# ---- design 1 ----
### src/rtl/serial_subtractor_pkg.sv
// Shared definitions for the digit-serial subtractor.
//   serial_sub_pkg          : FSM state encoding and counter sizing helper.
//   SERIAL_SUB_CHECK_PARAMS : elaboration-time WIDTH/DIGIT legality check,
//                             expanded as a generate item inside a module.
// Optional feature macro used by the block: SERIAL_SUB_OVF_EN.
package serial_sub_pkg;

  typedef enum logic [1:0] {
    IDLE = 2'd0,
    RUN  = 2'd1,
    DONE = 2'd2
  } state_t;

  // Digit counter width: enough to index every digit, never less than 1 bit.
  function automatic int cnt_width(input int ndig);
    return (ndig > 1) ? $clog2(ndig) : 1;
  endfunction

endpackage

`ifndef SERIAL_SUB_CHECK_PARAMS
`define SERIAL_SUB_CHECK_PARAMS(W, D) \
  if (((W) < 1) || ((D) < 1) || ((D) > (W)) || (((W) % (D)) != 0)) begin : g_param_check \
    $error("serial_subtractor: DIGIT must divide WIDTH and 1 <= DIGIT <= WIDTH"); \
  end
`endif

### src/rtl/serial_subtractor_if.sv
// Handshake/data bundle between a requesting controller and serial_subtractor.
//   start, a, b, bin             : request side (master drives)
//   busy, done, difference,
//   barrow                       : result side (slave drives)
//   ovf                          : only present when SERIAL_SUB_OVF_EN is defined
interface serial_subtractor_if #(
  parameter int WIDTH = 16
);
  logic             start;
  logic [WIDTH-1:0] a;
  logic [WIDTH-1:0] b;
  logic             bin;
  logic             busy;
  logic             done;
  logic [WIDTH-1:0] difference;
  logic             barrow;
`ifdef SERIAL_SUB_OVF_EN
  logic             ovf;

  modport master (output start, a, b, bin,
                  input  busy, done, difference, barrow, ovf);
  modport slave  (input  start, a, b, bin,
                  output busy, done, difference, barrow, ovf);
`else
  modport master (output start, a, b, bin,
                  input  busy, done, difference, barrow);
  modport slave  (input  start, a, b, bin,
                  output busy, done, difference, barrow);
`endif
endinterface

### src/rtl/serial_subtractor_fs_digit.sv
// fs_digit: combinational DIGIT-bit ripple-borrow subtractor, d = x - y - bi.
//   x, y   : digit operands
//   bi     : borrow into the LSB
//   d      : difference digit
//   bo     : borrow out of the MSB
//   msb_bi : borrow into the MSB (only with SERIAL_SUB_OVF_EN, for signed overflow)
module fs_digit #(
  parameter int DIGIT = 4
) (
  input  logic [DIGIT-1:0] x,
  input  logic [DIGIT-1:0] y,
  input  logic             bi,
  output logic [DIGIT-1:0] d,
  output logic             bo
`ifdef SERIAL_SUB_OVF_EN
  ,
  output logic             msb_bi
`endif
);

  // br[i] is the borrow into bit i; br[DIGIT] leaves the digit.
  logic [DIGIT:0] br;

  always_comb begin
    br    = '0;
    d     = '0;
    br[0] = bi;
    for (int i = 0; i < DIGIT; i++) begin
      d[i]    = x[i] ^ y[i] ^ br[i];
      br[i+1] = (~x[i] & y[i]) | (~(x[i] ^ y[i]) & br[i]);
    end
  end

  assign bo = br[DIGIT];
`ifdef SERIAL_SUB_OVF_EN
  assign msb_bi = br[DIGIT-1];
`endif

endmodule

### src/rtl/serial_subtractor.sv
// serial_subtractor: digit-serial subtractor, difference = a - b - bin over
// WIDTH bits, DIGIT bits per clock, borrow carried in a register between digits.
//   clk  : rising-edge clock
//   rst  : asynchronous active-high reset
//   bus  : serial_subtractor_if slave (start/a/b/bin in; busy/done/difference/barrow out)
// Optional: SERIAL_SUB_OVF_EN adds bus.ovf, signed overflow of the final result.
//
// state | meaning
// IDLE  | waiting for start
// RUN   | one digit subtracted per cycle, LSB digit first
// DONE  | one-cycle done pulse; a new start is accepted here too
module serial_subtractor
  import serial_sub_pkg::*;
#(
  parameter int WIDTH = 16,
  parameter int DIGIT = 4
) (
  input  logic          clk,
  input  logic          rst,
  serial_subtractor_if.slave bus
);

  localparam int            NDIG = WIDTH / DIGIT;
  localparam int            CW   = cnt_width(NDIG);
  localparam logic [CW-1:0] LAST = CW'(NDIG - 1);

  `SERIAL_SUB_CHECK_PARAMS(WIDTH, DIGIT)

  state_t           state, state_nxt;
  logic             accept;
  logic             last;
  logic [CW-1:0]    cnt;
  logic [WIDTH-1:0] a_r;
  logic [WIDTH-1:0] b_r;
  logic             borrow_r;
  logic [WIDTH-1:0] diff_r;
  logic             barrow_r;
  logic [DIGIT-1:0] x_dig;
  logic [DIGIT-1:0] y_dig;
  logic [DIGIT-1:0] d_dig;
  logic             bo_dig;
`ifdef SERIAL_SUB_OVF_EN
  logic             msb_bi_dig;
  logic             ovf_r;
`endif

  assign last  = (cnt == LAST);
  assign x_dig = a_r[cnt*DIGIT +: DIGIT];
  assign y_dig = b_r[cnt*DIGIT +: DIGIT];

  fs_digit #(
    .DIGIT (DIGIT)
  ) u_fs_digit (
    .x      (x_dig),
    .y      (y_dig),
    .bi     (borrow_r),
    .d      (d_dig),
    .bo     (bo_dig)
`ifdef SERIAL_SUB_OVF_EN
    ,
    .msb_bi (msb_bi_dig)
`endif
  );

  always_ff @(posedge clk or posedge rst) begin
    if (rst) begin
      state <= IDLE;
    end else begin
      state <= state_nxt;
    end
  end

  always_comb begin
    state_nxt = state;
    accept    = 1'b0;
    case (state)
      IDLE: begin
        if (bus.start) begin
          accept    = 1'b1;
          state_nxt = RUN;
        end
      end
      RUN: begin
        if (last) begin
          state_nxt = DONE;
        end
      end
      DONE: begin
        if (bus.start) begin
          accept    = 1'b1;
          state_nxt = RUN;
        end else begin
          state_nxt = IDLE;
        end
      end
      default: state_nxt = IDLE;
    endcase
  end

  // Results (diff_r, barrow_r) are left alone on acceptance; the previous
  // answer stays visible until RUN starts overwriting digits.
  always_ff @(posedge clk or posedge rst) begin
    if (rst) begin
      cnt      <= '0;
      a_r      <= '0;
      b_r      <= '0;
      borrow_r <= 1'b0;
      diff_r   <= '0;
      barrow_r <= 1'b0;
`ifdef SERIAL_SUB_OVF_EN
      ovf_r    <= 1'b0;
`endif
    end else if (accept) begin
      cnt      <= '0;
      a_r      <= bus.a;
      b_r      <= bus.b;
      borrow_r <= bus.bin;
    end else if (state == RUN) begin
      diff_r[cnt*DIGIT +: DIGIT] <= d_dig;
      borrow_r                   <= bo_dig;
      if (last) begin
        cnt      <= '0;
        barrow_r <= bo_dig;
`ifdef SERIAL_SUB_OVF_EN
        ovf_r    <= msb_bi_dig ^ bo_dig;
`endif
      end else begin
        cnt <= cnt + 1'b1;
      end
    end
  end

  assign bus.busy       = (state == RUN);
  assign bus.done       = (state == DONE);
  assign bus.difference = diff_r;
  assign bus.barrow     = barrow_r;
`ifdef SERIAL_SUB_OVF_EN
  assign bus.ovf        = ovf_r;
`endif

endmodule

### src/flat_wrapper.sv
// flat-port wrapper written by rule: the top's interface ports become plain ports
module serial_subtractor_flat import serial_sub_pkg::*;
#(
  parameter int WIDTH = 16,
  parameter int DIGIT = 4
)
  (clk, rst, bus_start, bus_a, bus_b, bus_bin, bus_busy, bus_done, bus_difference, bus_barrow);
  serial_subtractor_if #(.WIDTH(WIDTH)) bus_i ();
  input  logic clk;
  input  logic rst;
  input wire logic [$bits(bus_i.start)-1:0] bus_start;
  input wire logic [$bits(bus_i.a)-1:0] bus_a;
  input wire logic [$bits(bus_i.b)-1:0] bus_b;
  input wire logic [$bits(bus_i.bin)-1:0] bus_bin;
  output wire logic [$bits(bus_i.busy)-1:0] bus_busy;
  output wire logic [$bits(bus_i.done)-1:0] bus_done;
  output wire logic [$bits(bus_i.difference)-1:0] bus_difference;
  output wire logic [$bits(bus_i.barrow)-1:0] bus_barrow;
  assign bus_i.start = bus_start;
  assign bus_i.a = bus_a;
  assign bus_i.b = bus_b;
  assign bus_i.bin = bus_bin;
  assign bus_busy = bus_i.busy;
  assign bus_done = bus_i.done;
  assign bus_difference = bus_i.difference;
  assign bus_barrow = bus_i.barrow;
  serial_subtractor #(.WIDTH(WIDTH), .DIGIT(DIGIT)) u_core (.clk(clk), .rst(rst), .bus(bus_i));
endmodule
### config.mk
export PLATFORM = sky130hd
export DESIGN_NAME = serial_subtractor_flat
export DESIGN_NICKNAME = d
export VERILOG_FILES = /design/src/rtl/serial_subtractor_pkg.sv /design/src/rtl/serial_subtractor_if.sv /design/src/rtl/serial_subtractor_fs_digit.sv /design/src/rtl/serial_subtractor.sv /design/src/flat_wrapper.sv
export SDC_FILE = /design/constraint.sdc
export NUM_CORES = 1
export LEC_CHECK = 0
export CAP_MARGIN = 20
export CORE_MARGIN = 2
export CORE_UTILIZATION = 40
export CTS_CLUSTER_SIZE = 14
export DETAILED_ROUTE_END_ITERATION = 6
export GPL_ROUTABILITY_DRIVEN = 0
export GPL_TIMING_DRIVEN = 0
export SETUP_SLACK_MARGIN = 0.15
export SLEW_MARGIN = 0
export SYNTH_ARGS = -nofsm -noshare
export SYNTH_HDL_FRONTEND = slang
export SYNTH_SLANG_ARGS = --single-unit
### constraint.sdc
create_clock -name clk -period 3.7 [get_ports clk]
set_input_delay 1.11 -clock clk [delete_from_list [all_inputs] [get_ports clk]]
set_output_delay 1.11 -clock clk [all_outputs]
set_load 0.05 [all_outputs]
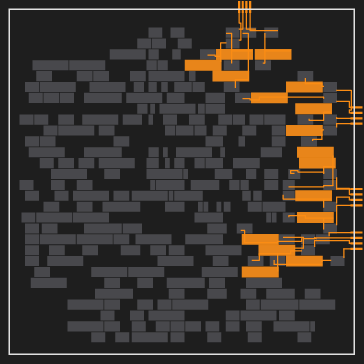
Design 1: wires at chosen ports, followed through buffers
Drawn at 4 px/micron.
color	port	bits	direction	end cells	buffers	wire
orange	bus_difference	16	output	16	16	339 microns
ports placed on the boundary: 55
Port-buffer cells: 54

==> metrics.yaml <==
run_status:
  status: "complete, but fails checks"
  violations: "design-rule violations"
pwr:
  vdd_ir_drop_max_mv: 0.4470
finish:
  antenna_cells_inserted: 0
  layout.clock.cell_area_share_pct: 3.180
  ratio_of_cells_with_drive_above_1_in_the_final_layout_pct: 17.84
  biggest_area_class: "sequential cells"
drt:
  routed_via_density: 5.189
  drt_wl_total_microns: 5224
  routedWlPerCell_microns: 16.43
  detailedRoute.firstIterationViolations: 61
  drc: 3
  vias_post_dr: 1650
synth:
  share_of_synthesized_area_spent_on_multiplexers_pct: 25.05
  avgSynthCellArea_sq_um: 15.07
  top_cells_by_area: "dfrtp_1 50%, mux2_1 11%, mux4_1 7.8%, mux2_2 6.3%, fa_1 3.0%"
  post_synth_instance_area_sq_um: 2683
  post-synth-top-count-cell: "dfrtp_1"
  synth.distinct_cells: 27
sta:
  fin_crit_ns: 3.359
  timing_worst_slew_pin_value_ns: 0.5031
  report.final.setup_viol: 0
  timing.setup.tns_ns: 0
cts:
  number_of_buffers_added_for_setup_after_cts: 0
  cts_root_buf: "clkbuf_8"
worst_setup_path:
  cp-start-kind: "register"
  critical_path.max_fanout: 10
placed_design:
  placed_cells_incl_taps: 310
job:
  tool_warnings: 32
floorplanning:
  rows: 29
  fp_util_pct: 41.77
  chipHeight_microns: 85.89
## metal layers
layer	GRT usage, %	routed length [microns]
met5	0	0
met4	4.329	27
met3	3.272	183
met2	24.52	2522
met1	20.41	2491
## final timing paths
kind	from	cells past startpoint	endpoint	slack [ns]
worst max-delay path	u_core.cnt[0]$_DFFE_PP0P_	11	u_core.bus.difference[7]$_DFFE_PP0P_	0.34
worst max register to register	u_core.cnt[0]$_DFFE_PP0P_	11	u_core.bus.difference[7]$_DFFE_PP0P_	0.34
worst min-delay path	u_core.a_r[0]$_DFFE_PP0P_	1	u_core.a_r[0]$_DFFE_PP0P_	0.48
max in group asynchronous	rst	3	u_core.b_r[12]$_DFFE_PP0P_	2.08
min in group asynchronous	rst	2	u_core.a_r[15]$_DFFE_PP0P_	1.09
worst min register to register	u_core.a_r[0]$_DFFE_PP0P_	1	u_core.a_r[0]$_DFFE_PP0P_	0.48
## report_power, final
part           switching, mW  internal [mW]  leakage [nW]
clock                  0.187          0.189        0.0575
combinational           1.02          0.897         0.812
sequential             0.129          0.855         0.668
total                   1.34           1.94          1.54
## timing repair
action	CTS	global route
hold buffers	0	0
gates resized	0	2
setup endpoints to repair	0	2

# ---- design 2 ----
Design 2, pin map:
Drawn at 1.5 px/micron. Pins as bars across the die edge, other pins in gray.
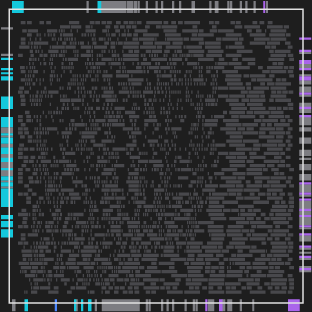
Design 2, routing congestion map:
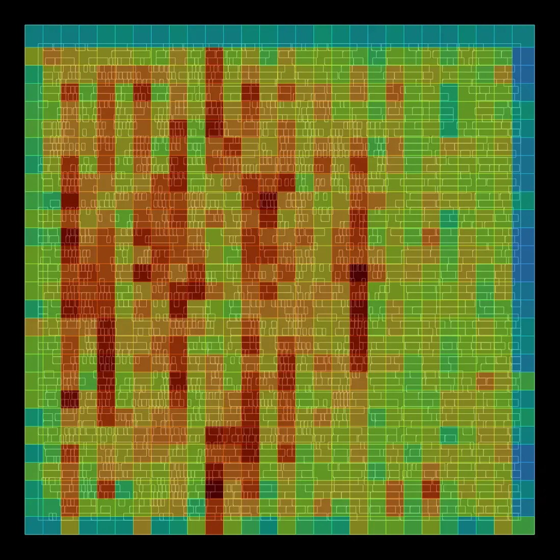
[src/rtl/insn_fetch_pkg.sv]
// Shared types and defaults for the instruction fetch unit.
//   fetch_state_e : FETCH (nothing to discard) / FLUSH (drop stale responses)
//   fetch_entry_t : one buffered instruction, {pc, insn}
package insn_fetch_pkg;
  localparam int XLEN   = 64;
  localparam int INSN_W = 32;

  localparam logic [XLEN-1:0] DEFAULT_RESET_PC   = 64'h0;
  localparam int              DEFAULT_FIFO_DEPTH = 2;

  typedef enum logic {
    FETCH = 1'b0,
    FLUSH = 1'b1
  } fetch_state_e;

  typedef struct packed {
    logic [XLEN-1:0]   pc;
    logic [INSN_W-1:0] insn;
  } fetch_entry_t;
endpackage

[src/rtl/fetch_fifo.sv]
// Synchronous FIFO of {pc, insn} entries between memory responses and decode.
//   clk, reset  : clock, synchronous active-high reset
//   flush       : empties the FIFO; a same-cycle push is discarded
//   push/entry  : write one entry
//   pop         : consume the head
//   head        : current head entry (valid when !empty)
//   count       : number of held entries; empty/full derived from it
// Push and pop in the same cycle both take effect, including when full:
// the head is read before the edge, so overwriting its slot is safe.
module fetch_fifo
  import insn_fetch_pkg::*;
#(
  parameter int DEPTH = 2
) (
  input  logic                       clk,
  input  logic                       reset,
  input  logic                       flush,
  input  logic                       push,
  input  fetch_entry_t               push_entry,
  input  logic                       pop,
  output fetch_entry_t               head,
  output logic [$clog2(DEPTH):0]     count,
  output logic                       empty,
  output logic                       full
);
  localparam int AW = $clog2(DEPTH);
  localparam int CW = AW + 1;

  fetch_entry_t    mem [DEPTH];
  logic [AW-1:0]   wr_ptr, rd_ptr;
  logic            push_ok, pop_ok;

  assign empty   = (count == '0);
  assign full    = (count == CW'(DEPTH));
  assign pop_ok  = pop && !empty;
  assign push_ok = push && (!full || pop_ok);
  assign head    = mem[rd_ptr];

  always_ff @(posedge clk) begin
    if (reset || flush) begin
      wr_ptr <= '0;
      rd_ptr <= '0;
      count  <= '0;
    end else begin
      if (push_ok) wr_ptr <= wr_ptr + 1'b1;
      if (pop_ok)  rd_ptr <= rd_ptr + 1'b1;
      count <= count + CW'(push_ok) - CW'(pop_ok);
    end
  end

  // Storage is not reset; validity comes from count.
  always_ff @(posedge clk) begin
    if (push_ok && !flush && !reset) mem[wr_ptr] <= push_entry;
  end
endmodule

[src/rtl/insn_fetch.sv]
// Instruction fetch: issues sequential 4-byte reads, buffers returned words
// with their PC, and handles redirects by flushing the buffer and dropping
// responses that were already in flight.
//   clk, reset                      : clock, synchronous active-high reset
//   redirect_valid/redirect_pc      : jump / taken branch target
//   mem_req_valid/ready/addr        : read request channel
//   mem_rsp_valid/data              : in-order read data, >= 1 cycle latency
//   insn_valid/ready, insn, insn_pc : head of buffer toward decode
module insn_fetch
  import insn_fetch_pkg::*;
#(
  parameter logic [XLEN-1:0] RESET_PC   = DEFAULT_RESET_PC,
  parameter int              FIFO_DEPTH = DEFAULT_FIFO_DEPTH
) (
  input  logic              clk,
  input  logic              reset,
  input  logic              redirect_valid,
  input  logic [XLEN-1:0]   redirect_pc,
  output logic              mem_req_valid,
  input  logic              mem_req_ready,
  output logic [XLEN-1:0]   mem_req_addr,
  input  logic              mem_rsp_valid,
  input  logic [INSN_W-1:0] mem_rsp_data,
  output logic              insn_valid,
  input  logic              insn_ready,
  output logic [INSN_W-1:0] insn,
  output logic [XLEN-1:0]   insn_pc
);
  localparam int CW = $clog2(FIFO_DEPTH) + 1;
  localparam int OW = $clog2(2 * FIFO_DEPTH) + 1;

  fetch_state_e     state;
  logic [XLEN-1:0]  pc, rsp_pc, redirect_al;
  logic [OW-1:0]    outstanding, drop_cnt, drop_next, live;
  logic [CW-1:0]    fifo_count;
  logic             fifo_empty, fifo_full;
  logic             req_fire, rsp_drop, push, pop;
  fetch_entry_t     head;

  // Credit: buffered + live in-flight words may never exceed the FIFO, so a
  // kept response always has a slot. Dropped responses only need the total cap.
  assign live          = outstanding - drop_cnt;
  assign mem_req_valid = !reset && !redirect_valid
                       && (({1'b0, live} + (OW+1)'(fifo_count)) < (OW+1)'(FIFO_DEPTH))
                       && (outstanding < OW'(2 * FIFO_DEPTH));
  assign mem_req_addr  = pc;
  assign req_fire      = mem_req_valid && mem_req_ready;

  assign rsp_drop    = (state == FLUSH);
  assign push        = mem_rsp_valid && !rsp_drop && !redirect_valid;
  assign pop         = insn_valid && insn_ready;
  assign redirect_al = {redirect_pc[XLEN-1:2], 2'b00};

  // A redirect re-arms the drop count from everything still in flight,
  // excluding a response arriving this very cycle (it is discarded now).
  always_comb begin
    drop_next = drop_cnt;
    if (redirect_valid)
      drop_next = outstanding - OW'(mem_rsp_valid);
    else if (mem_rsp_valid && rsp_drop)
      drop_next = drop_cnt - 1'b1;
  end

  // rsp_pc tracks the address of the next kept response; dropped responses
  // never advance it, so no per-request address queue is needed.
  always_ff @(posedge clk) begin
    if (reset) begin
      pc          <= RESET_PC;
      rsp_pc      <= RESET_PC;
      outstanding <= '0;
      drop_cnt    <= '0;
      state       <= FETCH;
    end else begin
      outstanding <= outstanding + OW'(req_fire) - OW'(mem_rsp_valid);
      drop_cnt    <= drop_next;
      state       <= (drop_next != '0) ? FLUSH : FETCH;
      if (redirect_valid) begin
        pc     <= redirect_al;
        rsp_pc <= redirect_al;
      end else begin
        if (req_fire) pc     <= pc + XLEN'(4);
        if (push)     rsp_pc <= rsp_pc + XLEN'(4);
      end
    end
  end

  fetch_fifo #(.DEPTH(FIFO_DEPTH)) u_fifo (
    .clk        (clk),
    .reset      (reset),
    .flush      (redirect_valid),
    .push       (push),
    .push_entry ('{pc: rsp_pc, insn: mem_rsp_data}),
    .pop        (pop),
    .head       (head),
    .count      (fifo_count),
    .empty      (fifo_empty),
    .full       (fifo_full)
  );

  assign insn_valid = !fifo_empty;
  assign insn       = head.insn;
  assign insn_pc    = head.pc;

  a_no_rsp_into_full: assert property (@(posedge clk) disable iff (reset)
    (mem_rsp_valid && state == FETCH) |-> !fifo_full);
  a_no_rsp_unrequested: assert property (@(posedge clk) disable iff (reset)
    mem_rsp_valid |-> (outstanding != '0));
endmodule

[config.mk]
export PLATFORM = sky130hd
export DESIGN_NAME = insn_fetch
export DESIGN_NICKNAME = d
export VERILOG_FILES = /design/src/rtl/insn_fetch_pkg.sv /design/src/rtl/fetch_fifo.sv /design/src/rtl/insn_fetch.sv
export SDC_FILE = /design/constraint.sdc
export NUM_CORES = 1
export LEC_CHECK = 0
export ABC_AREA = 1
export CORE_MARGIN = 5
export CORE_UTILIZATION = 50
export DETAILED_ROUTE_END_ITERATION = 6
export GPL_TIMING_DRIVEN = 0
export PLACE_DENSITY_LB_ADDON = 0.15
export REMOVE_ABC_BUFFERS = 1
export SETUP_SLACK_MARGIN = 0.2
export SYNTH_ARGS = -nofsm -noshare
export SYNTH_HDL_FRONTEND = slang
export SYNTH_HIERARCHICAL = 1
export SYNTH_SLANG_ARGS = --single-unit
[constraint.sdc]
create_clock -name clk -period 8.2 [get_ports clk]
set_clock_uncertainty 0.15 [all_clocks]
set_input_delay 2.05 -clock clk [delete_from_list [all_inputs] [get_ports clk]]
set_output_delay 2.05 -clock clk [all_outputs]
set_load 0.05 [all_outputs]
==> metrics.yaml <==
cts:
  clkSlewWorstSetupHoldPaths_ns: 0.06
  cts_sinks: 328
  max_buffers_root_to_sink: 3
  number_of_buffers_added_for_setup_after_cts: 0
drt:
  drt_wl_total_microns: 52710
  detailedRoute.firstIterationViolations: 1214
  routed_via_density: 5.428
  routedWlPerCell_microns: 19.34
  firstDrtPassIters: 6
floorplanning:
  fp_util_pct: 50.80
  pin_count: 264
  die-area_sq_um: 37950
  rows: 67
synth:
  syn_inst: 1996
  synth-warning-count: 6
  post_synth_instance_area_sq_um: 17080
sta:
  timing_worst_slew_pin_value_ns: 1.328
  report.final.setup_viol: 0
  layout_setup_ws_ns: 1.703
  fin_crit_sh_pct: 79.23
  report.final.slew_viol_count: 0
finish:
  finish.net_count: 2363
  lay_top_cells: "546 x nand2_1, 276 x nor2_1, 257 x clkdlybuf4s50_1"
  biggest_area_class: "sequential cells"
  stdcell_area_sq_um: 21410
  syn2layout_area_growth_pct: 25.38
  seq_cell_count: 328
  multiInputCombCellCount: 1430
  layout.clock.cell_area_share_pct: 5.797
  fillers: 2878
  sequential_fraction_of_total_cell_area_pct: 39.66
  comb_area_share_pct: 35.25
job:
  maxcap_viol_count: 0
worst_setup_path:
  cp-start-kind: "input port"
  regToRegSetupSlack_ns: 4.11
  crit_arrival_ns: 4.30
  list_of_cells_traversed_by_the_critical_path: "buf_4 > buf_16 > nor2_8 > nand2_2 > nor2_4 > nand2_2 > inv_1 > clkdlybuf4s50_1"
  criticalPathCategory: "input port to primary output"
  critical_path.startpoint: "reset"
run_status:
  status: "finished, final reports clean"
grt:
  initial_antenna_violation_count: 0
  globalRoute.totalOverflow: 0
min_path:
  worst_hold_startpoint: "rsp_pc[63]$_SDFFE_PP0P_"
  number_of_cells_traversed_by_the_worst_hold_path: 0
placed_design:
  gpl.final_weighted_congestion: 0.9653
  place_ws_ns: 1.695
pwr:
  total_power_mw: 4.131
Notes on 'pin map' of design 2 above:
color	port	pins	direction	edge
purple	insn	32	output	20 east, 11 south, 1 north
blue	mem_rsp_valid	1	input	south
cyan	mem_req_addr	64	output	48 west, 10 north, 6 south
all pins by edge	77 east, 68 south, 66 west, 53 north
Die Ht: 194.8 microns
die extent in x: 194.8 microns
Port-buffer cells: 259

Notes on 'routing congestion map' of design 2 above:
post-layout util: 63.70%
met2 global-route usage: 43.64%
layer carrying the most global-route usage: met2
routing usage on met3: 3.705%

[layer usage]
layer	up-vias	GRT usage, %	routed length, microns
li1	7108	-	-
met1	6884	36.23	22450
met2	692	43.64	24220
met3	108	3.705	3756
met4	0	10.99	2280
met5	-	0	0
[report_power, final]
| part | internal (mW) | total (mW) | switching [mW] |
|---|---|---|---|
| Combinational | 0.203 | 0.554 | 0.351 |
| Clock | 1.01 | 1.67 | 0.661 |
| Sequential | 1.81 | 1.91 | 0.0972 |
| Total | 3.02 | 4.13 | 1.11 |
[worst max-delay path: cells and delay by family]
family	cells	cell delay, ns
buffers and inverters	4	1.47
and+or+nand+nor	4	0.72
[stage by stage]
step / hold slack, ns / setup TNS, ns
floorplan: 0.2911 / -54.70
global placement: 0.3101 / -1100.19
detailed placement: 0.3117 / 0
CTS: 0.3279 / 0
global route: 0.3746 / 0
finish: 0.3315 / 0
[sequential cells by signal, summed over array words and instances (netlist names), named ones only]
signal / cells
u_fifo/rd_ptr: 1
outstanding: 3
u_fifo/wr_ptr: 1
rsp_pc: 62
rsp_drop: 1
u_fifo/mem: 192
drop_cnt: 3
mem_req_addr: 62
u_fifo/count: 2

# ---- design 3 ----
## config.mk

```make
export PLATFORM = sky130hd
export DESIGN_NAME = sdram_access_arbiter
export DESIGN_NICKNAME = d
export VERILOG_FILES = /design/src/rtl/sdram_arb_pkg.sv /design/src/rtl/sdram_refresh_timer.sv /design/src/rtl/sdram_access_arbiter.sv
export SDC_FILE = /design/constraint.sdc
export NUM_CORES = 1
export LEC_CHECK = 0
export CORE_MARGIN = 3
export CORE_UTILIZATION = 35
export DETAILED_ROUTE_END_ITERATION = 8
export GPL_TIMING_DRIVEN = 0
export PLACE_DENSITY = 0.77
export SYNTH_ARGS = -nofsm -noshare
export SYNTH_HDL_FRONTEND = slang
export SYNTH_SLANG_ARGS = --single-unit
```

## constraint.sdc

```tcl
create_clock -name clk -period 1.8 [get_ports clk]
set_input_delay 0.54 -clock clk [delete_from_list [all_inputs] [get_ports clk]]
set_output_delay 0.54 -clock clk [all_outputs]
set_load 0.02 [all_outputs]
```

## src/rtl/sdram_arb_pkg.sv

```systemverilog
// Shared types for the SDRAM access arbiter: command codes,
// FSM states, transaction owners and address field widths.
package sdram_arb_pkg;

    localparam int PAGE_W = 3;
    localparam int ROW_W  = 9;
    localparam int COL_W  = 10;
    localparam int ADDR_W = PAGE_W + ROW_W + COL_W;
    localparam int DATA_W = 16;

    typedef enum logic [1:0] {
        CMD_NOP = 2'b00,
        CMD_RD  = 2'b01,
        CMD_WR  = 2'b10,
        CMD_REF = 2'b11
    } cmd_t;

    typedef enum logic [1:0] {
        IDLE,
        ISSUE,
        GUARD,
        WAIT
    } state_t;

    typedef enum logic [2:0] {
        OWN_NONE,
        OWN_DISP,
        OWN_USER_WR,
        OWN_USER_RD,
        OWN_REF
    } owner_t;

endpackage

```

## src/rtl/sdram_refresh_timer.sv

```systemverilog
// Free-running refresh interval timer with pending request
// and sticky overrun flag for missed refresh intervals.
module sdram_refresh_timer
    import sdram_arb_pkg::*;
#(
    parameter int REFI = 780
) (
    input  logic clk,
    input  logic rst,
    input  logic ref_ack,
    output logic ref_pending,
    output logic ref_overrun
);

    localparam int TW = (REFI > 1) ? $clog2(REFI) : 1;

    logic [TW-1:0] cnt;
    logic          wrap;

    assign wrap = (cnt == TW'(REFI - 1));

    always_ff @(posedge clk or negedge rst) begin
        if (!rst) begin
            cnt         <= '0;
            ref_pending <= 1'b0;
            ref_overrun <= 1'b0;
        end else begin
            cnt <= wrap ? '0 : cnt + 1'b1;
            // A wrap on the ack cycle re-arms the request
            if (wrap)
                ref_pending <= 1'b1;
            else if (ref_ack)
                ref_pending <= 1'b0;
            if (wrap && ref_pending && !ref_ack)
                ref_overrun <= 1'b1;
        end
    end

endmodule

```

## src/rtl/sdram_access_arbiter.sv

```systemverilog
// Arbitrates refresh, display and user read/write traffic onto
// a single SDRAM controller command port.
module sdram_access_arbiter
    import sdram_arb_pkg::*;
#(
    parameter int REFI       = 780,
    parameter int STARVE_MAX = 4
) (
    input  logic              clk,
    input  logic              rst,
    input  logic              disp_req,
    input  logic [ADDR_W-1:0] disp_addr,
    output logic              disp_gnt,
    output logic              disp_valid,
    output logic [DATA_W-1:0] disp_data,
    input  logic              wr_req,
    input  logic [ADDR_W-1:0] wr_addr,
    input  logic [DATA_W-1:0] wr_data,
    output logic              wr_gnt,
    input  logic              rd_req,
    input  logic [ADDR_W-1:0] rd_addr,
    output logic              rd_gnt,
    output logic              rd_valid,
    output logic [DATA_W-1:0] rd_data,
    output logic              mem_cmd_vld,
    output logic [1:0]        mem_cmd,
    output logic [ADDR_W-1:0] mem_addr,
    output logic [DATA_W-1:0] mem_wdata,
    input  logic              mem_busy,
    input  logic              mem_rvalid,
    input  logic [DATA_W-1:0] mem_rdata,
    output logic              ref_overrun
);

    localparam int SW = $clog2(STARVE_MAX + 1);

    state_t        state;
    owner_t        owner;
    owner_t        win;
    logic          fav_wr;
    logic [SW-1:0] starve;
    logic          ref_pending;
    logic          ref_ack;
    logic          user_pend;
    logic          pick_wr;
    logic          starved;

    assign ref_ack   = (state == ISSUE) && (owner == OWN_REF);
    assign user_pend = wr_req || rd_req;
    assign pick_wr   = wr_req && (!rd_req || fav_wr);
    assign starved   = user_pend && (starve == SW'(STARVE_MAX));

    sdram_refresh_timer #(
        .REFI(REFI)
    ) u_timer (
        .clk        (clk),
        .rst        (rst),
        .ref_ack    (ref_ack),
        .ref_pending(ref_pending),
        .ref_overrun(ref_overrun)
    );

    always_comb begin
        win = OWN_NONE;
        if (ref_pending)
            win = OWN_REF;
        else if (starved)
            win = pick_wr ? OWN_USER_WR : OWN_USER_RD;
        else if (disp_req)
            win = OWN_DISP;
        else if (user_pend)
            win = pick_wr ? OWN_USER_WR : OWN_USER_RD;
    end

    always_ff @(posedge clk or negedge rst) begin
        if (!rst) begin
            state       <= IDLE;
            owner       <= OWN_NONE;
            mem_cmd_vld <= 1'b0;
            mem_cmd     <= CMD_NOP;
            mem_addr    <= '0;
            mem_wdata   <= '0;
            disp_gnt    <= 1'b0;
            wr_gnt      <= 1'b0;
            rd_gnt      <= 1'b0;
            fav_wr      <= 1'b1;
            starve      <= '0;
        end else begin
            mem_cmd_vld <= 1'b0;
            disp_gnt    <= 1'b0;
            wr_gnt      <= 1'b0;
            rd_gnt      <= 1'b0;
            if (!user_pend)
                starve <= '0;
            unique case (state)
                IDLE: begin
                    if (!mem_busy && win != OWN_NONE) begin
                        state       <= ISSUE;
                        owner       <= win;
                        mem_cmd_vld <= 1'b1;
                        mem_wdata   <= '0;
                        unique case (win)
                            OWN_REF: begin
                                mem_cmd  <= CMD_REF;
                                mem_addr <= '0;
                            end
                            OWN_DISP: begin
                                mem_cmd  <= CMD_RD;
                                mem_addr <= disp_addr;
                                disp_gnt <= 1'b1;
                                if (user_pend)
                                    starve <= starve + 1'b1;
                            end
                            OWN_USER_WR: begin
                                mem_cmd   <= CMD_WR;
                                mem_addr  <= wr_addr;
                                mem_wdata <= wr_data;
                                wr_gnt    <= 1'b1;
                                fav_wr    <= 1'b0;
                                starve    <= '0;
                            end
                            OWN_USER_RD: begin
                                mem_cmd  <= CMD_RD;
                                mem_addr <= rd_addr;
                                rd_gnt   <= 1'b1;
                                fav_wr   <= 1'b1;
                                starve   <= '0;
                            end
                            default: ;
                        endcase
                    end
                end
                ISSUE: state <= GUARD;
                GUARD: state <= WAIT;
                WAIT: begin
                    if (!mem_busy) begin
                        state <= IDLE;
                        owner <= OWN_NONE;
                    end
                end
                default: state <= IDLE;
            endcase
        end
    end

    assign disp_data  = mem_rdata;
    assign rd_data    = mem_rdata;
    assign disp_valid = mem_rvalid && (owner == OWN_DISP);
    assign rd_valid   = mem_rvalid && (owner == OWN_USER_RD);

endmodule

```

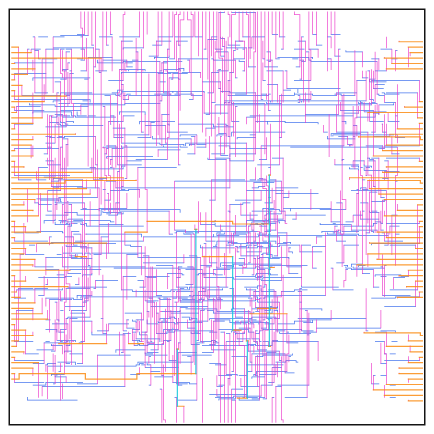
Design 3: routed metal, one color a layer
Drawn at 4 px/micron.
color	layer	wire length
orange	M3	942 microns
blue	M1	3940 microns
cyan	M4	126 microns
magenta	M2	5340 microns
total length of routed wires: 10350 microns
GRT Total Usage: 18.32%

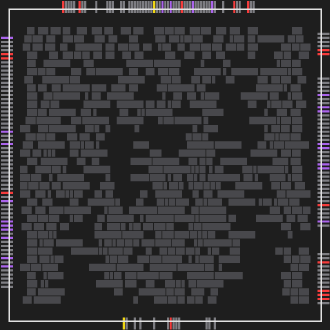
Design 3: pin map
Drawn at 3 px/micron. Pins as bars across the die edge, other pins in gray.
color	port	pins	direction	edge
purple	rd_addr	22	input	10 west, 8 east, 4 north
red	mem_rdata	16	input	7 east, 5 north, 3 west, 1 south
yellow	mem_cmd	2	output	1 north, 1 south
all pins by edge	62 west, 56 east, 53 north, 13 south
Die Ht: 103.5 microns
Port-buffer cells: 167
die extent in x: 103.5 microns

==> metrics.yaml <==
synth:
  async_flop_share_pct: 100.0
  ys_seq_share_pct: 48.95
  post_synth_instance_area_sq_um: 3326
  synth-simple-area-share_pct: 11.32
  aoi_share_pct: 15.27
  avgSynthCellArea_sq_um: 10.73
  yosys_cells: 310
  post_synth_fa_ha_maj_area_fraction_pct: 2.634
  synth-warning-count: 0
  synth_area_leader_cell: "dfrtp_1"
  synthTopLogicFamily: "AND-OR/OR-AND gates"
  yosys.stat.chipArea_sq_um: 3326
  xor_share_pct: 1.843
finish:
  layout.clock.cell_area_share_pct: 3.428
  lay_top_cells: "114 x clkdlybuf4s50_1, 61 x dfrtp_1, 49 x buf_4"
  seq_cell_count: 65
  finish.net_count: 619
  finalNonFillerCells: 638
  sequential_fraction_of_total_cell_area_pct: 28.47
  mi_logic_area_sq_um: 1456
  syn2layout_area_growth_pct: 72.31
run_status:
  status: "complete, but fails checks"
  violations: "negative setup slack"
floorplanning:
  fp_util_pct: 37.05
  tapCellCount: 126
  die-area_sq_um: 10710
cts:
  cts_made_buffers: 9
  max_buffers_root_to_sink: 2
  cts_tree: "yes"
  h-tree-depth: 3
drt:
  firstDrtPassIters: 5
  drt-met1-wl_microns: 3944
  vias_post_dr: 3073
  routed_via_density: 4.817
  route.top_layer_used: "met4"
  dr_wl_met2_microns: 5335
  detail-route-antenna-nets: 0
job:
  tool_warnings: 32
  maxcap_viol_count: 0
worst_setup_path:
  cp-start-kind: "register"
  critical_path.max_fanout: 7
  worstReg2RegStart: "starve[0]$_DFF_PN0_"
  criticalPathCategory: "register to register"
  worstRegToRegCells: 8
pwr:
  internal-power_mw: 3.974
  pwr-share-comb_pct: 45.9
  p_leak_nw: 2.743
  comb_cell_power_mw: 2.91
grt:
  gr-usage-met2_pct: 32.75
  initial_antenna_violation_count: 0
  largest_net_degree_at_the_start_of_global_routing: 66
  wire_length_of_the_first_global_routing_pass_microns: 15060
  globalRoute.totalOverflow: 0
  via_count_of_the_first_global_routing_pass: 3175
sta:
  report.final.slew_viol_count: 0
  grt_setup_unrepaired: "yes"
  layout_setup_ws_ns: -0.001703
  report.final.setup_viol: 1
  slew_headroom_pct: 43.96
  timing_worst_slew_pin_value_ns: 0.8406
critical path: stages, from the launching register on:
cell and delay (ns):
dfrtp_1 0.40, inv_2 0.09, ha_4 0.16, nand2_4 0.06
a211oi_4 0.28, buf_12 0.19, buf_12 0.14, mux2i_2 0.21
o221ai_1 0.13
metrics by stage:
stage,cell area [sq um],setup TNS (ns),hold slack [ns],power (mW),setup WS (ns)
5_1_grt,5731,-1.349,0.3784,6.703,-0.08356
4_1_cts,5497,-0.02287,0.3286,6.143,-0.02287
3_3_place_gp,5164,-165.06,0.4615,4.940,-1.975
3_5_place_dp,5161,-39.89,0.4710,5.027,-1.058
6_report,5731,-0.001703,0.2891,6.331,-0.001703
2_1_floorplan,3334,0,0.2444,3.625,0.003085
timing repair:
action	4_1_cts	5_1_grt
pin swaps	7	5
gates cloned	0	2
resized	95	29
buffers inserted	10	9
setup endpoints to repair	93	44
registers in the layout (all words and copies together) (netlist names):
signal,flops
u_timer.cnt,10
starve,3
owner,3
state,2
u_timer.ref_pending,1
mem_cmd,2
rd_gnt,1
mem_wdata,16
fav_wr,1
disp_gnt,1
mem_cmd_vld,1
u_timer.ref_overrun,1
wr_gnt,1
mem_addr,22

# ---- design 4 ----
File: src/rtl/cordic_pkg.sv
// Shared definitions for the CORDIC rotation arbiter: state encoding,
// fixed-point unity for sin/cos requests and default watchdog limit.
package cordic_pkg;

  typedef enum logic [1:0] {
    ST_IDLE = 2'd0,
    ST_BUSY = 2'd1,
    ST_GAP  = 2'd2
  } arb_state_e;

  localparam int unsigned CORDIC_WL_DEF   = 16;
  localparam int unsigned CORDIC_FL_DEF   = 12;
  localparam int unsigned ARB_TIMEOUT_DEF = 64;

  // 1.0 in Q4.12, used as the x operand of a (1,0,-theta) sin/cos request
  localparam logic [CORDIC_WL_DEF-1:0] CORDIC_ONE = 16'(1 << CORDIC_FL_DEF);

  // Index width for a requester count, never narrower than one bit
  function automatic int unsigned idx_w(input int unsigned n);
    return (n > 1) ? $clog2(n) : 1;
  endfunction

endpackage

File: src/rtl/cordic_rr_pick.sv
// Combinational round-robin picker: first set request at or after the
// pointer, wrapping modulo NREQ.
module cordic_rr_pick
  import cordic_pkg::*;
#(
  parameter int unsigned NREQ = 3,
  parameter int unsigned IW   = 2
) (
  input  logic [NREQ-1:0] i_req,
  input  logic [IW-1:0]   i_ptr,
  output logic [IW-1:0]   o_idx,
  output logic            o_hit
);

  int unsigned w_slot;

  // Scan from the farthest offset down so the nearest hit is written last
  always_comb begin
    o_hit  = 1'b0;
    o_idx  = '0;
    w_slot = 0;
    for (int unsigned i = 0; i < NREQ; i++) begin
      w_slot = (32'(i_ptr) + (NREQ - 1 - i)) % NREQ;
      if (i_req[IW'(w_slot)]) begin
        o_hit = 1'b1;
        o_idx = IW'(w_slot);
      end
    end
  end

endmodule

File: src/rtl/cordic_rot_arbiter.sv
// Time-shares one cordic_rotation_fixed core among NREQ requesters.
// Optional watchdog on the core handshake: define CORDIC_ARB_TIMEOUT_EN.
module cordic_rot_arbiter
  import cordic_pkg::*;
#(
  parameter int unsigned NREQ           = 3,
  parameter int unsigned N              = 15,
  parameter int unsigned wordLength     = CORDIC_WL_DEF,
  parameter int unsigned fractionLength = CORDIC_FL_DEF,
  parameter int unsigned TIMEOUT_CYC    = ARB_TIMEOUT_DEF
) (
  input  logic                       clk,
  input  logic                       reset,
  input  logic [NREQ-1:0]            req,
  input  logic [NREQ*wordLength-1:0] req_x,
  input  logic [NREQ*wordLength-1:0] req_y,
  input  logic [NREQ*wordLength-1:0] req_theta,
  output logic [NREQ-1:0]            ack,
  output logic [NREQ-1:0]            rsp_valid,
  output logic [wordLength-1:0]      rsp_x,
  output logic [wordLength-1:0]      rsp_y,
  output logic                       rsp_err,
  output logic                       busy,
  output logic [wordLength-1:0]      core_x_in,
  output logic [wordLength-1:0]      core_y_in,
  output logic [wordLength-1:0]      core_theta,
  output logic                       core_valid,
  input  logic                       core_done,
  input  logic [wordLength-1:0]      core_x_out,
  input  logic [wordLength-1:0]      core_y_out
);

  localparam int unsigned IW = idx_w(NREQ);
  localparam int unsigned WL = wordLength;

  // An illegal parameter set leaves the arbiter permanently idle
  localparam bit CFG_OK = (NREQ >= 2) && (NREQ <= 8) &&
                          (fractionLength < wordLength) && (TIMEOUT_CYC > N);

  arb_state_e      r_state, w_state_nxt;
  logic [IW-1:0]   r_ptr, w_ptr_nxt;
  logic [IW-1:0]   r_gid, w_gid_nxt;
  logic [NREQ-1:0] r_ack, w_ack_nxt;
  logic [NREQ-1:0] r_rsp_valid, w_rsp_valid_nxt;
  logic [WL-1:0]   r_rsp_x, w_rsp_x_nxt;
  logic [WL-1:0]   r_rsp_y, w_rsp_y_nxt;
  logic            r_rsp_err, w_rsp_err_nxt;
  logic            r_busy, w_busy_nxt;
  logic [WL-1:0]   r_core_x, w_core_x_nxt;
  logic [WL-1:0]   r_core_y, w_core_y_nxt;
  logic [WL-1:0]   r_core_th, w_core_th_nxt;
  logic            r_core_valid, w_core_valid_nxt;

  logic [IW-1:0]   w_idx;
  logic            w_hit;
  logic            w_go;
  logic [IW-1:0]   w_ptr_adv;
  logic            w_timeout;

  cordic_rr_pick #(
    .NREQ (NREQ),
    .IW   (IW)
  ) u_pick (
    .i_req (req),
    .i_ptr (r_ptr),
    .o_idx (w_idx),
    .o_hit (w_hit)
  );

  assign w_go      = w_hit & CFG_OK;
  assign w_ptr_adv = (r_gid == IW'(NREQ - 1)) ? '0 : r_gid + IW'(1);

`ifdef CORDIC_ARB_TIMEOUT_EN
  localparam int unsigned CW = (TIMEOUT_CYC > 1) ? $clog2(TIMEOUT_CYC) : 1;

  logic [CW-1:0] r_cnt, w_cnt_nxt;

  assign w_timeout = (r_cnt == CW'(TIMEOUT_CYC - 1));

  // Watchdog: cleared on grant, counts every BUSY cycle
  always_comb begin
    w_cnt_nxt = r_cnt;
    if (r_state == ST_IDLE && w_go) begin
      w_cnt_nxt = '0;
    end else if (r_state == ST_BUSY) begin
      w_cnt_nxt = r_cnt + CW'(1);
    end
  end

  always_ff @(posedge clk or negedge reset) begin
    if (!reset) begin
      r_cnt <= '0;
    end else begin
      r_cnt <= w_cnt_nxt;
    end
  end
`else
  assign w_timeout = 1'b0;
`endif

  // Next-state and next-output logic
  always_comb begin
    w_state_nxt      = r_state;
    w_ptr_nxt        = r_ptr;
    w_gid_nxt        = r_gid;
    w_ack_nxt        = '0;
    w_rsp_valid_nxt  = '0;
    w_rsp_x_nxt      = r_rsp_x;
    w_rsp_y_nxt      = r_rsp_y;
    w_rsp_err_nxt    = r_rsp_err;
    w_core_x_nxt     = r_core_x;
    w_core_y_nxt     = r_core_y;
    w_core_th_nxt    = r_core_th;
    w_core_valid_nxt = 1'b0;

    case (r_state)
      ST_IDLE: begin
        if (w_go) begin
          w_core_x_nxt     = req_x[32'(w_idx) * WL +: WL];
          w_core_y_nxt     = req_y[32'(w_idx) * WL +: WL];
          w_core_th_nxt    = req_theta[32'(w_idx) * WL +: WL];
          w_gid_nxt        = w_idx;
          w_ack_nxt[w_idx] = 1'b1;
          w_core_valid_nxt = 1'b1;
          w_state_nxt      = ST_BUSY;
        end
      end
      ST_BUSY: begin
        w_core_valid_nxt = 1'b1;
        // A done arriving with the timeout wins
        if (core_done) begin
          w_rsp_x_nxt            = core_x_out;
          w_rsp_y_nxt            = core_y_out;
          w_rsp_err_nxt          = 1'b0;
          w_rsp_valid_nxt[r_gid] = 1'b1;
          w_core_valid_nxt       = 1'b0;
          w_ptr_nxt              = w_ptr_adv;
          w_state_nxt            = ST_GAP;
        end else if (w_timeout) begin
          w_rsp_x_nxt            = '0;
          w_rsp_y_nxt            = '0;
          w_rsp_err_nxt          = 1'b1;
          w_rsp_valid_nxt[r_gid] = 1'b1;
          w_core_valid_nxt       = 1'b0;
          w_ptr_nxt              = w_ptr_adv;
          w_state_nxt            = ST_GAP;
        end
      end
      ST_GAP: begin
        w_state_nxt = ST_IDLE;
      end
      default: begin
        w_state_nxt = ST_IDLE;
      end
    endcase

    w_busy_nxt = (w_state_nxt != ST_IDLE);
  end

  // State and output registers
  always_ff @(posedge clk or negedge reset) begin
    if (!reset) begin
      r_state      <= ST_IDLE;
      r_ptr        <= '0;
      r_gid        <= '0;
      r_ack        <= '0;
      r_rsp_valid  <= '0;
      r_rsp_x      <= '0;
      r_rsp_y      <= '0;
      r_rsp_err    <= 1'b0;
      r_busy       <= 1'b0;
      r_core_x     <= '0;
      r_core_y     <= '0;
      r_core_th    <= '0;
      r_core_valid <= 1'b0;
    end else begin
      r_state      <= w_state_nxt;
      r_ptr        <= w_ptr_nxt;
      r_gid        <= w_gid_nxt;
      r_ack        <= w_ack_nxt;
      r_rsp_valid  <= w_rsp_valid_nxt;
      r_rsp_x      <= w_rsp_x_nxt;
      r_rsp_y      <= w_rsp_y_nxt;
      r_rsp_err    <= w_rsp_err_nxt;
      r_busy       <= w_busy_nxt;
      r_core_x     <= w_core_x_nxt;
      r_core_y     <= w_core_y_nxt;
      r_core_th    <= w_core_th_nxt;
      r_core_valid <= w_core_valid_nxt;
    end
  end

  assign ack        = r_ack;
  assign rsp_valid  = r_rsp_valid;
  assign rsp_x      = r_rsp_x;
  assign rsp_y      = r_rsp_y;
  assign rsp_err    = r_rsp_err;
  assign busy       = r_busy;
  assign core_x_in  = r_core_x;
  assign core_y_in  = r_core_y;
  assign core_theta = r_core_th;
  assign core_valid = r_core_valid;

endmodule

File: config.mk
export PLATFORM = sky130hd
export DESIGN_NAME = cordic_rot_arbiter
export DESIGN_NICKNAME = d
export VERILOG_FILES = /design/src/rtl/cordic_pkg.sv /design/src/rtl/cordic_rr_pick.sv /design/src/rtl/cordic_rot_arbiter.sv
export SDC_FILE = /design/constraint.sdc
export NUM_CORES = 1
export LEC_CHECK = 0
export ABC_AREA = 1
export CORE_AREA = 2 2 127 129
export CTS_CLUSTER_SIZE = 12
export DETAILED_ROUTE_END_ITERATION = 8
export DIE_AREA = 0 0 129 131
export MAX_ROUTING_LAYER = met4
export PLACE_DENSITY_LB_ADDON = 0.08
export SLEW_MARGIN = 15
export SYNTH_ARGS = -nofsm -noshare
export SYNTH_HDL_FRONTEND = slang
export SYNTH_SLANG_ARGS = --single-unit
File: constraint.sdc
create_clock -name clk -period 3.05 [get_ports clk]
set_input_delay 0.61 -clock clk [delete_from_list [all_inputs] [get_ports clk]]
set_output_delay 0.61 -clock clk [all_outputs]
set_load 0.02 [all_outputs]
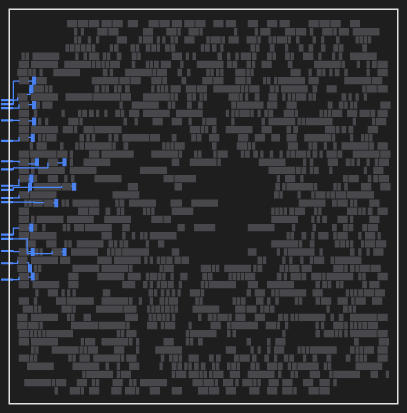
Design 4: wires at chosen ports, followed through buffers
Drawn at 3 px/micron.
color	port	bits	direction	end cells	buffers	wire
blue	core_y_out	16	input	16	16	133 microns
ports placed on the boundary: 271
Port-buffer cells: 269

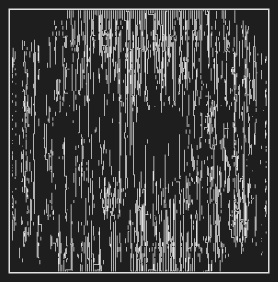
Design 4: M2 wires
Drawn at 2 px/micron.
nets with wire on the layer	883
longest straight run	72.1 microns
total length of routed wires: 17220 microns
vias post-DR: 5578
met2 global-route usage: 35.26%

==> metrics.yaml <==
sta:
  fin_worst_hold_slack_ns: 0.1461
  timing.setup.tns_ns: 0
  layout_setup_ws_ns: 0.7306
  timing_worst_slew_pin_value_ns: 0.5835
  report.final.slew_viol_count: 0
  slew_headroom_pct: 61.10
  grt_setup_unrepaired: "no"
  report.final.setup_viol: 0
  fin_crit_sh_pct: 76.05
  fin_crit_ns: 2.319
finish:
  fillers: 1542
  final_layout_top_logic_cell: "nand2_1"
  clkbuf_count: 10
  sequential_fraction_of_total_cell_area_pct: 27.67
  multiInputCombCellCount: 494
  mi_logic_area_sq_um: 2137
  layout.area.seq_sq_um: 2352
  finish.net_count: 1227
  biggest_area_class: "buffers"
floorplanning:
  design.core.area_sq_um: 15600
  tapCellCount: 216
  die-area_sq_um: 16900
  rows: 46
  die-width_microns: 129
synth:
  post_synthesis_net_count: 979
  top_cells_by_area: "dfrtp_1 44%, nand2_1 22%, nand3_1 14%, inv_1 11%, buf_4 2.1%"
  edf_count: 0
  xor_share_pct: 0
  avgSynthCellArea_sq_um: 6.706
  async_flop_share_pct: 100.0
  synth_area_leader_cell: "dfrtp_1"
  post_synth_fa_ha_maj_area_fraction_pct: 0.9412
  ys_seq_share_pct: 44.24
placed_design:
  dpl_cell_area_sq_um: 8194
  detailed_place_hpwl_microns: 11880
  gpl.final_weighted_congestion: 0.8111
  place_ws_ns: 0.4823
worst_setup_path:
  endpoint_kind: "register"
  criticalPathCategory: "register to register"
  regToRegSetupSlack_ns: 0.73
  cp-start-kind: "register"
  critical_path.startpoint: "r_ptr[0]$_DFFE_PN0P_"
  critical_path.max_fanout: 48
  worstReg2RegEnd: "core_theta[13]$_DFFE_PN0P_"
cts:
  h-tree-depth: 3
  cts_resized: 0
  number_of_buffers_added_for_setup_after_cts: 0
  cts_tree: "yes"
  clock.latency.late_pin_ns: 0.34
drt:
  routed_via_density: 4.420
  drc: 0
  firstDrtPassIters: 5
  route.top_layer_used: "met4"
  drt-met1-wl_microns: 7568
grt:
  grt_use_met3_pct: 4.112
  wire_length_of_the_first_global_routing_pass_microns: 27010
  initial_antenna_violation_count: 0
  via_count_of_the_first_global_routing_pass: 5317
job:
  maxcap_viol_count: 0
pwr:
  power.sequential.fraction_pct: 24.8
  p_leak_nw: 4.488
  pwr-share-comb_pct: 62.0
run_status:
  status: "finished, final reports clean"
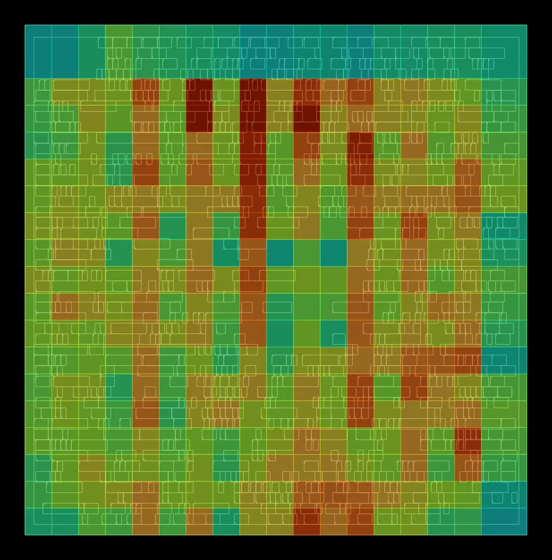
Design 4: routing congestion map
global-route met1 utilization: 25.86%
GRT Total Usage: 21.19%
routed wire length per instance: 13.64 microns
post-layout util: 54.51%
layer carrying the most global-route usage: met2

## synth_stat cells (2+ instances only)
cell type	count
dfrtp_1	94
nor3_1	2
buf_4	15
inv_2	2
buf_2	13
inv_1	158
buf_1	2
nand3_1	150
o21ai_0	3
clkbuf_1	13
nand2_1	318
o21bai_1	2
nor2_1	6
ha_1	4
## power by group through the flow
| stage | combinational, mW | clock (mW) | sequential, mW |
|---|---|---|---|
| after detailed placement | 5.56 | 0 | 2.19 |
| after global routing | 6.10 | 1.26 | 2.27 |
| final | 5.47 | 1.16 | 2.19 |
| after floorplan | 2.71 | 0 | 2.86 |
| after CTS | 5.57 | 1.21 | 2.20 |
| after global placement | 5.51 | 0 | 2.20 |
## stage by stage
stage                     total power [mW]  util [%]
after floorplan                      5.575         -
after global placement               7.714     52.53
after detailed placement             7.759     52.53
after CTS                            8.979     54.51
after global routing                 9.633     54.51
final                                8.828     54.51
## worst max-delay path, stage by stage (launching register included)
cell and delay, ns:
dfrtp_1 0.37, inv_1 0.09, ha_1 0.34, inv_2 0.10
nand2_1 0.05, nand2_1 0.08, nand2_1 0.07, nand2_1 0.08
nand2_1 0.08, nand3_2 0.09, buf_4 0.47, nand3_1 0.13
nand3_1 0.14, nand2_1 0.06

# ---- design 5 ----
`src/rtl/stack_unit.sv`:
```
// Operand stack for the stack-machine datapath: push/pop/peek/replace with a
// registered dout and sticky overflow/underflow flags.
module stack_unit #(
   parameter int WIDTH = 8,
   parameter int DEPTH = 16
) (
   input  logic                     clk,
   input  logic                     rst,
   input  logic                     push,
   input  logic                     pop,
   input  logic                     tos,
   input  logic                     clr_err,
   input  logic [WIDTH-1:0]         din,
   output logic [WIDTH-1:0]         dout,
   output logic [$clog2(DEPTH):0]   count,
   output logic                     empty,
   output logic                     full,
   output logic                     ovf,
   output logic                     unf
);

   localparam int AW = $clog2(DEPTH);
   localparam int CW = AW + 1;

   logic [WIDTH-1:0] mem [DEPTH];
   logic [CW-1:0]    sp;
   logic [CW-1:0]    sp_m1;
   logic [AW-1:0]    top_idx;
   logic [AW-1:0]    wr_idx;

   logic do_push;
   logic do_pop;
   logic do_replace;
   logic do_peek;
   logic set_ovf;
   logic set_unf;

   assign count   = sp;
   assign empty   = (sp == '0);
   assign full    = (sp == CW'(DEPTH));
   assign sp_m1   = sp - CW'(1);
   assign top_idx = sp_m1[AW-1:0];
   assign wr_idx  = sp[AW-1:0];

   always_comb begin
      do_push    = 1'b0;
      do_pop     = 1'b0;
      do_replace = 1'b0;
      do_peek    = 1'b0;
      set_ovf    = 1'b0;
      set_unf    = 1'b0;
      unique case ({push, pop})
         2'b10: begin
            do_push = !full;
            set_ovf = full;
         end
         2'b01: begin
            do_pop  = !empty;
            set_unf = empty;
         end
         2'b11: begin
            do_replace = !empty;
            set_unf    = empty;
         end
         default: do_peek = tos && !empty;
      endcase
   end

   // Storage is deliberately unreset; only entries below sp are ever read.
   always_ff @(posedge clk) begin
      if (do_push)
         mem[wr_idx] <= din;
      else if (do_replace)
         mem[top_idx] <= din;
   end

   always_ff @(posedge clk or negedge rst) begin
      if (!rst) begin
         sp   <= '0;
         dout <= '0;
         ovf  <= 1'b0;
         unf  <= 1'b0;
      end else begin
         if (do_push)
            sp <= sp + CW'(1);
         else if (do_pop)
            sp <= sp_m1;

         if (do_pop || do_replace || do_peek)
            dout <= mem[top_idx];

         // An error event in the same cycle as clr_err keeps the flag set.
         if (set_ovf)
            ovf <= 1'b1;
         else if (clr_err)
            ovf <= 1'b0;

         if (set_unf)
            unf <= 1'b1;
         else if (clr_err)
            unf <= 1'b0;
      end
   end

endmodule
```
`config.mk`:
```
export PLATFORM = sky130hd
export DESIGN_NAME = stack_unit
export DESIGN_NICKNAME = d
export VERILOG_FILES = /design/src/rtl/stack_unit.sv
export SDC_FILE = /design/constraint.sdc
export NUM_CORES = 1
export LEC_CHECK = 0
export CELL_PAD_IN_SITES_DETAIL_PLACEMENT = 0
export CELL_PAD_IN_SITES_GLOBAL_PLACEMENT = 1
export CORE_ASPECT_RATIO = 1.4
export CORE_MARGIN = 4
export CORE_UTILIZATION = 31
export CTS_BUF_LIST = sky130_fd_sc_hd__clkbuf_4 sky130_fd_sc_hd__clkbuf_8 sky130_fd_sc_hd__clkbuf_16
export DETAILED_ROUTE_END_ITERATION = 7
export GPL_TIMING_DRIVEN = 0
export PLACE_DENSITY_LB_ADDON = 0.05
export SYNTH_ARGS = -nofsm -noshare
export SYNTH_HDL_FRONTEND = slang
export SYNTH_SLANG_ARGS = --single-unit
```
`constraint.sdc`:
```
create_clock -name clk -period 3.5 [get_ports clk]
set_clock_uncertainty 0.05 [all_clocks]
set_input_delay 1.05 -clock clk [delete_from_list [all_inputs] [get_ports clk]]
set_output_delay 1.05 -clock clk [all_outputs]
set_load 0.03 [all_outputs]
```
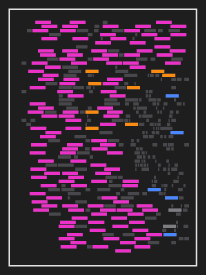
Design 5: register map, names as in the netlist
Drawn at 1.5 px/micron.
color	signal	flops
magenta	mem	128
orange	dout	8
blue	count	5
not colored	2
post-layout util: 38.63%
flip-flop and latch power: 2.22 mW
register area: 4219 sq um
sequential fraction of total cell area: 58.95%

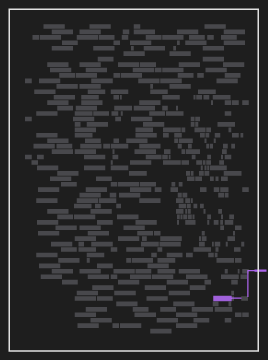
Design 5: wires at chosen ports, followed through buffers
Drawn at 2 px/micron.
color	port	bits	direction	end cells	buffers	wire
purple	unf	1	output	1	1	23.0 microns
Port-buffer cells: 29
ports placed on the boundary: 31

==> metrics.yaml <==
sta:
  layout_setup_ws_ns: 0.1721
  report.final.slew_viol_count: 0
drt:
  vias_post_dr: 3009
  firstDrtPassIters: 4
pwr:
  pwr-share-comb_pct: 38.8
  power_clock_mw: 1.92
  power.sequential.fraction_pct: 32.9
  total_switching_power_mw: 2.346
worst_setup_path:
  worst_setup_path_endpoint: "mem[2][5]$_DFFE_PP_"
  endpoint_kind: "register"
min_path:
  holdCritPathClass: "register to register"
  worst_hold_startpoint: "dout[1]$_DFFE_PN0P_"
run_status:
  status: "finished, final reports clean"
floorplanning:
  design.core.area_sq_um: 18530
synth:
  dominantRegCellSynth: "edfxtp_1"
  ys_seq_share_pct: 72.53
  post-synth-top-count-cell: "edfxtp_1"
  ys_ff: 143
  share_of_synthesized_area_spent_on_multiplexers_pct: 15.32
  post_synth_fa_ha_maj_area_fraction_pct: 0.4302
finish:
  antenna_cells_inserted: 0
  finalNonFillerCells: 616
  ratio_of_cells_with_drive_above_1_in_the_final_layout_pct: 27.96
  stdcell_area_sq_um: 7157
cts:
  cts_sinks: 143
  h-tree-depth: 4
  max_buffers_root_to_sink: 2
[final cells by class]
cell class              count  area (sq um)  share of cell area, %
repair buffers             32         334.1                  4.668
multi-input cells         142          1549                  21.64
flip-flops and latches    143          4219                  58.95
clock buffers              18         432.9                  6.049
well taps                 244         305.3                  4.266
inverters                   7         26.28                 0.3671
clock inverters            13         188.9                  2.640
plain buffers              17         101.3                  1.416
[per-layer routing]
| layer | track usage (%) | vias to the layer above | wire, microns |
|---|---|---|---|
| li1 | - | 1356 | - |
| met1 | 16.53 | 1585 | 5584 |
| met2 | 27.36 | 57 | 8285 |
| met3 | 2.660 | 11 | 412 |
| met4 | 5.494 | 0 | 287 |
| met5 | 0 | - | 0 |
[worst max-delay path: stages (launching register included)]
cell and delay (ns):
dfrtp_1 0.37, buf_4 0.22, buf_6 0.25, inv_1 0.09, ha_2 0.27, nor4b_4 0.16, buf_4 0.18, or2_1 0.22
buf_2 0.15, o32a_1 0.46, nor2_2 0.52
[sequential cells by signal, indices dropped and copies added (netlist names)]
name and flops:
count 5, unf 1, ovf 1, dout 8, mem 128
[repair_timing]
action,CTS,global route
buffers inserted,3,0
endpoints found under the setup margin,138,30
pin swaps,1,0
gates resized,30,4
hold buffers,0,0
cloned,0,0

# ---- design 6 ----
--- src/rtl/pick_drop_seq.sv ---
// Pick/drop magnet sequencer: grabs a block at pick sites and releases it at drop sites, with timed settle phases.
// Optional macro PICK_DROP_VISIT_LOCK_EN: each pick site may be served only once per run.
module pick_drop_seq #(
  parameter int NODE_W     = 6,
  parameter int NUM_NODES  = 64,
  parameter logic [NUM_NODES-1:0] PICK_MASK = 64'h0000_000F_E000_0000,
  parameter logic [NUM_NODES-1:0] DROP_MASK = 64'h0000_0000_1FE8_4000,
  parameter int SETTLE_CYC = 25_000_000,
  parameter int CNT_W      = 8
) (
  input  logic              clk_50,
  input  logic              rst,
  input  logic [NODE_W-1:0] node,
  input  logic              node_detected,
  output logic              control_mag,
  output logic              pick_message,
  output logic              drop_message,
  output logic              busy,
  output logic              carrying,
  output logic [NODE_W-1:0] pick_node,
  output logic [CNT_W-1:0]  drop_count,
  output logic              err_drop
);

  localparam int CW  = (SETTLE_CYC > 1) ? $clog2(SETTLE_CYC) : 1;
  localparam int NW1 = NODE_W + 1;
  localparam logic [CW-1:0]  LAST      = CW'(SETTLE_CYC - 1);
  localparam logic [NW1-1:0] NODES_LIM = NW1'(NUM_NODES);

  typedef enum logic [1:0] {EMPTY, ENGAGE, CARRY, RELEASE} state_t;

  state_t            state, state_nxt;
  logic              nd_q, evt, rise;
  logic [NODE_W-1:0] node_l, tgt_node, tgt_nxt;
  logic [CW-1:0]     cnt, cnt_nxt;
  logic              pick_nxt, drop_nxt, err_nxt;
  logic              in_range, is_pick, is_drop, pick_ok;

  assign rise     = node_detected & ~nd_q;
  assign in_range = {1'b0, node_l} < NODES_LIM;
  assign is_pick  = in_range && PICK_MASK[node_l];
  assign is_drop  = in_range && DROP_MASK[node_l];

`ifdef PICK_DROP_VISIT_LOCK_EN
  logic [NUM_NODES-1:0] visited;
  assign pick_ok = is_pick && !visited[node_l];

  always_ff @(posedge clk_50 or posedge rst) begin
    if (rst) begin
      visited <= '0;
    end else if (pick_nxt) begin
      visited[tgt_node] <= 1'b1;
    end
  end
`else
  assign pick_ok = is_pick;
`endif

  assign control_mag = (state == ENGAGE) || (state == CARRY);
  assign busy        = (state == ENGAGE) || (state == RELEASE);
  assign carrying    = (state == CARRY);

  always_comb begin
    state_nxt = state;
    cnt_nxt   = cnt;
    tgt_nxt   = tgt_node;
    pick_nxt  = 1'b0;
    drop_nxt  = 1'b0;
    err_nxt   = 1'b0;
    case (state)
      EMPTY: begin
        if (evt) begin
          if (pick_ok) begin
            state_nxt = ENGAGE;
            cnt_nxt   = '0;
            tgt_nxt   = node_l;
          end else if (is_pick || is_drop) begin
            err_nxt = 1'b1;
          end
        end
      end
      ENGAGE: begin
        if (cnt == LAST) begin
          state_nxt = CARRY;
          cnt_nxt   = '0;
          pick_nxt  = 1'b1;
        end else begin
          cnt_nxt = cnt + 1'b1;
        end
      end
      CARRY: begin
        if (evt) begin
          if (is_drop) begin
            state_nxt = RELEASE;
            cnt_nxt   = '0;
          end else if (is_pick) begin
            err_nxt = 1'b1;
          end
        end
      end
      RELEASE: begin
        if (cnt == LAST) begin
          state_nxt = EMPTY;
          cnt_nxt   = '0;
          drop_nxt  = 1'b1;
        end else begin
          cnt_nxt = cnt + 1'b1;
        end
      end
      default: state_nxt = EMPTY;
    endcase
  end

  // tgt_node is kept apart from node_l so edges seen mid-settle cannot alter the reported pick site.
  always_ff @(posedge clk_50 or posedge rst) begin
    if (rst) begin
      state        <= EMPTY;
      cnt          <= '0;
      nd_q         <= 1'b0;
      evt          <= 1'b0;
      node_l       <= '0;
      tgt_node     <= '0;
      pick_message <= 1'b0;
      drop_message <= 1'b0;
      err_drop     <= 1'b0;
      pick_node    <= '0;
      drop_count   <= '0;
    end else begin
      state        <= state_nxt;
      cnt          <= cnt_nxt;
      nd_q         <= node_detected;
      evt          <= rise;
      tgt_node     <= tgt_nxt;
      pick_message <= pick_nxt;
      drop_message <= drop_nxt;
      err_drop     <= err_nxt;
      if (rise) begin
        node_l <= node;
      end
      if (pick_nxt) begin
        pick_node <= tgt_node;
      end
      if (drop_nxt && (drop_count != '1)) begin
        drop_count <= drop_count + 1'b1;
      end
    end
  end

endmodule
--- config.mk ---
export PLATFORM = sky130hd
export DESIGN_NAME = pick_drop_seq
export DESIGN_NICKNAME = d
export VERILOG_FILES = /design/src/rtl/pick_drop_seq.sv
export SDC_FILE = /design/constraint.sdc
export NUM_CORES = 1
export LEC_CHECK = 0
export CORE_MARGIN = 2
export CORE_UTILIZATION = 40
export CTS_BUF_LIST = sky130_fd_sc_hd__clkbuf_8
export CTS_CLUSTER_DIAMETER = 200
export CTS_CLUSTER_SIZE = 8
export DETAILED_ROUTE_END_ITERATION = 10
export HOLD_SLACK_MARGIN = 0.02
export PLACE_DENSITY = 0.6
export SYNTH_ARGS = -nofsm -noshare
export SYNTH_HDL_FRONTEND = slang
export SYNTH_SLANG_ARGS = --single-unit
--- constraint.sdc ---
create_clock -name clk_50 -period 2.1 [get_ports clk_50]
set_input_delay 0.21 -clock clk_50 [delete_from_list [all_inputs] [get_ports clk_50]]
set_output_delay 0.21 -clock clk_50 [all_outputs]
set_load 0.02 [all_outputs]
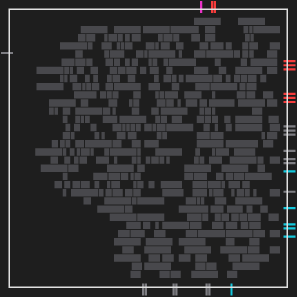
Design 6: pin map
Drawn at 3 px/micron. Pins as bars across the die edge, other pins in gray.
color	port	pins	direction	edge
red	drop_count	8	output	6 east, 2 north
cyan	node	6	input	5 east, 1 south
magenta	busy	1	output	north
all pins by edge	18 east, 7 south, 3 north, 1 west
Die Ht: 92.20 microns
die extent in x: 92.20 microns
Port-buffer cells: 28

-- worst min path at each step --
stage                            start                      end  slack [ns]  cells after the start
3_3_place_gp   tgt_node[4]$_DFFE_PP0P_  tgt_node[4]$_DFFE_PP0P_        0.47                      1
2_1_floorplan            node_detected           nd_q$_DFF_PP0_        0.24                      0
6_report                           rst    node_l[4]$_DFFE_PP0P_        0.17                      2
5_1_grt                            rst    node_l[0]$_DFFE_PP0P_        0.21                      2
3_5_place_dp   tgt_node[3]$_DFFE_PP0P_  tgt_node[3]$_DFFE_PP0P_        0.47                      1
4_1_cts                            rst    node_l[4]$_DFFE_PP0P_        0.18                      2
-- power by group through the flow --
| stage | Combinational [mW] | Sequential [mW] | Clock [mW] |
|---|---|---|---|
| finish | 1.64 | 1.31 | 1.06 |
| global route | 1.82 | 1.33 | 1.13 |
| CTS | 1.61 | 1.31 | 1.08 |
| detailed placement | 1.60 | 1.33 | 0 |
| global placement | 1.59 | 1.32 | 0 |
| floorplan | 1.11 | 1.32 | 0 |
-- registers in the layout (all words and copies together) (netlist names), 2 cells and up --
register / flops
cnt: 25
drop_count: 8
node_l: 6
pick_node: 6
tgt_node: 6
state: 2
==> metrics.yaml <==
pwr:
  power.density_nw_per_um2: 1010
  p_clk_share_pct: 26.5
drt:
  drc: 0
  vias_post_dr: 2427
  routedWlPerCell_microns: 14.51
  dr_wl_met2_microns: 3099
  detailedRoute.firstIterationViolations: 106
synth:
  ys_ff: 58
  post_synth_instance_area_sq_um: 3112
  async_flop_share_pct: 100.0
cts:
  h-tree-depth: 3
  number_of_buffers_added_for_setup_after_cts: 0
  cts_root_buf: "clkbuf_8"
  ctsHoldBuffers: 0
run_status:
  status: "finished, final reports clean"
finish:
  sequential_fraction_of_total_cell_area_pct: 36.59
  layout.area.seq_sq_um: 1453
  layout.core_utilization_pct: 51.91
  comb_area_share_pct: 38.67
  multiInputCombCellCount: 207
  fillers: 696
grt:
  grt_use_met3_pct: 2.876
  top_usage_layer: "met2"
worst_setup_path:
  cp-start-kind: "register"
  critical_path.startpoint: "cnt[2]$_DFFE_PP0P_"
  worstSetupPathDepth: 6
sta:
  fin_worst_hold_slack_ns: 0.1742
  slew_headroom_pct: 74.96
  timing.fmax_mhz: 503.5
  layout_setup_ws_ns: 0.1139
min_path:
  holdCritPathClass: "input port to async pin"
job:
  maxcap_viol_count: 0
  tool_warnings: 30
floorplanning:
  rows: 32

# ---- design 7 ----
Design 7, pin map:
Drawn at 2 px/micron. Pins as bars across the die edge, other pins in gray.
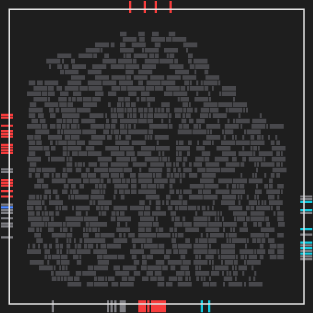
--- config.mk ---
export PLATFORM = sky130hd
export DESIGN_NAME = mac_accumulator
export DESIGN_NICKNAME = d
export VERILOG_FILES = /design/src/rtl/mac_accumulator.sv
export SDC_FILE = /design/constraint.sdc
export NUM_CORES = 1
export LEC_CHECK = 0
export CAP_MARGIN = 20
export CORE_MARGIN = 8
export CORE_UTILIZATION = 50
export CTS_CLUSTER_SIZE = 24
export DETAILED_ROUTE_END_ITERATION = 16
export GPL_ROUTABILITY_DRIVEN = 0
export PLACE_DENSITY = 0.68
export SETUP_SLACK_MARGIN = 0.05
export SYNTH_ARGS = -nofsm -noshare
export SYNTH_HDL_FRONTEND = slang
export SYNTH_SLANG_ARGS = --single-unit
--- constraint.sdc ---
create_clock -name clk -period 7.3 [get_ports clk]
set_input_delay 1.095 -clock clk [delete_from_list [all_inputs] [get_ports clk]]
set_output_delay 1.095 -clock clk [all_outputs]
set_load 0.02 [all_outputs]
--- src/rtl/mac_accumulator.sv ---
// mac_accumulator: streaming signed multiply-accumulate stage feeding the
// output quantizer. Build with ACC_SAT_EN defined to clamp the accumulator
// and report overflow; otherwise it wraps and out_overflow stays 0.
//
// Ports:
//   clk, rst                 clock, synchronous active-high reset
//   in_valid/in_ready        operand beat handshake
//   in_a, in_b               signed DATA_WIDTH operands
//   in_last                  final beat of the current dot product
//   out_valid/out_ready      result handshake
//   out_data                 signed ACC_WIDTH dot-product result
//   out_count                beats in the result, saturating at MAX_LEN
//   out_overflow             a clamp happened within this dot product
module mac_accumulator #(
    parameter int DATA_WIDTH = 8,
    parameter int ACC_WIDTH  = 32,
    parameter int MAX_LEN    = 256
) (
    input  logic                           clk,
    input  logic                           rst,
    input  logic                           in_valid,
    output logic                           in_ready,
    input  logic [DATA_WIDTH-1:0]          in_a,
    input  logic [DATA_WIDTH-1:0]          in_b,
    input  logic                           in_last,
    output logic                           out_valid,
    input  logic                           out_ready,
    output logic [ACC_WIDTH-1:0]           out_data,
    output logic [$clog2(MAX_LEN+1)-1:0]   out_count,
    output logic                           out_overflow
);

    localparam int CW = $clog2(MAX_LEN + 1);

    typedef enum logic {
        IDLE,
        ACCUM
    } state_t;

    state_t                        state_q;
    logic signed [ACC_WIDTH-1:0]   acc_q;
    logic signed [ACC_WIDTH-1:0]   acc_d;
    logic [CW-1:0]                 cnt_q;
    logic [CW-1:0]                 cnt_d;
    logic                          ovf_q;
    logic                          ovf_d;

    logic                          out_valid_q;
    logic [ACC_WIDTH-1:0]          out_data_q;
    logic [CW-1:0]                 out_count_q;
    logic                          out_ovf_q;

    logic signed [2*DATA_WIDTH-1:0] prod;
    logic signed [ACC_WIDTH-1:0]    prod_ext;
    logic signed [ACC_WIDTH-1:0]    base;
    logic signed [ACC_WIDTH-1:0]    sum;
    logic                           in_fire;

    // A pending result blocks input unless it leaves this same cycle.
    assign in_ready = !out_valid_q || out_ready;
    assign in_fire  = in_valid && in_ready;

    assign prod     = $signed(in_a) * $signed(in_b);
    assign prod_ext = ACC_WIDTH'(prod);

    // A fresh dot product starts from zero regardless of leftover acc.
    assign base = (state_q == ACCUM) ? acc_q : '0;
    assign sum  = base + prod_ext;

    assign cnt_d = (cnt_q == CW'(MAX_LEN)) ? cnt_q : cnt_q + CW'(1);

`ifdef ACC_SAT_EN
    localparam logic signed [ACC_WIDTH-1:0] ACC_MAX =
        {1'b0, {(ACC_WIDTH-1){1'b1}}};
    localparam logic signed [ACC_WIDTH-1:0] ACC_MIN =
        {1'b1, {(ACC_WIDTH-1){1'b0}}};

    logic ovf_now;

    always_comb begin
        ovf_now = (base[ACC_WIDTH-1] == prod_ext[ACC_WIDTH-1]) &&
                  (sum[ACC_WIDTH-1] != base[ACC_WIDTH-1]);
        acc_d   = sum;
        if (ovf_now) begin
            acc_d = base[ACC_WIDTH-1] ? ACC_MIN : ACC_MAX;
        end
        ovf_d = ((state_q == ACCUM) && ovf_q) || ovf_now;
    end
`else
    // Wrapping build: the sticky flag is never raised.
    always_comb begin
        acc_d = sum;
        ovf_d = ovf_q;
    end
`endif

    always_ff @(posedge clk) begin
        if (rst) begin
            state_q     <= IDLE;
            acc_q       <= '0;
            cnt_q       <= '0;
            ovf_q       <= 1'b0;
            out_valid_q <= 1'b0;
            out_data_q  <= '0;
            out_count_q <= '0;
            out_ovf_q   <= 1'b0;
        end else begin
            if (out_valid_q && out_ready) begin
                out_valid_q <= 1'b0;
            end
            if (in_fire) begin
                if (in_last) begin
                    // Overrides the clear above when a result is replaced.
                    out_valid_q <= 1'b1;
                    out_data_q  <= acc_d;
                    out_count_q <= cnt_d;
                    out_ovf_q   <= ovf_d;
                    acc_q       <= '0;
                    cnt_q       <= '0;
                    ovf_q       <= 1'b0;
                    state_q     <= IDLE;
                end else begin
                    acc_q       <= acc_d;
                    cnt_q       <= cnt_d;
                    ovf_q       <= ovf_d;
                    state_q     <= ACCUM;
                end
            end
        end
    end

    assign out_valid    = out_valid_q;
    assign out_data     = out_data_q;
    assign out_count    = out_count_q;
    assign out_overflow = out_ovf_q;

endmodule
==> metrics.yaml <==
synth:
  synth-warning-count: 0
  post_synthesis_net_count: 1085
  async_flop_share_pct: 0
  yosys_cells: 856
  proportion_of_netlist_area_held_by_the_largest_area_contributor_pct: 31.92
  avgSynthCellArea_sq_um: 9.966
  ys_ff: 84
  dominantRegCellSynth: "dfxtp_1"
drt:
  wl_met3_microns: 816
  drt_wl_total_microns: 19150
  drc: 0
  routedWlPerCell_microns: 16.83
  route.top_layer_used: "met4"
  vias_post_dr: 6089
  drt-met1-wl_microns: 9218
  detail-route-antenna-nets: 0
placed_design:
  placed_cells_incl_taps: 1122
  detailed_place_hpwl_microns: 14890
cts:
  ctsHoldBuffers: 0
  max_buffers_root_to_sink: 2
pwr:
  power.density_nw_per_um2: 455.3
  vdd_ir_drop_max_mv: 0.3737
  internal-power_mw: 2.221
  pwr-share-comb_pct: 75.7
  power.sequential.fraction_pct: 13.3
  comb_cell_power_mw: 3.37
  power_clock_mw: 0.489
  power.sequential.total_mw: 0.592
grt:
  via_count_of_the_first_global_routing_pass: 6458
  globalRoute.totalOverflow: 0
  initial_antenna_violation_count: 0
  grt_use_met3_pct: 2.812
  top_usage_layer: "met2"
  gr-usage-met2_pct: 30.65
finish:
  inverters: 93
  antenna_cells_inserted: 0
  seq_cell_count: 84
  multiInputCombCellCount: 646
  clkbuf_count: 9
  fillers: 1462
  sequential_fraction_of_total_cell_area_pct: 17.22
  ratio_of_cells_with_drive_above_1_in_the_final_layout_pct: 5.991
  biggest_area_class: "logic gates"
  syn2layout_area_growth_pct: 14.51
worst_setup_path:
  critical_path.startpoint: "in_b[2]"
  critical_path.max_fanout: 8
  critical_path_required_ns: 7.52
  cp-start-kind: "input port"
  worstReg2RegEnd: "acc_q[31]$_SDFFE_PP0P_"
  buf_inv_stages_crit_path: 3
  worst_setup_path_endpoint: "out_data[30]$_SDFFE_PP0P_"
  endpoint_kind: "register"
sta:
  finalHoldViolCount: 0
  timing_worst_slew_pin_value_ns: 0.7460
  report.final.setup_viol: 0
  fin_crit_sh_pct: 91.09
  layout_setup_ws_ns: 0.6507
floorplanning:
  tapCellCount: 220
  die-area_sq_um: 21500
run_status:
  status: "finished, final reports clean"
## Picture notes: 'pin map' of design 7
color	port	pins	direction	edge
red	out_data	32	output	15 west, 13 south, 4 north
cyan	in_b	8	input	6 east, 2 south
blue	out_ready	1	input	west
all pins by edge	25 west, 22 south, 14 east, 4 north
Die Ht: 146.6 microns
Port-buffer cells: 63
die extent in x: 146.6 microns

synthesized netlist by cell type, types with 2 or more instances:
library cell,count
fa_1,136
inv_1,92
dfxtp_1,84
ha_1,72
nand2_1,69
and2_1,58
nor2_1,51
a21oi_1,34
a22o_1,30
clkbuf_1,30
xnor2_1,28
o21ai_0,26
a22oi_1,22
nand3b_1,13
xor2_1,10
a21o_1,9
nand3_1,8
nand2b_1,7
nor3_1,6
o21a_1,5
o21ai_1,5
o21bai_1,5
a211oi_1,3
a21oi_2,3
a31oi_1,3
and3_1,3
or3_1,3
a31oi_2,2
nand4_1,2
nor4_1,2
nor4b_1,2
o211ai_1,2
o311ai_1,2
or2_2,2
or4_1,2
kinds of logic (layout without fill, tap and decap cells):
family / Yosys count / after routing / share of synthesized area, %
AND/OR/NAND/NOR: 235 / 235 / 14.05
adder cells (fa/ha/maj): 208 / 208 / 42.48
AND-OR/OR-AND: 162 / 162 / 13.83
buffers and inverters: 126 / 188 / 5.691
flip-flops: 84 / 84 / 19.71
XOR/XNOR: 38 / 38 / 3.901
multiplexers: 2 / 2 / 0.2933
other: 1 / 1 / 0.04396

# ---- design 8 ----
Design 8, register map, names as in the netlist:
Drawn at 3 px/micron.
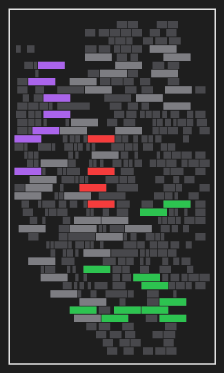
Design 8, pin map:
Drawn at 3 px/micron. Pins as bars across the die edge, other pins in gray.
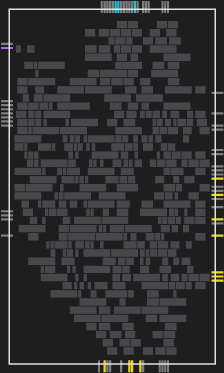
==> config.mk <==
export PLATFORM = sky130hd
export DESIGN_NAME = sprite_blitter
export DESIGN_NICKNAME = d
export VERILOG_FILES = /design/src/rtl/sprite_blitter.sv
export SDC_FILE = /design/constraint.sdc
export NUM_CORES = 1
export LEC_CHECK = 0
export CAP_MARGIN = 5
export CORE_ASPECT_RATIO = 1.75
export CORE_UTILIZATION = 40
export DETAILED_ROUTE_END_ITERATION = 7
export GPL_TIMING_DRIVEN = 1
export MAX_ROUTING_LAYER = met4
export PLACE_DENSITY = 0.7
export SLEW_MARGIN = 20
export SYNTH_ARGS = -nofsm -noshare
export SYNTH_HDL_FRONTEND = slang
export SYNTH_SLANG_ARGS = --single-unit
==> constraint.sdc <==
create_clock -name clk -period 7.4 [get_ports clk]
set_input_delay 1.48 -clock clk [delete_from_list [all_inputs] [get_ports clk]]
set_output_delay 1.48 -clock clk [all_outputs]
set_load 0.01 [all_outputs]
==> src/rtl/sprite_blitter.sv <==
// Sprite draw engine: scans a SPRITE_W x SPRITE_H colour ROM in row-major
// order after a start pulse and emits one plot request per visible pixel at
// the latched origin. It supports clipping at the screen edges, skipping of a
// transparent colour, and an erase mode that fills with a solid colour.
module sprite_blitter #(
  parameter int SPRITE_W = 10,
  parameter int SPRITE_H = 10,
  parameter int COORD_W  = 11,
  parameter int SCREEN_W = 320,
  parameter int SCREEN_H = 240,
  parameter int COLOR_W  = 3,
  parameter logic [COLOR_W-1:0] TRANSPARENT = '0,
  localparam int ADDR_W = $clog2(SPRITE_W * SPRITE_H)
) (
  input  logic               clk,
  input  logic               resetn,
  input  logic               start,
  input  logic [COORD_W-1:0] origin_x,
  input  logic [COORD_W-1:0] origin_y,
  input  logic               erase,
  input  logic [COLOR_W-1:0] erase_color,
  output logic [ADDR_W-1:0]  rom_addr,
  input  logic [COLOR_W-1:0] rom_data,
  output logic [COORD_W-1:0] x,
  output logic [COORD_W-1:0] y,
  output logic [COLOR_W-1:0] colour,
  output logic               plot,
  output logic               busy,
  output logic               done
);

  // Counter widths; a one-pixel dimension still needs a one-bit counter.
  localparam int COL_W = (SPRITE_W > 1) ? $clog2(SPRITE_W) : 1;
  localparam int ROW_W = (SPRITE_H > 1) ? $clog2(SPRITE_H) : 1;

  // Screen limits at the width of the extended coordinate sums.
  localparam logic [COORD_W:0] X_LIMIT = (COORD_W + 1)'(SCREEN_W);
  localparam logic [COORD_W:0] Y_LIMIT = (COORD_W + 1)'(SCREEN_H);

  // Last column and row indices at counter width.
  localparam logic [COL_W-1:0] COL_LAST = COL_W'(SPRITE_W - 1);
  localparam logic [ROW_W-1:0] ROW_LAST = ROW_W'(SPRITE_H - 1);

  typedef enum logic [1:0] {
    IDLE = 2'd0,
    SCAN = 2'd1,
    LAST = 2'd2
  } state_t;

  state_t state;

  // Scan position: row/col counters run alongside the linear ROM address,
  // so no divide or modulo is needed anywhere.
  logic [COL_W-1:0]  col;
  logic [ROW_W-1:0]  row;
  logic [ADDR_W-1:0] addr;

  // Draw parameters captured when a start is accepted.
  logic [COORD_W-1:0] org_x;
  logic [COORD_W-1:0] org_y;
  logic               erase_mode;
  logic [COLOR_W-1:0] fill_color;

  // Pipeline stage aligned with the ROM's one-cycle read latency.
  logic [COL_W-1:0] pipe_col;
  logic [ROW_W-1:0] pipe_row;
  logic             pipe_valid;

  logic busy_flag;
  logic done_flag;

  // Datapath intermediates for the plot slot.
  logic [COORD_W:0]   sum_x;
  logic [COORD_W:0]   sum_y;
  logic               on_screen;
  logic               opaque;
  logic [COLOR_W-1:0] pixel_colour;

  // Control FSM: accepts start, scans the sprite, drains the last pixel.
  always_ff @(posedge clk or negedge resetn) begin
    if (!resetn) begin
      state      <= IDLE;
      col        <= '0;
      row        <= '0;
      addr       <= '0;
      org_x      <= '0;
      org_y      <= '0;
      erase_mode <= 1'b0;
      fill_color <= '0;
      pipe_col   <= '0;
      pipe_row   <= '0;
      pipe_valid <= 1'b0;
      busy_flag  <= 1'b0;
      done_flag  <= 1'b0;
    end else begin
      case (state)
        IDLE: begin
          pipe_valid <= 1'b0;
          done_flag  <= 1'b0;
          if (start) begin
            org_x      <= origin_x;
            org_y      <= origin_y;
            erase_mode <= erase;
            fill_color <= erase_color;
            col        <= '0;
            row        <= '0;
            addr       <= '0;
            busy_flag  <= 1'b1;
            state      <= SCAN;
          end
        end

        SCAN: begin
          // Record the position of the address issued this cycle; its ROM
          // data appears next cycle together with this stage.
          pipe_col   <= col;
          pipe_row   <= row;
          pipe_valid <= 1'b1;
          if (col == COL_LAST) begin
            col <= '0;
            if (row == ROW_LAST) begin
              // Final address already issued; hold it and drain.
              done_flag <= 1'b1;
              state     <= LAST;
            end else begin
              row  <= row + ROW_W'(1);
              addr <= addr + ADDR_W'(1);
            end
          end else begin
            col  <= col + COL_W'(1);
            addr <= addr + ADDR_W'(1);
          end
        end

        LAST: begin
          // Final pixel is presented during this cycle; start is ignored.
          pipe_valid <= 1'b0;
          done_flag  <= 1'b0;
          busy_flag  <= 1'b0;
          state      <= IDLE;
        end

        default: begin
          pipe_valid <= 1'b0;
          done_flag  <= 1'b0;
          busy_flag  <= 1'b0;
          state      <= IDLE;
        end
      endcase
    end
  end

  // Pixel datapath: screen coordinate, clipping, transparency and colour.
  always_comb begin
    sum_x = {1'b0, org_x} + (COORD_W + 1)'(pipe_col);
    sum_y = {1'b0, org_y} + (COORD_W + 1)'(pipe_row);
    // A carry out means the coordinate wrapped past the coordinate range.
    on_screen = !sum_x[COORD_W] && !sum_y[COORD_W] &&
                (sum_x < X_LIMIT) && (sum_y < Y_LIMIT);
    opaque       = erase_mode || (rom_data != TRANSPARENT);
    pixel_colour = erase_mode ? fill_color : rom_data;

    // Outputs are held at zero outside a valid slot so they clear with reset.
    plot   = pipe_valid && on_screen && opaque;
    x      = pipe_valid ? sum_x[COORD_W-1:0] : '0;
    y      = pipe_valid ? sum_y[COORD_W-1:0] : '0;
    colour = pipe_valid ? pixel_colour : '0;
  end

  assign rom_addr = addr;
  assign busy     = busy_flag;
  assign done     = done_flag;

endmodule
==> metrics.yaml <==
synth:
  synth_area_leader_cell: "dfrtp_1"
  ys_seq_share_pct: 44.14
  edf_count: 0
  synthTopLogicFamily: "simple AND/OR/NAND/NOR gates"
  syn_inst: 298
  yosys.stat.chipArea_sq_um: 3062
  synth.distinct_cells: 52
drt:
  detail-route-antenna-nets: 0
  routedWlPerCell_microns: 14.19
  drt-met1-wl_microns: 2612
  vias_post_dr: 2360
  route.top_layer_used: "met4"
  firstDrtPassIters: 4
  drt_wl_total_microns: 6373
  dr_wl_met2_microns: 3466
pwr:
  power_switching_share_pct: 37.80
  power.sequential.fraction_pct: 35.1
  comb_cell_power_mw: 0.801
  internal-power_mw: 1.025
  power.density_nw_per_um2: 415.3
  top_power_group: "combinational cells"
  total_power_mw: 1.648
  p_clk_share_pct: 16.3
  pwr-share-comb_pct: 48.6
cts:
  cts_sinks: 54
  h-tree-depth: 2
  clock.latency.late_pin_ns: 0.29
  cts_resized: 0
sta:
  report.final.setup_viol: 0
  finalHoldViolCount: 0
  fin_crit_sh_pct: 65.20
  grt_setup_unrepaired: "no"
  fin_worst_hold_slack_ns: 0.4836
  fin_crit_ns: 4.825
  timing.setup.tns_ns: 0
  timing_worst_slew_pin_value_ns: 0.6996
worst_setup_path:
  list_of_cells_traversed_by_the_critical_path: "clkdlybuf4s50_1 > or4_1 > o211ai_1 > a2111o_1 > nor4_2 > clkdlybuf4s50_1"
  cp-start-kind: "input port"
  crit_arrival_ns: 3.34
  endpoint_kind: "primary output"
  cp_slowest_stage_delay_ns: 0.57
grt:
  largest_net_degree_at_the_start_of_global_routing: 55
  top_usage_layer: "met2"
  via_count_of_the_first_global_routing_pass: 2383
  wire_length_of_the_first_global_routing_pass_microns: 10940
  globalRoute.totalOverflow: 0
  grt_use_met3_pct: 2.810
  initial_antenna_violation_count: 0
floorplanning:
  die-width_microns: 68.14
  pin_count: 67
finish:
  mi_logic_area_sq_um: 1633
  ratio_of_cells_with_drive_above_1_in_the_final_layout_pct: 12.12
  layout.clock.cell_area_share_pct: 4.256
  buf_share_pct: 17.09
  fillers: 665
  multiInputCombCellCount: 225
  lay_top_cells: "65 x clkdlybuf4s50_1, 54 x dfrtp_1, 36 x nand2_1"
  layout.core_utilization_pct: 54.48
job:
  maxcap_viol_count: 0
run_status:
  status: "finished, final reports clean"
placed_design:
  detailed_place_hpwl_microns: 4756
Notes on 'register map, names as in the netlist' of design 8 above:
color	signal	flops
red	pipe_col	4
purple	rom_addr	7
green	org_y	11
sequential fraction of total cell area: 34.05%
register area: 1351 sq um
flip-flop and latch power: 0.579 mW

Notes on 'pin map' of design 8 above:
color	port	pins	direction	edge
purple	resetn	1	input	west
yellow	y	11	output	7 east, 4 south
cyan	rom_data	3	input	north
Die Ht: 117.7 microns
Port-buffer cells: 66

final timing paths:
kind,depth (start not counted),from,to,slack (ns)
max,6,rom_data[1],plot,2.58
max reg2reg,6,state[0]$_DFFE_PN0P_,row[3]$_DFFE_PN0P_,5.15
min in group asynchronous,2,resetn,fill_color[1]$_DFFE_PN0P_,1.31
max in group asynchronous,2,resetn,org_y[9]$_DFFE_PN0P_,5.66
min reg2reg,2,pipe_col[0]$_DFFE_PN0P_,pipe_col[0]$_DFFE_PN0P_,0.48
min,2,pipe_col[0]$_DFFE_PN0P_,pipe_col[0]$_DFFE_PN0P_,0.48
synth_stat cells, drive strengths merged (6+ instances only):
master  count
xor2       13
nand4       8
and2       15
ha         13
nor2       16
nor2b       7
clkbuf      7
o21ai      17
inv         8
and3        7
nand2      36
xnor2       6
a21o        7
dfrtp      54
a211oi      6
mux2       24
tightest hold or removal path, cell delays in order, from the launching register on:
cell and delay, ns:
dfrtp_1 0.35, nand2_1 0.05, nand2_1 0.05
flip-flops by register name, summed over array words and instances, names as in the netlist:
name,flops
busy,1
erase_mode,1
pipe_row,4
done,1
pipe_col,4
pipe_valid,1
col,4
state,2
rom_addr,7
org_y,11
org_x,11
fill_color,3
row,4

# ---- design 9 ----
Design 9, pin map:
Drawn at 2 px/micron. Pins as bars across the die edge, other pins in gray.
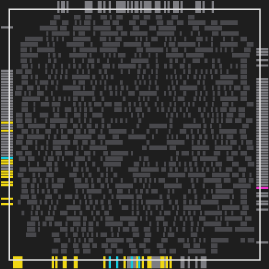
--- config.mk ---
export PLATFORM = sky130hd
export DESIGN_NAME = alu_issue_stage
export DESIGN_NICKNAME = d
export VERILOG_FILES = /design/src/rtl/alu_issue_stage_pkg.sv /design/src/rtl/alu_op_decode.sv /design/src/rtl/alu_issue_stage.sv
export SDC_FILE = /design/constraint.sdc
export NUM_CORES = 1
export LEC_CHECK = 0
export ABC_AREA = 1
export CAP_MARGIN = 10
export CELL_PAD_IN_SITES_DETAIL_PLACEMENT = 1
export CELL_PAD_IN_SITES_GLOBAL_PLACEMENT = 1
export CORE_MARGIN = 2
export CORE_UTILIZATION = 34
export DETAILED_ROUTE_END_ITERATION = 8
export GPL_TIMING_DRIVEN = 0
export PLACE_DENSITY_LB_ADDON = 0.1
export SYNTH_ARGS = -nofsm -noshare
export SYNTH_HDL_FRONTEND = slang
export SYNTH_HIERARCHICAL = 1
export SYNTH_SLANG_ARGS = --single-unit
--- constraint.sdc ---
create_clock -name clk -period 1.9 [get_ports clk]
set_input_delay 0.38 -clock clk [delete_from_list [all_inputs] [get_ports clk]]
set_output_delay 0.38 -clock clk [all_outputs]
set_load 0.005 [all_outputs]
--- src/rtl/alu_issue_stage_pkg.sv ---
// Shared ALU interface definitions: ALUOp codes and MIPS opcode/funct constants.
// Used by the issue stage, its decoder and the ALU that consumes out_alu_op.
package alu_issue_stage_pkg;

  typedef enum logic [4:0] {
    ALU_NOP  = 5'd0,
    ALU_ADD  = 5'd1,
    ALU_ADDU = 5'd2,
    ALU_SUB  = 5'd3,
    ALU_SUBU = 5'd4,
    ALU_AND  = 5'd5,
    ALU_OR   = 5'd6,
    ALU_XOR  = 5'd7,
    ALU_NOR  = 5'd8,
    ALU_SLT  = 5'd9,
    ALU_SLTU = 5'd10,
    ALU_SLL  = 5'd11,
    ALU_SRL  = 5'd12,
    ALU_SRA  = 5'd13,
    ALU_LUI  = 5'd14,
    ALU_EQL  = 5'd15,
    ALU_BNE  = 5'd16,
    ALU_LE0  = 5'd17,
    ALU_GT0  = 5'd18,
    ALU_LT0  = 5'd19,
    ALU_GE0  = 5'd20
  } alu_op_e;

  localparam logic [5:0] OPC_RTYPE  = 6'h00;
  localparam logic [5:0] OPC_REGIMM = 6'h01;
  localparam logic [5:0] OPC_BEQ    = 6'h04;
  localparam logic [5:0] OPC_BNE    = 6'h05;
  localparam logic [5:0] OPC_BLEZ   = 6'h06;
  localparam logic [5:0] OPC_BGTZ   = 6'h07;
  localparam logic [5:0] OPC_ADDI   = 6'h08;
  localparam logic [5:0] OPC_ADDIU  = 6'h09;
  localparam logic [5:0] OPC_SLTI   = 6'h0A;
  localparam logic [5:0] OPC_SLTIU  = 6'h0B;
  localparam logic [5:0] OPC_ANDI   = 6'h0C;
  localparam logic [5:0] OPC_ORI    = 6'h0D;
  localparam logic [5:0] OPC_XORI   = 6'h0E;
  localparam logic [5:0] OPC_LUI    = 6'h0F;

  localparam logic [5:0] FUNCT_SLL  = 6'h00;
  localparam logic [5:0] FUNCT_SRL  = 6'h02;
  localparam logic [5:0] FUNCT_SRA  = 6'h03;
  localparam logic [5:0] FUNCT_ADD  = 6'h20;
  localparam logic [5:0] FUNCT_ADDU = 6'h21;
  localparam logic [5:0] FUNCT_SUB  = 6'h22;
  localparam logic [5:0] FUNCT_SUBU = 6'h23;
  localparam logic [5:0] FUNCT_AND  = 6'h24;
  localparam logic [5:0] FUNCT_OR   = 6'h25;
  localparam logic [5:0] FUNCT_XOR  = 6'h26;
  localparam logic [5:0] FUNCT_NOR  = 6'h27;
  localparam logic [5:0] FUNCT_SLT  = 6'h2A;
  localparam logic [5:0] FUNCT_SLTU = 6'h2B;

  // Unknown funct codes map to NOP; the caller flags them illegal.
  function automatic logic [4:0] rtype_alu_op(input logic [5:0] funct);
    case (funct)
      FUNCT_SLL:  return ALU_SLL;
      FUNCT_SRL:  return ALU_SRL;
      FUNCT_SRA:  return ALU_SRA;
      FUNCT_ADD:  return ALU_ADD;
      FUNCT_ADDU: return ALU_ADDU;
      FUNCT_SUB:  return ALU_SUB;
      FUNCT_SUBU: return ALU_SUBU;
      FUNCT_AND:  return ALU_AND;
      FUNCT_OR:   return ALU_OR;
      FUNCT_XOR:  return ALU_XOR;
      FUNCT_NOR:  return ALU_NOR;
      FUNCT_SLT:  return ALU_SLT;
      FUNCT_SLTU: return ALU_SLTU;
      default:    return ALU_NOP;
    endcase
  endfunction

endpackage

--- src/rtl/alu_op_decode.sv ---
// Pure combinational decode of one MIPS instruction plus register read data
// into the ALU bundle {alu_op, in_a, in_b, dst, wr_en, illegal}.
module alu_op_decode
  import alu_issue_stage_pkg::*;
#(
  parameter int WORD_WIDTH = 32
) (
  input  logic [31:0]           instr,
  input  logic [WORD_WIDTH-1:0] rs_data,
  input  logic [WORD_WIDTH-1:0] rt_data,
  output logic [4:0]            alu_op,
  output logic [WORD_WIDTH-1:0] in_a,
  output logic [WORD_WIDTH-1:0] in_b,
  output logic [4:0]            dst,
  output logic                  wr_en,
  output logic                  illegal
);

  logic [5:0]            opcode;
  logic [5:0]            funct;
  logic [4:0]            rt_idx;
  logic [4:0]            rd_idx;
  logic [WORD_WIDTH-1:0] imm_sext;
  logic [WORD_WIDTH-1:0] imm_zext;
  logic [WORD_WIDTH-1:0] shamt_zext;
  logic                  writes;
  logic                  unused_rs_field;

  assign opcode     = instr[31:26];
  assign funct      = instr[5:0];
  assign rt_idx     = instr[20:16];
  assign rd_idx     = instr[15:11];
  assign imm_sext   = {{(WORD_WIDTH-16){instr[15]}}, instr[15:0]};
  assign imm_zext   = {{(WORD_WIDTH-16){1'b0}}, instr[15:0]};
  assign shamt_zext = {{(WORD_WIDTH-5){1'b0}}, instr[10:6]};
  // The rs index is resolved by the register file; only its data arrives here.
  assign unused_rs_field = ^instr[25:21];

  always_comb begin
    alu_op  = ALU_NOP;
    in_a    = '0;
    in_b    = '0;
    dst     = '0;
    writes  = 1'b0;
    illegal = 1'b0;
    case (opcode)
      OPC_RTYPE: begin
        case (funct)
          FUNCT_SLL, FUNCT_SRL, FUNCT_SRA: begin
            alu_op = rtype_alu_op(funct);
            in_a   = rt_data;
            in_b   = shamt_zext;
            dst    = rd_idx;
            writes = 1'b1;
          end
          FUNCT_ADD, FUNCT_ADDU, FUNCT_SUB, FUNCT_SUBU, FUNCT_AND, FUNCT_OR,
          FUNCT_XOR, FUNCT_NOR, FUNCT_SLT, FUNCT_SLTU: begin
            alu_op = rtype_alu_op(funct);
            in_a   = rs_data;
            in_b   = rt_data;
            dst    = rd_idx;
            writes = 1'b1;
          end
          default: illegal = 1'b1;
        endcase
      end
      OPC_ADDI:  begin alu_op = ALU_ADD;  in_a = rs_data; in_b = imm_sext; dst = rt_idx; writes = 1'b1; end
      OPC_ADDIU: begin alu_op = ALU_ADDU; in_a = rs_data; in_b = imm_sext; dst = rt_idx; writes = 1'b1; end
      OPC_SLTI:  begin alu_op = ALU_SLT;  in_a = rs_data; in_b = imm_sext; dst = rt_idx; writes = 1'b1; end
      OPC_SLTIU: begin alu_op = ALU_SLTU; in_a = rs_data; in_b = imm_sext; dst = rt_idx; writes = 1'b1; end
      OPC_ANDI:  begin alu_op = ALU_AND;  in_a = rs_data; in_b = imm_zext; dst = rt_idx; writes = 1'b1; end
      OPC_ORI:   begin alu_op = ALU_OR;   in_a = rs_data; in_b = imm_zext; dst = rt_idx; writes = 1'b1; end
      OPC_XORI:  begin alu_op = ALU_XOR;  in_a = rs_data; in_b = imm_zext; dst = rt_idx; writes = 1'b1; end
      // LUI: the ALU performs the shift by 16.
      OPC_LUI:   begin alu_op = ALU_LUI;                  in_b = imm_zext; dst = rt_idx; writes = 1'b1; end
      OPC_BEQ:   begin alu_op = ALU_EQL;  in_a = rs_data; in_b = rt_data; end
      OPC_BNE:   begin alu_op = ALU_BNE;  in_a = rs_data; in_b = rt_data; end
      OPC_BLEZ:  begin alu_op = ALU_LE0;  in_a = rs_data; end
      OPC_BGTZ:  begin alu_op = ALU_GT0;  in_a = rs_data; end
      OPC_REGIMM: begin
        case (rt_idx)
          5'd0:    begin alu_op = ALU_LT0; in_a = rs_data; end
          5'd1:    begin alu_op = ALU_GE0; in_a = rs_data; end
          default: illegal = 1'b1;
        endcase
      end
      default: illegal = 1'b1;
    endcase
  end

  assign wr_en = writes & (dst != 5'd0);

endmodule

--- src/rtl/alu_issue_stage.sv ---
// ID/EX register holding the decoded ALU bundle behind a valid/ready handshake.
// Define ALU_ISSUE_SKID_EN for a 2-entry skid buffer with a registered in_ready.
module alu_issue_stage
  import alu_issue_stage_pkg::*;
#(
  parameter int WORD_WIDTH = 32
) (
  input  logic                  clk,
  input  logic                  rst_n,
  input  logic                  flush,
  input  logic                  in_valid,
  output logic                  in_ready,
  input  logic [31:0]           in_instr,
  input  logic [WORD_WIDTH-1:0] in_rs_data,
  input  logic [WORD_WIDTH-1:0] in_rt_data,
  output logic                  out_valid,
  input  logic                  out_ready,
  output logic [4:0]            out_alu_op,
  output logic [WORD_WIDTH-1:0] out_in_a,
  output logic [WORD_WIDTH-1:0] out_in_b,
  output logic [4:0]            out_dst,
  output logic                  out_wr_en,
  output logic                  out_illegal
);

  localparam int BW = 2*WORD_WIDTH + 12;

  // Handshake: a beat moves on a port when valid and ready are both high at
  // the rising edge; valid is never withdrawn and data stays stable until then.
  logic [4:0]            dec_op;
  logic [WORD_WIDTH-1:0] dec_a;
  logic [WORD_WIDTH-1:0] dec_b;
  logic [4:0]            dec_dst;
  logic                  dec_wr_en;
  logic                  dec_illegal;
  logic [BW-1:0]         dec_bundle;
  logic [BW-1:0]         head;
  logic                  push;
  logic                  pop;

  alu_op_decode #(.WORD_WIDTH(WORD_WIDTH)) u_decode (
    .instr   (in_instr),
    .rs_data (in_rs_data),
    .rt_data (in_rt_data),
    .alu_op  (dec_op),
    .in_a    (dec_a),
    .in_b    (dec_b),
    .dst     (dec_dst),
    .wr_en   (dec_wr_en),
    .illegal (dec_illegal)
  );

  assign dec_bundle = {dec_op, dec_a, dec_b, dec_dst, dec_wr_en, dec_illegal};
  assign {out_alu_op, out_in_a, out_in_b, out_dst, out_wr_en, out_illegal} = head;
  assign push = in_valid & in_ready;
  assign pop  = out_valid & out_ready;

`ifdef ALU_ISSUE_SKID_EN
  logic [BW-1:0] slot1;
  logic [1:0]    count;
  logic [1:0]    count_next;
  logic          ready_q;

  always_comb begin
    count_next = count;
    if (flush)
      count_next = 2'd0;
    else if (push && !pop)
      count_next = count + 2'd1;
    else if (pop && !push)
      count_next = count - 2'd1;
  end

  assign out_valid = (count != 2'd0);
  assign in_ready  = ready_q;

  // head is the oldest entry; slot1 only ever holds the entry behind it.
  always_ff @(posedge clk or negedge rst_n) begin
    if (!rst_n) begin
      head    <= '0;
      slot1   <= '0;
      count   <= 2'd0;
      ready_q <= 1'b1;
    end else begin
      count   <= count_next;
      ready_q <= (count_next != 2'd2);
      if (!flush) begin
        if (pop) begin
          if (count == 2'd2) head <= slot1;
          if (push) begin
            if (count == 2'd2) slot1 <= dec_bundle;
            else               head  <= dec_bundle;
          end
        end else if (push) begin
          if (count == 2'd0) head  <= dec_bundle;
          else               slot1 <= dec_bundle;
        end
      end
    end
  end
`else
  logic valid_q;

  assign out_valid = valid_q;
  assign in_ready  = !valid_q | out_ready;

  always_ff @(posedge clk or negedge rst_n) begin
    if (!rst_n) begin
      head    <= '0;
      valid_q <= 1'b0;
    end else if (flush) begin
      valid_q <= 1'b0;
    end else if (in_ready) begin
      valid_q <= in_valid;
      if (in_valid) head <= dec_bundle;
    end
  end
`endif

endmodule

==> metrics.yaml <==
pwr:
  total_switching_power_mw: 1.323
worst_setup_path:
  critical_path.max_fanout: 2
  cp_top_delay_family: "buffers and inverters"
  list_of_cells_traversed_by_the_critical_path: "clkdlybuf4s50_1 > inv_1 > nand2_4 > clkdlybuf4s50_1"
  worstReg2RegStart: "out_valid$_DFFE_PN0P_"
  worstReg2RegEnd: "head[8]$_DFFE_PN0P_"
  worst_setup_path_endpoint: "in_ready"
  cp-start-kind: "input port"
  critical_path.startpoint: "out_ready"
finish:
  antenna_cells_inserted: 0
  finish.net_count: 1016
  ratio_of_cells_with_drive_above_1_in_the_final_layout_pct: 12.69
  largest_register_ff_count: 76
sta:
  fin_worst_hold_slack_ns: 0.4721
  timing_worst_slew_pin_value_ns: 0.5871
drt:
  drt-met1-wl_microns: 8293
  detail-route-antenna-nets: 0
  drc: 0
synth:
  syn_inst: 712
  yosys_cells: 712
  top_cells_by_area: "dfrtp_1 39%, nand2_1 24%, nand3_1 9.6%, o21ai_1 3.8%, inv_1 3.6%"
  post_synthesis_net_count: 819
  synth_area_leader_cell: "dfrtp_1"
  proportion_of_netlist_area_held_by_the_largest_area_contributor_pct: 38.94
  ys_ff: 77
  aoi_share_pct: 10.67
floorplanning:
  die-area_sq_um: 15540
placed_design:
  detailed_place_hpwl_microns: 15070
min_path:
  holdCritPathClass: "register to register"
  number_of_cells_traversed_by_the_worst_hold_path: 2
grt:
  gr-usage-met2_pct: 43.33
  via_count_of_the_first_global_routing_pass: 5789
run_status:
  status: "finished, final reports clean"
cts:
  cts_tree: "yes"
  cts_sinks: 77
About 'pin map' of design 9:
color	port	pins	direction	edge
cyan	out_alu_op	5	output	4 south, 1 west
magenta	flush	1	input	east
yellow	in_instr	32	input	21 south, 11 west
Port-buffer cells: 173
Die Ht: 124.6 microns
die extent in x: 124.6 microns

[cells in the mapped netlist, types with 3 or more instances]
cell type,n
dfrtp_1,77
clkbuf_1,11
inv_2,8
buf_4,7
buf_6,8
nand2_1,310
o221ai_1,5
buf_2,14
nand2_2,4
nand3_1,95
o21ai_1,38
a21oi_1,6
nor2_4,3
a22o_1,3
nand2_4,5
ha_1,6
inv_1,48
o22ai_1,3
o21ai_0,14
o22ai_2,6
nor2_1,15
nor2_2,3
[through the flow]
stage / total power [mW] / setup TNS (ns) / utilization [%] / setup WS [ns]
2_1_floorplan: 2.204 / 0 / - / 0.1569
3_3_place_gp: 2.814 / -231.21 / 48.09 / -2.424
3_5_place_dp: 2.849 / -50.31 / 48.27 / -0.8477
4_1_cts: 4.630 / -0.03453 / 50.84 / -0.02257
5_1_grt: 4.826 / -0.1607 / 51.79 / -0.03836
6_report: 4.622 / 0 / 51.79 / 0.03027
[cell type report]
type | instances | area (sq um)
timing repair buffer | 187 | 1846
multi-input combinational | 534 | 2623
sequential | 77 | 1927
clock inverter | 5 | 61.31
clock buffer | 11 | 232.7
tap | 184 | 230.2
buffer | 41 | 296.5
inverter | 59 | 226.5
fill | 1833 | 6927

# ---- design 10 ----
## src/rtl/sm_restore_serial.sv

```systemverilog
// sm_restore_serial: bit-serial reconstruction of a subtractor's minuend.
// Given the magnitude/sign from an N-bit magnitude subtractor and the original
// subtrahend B, rebuilds A = B + mag (pos=1) or A = B - mag (pos=0) one bit per
// clock, LSB first, behind a start/busy/done handshake. Subtraction is done as
// B + ~mag + 1, so a single ripple-carry bit cell serves both directions.
module sm_restore_serial #(
    parameter int N = 8
) (
    input  logic         clk,
    input  logic         reset,
    input  logic         start,
    input  logic [N-1:0] mag,
    input  logic         pos,
    input  logic [N-1:0] B,
    output logic         busy,
    output logic         done,
    output logic [N-1:0] A_out,
    output logic         ovf
);

    localparam int CW = $clog2(N);
    localparam logic [CW-1:0] LAST_BIT = CW'(N - 1);

    typedef enum logic [1:0] {
        ST_IDLE = 2'd0,
        ST_RUN  = 2'd1,
        ST_DONE = 2'd2
    } state_t;

    state_t        state_q, state_d;
    logic [CW-1:0] cnt_q,   cnt_d;     // index of the bit processed on the next RUN edge
    logic [N-1:0]  b_q,     b_d;       // subtrahend, shifted right so bit i sits at [0]
    logic [N-1:0]  op_q,    op_d;      // mag or ~mag, shifted the same way
    logic          c_q,     c_d;       // running carry between bit positions
    logic          pos_q,   pos_d;     // latched direction, decides how the carry maps to ovf
    logic [N-1:0]  res_q,   res_d;     // partial result, filled from the MSB side
    logic [N-1:0]  a_out_q, a_out_d;
    logic          ovf_q,   ovf_d;

    logic          sum_bit;
    logic          carry_bit;
    logic [N-1:0]  res_shifted;

    // One full-adder cell working on the current LSBs of the operand shifters.
    always_comb begin
        sum_bit     = b_q[0] ^ op_q[0] ^ c_q;
        carry_bit   = (b_q[0] & op_q[0]) | (b_q[0] & c_q) | (op_q[0] & c_q);
        res_shifted = {sum_bit, res_q[N-1:1]};
    end

    // Next-state and datapath control for the IDLE/RUN/DONE handshake.
    always_comb begin
        // NOTE: every variable assigned here gets a default first, so no path
        // leaves one unassigned and no latch is inferred.
        state_d = state_q;
        cnt_d   = cnt_q;
        b_d     = b_q;
        op_d    = op_q;
        c_d     = c_q;
        pos_d   = pos_q;
        res_d   = res_q;
        a_out_d = a_out_q;
        ovf_d   = ovf_q;

        case (state_q)
            ST_IDLE, ST_DONE: begin
                if (start) begin
                    // Accept: capture operands; pos=0 turns the add into B + ~mag + 1.
                    state_d = ST_RUN;
                    cnt_d   = '0;
                    b_d     = B;
                    op_d    = pos ? mag : ~mag;
                    c_d     = ~pos;
                    pos_d   = pos;
                    res_d   = '0;
                end else if (state_q == ST_DONE) begin
                    state_d = ST_IDLE;
                end
            end

            ST_RUN: begin
                // start and the input ports are deliberately ignored here.
                b_d   = b_q >> 1;
                op_d  = op_q >> 1;
                c_d   = carry_bit;
                res_d = res_shifted;
                cnt_d = cnt_q + CW'(1);
                if (cnt_q == LAST_BIT) begin
                    // Final bit: publish the result. A carry out means overflow
                    // for an add, while its absence means a borrow for a subtract.
                    state_d = ST_DONE;
                    cnt_d   = '0;
                    a_out_d = res_shifted;
                    ovf_d   = pos_q ? carry_bit : ~carry_bit;
                end
            end

            default: begin
                state_d = ST_IDLE;
            end
        endcase
    end

    // State and datapath registers; reset aborts any computation in flight.
    always_ff @(posedge clk or posedge reset) begin
        // NOTE: sequential state uses non-blocking assignments so every flop
        // samples the pre-edge values regardless of statement order.
        if (reset) begin
            state_q <= ST_IDLE;
            cnt_q   <= '0;
            b_q     <= '0;
            op_q    <= '0;
            c_q     <= 1'b0;
            pos_q   <= 1'b0;
            res_q   <= '0;
            a_out_q <= '0;
            ovf_q   <= 1'b0;
        end else begin
            state_q <= state_d;
            cnt_q   <= cnt_d;
            b_q     <= b_d;
            op_q    <= op_d;
            c_q     <= c_d;
            pos_q   <= pos_d;
            res_q   <= res_d;
            a_out_q <= a_out_d;
            ovf_q   <= ovf_d;
        end
    end

    assign busy  = (state_q == ST_RUN);
    assign done  = (state_q == ST_DONE);
    assign A_out = a_out_q;
    assign ovf   = ovf_q;

endmodule
```

## config.mk

```make
export PLATFORM = sky130hd
export DESIGN_NAME = sm_restore_serial
export DESIGN_NICKNAME = d
export VERILOG_FILES = /design/src/rtl/sm_restore_serial.sv
export SDC_FILE = /design/constraint.sdc
export NUM_CORES = 1
export LEC_CHECK = 0
export ABC_AREA = 1
export CAP_MARGIN = 10
export CORE_AREA = 2 2 65 67
export DETAILED_ROUTE_END_ITERATION = 12
export DIE_AREA = 0 0 67 69
export MAX_ROUTING_LAYER = met4
export PLACE_DENSITY = 0.8
export RECOVER_POWER = 100
export SYNTH_ARGS = -nofsm -noshare
export SYNTH_HDL_FRONTEND = slang
export SYNTH_SLANG_ARGS = --single-unit
```

## constraint.sdc

```tcl
create_clock -name clk -period 2.5 [get_ports clk]
set_clock_uncertainty 0.1 [all_clocks]
set_input_delay 0.375 -clock clk [delete_from_list [all_inputs] [get_ports clk]]
set_output_delay 0.375 -clock clk [all_outputs]
set_load 0.005 [all_outputs]
```

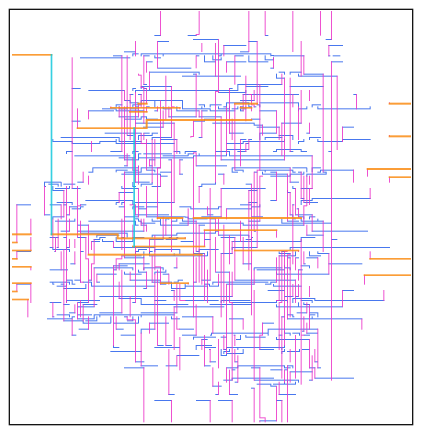
Design 10: routed metal, one color a layer
Drawn at 6 px/micron.
color	layer	wire length
magenta	M2	1540 microns
orange	M3	209 microns
blue	M1	1560 microns
cyan	M4	49.6 microns
vias post-DR: 1484
total length of routed wires: 3362 microns
GRT Total Usage: 17.63%

==> metrics.yaml <==
worst_setup_path:
  cp-start-kind: "register"
  critical_path.startpoint: "state_q[1]$_DFFE_PP0P_"
  buf_inv_stages_crit_path: 3
  regToRegSetupSlack_ns: 0.73
  critical_path.max_fanout: 19
  critical_path_required_ns: 2.03
  cp_slowest_stage_delay_ns: 0.52
  list_of_cells_traversed_by_the_critical_path: "inv_2 > nand2_2 > inv_6 > clkdlybuf4s50_1"
synth:
  synth_area_leader_cell: "dfrtp_1"
  synth-warning-count: 0
  post_synth_instance_area_sq_um: 1862
  avgSynthCellArea_sq_um: 8.060
  syn_inst: 231
  proportion_of_netlist_area_held_by_the_largest_area_contributor_pct: 52.42
drt:
  drc: 0
  detail-route-antenna-nets: 0
  routedWlPerCell_microns: 10.71
sta:
  grt_setup_unrepaired: "no"
  report.final.setup_viol: 0
  finalHoldViolCount: 0
  timing.setup.tns_ns: 0
  report.final.slew_viol_count: 0
pwr:
  vdd_ir_drop_max_mv: 0.4216
  internal-power_mw: 1.548
  pwr-share-comb_pct: 39.3
  total_power_mw: 2.490
  power.density_nw_per_um2: 1113
floorplanning:
  die-area_sq_um: 4623
  fp_util_pct: 47.57
  tapCellCount: 50
  pin_count: 31
cts:
  cts_resized: 0
  number_of_buffers_added_for_setup_after_cts: 0
finish:
  lay_top_cells: "110 x nand2_1, 39 x dfrtp_1, 39 x nand3_1"
  stdcell_area_sq_um: 2237
grt:
  globalRoute.totalOverflow: 0
run_status:
  status: "finished, final reports clean"
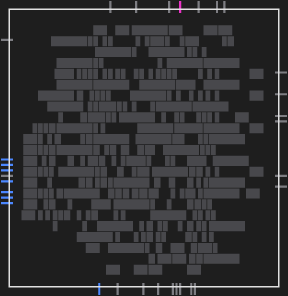
Design 10: pin map
Drawn at 4 px/micron. Pins as bars across the die edge, other pins in gray.
color	port	pins	direction	edge
blue	mag	8	input	7 west, 1 south
magenta	busy	1	output	north
all pins by edge	9 south, 9 west, 7 north, 6 east
die extent in x: 67 microns
Port-buffer cells: 30
Die Ht: 69 microns

[synth_stat cells]
| cell type | count |
|---|---|
| nor2_4 | 1 |
| buf_2 | 1 |
| dfrtp_1 | 39 |
| nor2_1 | 2 |
| o21ai_0 | 1 |
| fa_1 | 1 |
| nand2_2 | 2 |
| buf_6 | 2 |
| inv_1 | 19 |
| o21a_1 | 1 |
| ha_1 | 2 |
| xnor2_1 | 1 |
| nand2_4 | 1 |
| nor2_8 | 1 |
| buf_4 | 4 |
| inv_2 | 3 |
| nand3_1 | 39 |
| inv_6 | 1 |
| clkinv_1 | 1 |
| nand2_1 | 109 |
[through the flow]
| stage | worst slack (ns) | std cells |
|---|---|---|
| finish | 0.3251 | 314 |
| global route | 0.2316 | 314 |
| CTS | 0.2482 | 314 |
| detailed placement | 0.5732 | 306 |
| global placement | 0.6030 | 306 |
| floorplan | 1.136 | 231 |
[sequential cells by signal, indices dropped and copies added (netlist names)]
| signal | count |
|---|---|
| A_out | 8 |
| b_q | 8 |
| c_q | 1 |
| cnt_q | 3 |
| op_q | 8 |
| ovf | 1 |
| pos_q | 1 |
| res_q | 7 |
| state_q | 2 |

# ---- design 11 ----
Design 11, routing congestion map:
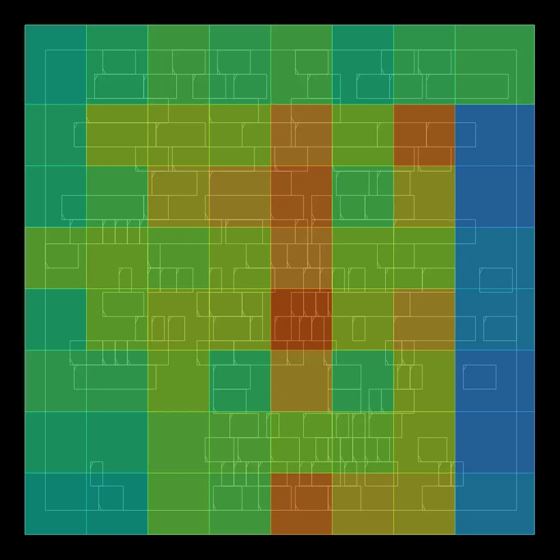
Design 11, routed metal, one color a layer:
Drawn at 6 px/micron.
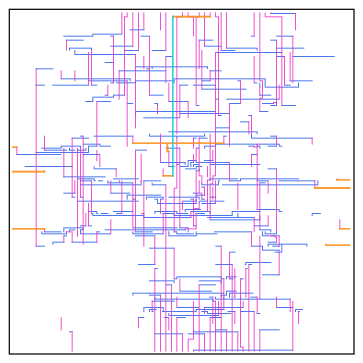
Design 11, pin map:
Drawn at 4 px/micron. Pins as bars across the die edge, other pins in gray.
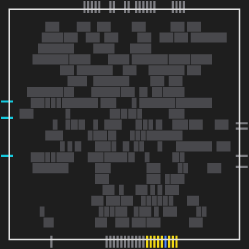
===== src/rtl/register_file_pkg.sv =====
// register_file_pkg: shared widths and sequencer state encoding for the register bank.
package register_file_pkg;
  localparam int REG_DATA_WIDTH = 8;
  localparam int DEFAULT_POINTER_WIDTH = 3;
  typedef enum logic [1:0] {IDLE, LOAD, DUMP_READ, DUMP_SEND} seq_state_t;
endpackage


===== src/rtl/register_file_sequencer.sv =====
// register_file_sequencer: bulk-loads or bulk-dumps a register_file bank over a byte stream.
module register_file_sequencer
  import register_file_pkg::*;
#(
  parameter int pointer_width = DEFAULT_POINTER_WIDTH
) (
  input  logic                      clock,
  input  logic                      reset_n,
  input  logic                      load_start,
  input  logic                      dump_start,
  input  logic                      in_valid,
  input  logic [REG_DATA_WIDTH-1:0] in_data,
  output logic                      in_ready,
  output logic                      out_valid,
  output logic [REG_DATA_WIDTH-1:0] out_data,
  input  logic                      out_ready,
  output logic                      rf_write_enable,
  output logic [pointer_width-1:0]  rf_address,
  output logic [REG_DATA_WIDTH-1:0] rf_data_in,
  output logic                      rf_is_immediate,
  input  logic [REG_DATA_WIDTH-1:0] rf_data_out,
  output logic                      busy,
  output logic                      done
);
  seq_state_t           state;
  logic [pointer_width:0] count;
  logic                 last;
  always_comb begin
    in_ready        = state == LOAD;
    out_valid       = state == DUMP_SEND;
    busy            = state != IDLE;
    rf_write_enable = in_valid & in_ready;
    rf_data_in      = rf_write_enable ? in_data : '0;
    rf_address      = count[pointer_width-1:0];
    rf_is_immediate = 1'b0;
    last            = &count[pointer_width-1:0];
  end
  // done defaults low so it pulses for exactly the first IDLE cycle after completion
  always_ff @(posedge clock or negedge reset_n) begin
    if (!reset_n) begin
      state    <= IDLE;
      count    <= '0;
      out_data <= '0;
      done     <= 1'b0;
    end else begin
      done <= 1'b0;
      case (state)
        IDLE: begin
          if (load_start) begin
            state <= LOAD;
            count <= '0;
          end else if (dump_start) begin
            state <= DUMP_READ;
            count <= '0;
          end
        end
        LOAD: begin
          if (rf_write_enable) begin
            count <= count + 1'b1;
            if (last) begin
              state <= IDLE;
              done  <= 1'b1;
            end
          end
        end
        DUMP_READ: begin
          out_data <= rf_data_out;
          state    <= DUMP_SEND;
        end
        DUMP_SEND: begin
          if (out_ready) begin
            count <= count + 1'b1;
            state <= last ? IDLE : DUMP_READ;
            done  <= last;
          end
        end
        default: state <= IDLE;
      endcase
    end
  end
endmodule


===== config.mk =====
export PLATFORM = sky130hd
export DESIGN_NAME = register_file_sequencer
export DESIGN_NICKNAME = d
export VERILOG_FILES = /design/src/rtl/register_file_pkg.sv /design/src/rtl/register_file_sequencer.sv
export SDC_FILE = /design/constraint.sdc
export NUM_CORES = 1
export LEC_CHECK = 0
export ABC_AREA = 1
export ABC_CLOCK_PERIOD_IN_PS = 2500
export CAP_MARGIN = 20
export CORE_MARGIN = 2
export CORE_UTILIZATION = 30
export CTS_CLUSTER_SIZE = 14
export DETAILED_ROUTE_END_ITERATION = 12
export GPL_TIMING_DRIVEN = 0
export SLEW_MARGIN = 25
export SYNTH_ARGS = -nofsm -noshare
export SYNTH_HDL_FRONTEND = slang
export SYNTH_SLANG_ARGS = --single-unit

===== constraint.sdc =====
create_clock -name clock -period 2.5 [get_ports clock]
set_input_delay 0.625 -clock clock [delete_from_list [all_inputs] [get_ports clock]]
set_output_delay 0.625 -clock clock [all_outputs]
set_load 0.01 [all_outputs]

==> metrics.yaml <==
run_status:
  status: "finished, final reports clean"
sta:
  fin_crit_sh_pct: 91.07
  fin_worst_hold_slack_ns: 0.5123
  final.setup_skew_ns: 0.01280
synth:
  synth-warning-count: 0
  syn_inst: 91
drt:
  drc: 0
  detail-route-antenna-nets: 0
worst_setup_path:
  worstRegToRegCells: 8
  endpoint_kind: "primary output"
  worstReg2RegStart: "count[0]$_DFFE_PN0P_"
  worst_setup_path_endpoint: "rf_write_enable"
  criticalPathCategory: "register to primary output"
  critical_path.max_fanout: 10
min_path:
  holdCritPathClass: "register to register"
  number_of_cells_traversed_by_the_worst_hold_path: 2
placed_design:
  gpl.final_weighted_congestion: 0.7420
  placed_cells_incl_taps: 167
finish:
  final_layout_top_logic_cell: "clkdlybuf4s50_1"
  fillers: 247
cts:
  cts_root_buf: "clkbuf_4"
  cts_made_buffers: 3
  clock.latency.late_pin_ns: 0.28
  h-tree-depth: 1
  cts_resized: 8
grt:
  met1_usage_pct: 17.95
  wire_length_of_the_first_global_routing_pass_microns: 3374
  largest_net_degree_at_the_start_of_global_routing: 15
floorplanning:
  pin_count: 47
  design.core.area_sq_um: 2734
About 'routing congestion map' of design 11:
routing usage on met3: 2.721%
post-layout util: 50.02%

About 'routed metal, one color a layer' of design 11:
color	layer	wire length
orange	M3	49.2 microns
blue	M1	944 microns
magenta	M2	938 microns
cyan	M4	26.5 microns
GRT Total Usage: 13.28%
vias post-DR: 718
total length of routed wires: 1958 microns

About 'pin map' of design 11:
color	port	pins	direction	edge
blue	out_ready	1	input	south
yellow	in_data	8	input	south
cyan	rf_address	3	output	west
all pins by edge	21 south, 19 north, 4 east, 3 west
Die Ht: 57.22 microns
Port-buffer cells: 45

## power by group
part           internal, mW  total, mW  switching, mW
Combinational         0.471      0.860          0.390
Clock                0.0886      0.165         0.0768
Sequential            0.327      0.384         0.0565
## cell usage after synthesis, drive strengths merged
master / n / area share (%)
nand2: 20 / 12
inv: 18 / 8.8
dfrtp: 14 / 41
nor2: 13 / 6.9
mux2: 8 / 14
nand3: 6 / 4.1
o21ai: 4 / 3.7
buf: 3 / 3.5
ha: 2 / 2.9
a21oi: 1 / 0.59
conb: 1 / 0.44
nand3b: 1 / 1.3
## flip-flops by register name, summed over array words and instances (netlist names)
| register | cells |
|---|---|
| state | 2 |
| out_data | 8 |
| done | 1 |
| count | 3 |
## cell type report
type	instances	share of cell area [%]
well taps	31	2.836
flip-flops and latches	14	25.62
repair buffers	45	32.39
plain buffers	3	2.196
inverters	18	5.489
multi-input cells	56	28.82
clock buffers	4	2.653
## cells by family after synthesis
family	count (synthesis)	synth area share, %
compound gates	5	4.270
fa+ha+maj	2	2.945
buf+inv	21	12.37
flops	14	41.24
mux	8	14.14
other cells	1	0.4414
simple gates	40	24.59

# ---- design 12 ----
Design 12, wires at chosen ports, followed through buffers:
Drawn at 4 px/micron.
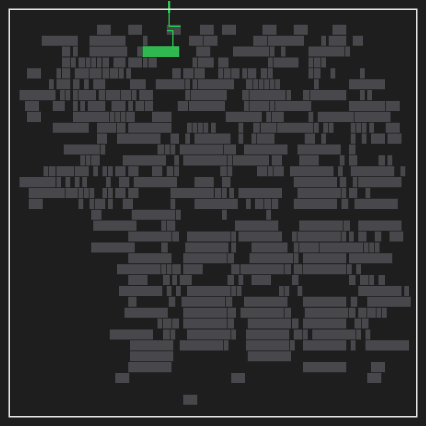
Design 12, routed metal, one color a layer:
Drawn at 4 px/micron.
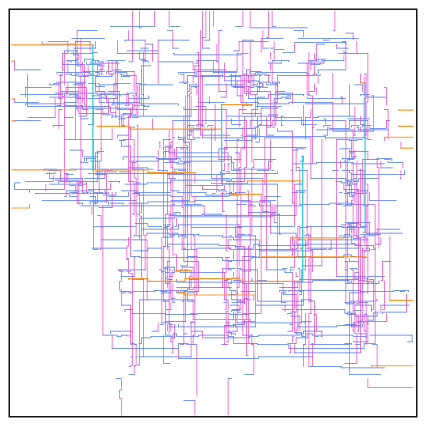
Design 12, routing congestion map:
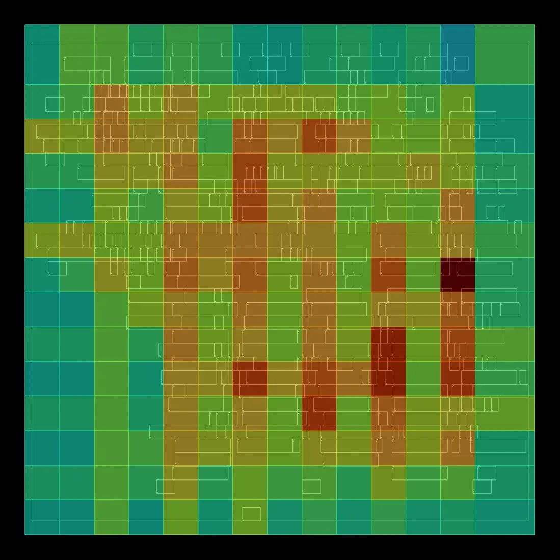
===== src/rtl/uart_pkg.sv =====
// Shared definitions for the UART TX feed path.
package uart_pkg;

  localparam int DATA_WIDTH_DEF = 8;

  typedef enum logic [1:0] {
    IDLE      = 2'b00,
    LAUNCH    = 2'b01,
    WAIT_BUSY = 2'b10,
    WAIT_DONE = 2'b11
  } launch_state_t;

endpackage


===== src/rtl/uart_sync_fifo.sv =====
// Synchronous FIFO feeding the UART launch FSM. Status flags are registered
// and derived from the registered occupancy count. A pop never frees space for
// a write in the same cycle: both are judged on the registered flags.
module uart_sync_fifo
  import uart_pkg::*;
#(
  parameter int DATA_WIDTH = DATA_WIDTH_DEF,
  parameter int DEPTH      = 8,
  parameter int ADDR_WIDTH = 3
) (
  input  logic                  clk,
  input  logic                  rst,
  input  logic                  wr_en,
  input  logic [DATA_WIDTH-1:0] wr_data,
  input  logic                  pop,
  output logic [DATA_WIDTH-1:0] rd_data,
  output logic                  full,
  output logic                  empty,
  output logic [ADDR_WIDTH:0]   count,
  output logic                  wr_overflow
);

  localparam logic [ADDR_WIDTH:0] FULL_CNT = (ADDR_WIDTH + 1)'(DEPTH);
  localparam logic [ADDR_WIDTH:0] ONE      = (ADDR_WIDTH + 1)'(1);

  logic [DATA_WIDTH-1:0] mem [DEPTH];
  logic [ADDR_WIDTH:0]   wr_ptr;
  logic [ADDR_WIDTH:0]   rd_ptr;
  logic [ADDR_WIDTH:0]   count_next;
  logic                  wr_ok;
  logic                  rd_ok;

  assign wr_ok   = wr_en && !full;
  assign rd_ok   = pop && !empty;
  assign rd_data = mem[rd_ptr[ADDR_WIDTH-1:0]];

  // Next occupancy: a simultaneous push and pop cancel out.
  always_comb begin
    count_next = count;
    case ({wr_ok, rd_ok})
      2'b10:   count_next = count + ONE;
      2'b01:   count_next = count - ONE;
      default: count_next = count;
    endcase
  end

  // Storage array; contents are deliberately left unreset.
  always_ff @(posedge clk) begin
    if (wr_ok) mem[wr_ptr[ADDR_WIDTH-1:0]] <= wr_data;
  end

  // Pointers, occupancy, status flags and the overflow pulse.
  always_ff @(posedge clk or negedge rst) begin
    if (!rst) begin
      wr_ptr      <= '0;
      rd_ptr      <= '0;
      count       <= '0;
      full        <= 1'b0;
      empty       <= 1'b1;
      wr_overflow <= 1'b0;
    end else begin
      if (wr_ok) wr_ptr <= wr_ptr + ONE;
      if (rd_ok) rd_ptr <= rd_ptr + ONE;
      count       <= count_next;
      full        <= (count_next == FULL_CNT);
      empty       <= (count_next == '0);
      wr_overflow <= wr_en && full;
    end
  end

endmodule


===== src/rtl/uart_tx_fifo_feeder.sv =====
// Buffers host bytes and launches them one at a time into the UART TX
// controller, waiting for its busy flag to rise and fall around each frame.
//
// state     | meaning
// IDLE      | waiting for a queued byte and busy low; pops on exit
// LAUNCH    | Data_Valid high for this single cycle
// WAIT_BUSY | waiting for TX to acknowledge with busy; gives up after timeout
// WAIT_DONE | frame on the line; leave when busy falls
module uart_tx_fifo_feeder
  import uart_pkg::*;
#(
  parameter int DATA_WIDTH   = DATA_WIDTH_DEF,
  parameter int DEPTH        = 8,
  parameter int ADDR_WIDTH   = 3,
  parameter int BUSY_TIMEOUT = 4
) (
  input  logic                  clk,
  input  logic                  rst,
  input  logic                  wr_en,
  input  logic [DATA_WIDTH-1:0] wr_data,
  output logic                  full,
  output logic                  empty,
  output logic [ADDR_WIDTH:0]   count,
  output logic                  wr_overflow,
  input  logic                  busy,
  output logic [DATA_WIDTH-1:0] P_DATA,
  output logic                  Data_Valid,
  output logic                  tx_timeout
);

  // Down-counter loaded in LAUNCH; busy is watched for BUSY_TIMEOUT-1 cycles
  // of WAIT_BUSY, so the timeout pulse lands BUSY_TIMEOUT cycles after the
  // Data_Valid cycle.
  localparam int             TW       = (BUSY_TIMEOUT > 2) ? $clog2(BUSY_TIMEOUT) : 1;
  localparam logic [TW-1:0]  TMR_LOAD = TW'(BUSY_TIMEOUT - 2);
  localparam logic [TW-1:0]  TMR_ONE  = TW'(1);

  launch_state_t         state;
  launch_state_t         state_next;
  logic                  pop;
  logic                  timeout_hit;
  logic [TW-1:0]         tmr;
  logic [DATA_WIDTH-1:0] rd_data;

  uart_sync_fifo #(
    .DATA_WIDTH (DATA_WIDTH),
    .DEPTH      (DEPTH),
    .ADDR_WIDTH (ADDR_WIDTH)
  ) u_fifo (
    .clk         (clk),
    .rst         (rst),
    .wr_en       (wr_en),
    .wr_data     (wr_data),
    .pop         (pop),
    .rd_data     (rd_data),
    .full        (full),
    .empty       (empty),
    .count       (count),
    .wr_overflow (wr_overflow)
  );

  assign timeout_hit = (state == WAIT_BUSY) && !busy && (tmr == '0);

  // Next-state logic and the pop strobe (only on IDLE -> LAUNCH).
  always_comb begin
    state_next = state;
    pop        = 1'b0;
    case (state)
      IDLE: begin
        if (!empty && !busy) begin
          pop        = 1'b1;
          state_next = LAUNCH;
        end
      end
      LAUNCH:    state_next = WAIT_BUSY;
      WAIT_BUSY: begin
        if (busy)             state_next = WAIT_DONE;
        else if (tmr == '0)   state_next = IDLE;
      end
      WAIT_DONE: if (!busy)   state_next = IDLE;
      default:                state_next = IDLE;
    endcase
  end

  // State register.
  always_ff @(posedge clk or negedge rst) begin
    if (!rst) state <= IDLE;
    else      state <= state_next;
  end

  // Registered outputs and the busy-acknowledge timer.
  always_ff @(posedge clk or negedge rst) begin
    if (!rst) begin
      P_DATA     <= '0;
      Data_Valid <= 1'b0;
      tx_timeout <= 1'b0;
      tmr        <= '0;
    end else begin
      if (pop) P_DATA <= rd_data;
      Data_Valid <= pop;
      tx_timeout <= timeout_hit;
      if (state == LAUNCH)
        tmr <= TMR_LOAD;
      else if ((state == WAIT_BUSY) && !busy && (tmr != '0))
        tmr <= tmr - TMR_ONE;
    end
  end

endmodule


===== config.mk =====
export PLATFORM = sky130hd
export DESIGN_NAME = uart_tx_fifo_feeder
export DESIGN_NICKNAME = d
export VERILOG_FILES = /design/src/rtl/uart_pkg.sv /design/src/rtl/uart_sync_fifo.sv /design/src/rtl/uart_tx_fifo_feeder.sv
export SDC_FILE = /design/constraint.sdc
export NUM_CORES = 1
export LEC_CHECK = 0
export ABC_AREA = 1
export CAP_MARGIN = 30
export CORE_MARGIN = 1
export CORE_UTILIZATION = 39
export DETAILED_ROUTE_END_ITERATION = 8
export SYNTH_ARGS = -nofsm -noshare
export SYNTH_HDL_FRONTEND = slang
export SYNTH_HIERARCHICAL = 1
export SYNTH_SLANG_ARGS = --single-unit

===== constraint.sdc =====
create_clock -name clk -period 2.5 [get_ports clk]
set_input_delay 0.5 -clock clk [delete_from_list [all_inputs] [get_ports clk]]
set_output_delay 0.5 -clock clk [all_outputs]
set_load 0.03 [all_outputs]

==> metrics.yaml <==
pwr:
  power_clock_mw: 1.03
  comb_cell_power_mw: 2.23
  total_power_mw: 5.394
  pwr-share-comb_pct: 41.4
synth:
  ys_ff: 91
  ys_seq_share_pct: 67.28
  aoi_share_pct: 7.742
  post-synth-top-count-cell: "nor2_1"
  synth_area_leader_cell: "edfxtp_1"
  yosys.stat.chipArea_sq_um: 3862
  share_of_synthesized_area_spent_on_multiplexers_pct: 0
  synth.distinct_cells: 30
sta:
  timing_worst_slew_pin_value_ns: 0.6170
  final.setup_skew_ns: 0.01483
  timing.setup.tns_ns: 0
  fin_worst_hold_slack_ns: 0.4842
finish:
  fillers: 832
drt:
  detailedRoute.firstIterationViolations: 84
  dr_wl_met2_microns: 3420
  drt-met1-wl_microns: 3555
run_status:
  status: "finished, final reports clean"
placed_design:
  gpl.final_weighted_congestion: 0.8473
  placed_cells_incl_taps: 512
  detailed_place_hpwl_microns: 4666
  place_ws_ns: -0.02444
cts:
  cts_tree: "yes"
  number_of_buffers_added_for_setup_after_cts: 0
worst_setup_path:
  critical_path.startpoint: "u_fifo/empty$_DFF_PN1_"
  cp_top_delay_family: "buffers and inverters"
  endpoint_kind: "primary output"
  worstReg2RegStart: "u_fifo/empty$_DFF_PN1_"
  cp_slowest_cell: "clkdlybuf4s50_1"
  cp-start-kind: "register"
  cp_slowest_stage_delay_ns: 0.70
floorplanning:
  fp_util_pct: 41.02
  die-width_microns: 101.5
min_path:
  number_of_cells_traversed_by_the_worst_hold_path: 2
  worst_hold_startpoint: "P_DATA[7]$_DFFE_PN0P_"
grt:
  initial_antenna_violation_count: 0
job:
  tool_warnings: 26
About 'wires at chosen ports, followed through buffers' of design 12:
color	port	bits	direction	end cells	buffers	wire
green	wr_overflow	1	output	1	1	13.8 microns
Port-buffer cells: 28
ports placed on the boundary: 29

About 'routed metal, one color a layer' of design 12:
color	layer	wire length
cyan	M4	120 microns
orange	M3	310 microns
blue	M1	3560 microns
magenta	M2	3420 microns
total length of routed wires: 7404 microns
vias post-DR: 2525
routed wire length per instance: 14.02 microns

About 'routing congestion map' of design 12:
global-route met1 utilization: 21.01%
layer carrying the most global-route usage: met2
met2 global-route usage: 25.36%
post-layout util: 48.90%
GRT Total Usage: 15.99%

## layout by cell type (no fill, tap or decap)
master / instances
nor2_1: 69
edfxtp_1: 64
nand2_1: 56
o21ai_0: 35
clkdlybuf4s50_1: 28
dfrtp_1: 26
inv_1: 20
buf_4: 18
clkbuf_8: 9
nand3_1: 8
o22ai_1: 8
a31oi_1: 8
nand2_2: 7
ha_1: 5
nand3_2: 5
xor2_1: 4
inv_2: 2
nor2_2: 2
nand2_4: 2
inv_4: 2
clkinv_1: 2
a21oi_1: 2
clkinvlp_4: 2
xnor2_1: 2
or2_2: 2
nor2_4: 1
nand3_4: 1
o21ai_1: 1
nand4_1: 1
clkinv_4: 1
clkbuf_16: 1
clkbuf_1: 1
bufinv_16: 1
nor2_8: 1
o21ai_2: 1
dfstp_2: 1
## final cells by class
class	count	area [sq um]	share of cell area, %
clock buffer	11	152.6	3.315
clock inverter	5	60.06	1.304
inverter	25	96.34	2.092
multi-input combinational	221	1120	24.32
sequential	91	2599	56.44
tap	129	161.4	3.505
timing repair buffer	46	415.4	9.022
## worst min-delay path: cells and delay by family, from the launching register on
family,cells,cell delay [ns]
flip-flops,1,0.35
AND/OR/NAND/NOR,2,0.10

# ---- design 13 ----
<file path="config.mk">
export PLATFORM = sky130hd
export DESIGN_NAME = gcd_rr_scheduler_flat
export DESIGN_NICKNAME = d
export VERILOG_FILES = /design/src/rtl/gcd_rr_scheduler_if.sv /design/src/rtl/gcd_rr_scheduler.sv /design/src/flat_wrapper.sv
export SDC_FILE = /design/constraint.sdc
export NUM_CORES = 1
export LEC_CHECK = 0
export ABC_AREA = 1
export ABC_CLOCK_PERIOD_IN_PS = 3000
export CAP_MARGIN = 30
export CORE_ASPECT_RATIO = 1.75
export CORE_UTILIZATION = 40
export DETAILED_ROUTE_END_ITERATION = 10
export PLACE_DENSITY_LB_ADDON = 0.2
export SYNTH_ARGS = -nofsm -noshare
export SYNTH_HDL_FRONTEND = slang
export SYNTH_SLANG_ARGS = --single-unit
</file>
<file path="constraint.sdc">
create_clock -name clk -period 3 [get_ports clk]
set_input_delay 0.45 -clock clk [delete_from_list [all_inputs] [get_ports clk]]
set_output_delay 0.45 -clock clk [all_outputs]
set_load 0.02 [all_outputs]
</file>
<file path="src/rtl/gcd_rr_scheduler_if.sv">
// Request/response channel bundle between the GCD clients and the round-robin scheduler.
// The master modport is the client side. The slave modport is the scheduler side.
interface gcd_rr_scheduler_if #(
  parameter int NUM_REQ = 4,
  parameter int WIDTH   = 8,
  parameter int IDW     = 2
);
  logic [NUM_REQ-1:0]       req_valid;
  logic [NUM_REQ-1:0]       req_ready;
  logic [NUM_REQ*WIDTH-1:0] req_a;
  logic [NUM_REQ*WIDTH-1:0] req_b;
  logic                     rsp_valid;
  logic                     rsp_ready;
  logic [IDW-1:0]           rsp_id;
  logic [WIDTH-1:0]         rsp_result;
  logic                     rsp_err;

  modport master (
    output req_valid, req_a, req_b, rsp_ready,
    input  req_ready, rsp_valid, rsp_id, rsp_result, rsp_err
  );

  modport slave (
    input  req_valid, req_a, req_b, rsp_ready,
    output req_ready, rsp_valid, rsp_id, rsp_result, rsp_err
  );
endinterface

</file>
<file path="src/rtl/gcd_rr_scheduler.sv">
// Round-robin front end for one shared iterative GCD engine.
// Clients are accepted one at a time. Jobs with a zero operand are answered locally.
// Every other job is started on the engine and guarded by a watchdog.
// The result goes back on one tagged response channel.
module gcd_rr_scheduler #(
  parameter int NUM_REQ = 4,
  parameter int WIDTH   = 8,
  parameter int TIMEOUT = 600,
  parameter int IDW     = 2
) (
  input  logic             clk,
  input  logic             rst_n,
  gcd_rr_scheduler_if.slave bus,
  output logic             eng_start,
  output logic [WIDTH-1:0] eng_a,
  output logic [WIDTH-1:0] eng_b,
  input  logic             eng_done,
  input  logic [WIDTH-1:0] eng_result,
  output logic             busy
);
  localparam int CW = $clog2(TIMEOUT);

  typedef enum logic [1:0] {IDLE, ISSUE, WAIT, RESP} state_t;

  state_t           state_q;
  logic [IDW-1:0]   ptr_q;
  logic [IDW-1:0]   id_q;
  logic [WIDTH-1:0] a_q, b_q, res_q;
  logic             err_q;
  logic [CW-1:0]    cnt_q;
  logic             eng_start_q;
  logic             rsp_valid_q;

  logic [NUM_REQ-1:0] gnt;
  logic [IDW-1:0]     gnt_id;
  logic               gnt_any;
  logic [WIDTH-1:0]   a_in, b_in;
  logic [IDW-1:0]     ptr_d;
  int                 idx;

  // Pick the first valid requester, scanning up from the pointer with wrap. Only in IDLE.
  always_comb begin
    gnt     = '0;
    gnt_id  = '0;
    gnt_any = 1'b0;
    idx     = 0;
    if (state_q == IDLE) begin
      for (int k = 0; k < NUM_REQ; k++) begin
        idx = int'(ptr_q) + k;
        if (idx >= NUM_REQ) idx = idx - NUM_REQ;
        if (!gnt_any && bus.req_valid[idx]) begin
          gnt_any  = 1'b1;
          gnt[idx] = 1'b1;
          gnt_id   = IDW'(idx);
        end
      end
    end
  end

  // Reset forces the ready lines low at once. The grant term alone would still show the IDLE grant.
  assign bus.req_ready = gnt & {NUM_REQ{rst_n}};

  assign a_in  = bus.req_a[int'(gnt_id)*WIDTH +: WIDTH];
  assign b_in  = bus.req_b[int'(gnt_id)*WIDTH +: WIDTH];
  assign ptr_d = (id_q == IDW'(NUM_REQ-1)) ? '0 : id_q + IDW'(1);

  // Scheduler FSM. It also registers the engine and response outputs.
  always_ff @(posedge clk or negedge rst_n) begin
    if (!rst_n) begin
      state_q     <= IDLE;
      ptr_q       <= '0;
      id_q        <= '0;
      a_q         <= '0;
      b_q         <= '0;
      res_q       <= '0;
      err_q       <= 1'b0;
      cnt_q       <= '0;
      eng_start_q <= 1'b0;
      rsp_valid_q <= 1'b0;
    end else begin
      eng_start_q <= 1'b0;
      case (state_q)
        IDLE: begin
          if (gnt_any && rst_n) begin
            id_q <= gnt_id;
            a_q  <= a_in;
            b_q  <= b_in;
            if (a_in == '0 || b_in == '0) begin
              // gcd(x,0)=x and gcd(0,0)=0. No engine trip is needed.
              res_q       <= a_in | b_in;
              err_q       <= 1'b0;
              rsp_valid_q <= 1'b1;
              state_q     <= RESP;
            end else begin
              eng_start_q <= 1'b1;
              state_q     <= ISSUE;
            end
          end
        end
        ISSUE: begin
          // eng_done seen in this cycle is stale, so it is ignored.
          cnt_q   <= '0;
          state_q <= WAIT;
        end
        WAIT: begin
          cnt_q <= cnt_q + CW'(1);
          if (eng_done) begin
            res_q       <= eng_result;
            err_q       <= 1'b0;
            rsp_valid_q <= 1'b1;
            state_q     <= RESP;
          end else if (cnt_q == CW'(TIMEOUT-1)) begin
            res_q       <= '0;
            err_q       <= 1'b1;
            rsp_valid_q <= 1'b1;
            state_q     <= RESP;
          end
        end
        RESP: begin
          if (bus.rsp_ready) begin
            rsp_valid_q <= 1'b0;
            ptr_q       <= ptr_d;
            state_q     <= IDLE;
          end
        end
        default: state_q <= IDLE;
      endcase
    end
  end

  assign eng_start      = eng_start_q;
  assign eng_a          = a_q;
  assign eng_b          = b_q;
  assign bus.rsp_valid  = rsp_valid_q;
  assign bus.rsp_id     = id_q;
  assign bus.rsp_result = res_q;
  assign bus.rsp_err    = err_q;
  assign busy           = (state_q != IDLE);
endmodule

</file>
<file path="src/flat_wrapper.sv">
// flat-port wrapper written by rule: the top's interface ports become plain ports
module gcd_rr_scheduler_flat 
#(
  parameter int NUM_REQ = 4,
  parameter int WIDTH   = 8,
  parameter int TIMEOUT = 600,
  parameter int IDW     = 2
)
  (clk, rst_n, eng_start, eng_a, eng_b, eng_done, eng_result, busy, bus_req_valid, bus_req_a, bus_req_b, bus_rsp_ready, bus_req_ready, bus_rsp_valid, bus_rsp_id, bus_rsp_result, bus_rsp_err);
  gcd_rr_scheduler_if #(.NUM_REQ(NUM_REQ), .WIDTH(WIDTH), .IDW(IDW)) bus_i ();
  input  logic clk;
  input  logic rst_n;
  output logic eng_start;
  output logic [WIDTH-1:0] eng_a;
  output logic [WIDTH-1:0] eng_b;
  input  logic eng_done;
  input  logic [WIDTH-1:0] eng_result;
  output logic busy;
  input wire logic [$bits(bus_i.req_valid)-1:0] bus_req_valid;
  input wire logic [$bits(bus_i.req_a)-1:0] bus_req_a;
  input wire logic [$bits(bus_i.req_b)-1:0] bus_req_b;
  input wire logic [$bits(bus_i.rsp_ready)-1:0] bus_rsp_ready;
  output wire logic [$bits(bus_i.req_ready)-1:0] bus_req_ready;
  output wire logic [$bits(bus_i.rsp_valid)-1:0] bus_rsp_valid;
  output wire logic [$bits(bus_i.rsp_id)-1:0] bus_rsp_id;
  output wire logic [$bits(bus_i.rsp_result)-1:0] bus_rsp_result;
  output wire logic [$bits(bus_i.rsp_err)-1:0] bus_rsp_err;
  assign bus_i.req_valid = bus_req_valid;
  assign bus_i.req_a = bus_req_a;
  assign bus_i.req_b = bus_req_b;
  assign bus_i.rsp_ready = bus_rsp_ready;
  assign bus_req_ready = bus_i.req_ready;
  assign bus_rsp_valid = bus_i.rsp_valid;
  assign bus_rsp_id = bus_i.rsp_id;
  assign bus_rsp_result = bus_i.rsp_result;
  assign bus_rsp_err = bus_i.rsp_err;
  gcd_rr_scheduler #(.NUM_REQ(NUM_REQ), .WIDTH(WIDTH), .TIMEOUT(TIMEOUT), .IDW(IDW)) u_core (.clk(clk), .rst_n(rst_n), .bus(bus_i), .eng_start(eng_start), .eng_a(eng_a), .eng_b(eng_b), .eng_done(eng_done), .eng_result(eng_result), .busy(busy));
endmodule
</file>
==> metrics.yaml <==
drt:
  dr_wl_met2_microns: 5358
  vias_post_dr: 3568
  wl_met3_microns: 453
  drt-met1-wl_microns: 3854
cts:
  h-tree-depth: 2
  ctsHoldBuffers: 0
  cts_root_buf: "clkbuf_16"
  cts_resized: 4
placed_design:
  placed_cells_incl_taps: 659
  detailed_place_hpwl_microns: 7749
grt:
  via_count_of_the_first_global_routing_pass: 3526
  largest_net_degree_at_the_start_of_global_routing: 44
  globalRoute.totalOverflow: 0
sta:
  fin_crit_sh_pct: 94.01
  timing.fmax_mhz: 354.6
  report.final.slew_viol_count: 0
  final.setup_skew_ns: 0.006919
  report.final.setup_viol: 0
  grt_setup_unrepaired: "no"
worst_setup_path:
  worstReg2RegEnd: "u_core.bus.rsp_valid$_DFFE_PN0P_"
  cp_slowest_stage_delay_ns: 0.38
  list_of_cells_traversed_by_the_critical_path: "inv_4 > ha_1 > inv_1 > nand3_2 > nand2_4 > nand4_4 > nand2_4 > nand3_4 > buf_4 > nand2_1 > nand3_1 > nand2_1 > nand2_1 > nor2_1 > nand2_1 > nand3_2 > buf_4 > nand2_1 > nand2_1 > nand2_1"
  endpoint_kind: "register"
  critical_path.max_fanout: 9
  critical_path_required_ns: 3.18
  timing.critical_path.mode_cell: "nand2_1"
  worstSetupPathDepth: 20
floorplanning:
  fp_util_pct: 41.41
  die-area_sq_um: 8262
  pin_count: 114
  design.core.area_sq_um: 7620
run_status:
  status: "finished, final reports clean"
synth:
  ys_ff: 43
  yosys_cells: 457
  avgSynthCellArea_sq_um: 6.905
pwr:
  power_clock_mw: 0.696
  power.density_nw_per_um2: 1224
  power.sequential.total_mw: 0.970
finish:
  layout.core_utilization_pct: 61.41
  finalNonFillerCells: 668
## cells in the mapped netlist
library cell / count
nand3_4: 1
nor2_4: 1
o22ai_1: 4
buf_6: 6
nand3b_1: 1
nor3_1: 3
clkbuf_1: 7
nor2_1: 18
o21ai_0: 28
nand3_2: 6
nand2_1: 159
ha_1: 10
buf_1: 2
buf_2: 8
o31ai_1: 1
inv_1: 27
nand2_2: 5
nor4_1: 2
a21oi_1: 18
a21boi_0: 1
nand4_1: 34
nand3_1: 61
xor2_1: 1
a311oi_1: 1
clkinv_4: 1
dfrtp_1: 43
nand2_4: 4
inv_2: 2
nand4_4: 1
clkinv_1: 1
## final cells by class
| cell class | count | area (sq um) |
|---|---|---|
| Clock inverter | 3 | 67.56 |
| Fill cell | 705 | 2940 |
| Timing Repair Buffer | 138 | 1338 |
| Inverter | 31 | 125.1 |
| Sequential cell | 43 | 1076 |
| Clock buffer | 5 | 125.1 |
| Multi-Input combinational cell | 360 | 1838 |
| Tap cell | 88 | 110.1 |
## logic make-up after synthesis
logic type,share of synthesized area [%]
AND/OR/NAND/NOR,44.49
buffers and inverters,8.327
AND-OR/OR-AND,8.842
flip-flops,34.10
adder cells (fa/ha/maj),3.965
XOR/XNOR,0.2776
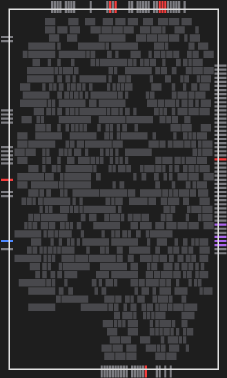
Design 13: pin map
Drawn at 3 px/micron. Pins as bars across the die edge, other pins in gray.
color	port	pins	direction	edge
purple	bus_req_ready	4	output	east
red	eng_a	8	output	5 north, 1 east, 1 west, 1 south
blue	bus_rsp_ready	1	input	west
all pins by edge	47 east, 31 north, 20 south, 16 west
Port-buffer cells: 113
Die Ht: 119.5 microns
die extent in x: 69.14 microns

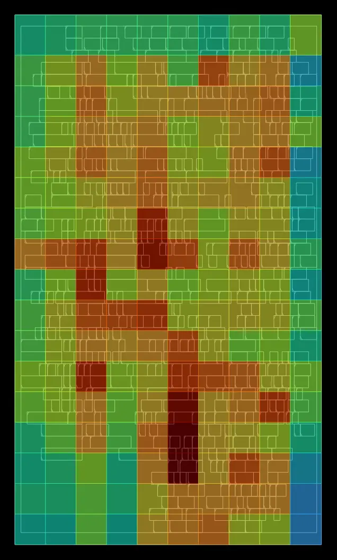
Design 13: routing congestion map
routed wire length per instance: 14.94 microns
met2 global-route usage: 44.96%
GRT Total Usage: 24.76%


# ---- design 14 ----
File: config.mk
export PLATFORM = sky130hd
export DESIGN_NAME = cmp63_popcount_seq_flat
export DESIGN_NICKNAME = d
export VERILOG_FILES = /design/src/rtl/cmp63_popcount_seq_if.sv /design/src/rtl/cmp63_popcount_seq.sv /design/src/flat_wrapper.sv
export SDC_FILE = /design/constraint.sdc
export NUM_CORES = 1
export LEC_CHECK = 0
export CAP_MARGIN = 5
export CORE_UTILIZATION = 57
export CTS_BUF_LIST = sky130_fd_sc_hd__clkbuf_8
export DETAILED_ROUTE_END_ITERATION = 6
export HOLD_SLACK_MARGIN = 0.02
export PLACE_DENSITY_LB_ADDON = 0.15
export SLEW_MARGIN = 0
export SYNTH_ARGS = -nofsm -noshare
export SYNTH_HDL_FRONTEND = slang
export SYNTH_SLANG_ARGS = --single-unit
File: constraint.sdc
create_clock -name clk -period 8 [get_ports clk]
set_input_delay 1.6 -clock clk [delete_from_list [all_inputs] [get_ports clk]]
set_output_delay 1.6 -clock clk [all_outputs]
set_load 0.02 [all_outputs]
File: src/rtl/cmp63_popcount_seq_if.sv
// Handshake bundle for the sequential popcount engine: word input, result
// output, abort request and activity flag.
interface cmp63_popcount_seq_if #(
  parameter int DATA_W = 48
);
  localparam int CNT_W = $clog2(DATA_W + 1);

  logic              clear;
  logic              in_valid;
  logic              in_ready;
  logic [DATA_W-1:0] in_data;
  logic              out_valid;
  logic              out_ready;
  logic [CNT_W-1:0]  out_count;
  logic              busy;

  modport master (
    output clear, in_valid, in_data, out_ready,
    input  in_ready, out_valid, out_count, busy
  );

  modport slave (
    input  clear, in_valid, in_data, out_ready,
    output in_ready, out_valid, out_count, busy
  );
endinterface

File: src/rtl/cmp63_popcount_seq.sv
// Sequential population counter. One 6:3 compressor cell is reused once per
// 6-bit chunk of the latched word; the partial counts are summed into an
// accumulator and the total is offered on a valid/ready output.

// 6:3 compressor: counts the ones among six inputs, count = 4*CO + 2*S2 + S1.
// Built as two full adders on the inputs, then a full adder on the three
// weight-2 carries.
module cmp63_cell (
  input  logic i_a1,
  input  logic i_a2,
  input  logic i_a3,
  input  logic i_a4,
  input  logic i_a5,
  input  logic i_a6,
  output logic o_co,
  output logic o_s2,
  output logic o_s1
);
  logic w_sumA;
  logic w_carryA;
  logic w_sumB;
  logic w_carryB;
  logic w_carryM;

  assign w_sumA   = i_a1 ^ i_a2 ^ i_a3;
  assign w_carryA = (i_a1 & i_a2) | (i_a1 & i_a3) | (i_a2 & i_a3);
  assign w_sumB   = i_a4 ^ i_a5 ^ i_a6;
  assign w_carryB = (i_a4 & i_a5) | (i_a4 & i_a6) | (i_a5 & i_a6);
  assign w_carryM = w_sumA & w_sumB;

  assign o_s1 = w_sumA ^ w_sumB;
  assign o_s2 = w_carryA ^ w_carryB ^ w_carryM;
  assign o_co = (w_carryA & w_carryB) | (w_carryA & w_carryM) | (w_carryB & w_carryM);
endmodule

module cmp63_popcount_seq #(
  parameter int DATA_W = 48
) (
  input logic clk,
  input logic rst,
  cmp63_popcount_seq_if.slave bus
);
  localparam int NCHUNK = (DATA_W + 5) / 6;
  localparam int CNT_W  = $clog2(DATA_W + 1);
  localparam int PAD_W  = NCHUNK * 6;
  localparam int CHK_W  = (NCHUNK > 1) ? $clog2(NCHUNK) : 1;

  typedef enum logic [1:0] {
    ST_IDLE,
    ST_RUN,
    ST_DONE
  } state_t;

  state_t           r_state;
  state_t           w_nextState;
  logic [PAD_W-1:0] r_sreg;
  logic [CNT_W-1:0] r_acc;
  logic [CNT_W-1:0] r_count;
  logic [CHK_W-1:0] r_chunk;

  logic             w_inReady;
  logic             w_outValid;
  logic             w_busy;
  logic             w_accept;
  logic             w_lastChunk;
  logic             w_co;
  logic             w_s2;
  logic             w_s1;
  logic [CNT_W-1:0] w_accSum;

  cmp63_cell u_cell (
    .i_a1 (r_sreg[0]),
    .i_a2 (r_sreg[1]),
    .i_a3 (r_sreg[2]),
    .i_a4 (r_sreg[3]),
    .i_a5 (r_sreg[4]),
    .i_a6 (r_sreg[5]),
    .o_co (w_co),
    .o_s2 (w_s2),
    .o_s1 (w_s1)
  );

  // A clear in the same cycle as a valid word suppresses acceptance.
  assign w_accept    = bus.in_valid & w_inReady & ~bus.clear;
  assign w_lastChunk = (r_state == ST_RUN) && (r_chunk == CHK_W'(NCHUNK - 1));
  assign w_accSum    = r_acc + CNT_W'({w_co, w_s2, w_s1});

  // State register; reset dominates everything.
  always_ff @(posedge clk) begin
    if (rst) r_state <= ST_IDLE;
    else     r_state <= w_nextState;
  end

  // Next-state: one RUN cycle per chunk, DONE holds until the result is taken.
  always_comb begin
    w_nextState = r_state;
    if (bus.clear) begin
      w_nextState = ST_IDLE;
    end else begin
      case (r_state)
        ST_IDLE: if (w_accept)      w_nextState = ST_RUN;
        ST_RUN:  if (w_lastChunk)   w_nextState = ST_DONE;
        ST_DONE: if (bus.out_ready) w_nextState = ST_IDLE;
        default:                    w_nextState = ST_IDLE;
      endcase
    end
  end

  // Handshake and status outputs decoded from the current state.
  always_comb begin
    w_inReady  = 1'b0;
    w_outValid = 1'b0;
    w_busy     = 1'b0;
    case (r_state)
      ST_IDLE: w_inReady = 1'b1;
      ST_RUN:  w_busy    = 1'b1;
      ST_DONE: begin
        w_outValid = 1'b1;
        w_busy     = 1'b1;
      end
      default: w_inReady = 1'b0;
    endcase
  end

  // Datapath: latch the padded word, then shift out one chunk per RUN cycle
  // while summing compressor counts; the result register loads on DONE entry.
  always_ff @(posedge clk) begin
    if (rst) begin
      r_sreg  <= '0;
      r_acc   <= '0;
      r_chunk <= '0;
      r_count <= '0;
    end else if (bus.clear) begin
      r_acc   <= '0;
      r_chunk <= '0;
      r_count <= '0;
    end else begin
      case (r_state)
        ST_IDLE: begin
          if (w_accept) begin
            r_sreg  <= PAD_W'(bus.in_data);
            r_acc   <= '0;
            r_chunk <= '0;
          end
        end
        ST_RUN: begin
          r_acc  <= w_accSum;
          r_sreg <= r_sreg >> 6;
          if (w_lastChunk) begin
            r_chunk <= '0;
            r_count <= w_accSum;
          end else begin
            r_chunk <= r_chunk + CHK_W'(1);
          end
        end
        default: begin
          r_acc <= r_acc;
        end
      endcase
    end
  end

  assign bus.in_ready  = w_inReady;
  assign bus.out_valid = w_outValid;
  assign bus.busy      = w_busy;
  assign bus.out_count = r_count;
endmodule

File: src/flat_wrapper.sv
// flat-port wrapper written by rule: the top's interface ports become plain ports
module cmp63_popcount_seq_flat 
#(
  parameter int DATA_W = 48
)
  (clk, rst, bus_clear, bus_in_valid, bus_in_data, bus_out_ready, bus_in_ready, bus_out_valid, bus_out_count, bus_busy);
  cmp63_popcount_seq_if #(.DATA_W(DATA_W)) bus_i ();
  input logic clk;
  input logic rst;
  input wire logic [$bits(bus_i.clear)-1:0] bus_clear;
  input wire logic [$bits(bus_i.in_valid)-1:0] bus_in_valid;
  input wire logic [$bits(bus_i.in_data)-1:0] bus_in_data;
  input wire logic [$bits(bus_i.out_ready)-1:0] bus_out_ready;
  output wire logic [$bits(bus_i.in_ready)-1:0] bus_in_ready;
  output wire logic [$bits(bus_i.out_valid)-1:0] bus_out_valid;
  output wire logic [$bits(bus_i.out_count)-1:0] bus_out_count;
  output wire logic [$bits(bus_i.busy)-1:0] bus_busy;
  assign bus_i.clear = bus_clear;
  assign bus_i.in_valid = bus_in_valid;
  assign bus_i.in_data = bus_in_data;
  assign bus_i.out_ready = bus_out_ready;
  assign bus_in_ready = bus_i.in_ready;
  assign bus_out_valid = bus_i.out_valid;
  assign bus_out_count = bus_i.out_count;
  assign bus_busy = bus_i.busy;
  cmp63_popcount_seq #(.DATA_W(DATA_W)) u_core (.clk(clk), .rst(rst), .bus(bus_i));
endmodule
==> metrics.yaml <==
pwr:
  power_clock_mw: 0.256
  power_switching_share_pct: 25.13
drt:
  dr_wl_met2_microns: 2766
  firstDrtPassIters: 4
finish:
  ratio_of_cells_with_drive_above_1_in_the_final_layout_pct: 5.789
placed_design:
  placed_cells_incl_taps: 435
worst_setup_path:
  regToRegSetupSlack_ns: 5.16
  cp-start-kind: "register"
  worst_setup_path_endpoint: "bus_in_ready"
synth:
  xor_share_pct: 0.8468
  synth-warning-count: 0
  netlist_top_cells_count: "65 x dfxtp_1, 56 x nor2_1, 46 x a211oi_1"
  aoi_share_pct: 17.46
  synth.distinct_cells: 37
min_path:
  holdPathEnd: "u_core.bus.out_count[0]$_SDFFE_PP0P_"
grt:
  wire_length_of_the_first_global_routing_pass_microns: 9473
sta:
  fin_crit_sh_pct: 42.74
cts:
  max_buffers_root_to_sink: 2
  cts_resized: 0
  h-tree-depth: 3
run_status:
  status: "finished, final reports clean"
floorplanning:
  tapCellCount: 70
[worst max-delay path: stages, from the launching register on]
cell and delay (ns):
dfxtp_1 0.31, inv_1 0.10, ha_1 0.38, clkdlybuf4s50_1 0.68
[cell usage in the layout (no fill, tap or decap), types with 8 or more instances in the layout]
cell type / synthesis / routed
a21oi_1: 16 / 16
mux2i_1: 42 / 42
clkdlybuf4s50_1: 0 / 60
ha_1: 9 / 8
nand2_1: 9 / 9
clkbuf_8: 0 / 9
a211oi_1: 46 / 46
inv_1: 11 / 13
dfxtp_1: 65 / 65
nor2_1: 56 / 56
[routing by layer]
metal	up-vias	GRT usage, %
met4	0	6.996
met5	-	0
met1	1108	28.48
met2	61	35.00
li1	1279	-
met3	8	8.995
[cells by family (layout without fill, tap and decap cells)]
logic type,Yosys count,after routing
AND-OR/OR-AND,78,78
XOR/XNOR,3,3
adder cells (fa/ha/maj),13,13
buffers and inverters,37,89
flip-flops,65,65
multiplexers,42,42
AND/OR/NAND/NOR,90,90
[registers in the layout, summed over array words and instances, names as in the netlist]
name,flops
u_core.r_chunk,3
u_core.r_state,2
u_core.bus.out_count,6
u_core.r_acc,6
u_core.r_sreg,48
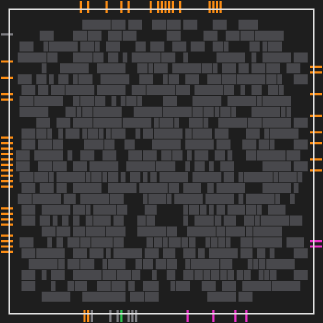
Design 14: pin map
Drawn at 4 px/micron. Pins as bars across the die edge, other pins in gray.
color	port	pins	direction	edge
green	bus_out_ready	1	input	south
orange	bus_in_data	48	input	22 west, 16 north, 8 east, 2 south
magenta	bus_out_count	6	output	4 south, 2 east
all pins by edge	23 west, 16 north, 13 south, 10 east
die extent in x: 75.78 microns
Port-buffer cells: 61
Die Ht: 75.78 microns

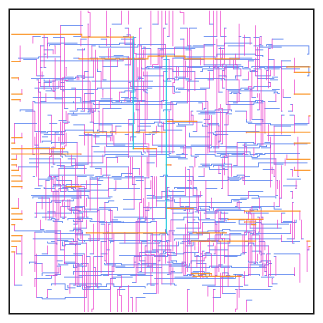
Design 14: routed metal, one color a layer
Drawn at 4 px/micron.
color	layer	wire length
magenta	M2	2770 microns
cyan	M4	72.1 microns
orange	M3	315 microns
blue	M1	2800 microns
routed wire length per instance: 13.23 microns
total length of routed wires: 5954 microns
vias post-DR: 2456
GRT Total Usage: 22.45%


# ---- design 15 ----
Design 15, routing congestion map:
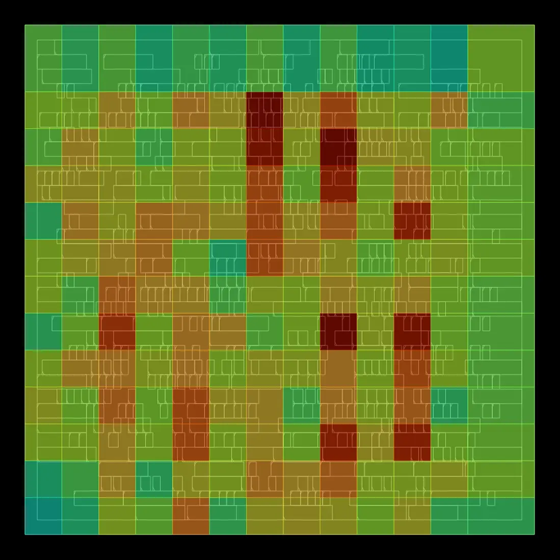
`config.mk`:
```
export PLATFORM = sky130hd
export DESIGN_NAME = crosswalk_violation_judge_flat
export DESIGN_NICKNAME = d
export VERILOG_FILES = /design/src/rtl/crosswalk_violation_judge_if.sv /design/src/rtl/crosswalk_violation_judge.sv /design/src/flat_wrapper.sv
export SDC_FILE = /design/constraint.sdc
export NUM_CORES = 1
export LEC_CHECK = 0
export ABC_AREA = 1
export CAP_MARGIN = 10
export CORE_MARGIN = 2
export CORE_UTILIZATION = 60
export CTS_BUF_LIST = sky130_fd_sc_hd__clkbuf_16
export DETAILED_ROUTE_END_ITERATION = 6
export DONT_BUFFER_PORTS = 1
export PLACE_DENSITY_LB_ADDON = 0.12
export SETUP_SLACK_MARGIN = 0.4
export SLEW_MARGIN = 0
export SYNTH_ARGS = -nofsm -noshare
export SYNTH_HDL_FRONTEND = slang
export SYNTH_SLANG_ARGS = --single-unit
export TNS_END_PERCENT = 1
```
`constraint.sdc`:
```
create_clock -name clk -period 6.1 [get_ports clk]
set_input_delay 1.22 -clock clk [delete_from_list [all_inputs] [get_ports clk]]
set_output_delay 1.22 -clock clk [all_outputs]
set_load 0.05 [all_outputs]
```
`src/rtl/crosswalk_violation_judge_if.sv`:
```
// Pixel stream, frame strobe and alarm handshake between the video front end
// and the crosswalk violation judge.
interface crosswalk_violation_judge_if #(
    parameter int unsigned CNT_W = 17
);
    logic             enable;
    logic             pixel_valid;
    logic             motion_pixel;
    logic             car_detection_en;
    logic             human_detection_en;
    logic             v_finish;
    logic             alarm_ack;
    logic             alarm_valid;
    logic [1:0]       alarm_type;
    logic             violation_pulse;
    logic [CNT_W-1:0] frame_car_cnt;
    logic [CNT_W-1:0] frame_human_cnt;
    logic [7:0]       violation_total;
    logic [2:0]       state_dbg;

    modport slave (
        input  enable, pixel_valid, motion_pixel, car_detection_en,
               human_detection_en, v_finish, alarm_ack,
        output alarm_valid, alarm_type, violation_pulse, frame_car_cnt,
               frame_human_cnt, violation_total, state_dbg
    );

    modport master (
        output enable, pixel_valid, motion_pixel, car_detection_en,
               human_detection_en, v_finish, alarm_ack,
        input  alarm_valid, alarm_type, violation_pulse, frame_car_cnt,
               frame_human_cnt, violation_total, state_dbg
    );
endinterface

```
`src/rtl/crosswalk_violation_judge.sv`:
```
// Counts moving pixels inside the crosswalk window per frame and raises an
// acknowledged alarm once hits persist for FRAME_PERSIST consecutive frames.
module crosswalk_violation_judge #(
    parameter int unsigned PIX_THRESH     = 200,
    parameter int unsigned FRAME_PERSIST  = 3,
    parameter int unsigned HOLDOFF_FRAMES = 30,
    parameter int unsigned CNT_W          = 17
) (
    input logic                        clk,
    input logic                        reset,
    crosswalk_violation_judge_if.slave bus
);
    typedef enum logic [2:0] {
        IDLE    = 3'd0,
        MONITOR = 3'd1,
        CONFIRM = 3'd2,
        ALARM   = 3'd3,
        HOLDOFF = 3'd4
    } state_t;

    state_t           state, state_nxt;
    logic [3:0]       persist, persist_nxt;
    logic [1:0]       cand_type, cand_nxt;
    logic [7:0]       hold, hold_nxt;
    logic             alarm_valid, alarm_valid_nxt;
    logic [1:0]       alarm_type, alarm_type_nxt;
    logic             violation_pulse, pulse_nxt;
    logic [7:0]       violation_total, total_nxt;
    logic [CNT_W-1:0] car_cnt, human_cnt;
    logic [CNT_W-1:0] frame_car_cnt, frame_human_cnt;
    logic             enter_alarm;
    logic             car_px, human_px, cnt_clear;
    logic [1:0]       hit;

    // The end-of-frame strobe owns its cycle: a coincident pixel is dropped.
    assign car_px    = bus.pixel_valid & bus.motion_pixel & bus.car_detection_en & ~bus.v_finish;
    assign human_px  = bus.pixel_valid & bus.motion_pixel & bus.human_detection_en & ~bus.v_finish;
    assign cnt_clear = ~bus.enable | (state == IDLE) | bus.v_finish;
    assign hit       = {32'(human_cnt) >= PIX_THRESH, 32'(car_cnt) >= PIX_THRESH};

    always_ff @(posedge clk or negedge reset) begin
        if (!reset) begin
            car_cnt         <= '0;
            human_cnt       <= '0;
            frame_car_cnt   <= '0;
            frame_human_cnt <= '0;
        end else begin
            // NOTE: non-blocking assignments so every register samples pre-edge values.
            if (cnt_clear)
                car_cnt <= '0;
            else if (car_px && car_cnt != '1)
                car_cnt <= car_cnt + CNT_W'(1);
            if (cnt_clear)
                human_cnt <= '0;
            else if (human_px && human_cnt != '1)
                human_cnt <= human_cnt + CNT_W'(1);
            if (bus.v_finish && bus.enable) begin
                frame_car_cnt   <= car_cnt;
                frame_human_cnt <= human_cnt;
            end
        end
    end

    always_ff @(posedge clk or negedge reset) begin
        if (!reset) begin
            state           <= IDLE;
            persist         <= '0;
            cand_type       <= '0;
            hold            <= '0;
            alarm_valid     <= 1'b0;
            alarm_type      <= '0;
            violation_pulse <= 1'b0;
            violation_total <= '0;
        end else begin
            state           <= state_nxt;
            persist         <= persist_nxt;
            cand_type       <= cand_nxt;
            hold            <= hold_nxt;
            alarm_valid     <= alarm_valid_nxt;
            alarm_type      <= alarm_type_nxt;
            violation_pulse <= pulse_nxt;
            violation_total <= total_nxt;
        end
    end

    always_comb begin
        // NOTE: every output of this block gets a default first, so no latches.
        state_nxt       = state;
        persist_nxt     = persist;
        cand_nxt        = cand_type;
        hold_nxt        = hold;
        alarm_valid_nxt = alarm_valid;
        alarm_type_nxt  = alarm_type;
        pulse_nxt       = 1'b0;
        total_nxt       = violation_total;
        enter_alarm     = 1'b0;
        if (!bus.enable) begin
            state_nxt       = IDLE;
            persist_nxt     = '0;
            cand_nxt        = '0;
            hold_nxt        = '0;
            alarm_valid_nxt = 1'b0;
            alarm_type_nxt  = '0;
        end else begin
            case (state)
                IDLE: state_nxt = MONITOR;
                MONITOR: begin
                    if (bus.v_finish && hit != 2'b00) begin
                        persist_nxt = 4'd1;
                        cand_nxt    = hit;
                        if (FRAME_PERSIST == 1) enter_alarm = 1'b1;
                        else                    state_nxt   = CONFIRM;
                    end
                end
                CONFIRM: begin
                    if (bus.v_finish) begin
                        if ((hit & cand_type) != 2'b00) begin
                            persist_nxt = persist + 4'd1;
                            cand_nxt    = cand_type | hit;
                            if (persist_nxt == 4'(FRAME_PERSIST)) enter_alarm = 1'b1;
                        end else begin
                            persist_nxt = '0;
                            cand_nxt    = '0;
                            state_nxt   = MONITOR;
                        end
                    end
                end
                ALARM: begin
                    if (bus.alarm_ack) begin
                        alarm_valid_nxt = 1'b0;
                        alarm_type_nxt  = '0;
                        persist_nxt     = '0;
                        cand_nxt        = '0;
                        hold_nxt        = 8'(HOLDOFF_FRAMES);
                        state_nxt       = HOLDOFF;
                    end
                end
                HOLDOFF: begin
                    if (bus.v_finish) begin
                        if (hold == 8'd1) begin
                            hold_nxt  = '0;
                            state_nxt = MONITOR;
                        end else begin
                            hold_nxt = hold - 8'd1;
                        end
                    end
                end
                default: state_nxt = IDLE;
            endcase
            if (enter_alarm) begin
                state_nxt       = ALARM;
                alarm_valid_nxt = 1'b1;
                alarm_type_nxt  = cand_nxt;
                pulse_nxt       = 1'b1;
                if (violation_total != 8'hFF) total_nxt = violation_total + 8'd1;
            end
        end
    end

    assign bus.alarm_valid     = alarm_valid;
    assign bus.alarm_type      = alarm_type;
    assign bus.violation_pulse = violation_pulse;
    assign bus.frame_car_cnt   = frame_car_cnt;
    assign bus.frame_human_cnt = frame_human_cnt;
    assign bus.violation_total = violation_total;
    assign bus.state_dbg       = state;
endmodule

```
`src/flat_wrapper.sv`:
```
// flat-port wrapper written by rule: the top's interface ports become plain ports
module crosswalk_violation_judge_flat 
#(
    parameter int unsigned PIX_THRESH     = 200,
    parameter int unsigned FRAME_PERSIST  = 3,
    parameter int unsigned HOLDOFF_FRAMES = 30,
    parameter int unsigned CNT_W          = 17
)
  (clk, reset, bus_enable, bus_pixel_valid, bus_motion_pixel, bus_car_detection_en, bus_human_detection_en, bus_v_finish, bus_alarm_ack, bus_alarm_valid, bus_alarm_type, bus_violation_pulse, bus_frame_car_cnt, bus_frame_human_cnt, bus_violation_total, bus_state_dbg);
  crosswalk_violation_judge_if #(.CNT_W(CNT_W)) bus_i ();
  input logic clk;
  input logic reset;
  input wire logic [$bits(bus_i.enable)-1:0] bus_enable;
  input wire logic [$bits(bus_i.pixel_valid)-1:0] bus_pixel_valid;
  input wire logic [$bits(bus_i.motion_pixel)-1:0] bus_motion_pixel;
  input wire logic [$bits(bus_i.car_detection_en)-1:0] bus_car_detection_en;
  input wire logic [$bits(bus_i.human_detection_en)-1:0] bus_human_detection_en;
  input wire logic [$bits(bus_i.v_finish)-1:0] bus_v_finish;
  input wire logic [$bits(bus_i.alarm_ack)-1:0] bus_alarm_ack;
  output wire logic [$bits(bus_i.alarm_valid)-1:0] bus_alarm_valid;
  output wire logic [$bits(bus_i.alarm_type)-1:0] bus_alarm_type;
  output wire logic [$bits(bus_i.violation_pulse)-1:0] bus_violation_pulse;
  output wire logic [$bits(bus_i.frame_car_cnt)-1:0] bus_frame_car_cnt;
  output wire logic [$bits(bus_i.frame_human_cnt)-1:0] bus_frame_human_cnt;
  output wire logic [$bits(bus_i.violation_total)-1:0] bus_violation_total;
  output wire logic [$bits(bus_i.state_dbg)-1:0] bus_state_dbg;
  assign bus_i.enable = bus_enable;
  assign bus_i.pixel_valid = bus_pixel_valid;
  assign bus_i.motion_pixel = bus_motion_pixel;
  assign bus_i.car_detection_en = bus_car_detection_en;
  assign bus_i.human_detection_en = bus_human_detection_en;
  assign bus_i.v_finish = bus_v_finish;
  assign bus_i.alarm_ack = bus_alarm_ack;
  assign bus_alarm_valid = bus_i.alarm_valid;
  assign bus_alarm_type = bus_i.alarm_type;
  assign bus_violation_pulse = bus_i.violation_pulse;
  assign bus_frame_car_cnt = bus_i.frame_car_cnt;
  assign bus_frame_human_cnt = bus_i.frame_human_cnt;
  assign bus_violation_total = bus_i.violation_total;
  assign bus_state_dbg = bus_i.state_dbg;
  crosswalk_violation_judge #(.PIX_THRESH(PIX_THRESH), .FRAME_PERSIST(FRAME_PERSIST), .HOLDOFF_FRAMES(HOLDOFF_FRAMES), .CNT_W(CNT_W)) u_core (.clk(clk), .reset(reset), .bus(bus_i));
endmodule
```
==> metrics.yaml <==
run_status:
  status: "finished, final reports clean"
grt:
  largest_net_degree_at_the_start_of_global_routing: 98
  met1_usage_pct: 31.70
  grt_util_all_layers_pct: 24.09
finish:
  layout.area.seq_sq_um: 2427
  ratio_of_cells_with_drive_above_1_in_the_final_layout_pct: 7.827
  lay_top_cells: "148 x nand2_1, 97 x dfrtp_1, 76 x inv_1"
drt:
  dr_wl_met2_microns: 4878
  drc: 0
  wl_met3_microns: 447
  route.top_layer_used: "met4"
  routed_via_density: 5.446
  drt-met1-wl_microns: 4496
synth:
  aoi_share_pct: 11.31
  proportion_of_netlist_area_held_by_the_largest_area_contributor_pct: 48.55
sta:
  fin_crit_sh_pct: 39.92
  report.final.slew_viol_count: 0
  timing.setup.tns_ns: 0
  report.final.setup_viol: 0
cts:
  cts_root_buf: "clkbuf_16"
  clkSlewWorstSetupHoldPaths_ns: 0.07
pwr:
  power.sequential.total_mw: 0.723
  top_power_group: "registers"
  total_power_mw: 1.506
placed_design:
  numPortBuffers: 0
  place_ws_ns: 3.593
worst_setup_path:
  cp_top_delay_family: "simple AND/OR/NAND/NOR gates"
  cp_slowest_cell: "dfrtp_1"
  cp_slowest_stage_delay_ns: 0.43
floorplanning:
  pin_count: 58
  die-width_microns: 95.29
min_path:
  holdCritPathClass: "register to register"
About 'routing congestion map' of design 15:
routed wire length per instance: 13.66 microns
routing usage on met3: 4.980%
post-layout util: 66.02%

worst paths after layout:
check	start	to	slack [ns]	cells after the start
setup / recovery	u_core.car_cnt[8]$_DFFE_PN0P_	u_core.car_cnt[11]$_DFFE_PN0P_	3.66	13
hold / removal	u_core.persist[3]$_DFFE_PN0P_	u_core.persist[3]$_DFFE_PN0P_	0.52	2
hold reg to reg	u_core.persist[3]$_DFFE_PN0P_	u_core.persist[3]$_DFFE_PN0P_	0.52	2
max in group asynchronous	reset	u_core.bus.frame_car_cnt[1]$_DFFE_PN0P_	5.40	0
setup reg to reg	u_core.car_cnt[8]$_DFFE_PN0P_	u_core.car_cnt[11]$_DFFE_PN0P_	3.66	13
min in group asynchronous	reset	u_core.bus.frame_human_cnt[7]$_DFFE_PN0P_	0.56	0
state kept, by name, indices dropped and copies added, names as in the netlist:
register and flops:
u_core.bus.frame_car_cnt 17, u_core.bus.frame_human_cnt 17, u_core.car_cnt 17, u_core.human_cnt 17, u_core.bus.violation_total 8, u_core.hold 8, u_core.persist 4, u_core.bus.state_dbg 3
u_core.bus.alarm_type 2, u_core.cand_type 2, u_core.bus.alarm_valid 1, u_core.bus.violation_pulse 1

# ---- design 16 ----
Design 16, routed metal, one color a layer:
Drawn at 3 px/micron.
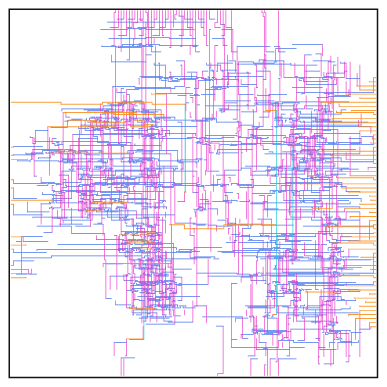
$ cat config.mk
export PLATFORM = sky130hd
export DESIGN_NAME = sram_march_bist
export DESIGN_NICKNAME = d
export VERILOG_FILES = /design/src/rtl/sram_march_bist.sv
export SDC_FILE = /design/constraint.sdc
export NUM_CORES = 1
export LEC_CHECK = 0
export ABC_AREA = 1
export CAP_MARGIN = 20
export CORE_MARGIN = 1.5
export CORE_UTILIZATION = 30
export CTS_CLUSTER_SIZE = 10
export DETAILED_ROUTE_END_ITERATION = 16
export PLACE_DENSITY = 0.59
export SETUP_SLACK_MARGIN = 0.15
export SLEW_MARGIN = 20
export SYNTH_ARGS = -nofsm -noshare
export SYNTH_HDL_FRONTEND = slang
export SYNTH_SLANG_ARGS = --single-unit
export TNS_END_PERCENT = 100
$ cat constraint.sdc
create_clock -name clk_i -period 4.5 [get_ports clk_i]
set_clock_uncertainty 0.15 [all_clocks]
set_input_delay 0.675 -clock clk_i [delete_from_list [all_inputs] [get_ports clk_i]]
set_output_delay 0.675 -clock clk_i [all_outputs]
set_load 0.01 [all_outputs]
$ cat src/rtl/sram_march_bist.sv
`default_nettype none
// ============================================================================
// Module : sram_march_bist
// Brief  : March C- BIST initiator for a single-port SRAM (1-cycle read latency)
// Rev    : 1.0
// ============================================================================
module sram_march_bist #(
    parameter int DATA_WIDTH = 32,
    parameter int NUM_WORDS  = 1024,
    localparam int AW = $clog2(NUM_WORDS),
    localparam int BW = DATA_WIDTH / 8
) (
    input  logic                  clk_i,
    input  logic                  rst_ni,
    input  logic                  start_i,
    output logic                  busy_o,
    output logic                  done_o,
    output logic                  pass_o,
    output logic [AW-1:0]         fail_addr_o,
    output logic [DATA_WIDTH-1:0] fail_data_o,
    output logic                  req_o,
    output logic                  we_o,
    output logic [AW-1:0]         addr_o,
    output logic [DATA_WIDTH-1:0] wdata_o,
    output logic [BW-1:0]         be_o,
    input  logic [DATA_WIDTH-1:0] rdata_i
);

    localparam logic [3:0] S_IDLE  = 4'd0;
    localparam logic [3:0] S_M0    = 4'd1;
    localparam logic [3:0] S_M1    = 4'd2;
    localparam logic [3:0] S_M2    = 4'd3;
    localparam logic [3:0] S_M3    = 4'd4;
    localparam logic [3:0] S_M4    = 4'd5;
    localparam logic [3:0] S_M5    = 4'd6;
    localparam logic [3:0] S_CHECK = 4'd7;
    localparam logic [3:0] S_FIN   = 4'd8;

    localparam logic [AW-1:0]         C_LAST = AW'(NUM_WORDS - 1);
    localparam logic [DATA_WIDTH-1:0] C_ONES = {DATA_WIDTH{1'b1}};

    logic [3:0]            state_q, state_d;
    logic [AW-1:0]         addr_q, addr_d;
    logic                  ph_q, ph_d;         // 0 = read slot, 1 = write slot
    logic                  cmp_v_q, cmp_v_d;
    logic [DATA_WIDTH-1:0] exp_q, exp_d;
    logic [AW-1:0]         caddr_q, caddr_d;
    logic                  pass_q, pass_d;
    logic [AW-1:0]         fail_addr_q, fail_addr_d;
    logic [DATA_WIDTH-1:0] fail_data_q, fail_data_d;

    logic                  mismatch;
    logic                  is_read;
    logic [DATA_WIDTH-1:0] read_bg;

    always_ff @(posedge clk_i or negedge rst_ni) begin
        if (!rst_ni) begin
            state_q     <= S_IDLE;
            addr_q      <= '0;
            ph_q        <= 1'b0;
            cmp_v_q     <= 1'b0;
            exp_q       <= '0;
            caddr_q     <= '0;
            pass_q      <= 1'b0;
            fail_addr_q <= '0;
            fail_data_q <= '0;
        end else begin
            state_q     <= state_d;
            addr_q      <= addr_d;
            ph_q        <= ph_d;
            cmp_v_q     <= cmp_v_d;
            exp_q       <= exp_d;
            caddr_q     <= caddr_d;
            pass_q      <= pass_d;
            fail_addr_q <= fail_addr_d;
            fail_data_q <= fail_data_d;
        end
    end

    always_comb begin
        state_d     = state_q;
        addr_d      = addr_q;
        ph_d        = ph_q;
        pass_d      = pass_q;
        fail_addr_d = fail_addr_q;
        fail_data_d = fail_data_q;
        mismatch    = cmp_v_q && (rdata_i != exp_q);
        is_read     = (state_q == S_M5) ||
                      ((state_q >= S_M1) && (state_q <= S_M4) && !ph_q);
        read_bg     = ((state_q == S_M2) || (state_q == S_M4)) ? C_ONES : '0;

        case (state_q)
            S_IDLE: begin
                if (start_i) begin
                    state_d     = S_M0;
                    addr_d      = '0;
                    ph_d        = 1'b0;
                    pass_d      = 1'b0;
                    fail_addr_d = '0;
                    fail_data_d = '0;
                end
            end
            S_M0: begin
                if (addr_q == C_LAST) begin
                    state_d = S_M1;
                    addr_d  = '0;
                end else begin
                    addr_d = addr_q + AW'(1);
                end
            end
            S_M1, S_M2: begin
                ph_d = ~ph_q;
                if (ph_q) begin
                    if (addr_q == C_LAST) begin
                        state_d = state_q + 4'd1;
                        // M3 is the first descending element
                        addr_d  = (state_q == S_M2) ? C_LAST : '0;
                    end else begin
                        addr_d = addr_q + AW'(1);
                    end
                end
            end
            S_M3, S_M4: begin
                ph_d = ~ph_q;
                if (ph_q) begin
                    if (addr_q == '0) begin
                        state_d = state_q + 4'd1;
                        addr_d  = C_LAST;
                    end else begin
                        addr_d = addr_q - AW'(1);
                    end
                end
            end
            S_M5: begin
                if (addr_q == '0) begin
                    state_d = S_CHECK;
                end else begin
                    addr_d = addr_q - AW'(1);
                end
            end
            S_CHECK: begin
                state_d = S_FIN;
                if (!mismatch) begin
                    pass_d = 1'b1;
                end
            end
            S_FIN:   state_d = S_IDLE;
            default: state_d = S_IDLE;
        endcase

        // A failing compare overrides the march walk; the current access still goes out
        if (mismatch) begin
            state_d     = S_FIN;
            fail_addr_d = caddr_q;
            fail_data_d = rdata_i;
        end

        cmp_v_d = is_read && !mismatch;
        exp_d   = is_read ? read_bg : exp_q;
        caddr_d = is_read ? addr_q : caddr_q;
    end

    always_comb begin
        req_o       = (state_q >= S_M0) && (state_q <= S_M5);
        we_o        = (state_q == S_M0) ||
                      ((state_q >= S_M1) && (state_q <= S_M4) && ph_q);
        addr_o      = req_o ? addr_q : '0;
        wdata_o     = (we_o && ((state_q == S_M1) || (state_q == S_M3))) ? C_ONES : '0;
        be_o        = req_o ? {BW{1'b1}} : '0;
        busy_o      = (state_q != S_IDLE) && (state_q != S_FIN);
        done_o      = (state_q == S_FIN);
        pass_o      = pass_q;
        fail_addr_o = fail_addr_q;
        fail_data_o = fail_data_q;
    end

endmodule
`default_nettype wire

==> metrics.yaml <==
run_status:
  status: "finished, final reports clean"
pwr:
  power_clock_mw: 0.829
  total_power_mw: 4.227
  power.sequential.total_mw: 1.10
  top_power_group: "combinational cells"
sta:
  report.final.slew_viol_count: 0
  fin_worst_hold_slack_ns: 0.1985
  timing.fmax_mhz: 250.2
  layout_setup_ws_ns: 0.5027
  finalHoldViolCount: 0
placed_design:
  detailed_place_hpwl_microns: 8728
  numPortBuffers: 127
  dpl_cell_area_sq_um: 5425
synth:
  post_synth_instance_area_sq_um: 4264
  yosys.stat.chipArea_sq_um: 4264
  post_synthesis_net_count: 610
finish:
  layout.core_utilization_pct: 41.62
  largest_register_ff_count: 32
  final_layout_top_logic_cell: "nand2_1"
  stdcell_area_sq_um: 5777
grt:
  grt_use_met3_pct: 3.439
  largest_net_degree_at_the_start_of_global_routing: 47
  gr-usage-met2_pct: 24.86
drt:
  firstDrtPassIters: 5
  drc: 0
  detail-route-antenna-nets: 0
cts:
  cts_root_buf: "clkbuf_16"
  cts_tree: "yes"
worst_setup_path:
  cp_slowest_cell: "clkdlybuf4s50_1"
  regToRegSetupSlack_ns: 1.94
  crit_arrival_ns: 3.17
  endpoint_kind: "primary output"
  worst_setup_path_endpoint: "addr_o[9]"
floorplanning:
  die-width_microns: 122.2
About 'routed metal, one color a layer' of design 16:
color	layer	wire length
orange	M3	912 microns
magenta	M2	5240 microns
blue	M1	5740 microns
cyan	M4	194 microns
vias post-DR: 4046
GRT Total Usage: 16.36%
total length of routed wires: 12080 microns
routed wire length per instance: 14.40 microns

==> cell families after synthesis <==
kind of cell	after synthesis	synth area share [%]
AOI/OAI and AO/OA	36	4.548
DFF	70	41.08
and+or+nand+nor	357	38.82
xor gates and xnor gates	8	1.643
adders and majority gates	7	2.054
buffers and inverters	90	11.85
==> Yosys cell counts <==
cell type	instances
nand3_4	1
a22oi_1	1
nand2_2	1
o21ai_1	3
o21ai_2	1
inv_2	5
buf_1	4
nand3_1	95
o21ai_0	15
xnor2_1	2
o211ai_1	1
ha_1	7
and3_1	3
nor2_2	3
inv_1	26
nor2_1	60
and2_1	1
nand4_1	10
nand2_1	152
dfrtp_1	70
buf_4	36
a21oi_1	13
xor2_1	6
nor2_4	4
nor3_1	10
nand3_2	13
clkinv_1	1
buf_2	8
or2_2	1
buf_6	3
nand3b_1	3
clkbuf_1	7
o221ai_1	1
a31oi_1	1
==> cell type report <==
class / count / area [sq um]
Clock buffer: 11 / 242.7
Clock inverter: 5 / 106.4
Fill cell: 1367 / 8104
Inverter: 32 / 120.1
Multi-Input combinational cell: 408 / 2017
Sequential cell: 70 / 1752
Tap cell: 180 / 225.2
Timing Repair Buffer: 133 / 1314

# ---- design 17 ----
**src/rtl/gpu_ingress_queue_if.sv**
```systemverilog
// Handshake and status bundle between the GPU ingress queue and its surroundings.
// The slave modport is the queue's view; the master modport is the GPU/router side.
interface gpu_ingress_queue_if #(
  parameter int unsigned DWIDTH     = 16,
  parameter int unsigned FIFO_DEPTH = 8,
  parameter int unsigned AWIDTH     = 6
) ();

  localparam int unsigned CW = $clog2(FIFO_DEPTH) + 1;

  logic [DWIDTH-1:0] in_data;
  logic [AWIDTH-1:0] in_dest_addr;
  logic              in_valid;
  logic              in_ready;
  logic [DWIDTH-1:0] out_data;
  logic [AWIDTH-1:0] out_dest_addr;
  logic              out_valid;
  logic              out_ready;
  logic              fifo_full;
  logic              fifo_empty;
  logic [CW-1:0]     fifo_count;
  logic [7:0]        drop_count;

  modport slave (
    input  in_data, in_dest_addr, in_valid, out_ready,
    output in_ready, out_data, out_dest_addr, out_valid,
    output fifo_full, fifo_empty, fifo_count, drop_count
  );

  modport master (
    output in_data, in_dest_addr, in_valid, out_ready,
    input  in_ready, out_data, out_dest_addr, out_valid,
    input  fifo_full, fifo_empty, fifo_count, drop_count
  );

endinterface

```
**src/rtl/gpu_ingress_queue.sv**
```systemverilog
// GPU-to-leaf-router ingress queue: circular buffer of {dest, data} flits
// followed by a single output register, with saturating drop accounting.
module gpu_ingress_queue #(
  parameter int unsigned DWIDTH     = 16,
  parameter int unsigned FIFO_DEPTH = 8,
  parameter int unsigned AWIDTH     = 6
) (
  input  logic               clk,
  input  logic               reset,
  gpu_ingress_queue_if.slave q
);

  localparam int unsigned PW = (FIFO_DEPTH > 1) ? $clog2(FIFO_DEPTH) : 1;
  localparam int unsigned CW = $clog2(FIFO_DEPTH) + 1;
  localparam int unsigned EW = AWIDTH + DWIDTH;
  localparam logic [CW-1:0] DEPTH_C   = CW'(FIFO_DEPTH);
  localparam logic [PW-1:0] LAST_PTR  = PW'(FIFO_DEPTH - 1);
  localparam logic [7:0]    DROP_MAX  = 8'hFF;

  logic [EW-1:0]     mem [FIFO_DEPTH];
  logic [PW-1:0]     wr_ptr;
  logic [PW-1:0]     rd_ptr;
  logic [CW-1:0]     count;
  logic              full_q;
  logic              empty_q;
  logic              ready_q;
  logic [7:0]        drops;
  logic              ovalid;
  logic [DWIDTH-1:0] odata;
  logic [AWIDTH-1:0] oaddr;

  logic              push_c;
  logic              pop_c;
  logic              drop_c;
  logic [CW-1:0]     count_nxt_c;
  logic [PW-1:0]     wr_ptr_nxt_c;
  logic [PW-1:0]     rd_ptr_nxt_c;

  // Handshake decisions use registered state only, so in_ready never sees out_ready.
  always_comb begin
    push_c       = 1'b0;
    pop_c        = 1'b0;
    drop_c       = 1'b0;
    count_nxt_c  = count;
    wr_ptr_nxt_c = wr_ptr;
    rd_ptr_nxt_c = rd_ptr;

    push_c = q.in_valid && !full_q;
    pop_c  = !empty_q && (!ovalid || q.out_ready);
    drop_c = q.in_valid && full_q && (drops != DROP_MAX);

    count_nxt_c = count + CW'(push_c) - CW'(pop_c);

    if (push_c) begin
      wr_ptr_nxt_c = (wr_ptr == LAST_PTR) ? '0 : wr_ptr + PW'(1);
    end
    if (pop_c) begin
      rd_ptr_nxt_c = (rd_ptr == LAST_PTR) ? '0 : rd_ptr + PW'(1);
    end
  end

  // Storage RAM carries no reset; the pointers alone define validity.
  always_ff @(posedge clk) begin
    if (push_c && !reset) begin
      mem[wr_ptr] <= {q.in_dest_addr, q.in_data};
    end
  end

  // Occupancy, pointers and the status flags derived from the next count.
  always_ff @(posedge clk) begin
    if (reset) begin
      wr_ptr  <= '0;
      rd_ptr  <= '0;
      count   <= '0;
      full_q  <= 1'b0;
      empty_q <= 1'b1;
      ready_q <= 1'b1;
      drops   <= '0;
    end else begin
      wr_ptr  <= wr_ptr_nxt_c;
      rd_ptr  <= rd_ptr_nxt_c;
      count   <= count_nxt_c;
      full_q  <= (count_nxt_c == DEPTH_C);
      empty_q <= (count_nxt_c == '0);
      ready_q <= (count_nxt_c != DEPTH_C);
      if (drop_c) begin
        drops <= drops + 8'd1;
      end
    end
  end

  // Output register: refill from the head, otherwise retire a consumed flit.
  always_ff @(posedge clk) begin
    if (reset) begin
      ovalid <= 1'b0;
      odata  <= '0;
      oaddr  <= '0;
    end else if (pop_c) begin
      ovalid         <= 1'b1;
      {oaddr, odata} <= mem[rd_ptr];
    end else if (q.out_ready) begin
      ovalid <= 1'b0;
    end
  end

  assign q.in_ready      = ready_q;
  assign q.out_data      = odata;
  assign q.out_dest_addr = oaddr;
  assign q.out_valid     = ovalid;
  assign q.fifo_full     = full_q;
  assign q.fifo_empty    = empty_q;
  assign q.fifo_count    = count;
  assign q.drop_count    = drops;

endmodule
```
**src/flat_wrapper.sv**
```systemverilog
// flat-port wrapper written by rule: the top's interface ports become plain ports
module gpu_ingress_queue_flat 
#(
  parameter int unsigned DWIDTH     = 16,
  parameter int unsigned FIFO_DEPTH = 8,
  parameter int unsigned AWIDTH     = 6
)
  (clk, reset, q_in_data, q_in_dest_addr, q_in_valid, q_out_ready, q_in_ready, q_out_data, q_out_dest_addr, q_out_valid, q_fifo_full, q_fifo_empty, q_fifo_count, q_drop_count);
  gpu_ingress_queue_if #(.DWIDTH(DWIDTH), .FIFO_DEPTH(FIFO_DEPTH), .AWIDTH(AWIDTH)) q_i ();
  input  logic clk;
  input  logic reset;
  input wire logic [$bits(q_i.in_data)-1:0] q_in_data;
  input wire logic [$bits(q_i.in_dest_addr)-1:0] q_in_dest_addr;
  input wire logic [$bits(q_i.in_valid)-1:0] q_in_valid;
  input wire logic [$bits(q_i.out_ready)-1:0] q_out_ready;
  output wire logic [$bits(q_i.in_ready)-1:0] q_in_ready;
  output wire logic [$bits(q_i.out_data)-1:0] q_out_data;
  output wire logic [$bits(q_i.out_dest_addr)-1:0] q_out_dest_addr;
  output wire logic [$bits(q_i.out_valid)-1:0] q_out_valid;
  output wire logic [$bits(q_i.fifo_full)-1:0] q_fifo_full;
  output wire logic [$bits(q_i.fifo_empty)-1:0] q_fifo_empty;
  output wire logic [$bits(q_i.fifo_count)-1:0] q_fifo_count;
  output wire logic [$bits(q_i.drop_count)-1:0] q_drop_count;
  assign q_i.in_data = q_in_data;
  assign q_i.in_dest_addr = q_in_dest_addr;
  assign q_i.in_valid = q_in_valid;
  assign q_i.out_ready = q_out_ready;
  assign q_in_ready = q_i.in_ready;
  assign q_out_data = q_i.out_data;
  assign q_out_dest_addr = q_i.out_dest_addr;
  assign q_out_valid = q_i.out_valid;
  assign q_fifo_full = q_i.fifo_full;
  assign q_fifo_empty = q_i.fifo_empty;
  assign q_fifo_count = q_i.fifo_count;
  assign q_drop_count = q_i.drop_count;
  gpu_ingress_queue #(.DWIDTH(DWIDTH), .FIFO_DEPTH(FIFO_DEPTH), .AWIDTH(AWIDTH)) u_core (.clk(clk), .reset(reset), .q(q_i));
endmodule
```
**config.mk**
```make
export PLATFORM = sky130hd
export DESIGN_NAME = gpu_ingress_queue_flat
export DESIGN_NICKNAME = d
export VERILOG_FILES = /design/src/rtl/gpu_ingress_queue_if.sv /design/src/rtl/gpu_ingress_queue.sv /design/src/flat_wrapper.sv
export SDC_FILE = /design/constraint.sdc
export NUM_CORES = 1
export LEC_CHECK = 0
export CAP_MARGIN = 10
export CORE_ASPECT_RATIO = 0.75
export CORE_UTILIZATION = 43
export CTS_BUF_LIST = sky130_fd_sc_hd__clkbuf_4 sky130_fd_sc_hd__clkbuf_8 sky130_fd_sc_hd__clkbuf_16
export CTS_CLUSTER_DIAMETER = 30
export CTS_CLUSTER_SIZE = 16
export DETAILED_ROUTE_END_ITERATION = 8
export DONT_BUFFER_PORTS = 1
export GPL_ROUTABILITY_DRIVEN = 0
export PLACE_DENSITY_LB_ADDON = 0.15
export SYNTH_ARGS = -nofsm -noshare
export SYNTH_HDL_FRONTEND = slang
export SYNTH_SLANG_ARGS = --single-unit
```
**constraint.sdc**
```tcl
create_clock -name clk -period 4.26 [get_ports clk]
set_input_delay 0.852 -clock clk [delete_from_list [all_inputs] [get_ports clk]]
set_output_delay 0.852 -clock clk [all_outputs]
set_load 0.02 [all_outputs]
```
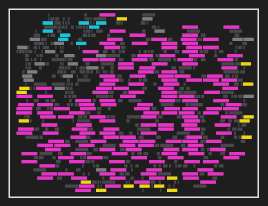
Design 17: register map, names as in the netlist
Drawn at 1.5 px/micron.
color	signal	flops	where
yellow	u_core.q.out_data	16	spread over the die
cyan	u_core.q.drop_count	8	north-west
magenta	u_core.mem	176	spread over the die
not colored	20
post-layout util: 51.29%
sequential fraction of total cell area: 61.90%

==> metrics.yaml <==
run_status:
  status: "finished, final reports clean"
cts:
  cts_made_buffers: 36
  h-tree-depth: 2
  number_of_buffers_added_for_setup_after_cts: 0
  cts_root_buf: "clkbuf_16"
  clock.latency.late_pin_ns: 0.49
synth:
  synth_area_leader_cell: "edfxtp_1"
  synth-warning-count: 0
  ys_ff: 220
  dominantRegCellSynth: "edfxtp_1"
  edf_count: 176
  yosys_cells: 552
  ys_seq_share_pct: 71.93
  post_synth_instance_area_sq_um: 8572
  top_cells_by_area: "edfxtp_1 62%, mux2i_1 11%, dfxtp_1 10%, a22oi_1 3.9%, nor2_1 1.9%"
sta:
  report.final.slew_viol_count: 0
  final.setup_skew_ns: 0.01341
  timing.fmax_mhz: 400.6
  finalHoldViolCount: 0
  timing.setup.tns_ns: 0
grt:
  wire_length_of_the_first_global_routing_pass_microns: 27530
  grt_use_met3_pct: 4.562
  largest_net_degree_at_the_start_of_global_routing: 47
  initial_antenna_violation_count: 0
  met1_usage_pct: 24.64
pwr:
  power_switching_share_pct: 28.58
  comb_cell_power_mw: 0.960
  total_power_mw: 6.414
  vdd_ir_drop_max_mv: 0.3238
  power.density_nw_per_um2: 643.5
worst_setup_path:
  criticalPathCategory: "register to register"
  list_of_cells_traversed_by_the_critical_path: "nand2b_1 > nand2b_1 > inv_2 > ha_1 > inv_1 > ha_1 > inv_1 > fa_1 > xor2_1 > nand3b_1 > or3_1"
  cp_slowest_cell: "dfxtp_1"
  cp-start-kind: "register"
  critical_path.startpoint: "u_core.q.out_valid$_SDFFE_PP0P_"
  worstReg2RegStart: "u_core.q.out_valid$_SDFFE_PP0P_"
  endpoint_kind: "register"
  buf_inv_stages_crit_path: 3
  critical_path_required_ns: 4.62
  cp_top_delay_family: "adder cells"
  cp_slowest_stage_delay_ns: 0.51
  worstReg2RegEnd: "u_core.q.in_ready$_SDFF_PP1_"
  critical_path.max_fanout: 3
min_path:
  number_of_cells_traversed_by_the_worst_hold_path: 1
  holdPathEnd: "u_core.q.out_dest_addr[3]$_SDFFE_PP0P_"
floorplanning:
  pin_count: 64
  design.core.area_sq_um: 19430
  rows: 44
placed_design:
  detailed_place_hpwl_microns: 10140
  place_ws_ns: 1.373
  dpl_cell_area_sq_um: 8837
drt:
  routed_via_density: 5.472
  detail-route-antenna-nets: 0
  vias_post_dr: 4673
  dr_wl_met2_microns: 8173
  route.top_layer_used: "met4"
  firstDrtPassIters: 5
job:
  maxcap_viol_count: 0
  tool_warnings: 26
finish:
  finish.net_count: 611
  finalNonFillerCells: 854
  syn2layout_area_growth_pct: 16.28
  stdcell_area_sq_um: 9967
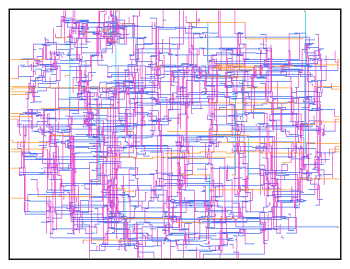
Design 17: routed metal, one color a layer
Drawn at 2 px/micron.
color	layer	wire length
orange	M3	1070 microns
magenta	M2	8170 microns
cyan	M4	380 microns
blue	M1	8000 microns
total length of routed wires: 17620 microns
GRT Total Usage: 17.99%
routed wire length per instance: 20.63 microns

cell type report:
cell class                 instances  share of cell area [%]
multi-input combinational        294                   22.19
timing repair buffer              14                   1.054
clock inverter                    23                   1.682
tap                              253                   3.176
sequential                       220                   61.90
inverter                           9                  0.3389
clock buffer                      41                   9.654
placed cells by master (no fill, tap or decap), types with 3 or more instances in the layout:
| master | instances |
|---|---|
| edfxtp_1 | 176 |
| mux2i_1 | 91 |
| a22oi_1 | 44 |
| dfxtp_1 | 43 |
| nor2_1 | 37 |
| clkbuf_16 | 37 |
| a21oi_1 | 31 |
| nor3_1 | 17 |
| buf_4 | 14 |
| nor3_2 | 12 |
| clkinvlp_4 | 10 |
| ha_1 | 9 |
| inv_1 | 8 |
| nand2_1 | 8 |
| nor2_2 | 6 |
| clkinv_2 | 6 |
| nand2b_1 | 5 |
| xor2_1 | 5 |
| clkinv_1 | 4 |
| or3_1 | 3 |
| nand3_1 | 3 |
| clkbuf_4 | 3 |

# ---- design 18 ----
Design 18, pin map:
Drawn at 3 px/micron. Pins as bars across the die edge, other pins in gray.
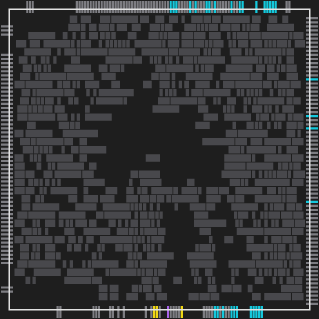
Design 18, wires at chosen ports, followed through buffers:
Drawn at 4 px/micron.
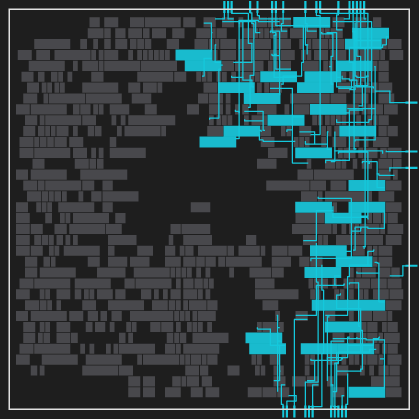
**src/rtl/horner_series_ctrl.sv**
```systemverilog
// Horner-rule sequencer: drives one shared registered multiply-add stage from coefficient
// index TERMS-1 down to 0. Build option SERIES_OVF_ABORT_EN stops at the first overflow and saturates.
module horner_series_ctrl #(
  parameter int WIDTH     = 32,
  parameter int TERMS     = 8,
  parameter int ADDR_W    = 3,
  parameter int STAGE_LAT = 1
) (
  input  logic              clk,
  input  logic              reset,
  input  logic              in_valid,
  output logic              in_ready,
  input  logic [WIDTH-1:0]  in_x,
  input  logic              abort,
  output logic [ADDR_W-1:0] lut_addr,
  input  logic [WIDTH-1:0]  lut_data,
  output logic              stage_en,
  output logic [WIDTH-1:0]  stage_prev,
  output logic [WIDTH-1:0]  stage_x,
  output logic [WIDTH-1:0]  stage_const,
  input  logic [WIDTH-1:0]  stage_out,
  input  logic              stage_ovf,
  output logic              res_valid,
  input  logic              res_ready,
  output logic [WIDTH-1:0]  res_data,
  output logic              res_ovf,
  output logic              busy
);

  localparam int CNT_W = (STAGE_LAT > 1) ? $clog2(STAGE_LAT) : 1;
  localparam logic [ADDR_W-1:0] LAST_IDX  = ADDR_W'(TERMS - 1);
  localparam logic [CNT_W-1:0]  WAIT_INIT = CNT_W'(STAGE_LAT - 1);
  localparam logic [WIDTH-1:0]  SAT_POS   = {1'b0, {(WIDTH-1){1'b1}}};
  localparam logic [WIDTH-1:0]  SAT_NEG   = {1'b1, {(WIDTH-1){1'b0}}};

  typedef enum logic [1:0] {
    S_IDLE,
    S_ISSUE,
    S_WAIT,
    S_DONE
  } state_e;

  state_e              state_q, state_d;
  logic [WIDTH-1:0]    acc_q, acc_d;
  logic [WIDTH-1:0]    x_q, x_d;
  logic [ADDR_W-1:0]   idx_q, idx_d;
  logic [CNT_W-1:0]    wait_cnt_q, wait_cnt_d;
  logic                ovf_q, ovf_d;
  logic                ovf_stop;

`ifdef SERIES_OVF_ABORT_EN
  assign ovf_stop = stage_ovf;
`else
  assign ovf_stop = 1'b0;
`endif

  always_comb begin
    // NOTE: every signal gets its hold value first so no path leaves one unassigned (no latches).
    state_d    = state_q;
    acc_d      = acc_q;
    x_d        = x_q;
    idx_d      = idx_q;
    wait_cnt_d = wait_cnt_q;
    ovf_d      = ovf_q;

    unique case (state_q)
      S_IDLE: begin
        // Load happens on the accept edge; abort is irrelevant here.
        if (in_valid) begin
          x_d     = in_x;
          acc_d   = '0;
          ovf_d   = 1'b0;
          idx_d   = LAST_IDX;
          state_d = S_ISSUE;
        end
      end
      S_ISSUE: begin
        if (abort) begin
          acc_d   = '0;
          ovf_d   = 1'b0;
          idx_d   = '0;
          state_d = S_IDLE;
        end else begin
          wait_cnt_d = WAIT_INIT;
          state_d    = S_WAIT;
        end
      end
      S_WAIT: begin
        if (abort) begin
          acc_d      = '0;
          ovf_d      = 1'b0;
          idx_d      = '0;
          wait_cnt_d = '0;
          state_d    = S_IDLE;
        end else if (wait_cnt_q == '0) begin
          acc_d = stage_out;
          ovf_d = ovf_q | stage_ovf;
          if (ovf_stop) begin
            acc_d   = stage_out[WIDTH-1] ? SAT_NEG : SAT_POS;
            state_d = S_DONE;
          end else if (idx_q == '0) begin
            state_d = S_DONE;
          end else begin
            idx_d   = idx_q - 1'b1;
            state_d = S_ISSUE;
          end
        end else begin
          wait_cnt_d = wait_cnt_q - 1'b1;
        end
      end
      S_DONE: begin
        if (res_ready) state_d = S_IDLE;
      end
      default: state_d = S_IDLE;
    endcase
  end

  always_ff @(posedge clk or negedge reset) begin
    if (!reset) begin
      state_q    <= S_IDLE;
      acc_q      <= '0;
      x_q        <= '0;
      idx_q      <= '0;
      wait_cnt_q <= '0;
      ovf_q      <= 1'b0;
    end else begin
      // NOTE: non-blocking so every register samples the pre-edge values computed above.
      state_q    <= state_d;
      acc_q      <= acc_d;
      x_q        <= x_d;
      idx_q      <= idx_d;
      wait_cnt_q <= wait_cnt_d;
      ovf_q      <= ovf_d;
    end
  end

  assign in_ready    = (state_q == S_IDLE);
  assign busy        = (state_q != S_IDLE);
  assign stage_en    = (state_q == S_ISSUE);
  assign lut_addr    = idx_q;
  assign stage_prev  = acc_q;
  assign stage_x     = x_q;
  assign stage_const = lut_data;
  assign res_valid   = (state_q == S_DONE);
  assign res_data    = res_valid ? acc_q : '0;
  assign res_ovf     = res_valid & ovf_q;

endmodule

```
**config.mk**
```make
export PLATFORM = sky130hd
export DESIGN_NAME = horner_series_ctrl
export DESIGN_NICKNAME = d
export VERILOG_FILES = /design/src/rtl/horner_series_ctrl.sv
export SDC_FILE = /design/constraint.sdc
export NUM_CORES = 1
export LEC_CHECK = 0
export ABC_AREA = 1
export CAP_MARGIN = 30
export CORE_UTILIZATION = 35
export CTS_CLUSTER_DIAMETER = 40
export CTS_CLUSTER_SIZE = 14
export DETAILED_ROUTE_END_ITERATION = 12
export PLACE_DENSITY = 0.81
export SYNTH_ARGS = -nofsm -noshare
export SYNTH_HDL_FRONTEND = slang
export SYNTH_SLANG_ARGS = --single-unit
```
**constraint.sdc**
```tcl
create_clock -name clk -period 1.6 [get_ports clk]
set_clock_uncertainty 0.2 [all_clocks]
set_input_delay 0.24 -clock clk [delete_from_list [all_inputs] [get_ports clk]]
set_output_delay 0.24 -clock clk [all_outputs]
set_load 0.02 [all_outputs]
```
==> metrics.yaml <==
worst_setup_path:
  cp_slowest_cell: "dfrtp_1"
  critical_path.max_fanout: 7
  worstRegToRegCells: 8
run_status:
  status: "complete, but fails checks"
  violations: "negative setup slack"
finish:
  layout.clock.cell_area_share_pct: 4.187
grt:
  via_count_of_the_first_global_routing_pass: 3513
  grt_util_all_layers_pct: 22.87
drt:
  wl_met3_microns: 664
  route.top_layer_used: "met4"
synth:
  yosys_cells: 435
  syn_inst: 435
  proportion_of_netlist_area_held_by_the_largest_area_contributor_pct: 52.49
pwr:
  comb_cell_power_mw: 5.09
  vdd_ir_drop_max_mv: 0.9480
sta:
  layout_setup_ws_ns: -0.2169
  timing.fmax_mhz: 550.4
  report.final.setup_viol: 105
  slew_headroom_pct: 74.81
cts:
  cts_made_buffers: 9
placed_design:
  gpl.final_weighted_congestion: 0.8473
  placed_cells_incl_taps: 712
About 'pin map' of design 18:
color	port	pins	direction	edge
purple	stage_en	1	output	south
cyan	stage_prev	32	output	17 north, 11 south, 4 east
yellow	lut_addr	3	output	south
Port-buffer cells: 173
Die Ht: 99.64 microns

About 'wires at chosen ports, followed through buffers' of design 18:
color	port	bits	direction	end cells	buffers	wire
cyan	stage_prev	32	output	32	36	1410 microns
ports placed on the boundary: 238

==> metal layers <==
metal / GRT usage (%) / vias to the layer above
li1: - / 1633
met1: 25.63 / 1625
met2: 41.03 / 139
met3: 6.184 / 31
met4: 9.389 / 0
met5: 0 / -
==> cell usage after synthesis <==
cell,n
inv_1,44
ha_1,2
nand3b_1,1
nand2_1,183
nand3_1,36
dfrtp_1,70
nor2_2,1
or2_1,1
a21oi_1,1
clkbuf_1,10
buf_2,9
nor2_1,41
buf_4,32
o21ai_1,1
nor2_4,1
o21ai_0,2
==> repair_timing <==
| item | CTS | global route |
|---|---|---|
| hold endpoints to repair | 70 | 0 |
| gates resized | 312 | 38 |
| setup endpoints to repair | 173 | 112 |
| buffers inserted | 8 | 8 |
| pin swaps | 3 | 2 |
| gates cloned | 7 | 0 |
| hold buffers | 1 | 0 |
==> flip-flops by register name, indices dropped and copies added (netlist names) <==
register and flops:
stage_prev 32, state_q 2, ovf_q 1, lut_addr 3, stage_x 32
==> worst register-to-register path, cell delays in order (launching register included) <==
cell	delay, ns
dfrtp_1	0.41
buf_4	0.17
nor2_4	0.18
buf_6	0.14
buf_4	0.11
nand2_4	0.07
bufbuf_16	0.28
nand2_1	0.05
nand2_1	0.05

# ---- design 19 ----
Design 19, register map, names as in the netlist:
Drawn at 4 px/micron.
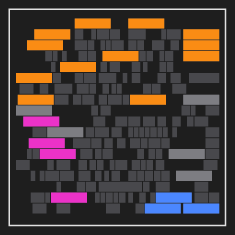
`config.mk`:
```
export PLATFORM = sky130hd
export DESIGN_NAME = io_ring_pwr_seq
export DESIGN_NICKNAME = d
export VERILOG_FILES = /design/src/rtl/io_ring_pwr_seq.sv
export SDC_FILE = /design/constraint.sdc
export NUM_CORES = 1
export LEC_CHECK = 0
export CORE_UTILIZATION = 55
export CTS_CLUSTER_DIAMETER = 50
export DETAILED_ROUTE_END_ITERATION = 10
export PLACE_DENSITY = 0.78
export SLEW_MARGIN = 10
export SYNTH_ARGS = -nofsm -noshare
export SYNTH_HDL_FRONTEND = slang
export SYNTH_SLANG_ARGS = --single-unit
```
`constraint.sdc`:
```
create_clock -name clk -period 3.2 [get_ports clk]
set_input_delay 0.8 -clock clk [delete_from_list [all_inputs] [get_ports clk]]
set_output_delay 0.8 -clock clk [all_outputs]
set_load 0.02 [all_outputs]
```
`src/rtl/io_ring_pwr_seq.sv`:
```
// io_ring_pwr_seq: staggered pad-group power sequencer for one IO-ring supply segment
module io_ring_pwr_seq #(
  parameter int N_GROUPS    = 4,
  parameter int SETTLE_CYC  = 256,
  parameter int STAGGER_CYC = 16,
  parameter int CNT_W       = 12
) (
  input  logic                clk,
  input  logic                rst_n,
  input  logic                vddq_ok_i,
  input  logic                seq_en_i,
  input  logic                pwr_down_req_i,
  output logic [N_GROUPS-1:0] grp_en_o,
  output logic                iso_n_o,
  output logic                ready_o,
  output logic                busy_o,
  output logic                fault_o,
  output logic [2:0]          state_o
);
  typedef enum logic [2:0] {
    OFF = 3'd0, WAIT_SUP = 3'd1, SETTLE = 3'd2, RAMP_UP = 3'd3,
    ON = 3'd4, RAMP_DOWN = 3'd5, FAULT = 3'd6
  } state_t;
  localparam logic [CNT_W-1:0] SET_LAST = CNT_W'(SETTLE_CYC - 1);
  localparam logic [CNT_W-1:0] STG_LAST = CNT_W'(STAGGER_CYC - 1);
  state_t state, state_d;
  logic [CNT_W-1:0] timer, timer_d, timer_inc;
  logic [N_GROUPS-1:0] grp_d;
  logic iso_d, fault_d, sync1, vok_s, stop, powered;
  assign timer_inc = &timer ? timer : timer + 1'b1;
  assign stop = pwr_down_req_i | ~seq_en_i;
  assign powered = (state == SETTLE) | (state == RAMP_UP) | (state == ON) | (state == RAMP_DOWN);
  assign state_o = state;
  always_comb begin
    state_d = state;
    timer_d = '0;
    grp_d = grp_en_o;
    iso_d = iso_n_o;
    fault_d = fault_o;
    case (state)
      OFF: state_d = seq_en_i ? WAIT_SUP : OFF;
      WAIT_SUP: state_d = !seq_en_i ? OFF : vok_s ? SETTLE : WAIT_SUP;
      SETTLE: begin
        timer_d = timer_inc;
        if (!seq_en_i) state_d = OFF;
        else if (timer == SET_LAST) begin
          state_d = RAMP_UP;
          grp_d = N_GROUPS'(1);
          timer_d = '0;
        end
      end
      RAMP_UP: begin
        timer_d = timer_inc;
        if (stop) begin
          state_d = RAMP_DOWN;
          timer_d = '0;
        end else if (timer == STG_LAST) begin
          timer_d = '0;
          if (&grp_en_o) begin
            state_d = ON;
            iso_d = 1'b1;
          end else grp_d = (grp_en_o << 1) | N_GROUPS'(1);
        end
      end
      ON: if (stop) begin
        state_d = RAMP_DOWN;
        iso_d = 1'b0;
      end
      RAMP_DOWN: begin
        timer_d = timer_inc;
        if (timer == STG_LAST) begin
          timer_d = '0;
          grp_d = grp_en_o >> 1;
          state_d = (grp_en_o >> 1) == '0 ? OFF : RAMP_DOWN;
        end
      end
      FAULT: if (!seq_en_i) begin
        state_d = OFF;
        fault_d = 1'b0;
      end
      default: state_d = OFF;
    endcase
    // supply loss overrides any request and drops everything at once
    if (powered && !vok_s) begin
      state_d = FAULT;
      timer_d = '0;
      grp_d = '0;
      iso_d = 1'b0;
      fault_d = 1'b1;
    end
  end
  always_ff @(posedge clk or negedge rst_n) begin
    if (!rst_n) begin
      sync1 <= 1'b0;
      vok_s <= 1'b0;
      state <= OFF;
      timer <= '0;
      grp_en_o <= '0;
      iso_n_o <= 1'b0;
      ready_o <= 1'b0;
      busy_o <= 1'b0;
      fault_o <= 1'b0;
    end else begin
      sync1 <= vddq_ok_i;
      vok_s <= sync1;
      state <= state_d;
      timer <= timer_d;
      grp_en_o <= grp_d;
      iso_n_o <= iso_d;
      ready_o <= iso_d;
      busy_o <= (state_d == SETTLE) | (state_d == RAMP_UP) | (state_d == RAMP_DOWN);
      fault_o <= fault_d;
    end
  end
endmodule

```
==> metrics.yaml <==
run_status:
  status: "finished, final reports clean"
finish:
  num-nonclk-buffers: 16
  comb_area_share_pct: 48.38
  mi_logic_area_sq_um: 805.8
sta:
  timing.fmax_mhz: 400.8
drt:
  drc: 0
  routed_via_density: 6.249
grt:
  grt_util_all_layers_pct: 24.78
cts:
  cts_sinks: 24
  number_of_buffers_added_for_setup_after_cts: 0
synth:
  ys_seq_share_pct: 40.85
  yosys_cells: 163
pwr:
  total_switching_power_mw: 0.3933
  total_power_mw: 1.050
  power.density_nw_per_um2: 630.6
worst_setup_path:
  cp-start-kind: "input port"
Notes on 'register map, names as in the netlist' of design 19 above:
color	signal	flops
orange	timer	12
magenta	grp_en_o	4
blue	state_o	3
flip-flop and latch power: 0.414 mW
register area: 600.6 sq um
post-layout util: 66.62%
sequential fraction of total cell area: 36.06%

==> layer usage <==
metal	vias up	routed length, microns	global-route usage (%)
met2	34	1472	40.53
met3	5	106	2.542
met4	0	43	8.333
met5	-	0	0
met1	619	1527	33.86
li1	623	-	-
==> stage by stage <==
step | setup WS, ns | hold slack [ns] | std cells
6_report | 0.7051 | 0.3729 | 205
5_1_grt | 0.5440 | 0.3844 | 205
4_1_cts | 0.6896 | 0.3835 | 205
3_5_place_dp | 0.3523 | 0.3416 | 201
3_3_place_gp | 0.5249 | 0.3325 | 201
2_1_floorplan | 1.211 | 0.3312 | 163
==> logic make-up (layout without fill, tap and decap cells) <==
| family | count (synthesis) | in the layout |
|---|---|---|
| and+or+nand+nor | 82 | 82 |
| AOI/OAI and AO/OA | 34 | 34 |
| DFF | 24 | 24 |
| buffers and inverters | 11 | 23 |
| muxes | 6 | 6 |
| xor gates and xnor gates | 5 | 5 |
| adders and majority gates | 1 | 1 |
==> worst register-to-register path, stage by stage (launching register included) <==
cell,delay (ns)
dfrtp_1,0.43
ha_1,0.25
and4_1,0.38
a41oi_1,0.22
a311oi_1,0.35
or2_1,0.48
nor3_1,0.12

# ---- design 20 ----
Design 20, routed metal, one color a layer:
Drawn at 4 px/micron.
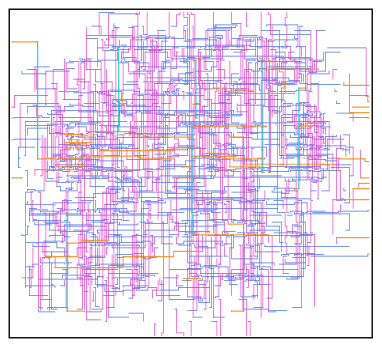
Design 20, wires at chosen ports, followed through buffers:
Drawn at 4 px/micron.
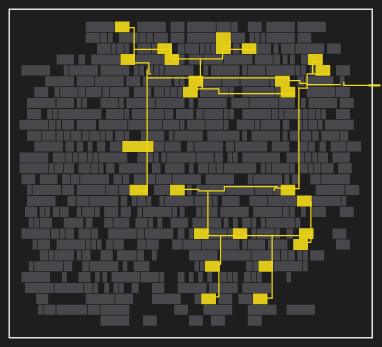
`src/rtl/hex_display_scanner.sv`:
```
`default_nettype none
// ============================================================================
// hex_display_scanner : time-multiplexed multi-digit hex to 7-segment driver
// Revision            : 1.0
// ============================================================================
module hex_display_scanner #(
  parameter int NUM_DIGITS = 4,
  parameter int SCAN_DIV   = 50000,
  parameter int GUARD      = 2,
  parameter int BLINK_DIV  = 64
) (
  input  logic                    clk,
  input  logic                    reset,
  input  logic [4*NUM_DIGITS-1:0] value_i,
  input  logic                    load_i,
  input  logic [NUM_DIGITS-1:0]   dp_i,
  input  logic [NUM_DIGITS-1:0]   blink_i,
  input  logic                    lzb_i,
  input  logic                    enable_i,
  output logic [6:0]              seg_n,
  output logic                    dp_n,
  output logic [NUM_DIGITS-1:0]   an_n,
  output logic                    frame_o
);

  localparam int c_val_w = 4 * NUM_DIGITS;
  localparam int c_cnt_w = (SCAN_DIV > 1) ? $clog2(SCAN_DIV) : 1;
  localparam int c_idx_w = (NUM_DIGITS > 1) ? $clog2(NUM_DIGITS) : 1;
  localparam int c_blk_w = (BLINK_DIV > 1) ? $clog2(BLINK_DIV) : 1;
  localparam logic [NUM_DIGITS-1:0] c_digit_one = NUM_DIGITS'(1);

  logic [c_cnt_w-1:0]    scan_cnt_q, scan_cnt_d;
  logic [c_idx_w-1:0]    idx_q, idx_d;
  logic [c_val_w-1:0]    act_val_q, act_val_d, pend_val_q, pend_val_d;
  logic [NUM_DIGITS-1:0] act_dp_q, act_dp_d, pend_dp_q, pend_dp_d;
  logic [NUM_DIGITS-1:0] act_blink_q, act_blink_d, pend_blink_q, pend_blink_d;
  logic                  pend_valid_q, pend_valid_d;
  logic [c_blk_w-1:0]    blink_cnt_q, blink_cnt_d;
  logic                  blink_on_q, blink_on_d;
  logic [6:0]            seg_q, seg_d;
  logic                  dp_q, dp_d;
  logic [NUM_DIGITS-1:0] an_q, an_d;
  logic                  frame_q, frame_d;

  logic                  w_slot_end, w_last_digit, w_boundary;
  logic                  w_guard_ok, w_digit_on;
  logic [3:0]            w_nib [NUM_DIGITS];
  logic [NUM_DIGITS-1:0] w_lz_blank, w_blank;

  function automatic logic [6:0] hex_to_seg(input logic [3:0] nib);
    case (nib)
      4'h0: hex_to_seg = 7'h7E;
      4'h1: hex_to_seg = 7'h30;
      4'h2: hex_to_seg = 7'h6D;
      4'h3: hex_to_seg = 7'h79;
      4'h4: hex_to_seg = 7'h33;
      4'h5: hex_to_seg = 7'h5B;
      4'h6: hex_to_seg = 7'h5F;
      4'h7: hex_to_seg = 7'h70;
      4'h8: hex_to_seg = 7'h7F;
      4'h9: hex_to_seg = 7'h7B;
      4'hA: hex_to_seg = 7'h77;
      4'hB: hex_to_seg = 7'h1F;
      4'hC: hex_to_seg = 7'h4E;
      4'hD: hex_to_seg = 7'h3D;
      4'hE: hex_to_seg = 7'h4F;
      default: hex_to_seg = 7'h47;
    endcase
  endfunction

  assign w_slot_end   = (scan_cnt_q == c_cnt_w'(SCAN_DIV - 1));
  assign w_last_digit = (idx_q == c_idx_w'(NUM_DIGITS - 1));
  assign w_boundary   = w_slot_end & w_last_digit;

  generate
    if (GUARD == 0) begin : g_guard_none
      assign w_guard_ok = 1'b1;
    end else begin : g_guard_cmp
      assign w_guard_ok = (scan_cnt_q >= c_cnt_w'(GUARD));
    end
  endgenerate

  // A digit is LZ-blanked when it and every digit above it hold zero.
  generate
    for (genvar k = 0; k < NUM_DIGITS; k++) begin : g_digit
      assign w_nib[k] = act_val_q[4*k +: 4];
      if (k == 0) begin : g_lsd
        assign w_lz_blank[k] = 1'b0;
      end else begin : g_upper
        assign w_lz_blank[k] = lzb_i & ~(|act_val_q[c_val_w-1:4*k]);
      end
      assign w_blank[k] = w_lz_blank[k] | (act_blink_q[k] & ~blink_on_q);
    end
  endgenerate

  assign w_digit_on = w_guard_ok & enable_i & ~w_blank[idx_q];

  always_comb begin
    scan_cnt_d   = w_slot_end ? '0 : scan_cnt_q + c_cnt_w'(1);
    idx_d        = idx_q;
    act_val_d    = act_val_q;
    act_dp_d     = act_dp_q;
    act_blink_d  = act_blink_q;
    pend_val_d   = pend_val_q;
    pend_dp_d    = pend_dp_q;
    pend_blink_d = pend_blink_q;
    pend_valid_d = pend_valid_q;
    blink_cnt_d  = blink_cnt_q;
    blink_on_d   = blink_on_q;

    if (w_slot_end) begin
      idx_d = w_last_digit ? '0 : idx_q + c_idx_w'(1);
    end

    // A load landing on the boundary itself goes straight to the active set.
    if (w_boundary) begin
      if (load_i) begin
        act_val_d   = value_i;
        act_dp_d    = dp_i;
        act_blink_d = blink_i;
      end else if (pend_valid_q) begin
        act_val_d   = pend_val_q;
        act_dp_d    = pend_dp_q;
        act_blink_d = pend_blink_q;
      end
      pend_valid_d = 1'b0;
      if (blink_cnt_q == c_blk_w'(BLINK_DIV - 1)) begin
        blink_cnt_d = '0;
        blink_on_d  = ~blink_on_q;
      end else begin
        blink_cnt_d = blink_cnt_q + c_blk_w'(1);
      end
    end else if (load_i) begin
      pend_val_d   = value_i;
      pend_dp_d    = dp_i;
      pend_blink_d = blink_i;
      pend_valid_d = 1'b1;
    end
  end

  always_comb begin
    seg_d   = 7'h7F;
    dp_d    = 1'b1;
    an_d    = '1;
    frame_d = w_boundary;
    if (w_digit_on) begin
      an_d  = ~(c_digit_one << idx_q);
      seg_d = ~hex_to_seg(w_nib[idx_q]);
      dp_d  = ~act_dp_q[idx_q];
    end
  end

  always_ff @(posedge clk) begin
    if (reset) begin
      scan_cnt_q   <= '0;
      idx_q        <= '0;
      act_val_q    <= '0;
      act_dp_q     <= '0;
      act_blink_q  <= '0;
      pend_val_q   <= '0;
      pend_dp_q    <= '0;
      pend_blink_q <= '0;
      pend_valid_q <= 1'b0;
      blink_cnt_q  <= '0;
      blink_on_q   <= 1'b1;
      seg_q        <= 7'h7F;
      dp_q         <= 1'b1;
      an_q         <= '1;
      frame_q      <= 1'b0;
    end else begin
      scan_cnt_q   <= scan_cnt_d;
      idx_q        <= idx_d;
      act_val_q    <= act_val_d;
      act_dp_q     <= act_dp_d;
      act_blink_q  <= act_blink_d;
      pend_val_q   <= pend_val_d;
      pend_dp_q    <= pend_dp_d;
      pend_blink_q <= pend_blink_d;
      pend_valid_q <= pend_valid_d;
      blink_cnt_q  <= blink_cnt_d;
      blink_on_q   <= blink_on_d;
      seg_q        <= seg_d;
      dp_q         <= dp_d;
      an_q         <= an_d;
      frame_q      <= frame_d;
    end
  end

  assign seg_n   = seg_q;
  assign dp_n    = dp_q;
  assign an_n    = an_q;
  assign frame_o = frame_q;

endmodule
`default_nettype wire

```
`config.mk`:
```
export PLATFORM = sky130hd
export DESIGN_NAME = hex_display_scanner
export DESIGN_NICKNAME = d
export VERILOG_FILES = /design/src/rtl/hex_display_scanner.sv
export SDC_FILE = /design/constraint.sdc
export NUM_CORES = 1
export LEC_CHECK = 0
export CORE_ASPECT_RATIO = 0.9
export CORE_MARGIN = 2
export CORE_UTILIZATION = 61
export CTS_CLUSTER_SIZE = 24
export DETAILED_ROUTE_END_ITERATION = 7
export GPL_TIMING_DRIVEN = 0
export PLACE_DENSITY = 0.95
export SETUP_SLACK_MARGIN = 0.05
export SYNTH_ARGS = -nofsm -noshare
export SYNTH_HDL_FRONTEND = slang
export SYNTH_SLANG_ARGS = --single-unit
export TNS_END_PERCENT = 100
```
`constraint.sdc`:
```
create_clock -name clk -period 3.1 [get_ports clk]
set_clock_uncertainty 0.1 [all_clocks]
set_input_delay 0.775 -clock clk [delete_from_list [all_inputs] [get_ports clk]]
set_output_delay 0.775 -clock clk [all_outputs]
set_load 0.01 [all_outputs]
```
==> metrics.yaml <==
run_status:
  status: "finished, final reports clean"
synth:
  synth_area_leader_cell: "dfxtp_1"
  ys_seq_share_pct: 42.52
  synth.distinct_cells: 48
  dominantRegCellSynth: "dfxtp_1"
  netlist_top_cells_count: "87 x dfxtp_1, 69 x nand2_1, 51 x nor2_1"
  syn_inst: 433
cts:
  h-tree-depth: 3
  ctsHoldBuffers: 0
  clock.latency.late_pin_ns: 0.36
  cts_tree: "yes"
  number_of_buffers_added_for_setup_after_cts: 0
sta:
  fin_worst_hold_slack_ns: 0.3565
  timing.fmax_mhz: 425.0
  report.final.slew_viol_count: 0
  slew_headroom_pct: 53.11
  layout_setup_ws_ns: 0.7468
  report.final.setup_viol: 0
  finalHoldViolCount: 0
floorplanning:
  fp_util_pct: 62.53
  design.core.area_sq_um: 6551
grt:
  initial_antenna_violation_count: 0
finish:
  fillers: 467
  final_layout_top_logic_cell: "dfxtp_1"
  finish.net_count: 524
  ratio_of_cells_with_drive_above_1_in_the_final_layout_pct: 14.14
placed_design:
  dpl_cell_area_sq_um: 4599
worst_setup_path:
  worstRegToRegCells: 8
  worst_setup_path_endpoint: "scan_cnt_q[11]$_SDFF_PP0_"
  buf_inv_stages_crit_path: 2
  worstSetupPathDepth: 8
  criticalPathCategory: "register to register"
pwr:
  power.sequential.total_mw: 1.16
  pwr-share-comb_pct: 8.1
  internal-power_mw: 1.666
  p_leak_nw: 1.764
## Picture notes: 'routed metal, one color a layer' of design 20
color	layer	wire length
blue	M1	3880 microns
magenta	M2	4850 microns
cyan	M4	285 microns
orange	M3	477 microns
total length of routed wires: 9493 microns
GRT Total Usage: 26.07%
routed wire length per instance: 16.42 microns
vias post-DR: 3386

## Picture notes: 'wires at chosen ports, followed through buffers' of design 20
color	port	bits	direction	end cells	buffers	wire
yellow	load_i	1	input	27	3	337 microns
ports placed on the boundary: 42
Port-buffer cells: 39

[final cells by class]
| type | count | area [sq um] | area share [%] |
|---|---|---|---|
| Multi-Input combinational cell | 311 | 2155 | 44.80 |
| Sequential cell | 87 | 1742 | 36.21 |
| Timing Repair Buffer | 39 | 390.4 | 8.117 |
| Clock buffer | 14 | 172.7 | 3.590 |
| Buffer | 26 | 166.4 | 3.460 |
| Tap cell | 90 | 112.6 | 2.341 |
| Clock inverter | 2 | 37.54 | 0.7804 |
| Inverter | 9 | 33.78 | 0.7024 |
[through the flow]
step           total power [mW]  util (%)
6_report                  2.170     73.41
4_1_cts                   2.172     73.41
3_3_place_gp              1.351     70.21
2_1_floorplan             1.279         -
5_1_grt                   2.240     73.41
3_5_place_dp              1.360     70.21
[flip-flops by register name (all words and copies together) (netlist names)]
signal	flops
act_blink_q	4
an_n	4
scan_cnt_q	16
pend_dp_q	4
blink_cnt_q	6
seg_n	7
frame_o	1
idx_q	2
act_val_q	16
pend_blink_q	4
act_dp_q	4
blink_on_q	1
pend_val_q	16
dp_n	1
pend_valid_q	1


==> gallery <==
Routed metal, one color a layer.
Plate I
Drawn at 4 px/micron.
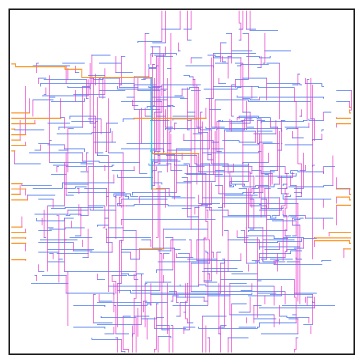
Plate II
Drawn at 4 px/micron.
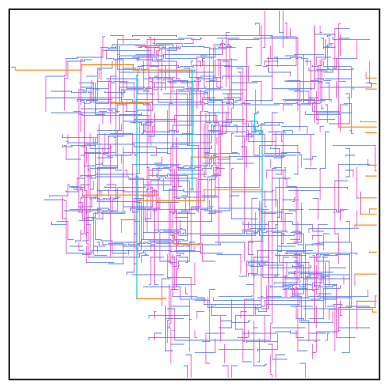
Plate III
Drawn at 3 px/micron.
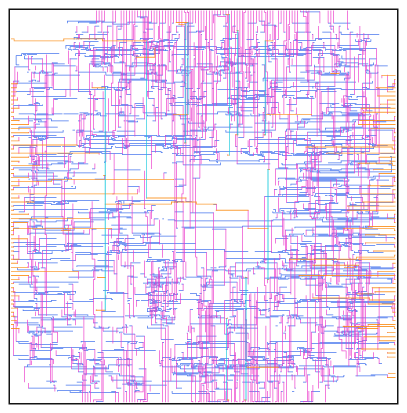
Plate IV
Drawn at 6 px/micron.
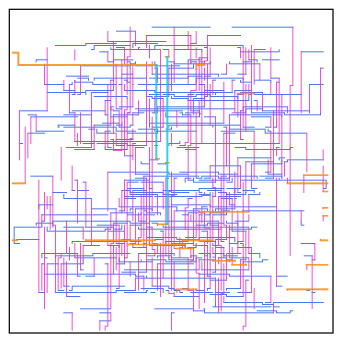
Plate V
Drawn at 4 px/micron.
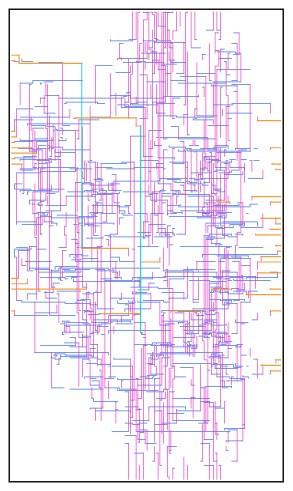
Plate VI
Drawn at 2 px/micron.
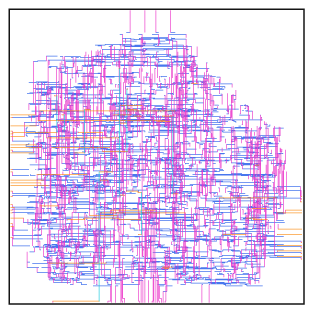
The one with the least wire is Plate IV.
The one with the smallest die is Plate IV.
Plate III -> design 4
Plate II -> design 6
Plate VI -> design 7
Plate V -> design 8
Plate IV -> design 19
Plate I -> design 1

Key to Plate IV:
color	layer	wire length
magenta	M2	1470 microns
cyan	M4	43.5 microns
orange	M3	106 microns
blue	M1	1530 microns


==> screenshots <==
Pin map.
panel A
Drawn at 2 px/micron. Pins as bars across the die edge, other pins in gray.
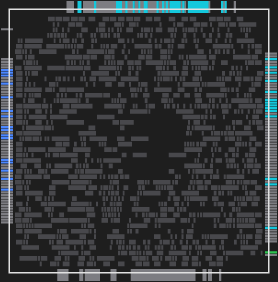
panel B
Drawn at 1.5 px/micron. Pins as bars across the die edge, other pins in gray.
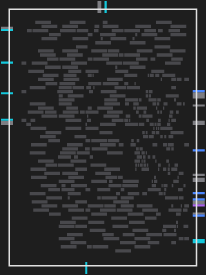
panel C
Drawn at 3 px/micron. Pins as bars across the die edge, other pins in gray.
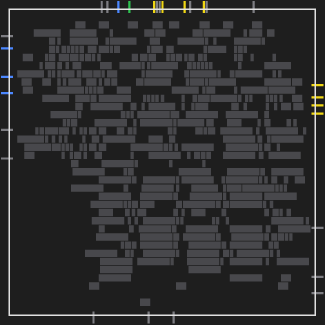
panel D
Drawn at 4 px/micron. Pins as bars across the die edge, other pins in gray.
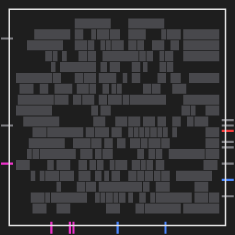
panel E
Drawn at 3 px/micron. Pins as bars across the die edge, other pins in gray.
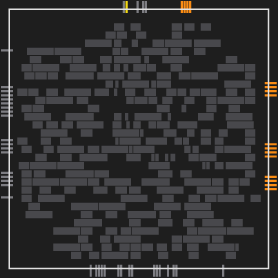
panel F
Drawn at 3 px/micron. Pins as bars across the die edge, other pins in gray.
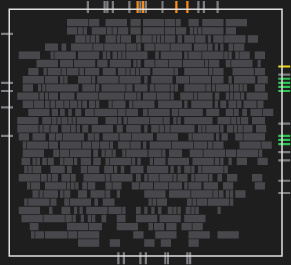
- panel C = design 12
- panel E = design 1
- panel B = design 5
- panel F = design 20
- panel D = design 19
- panel A = design 4

Key to panel A:
color	port	pins	direction	edge
green	rsp_err	1	output	east
blue	core_y_out	16	input	west
cyan	req_theta	48	input	34 north, 14 east

Power is estimated from default activity; no workload was simulated.
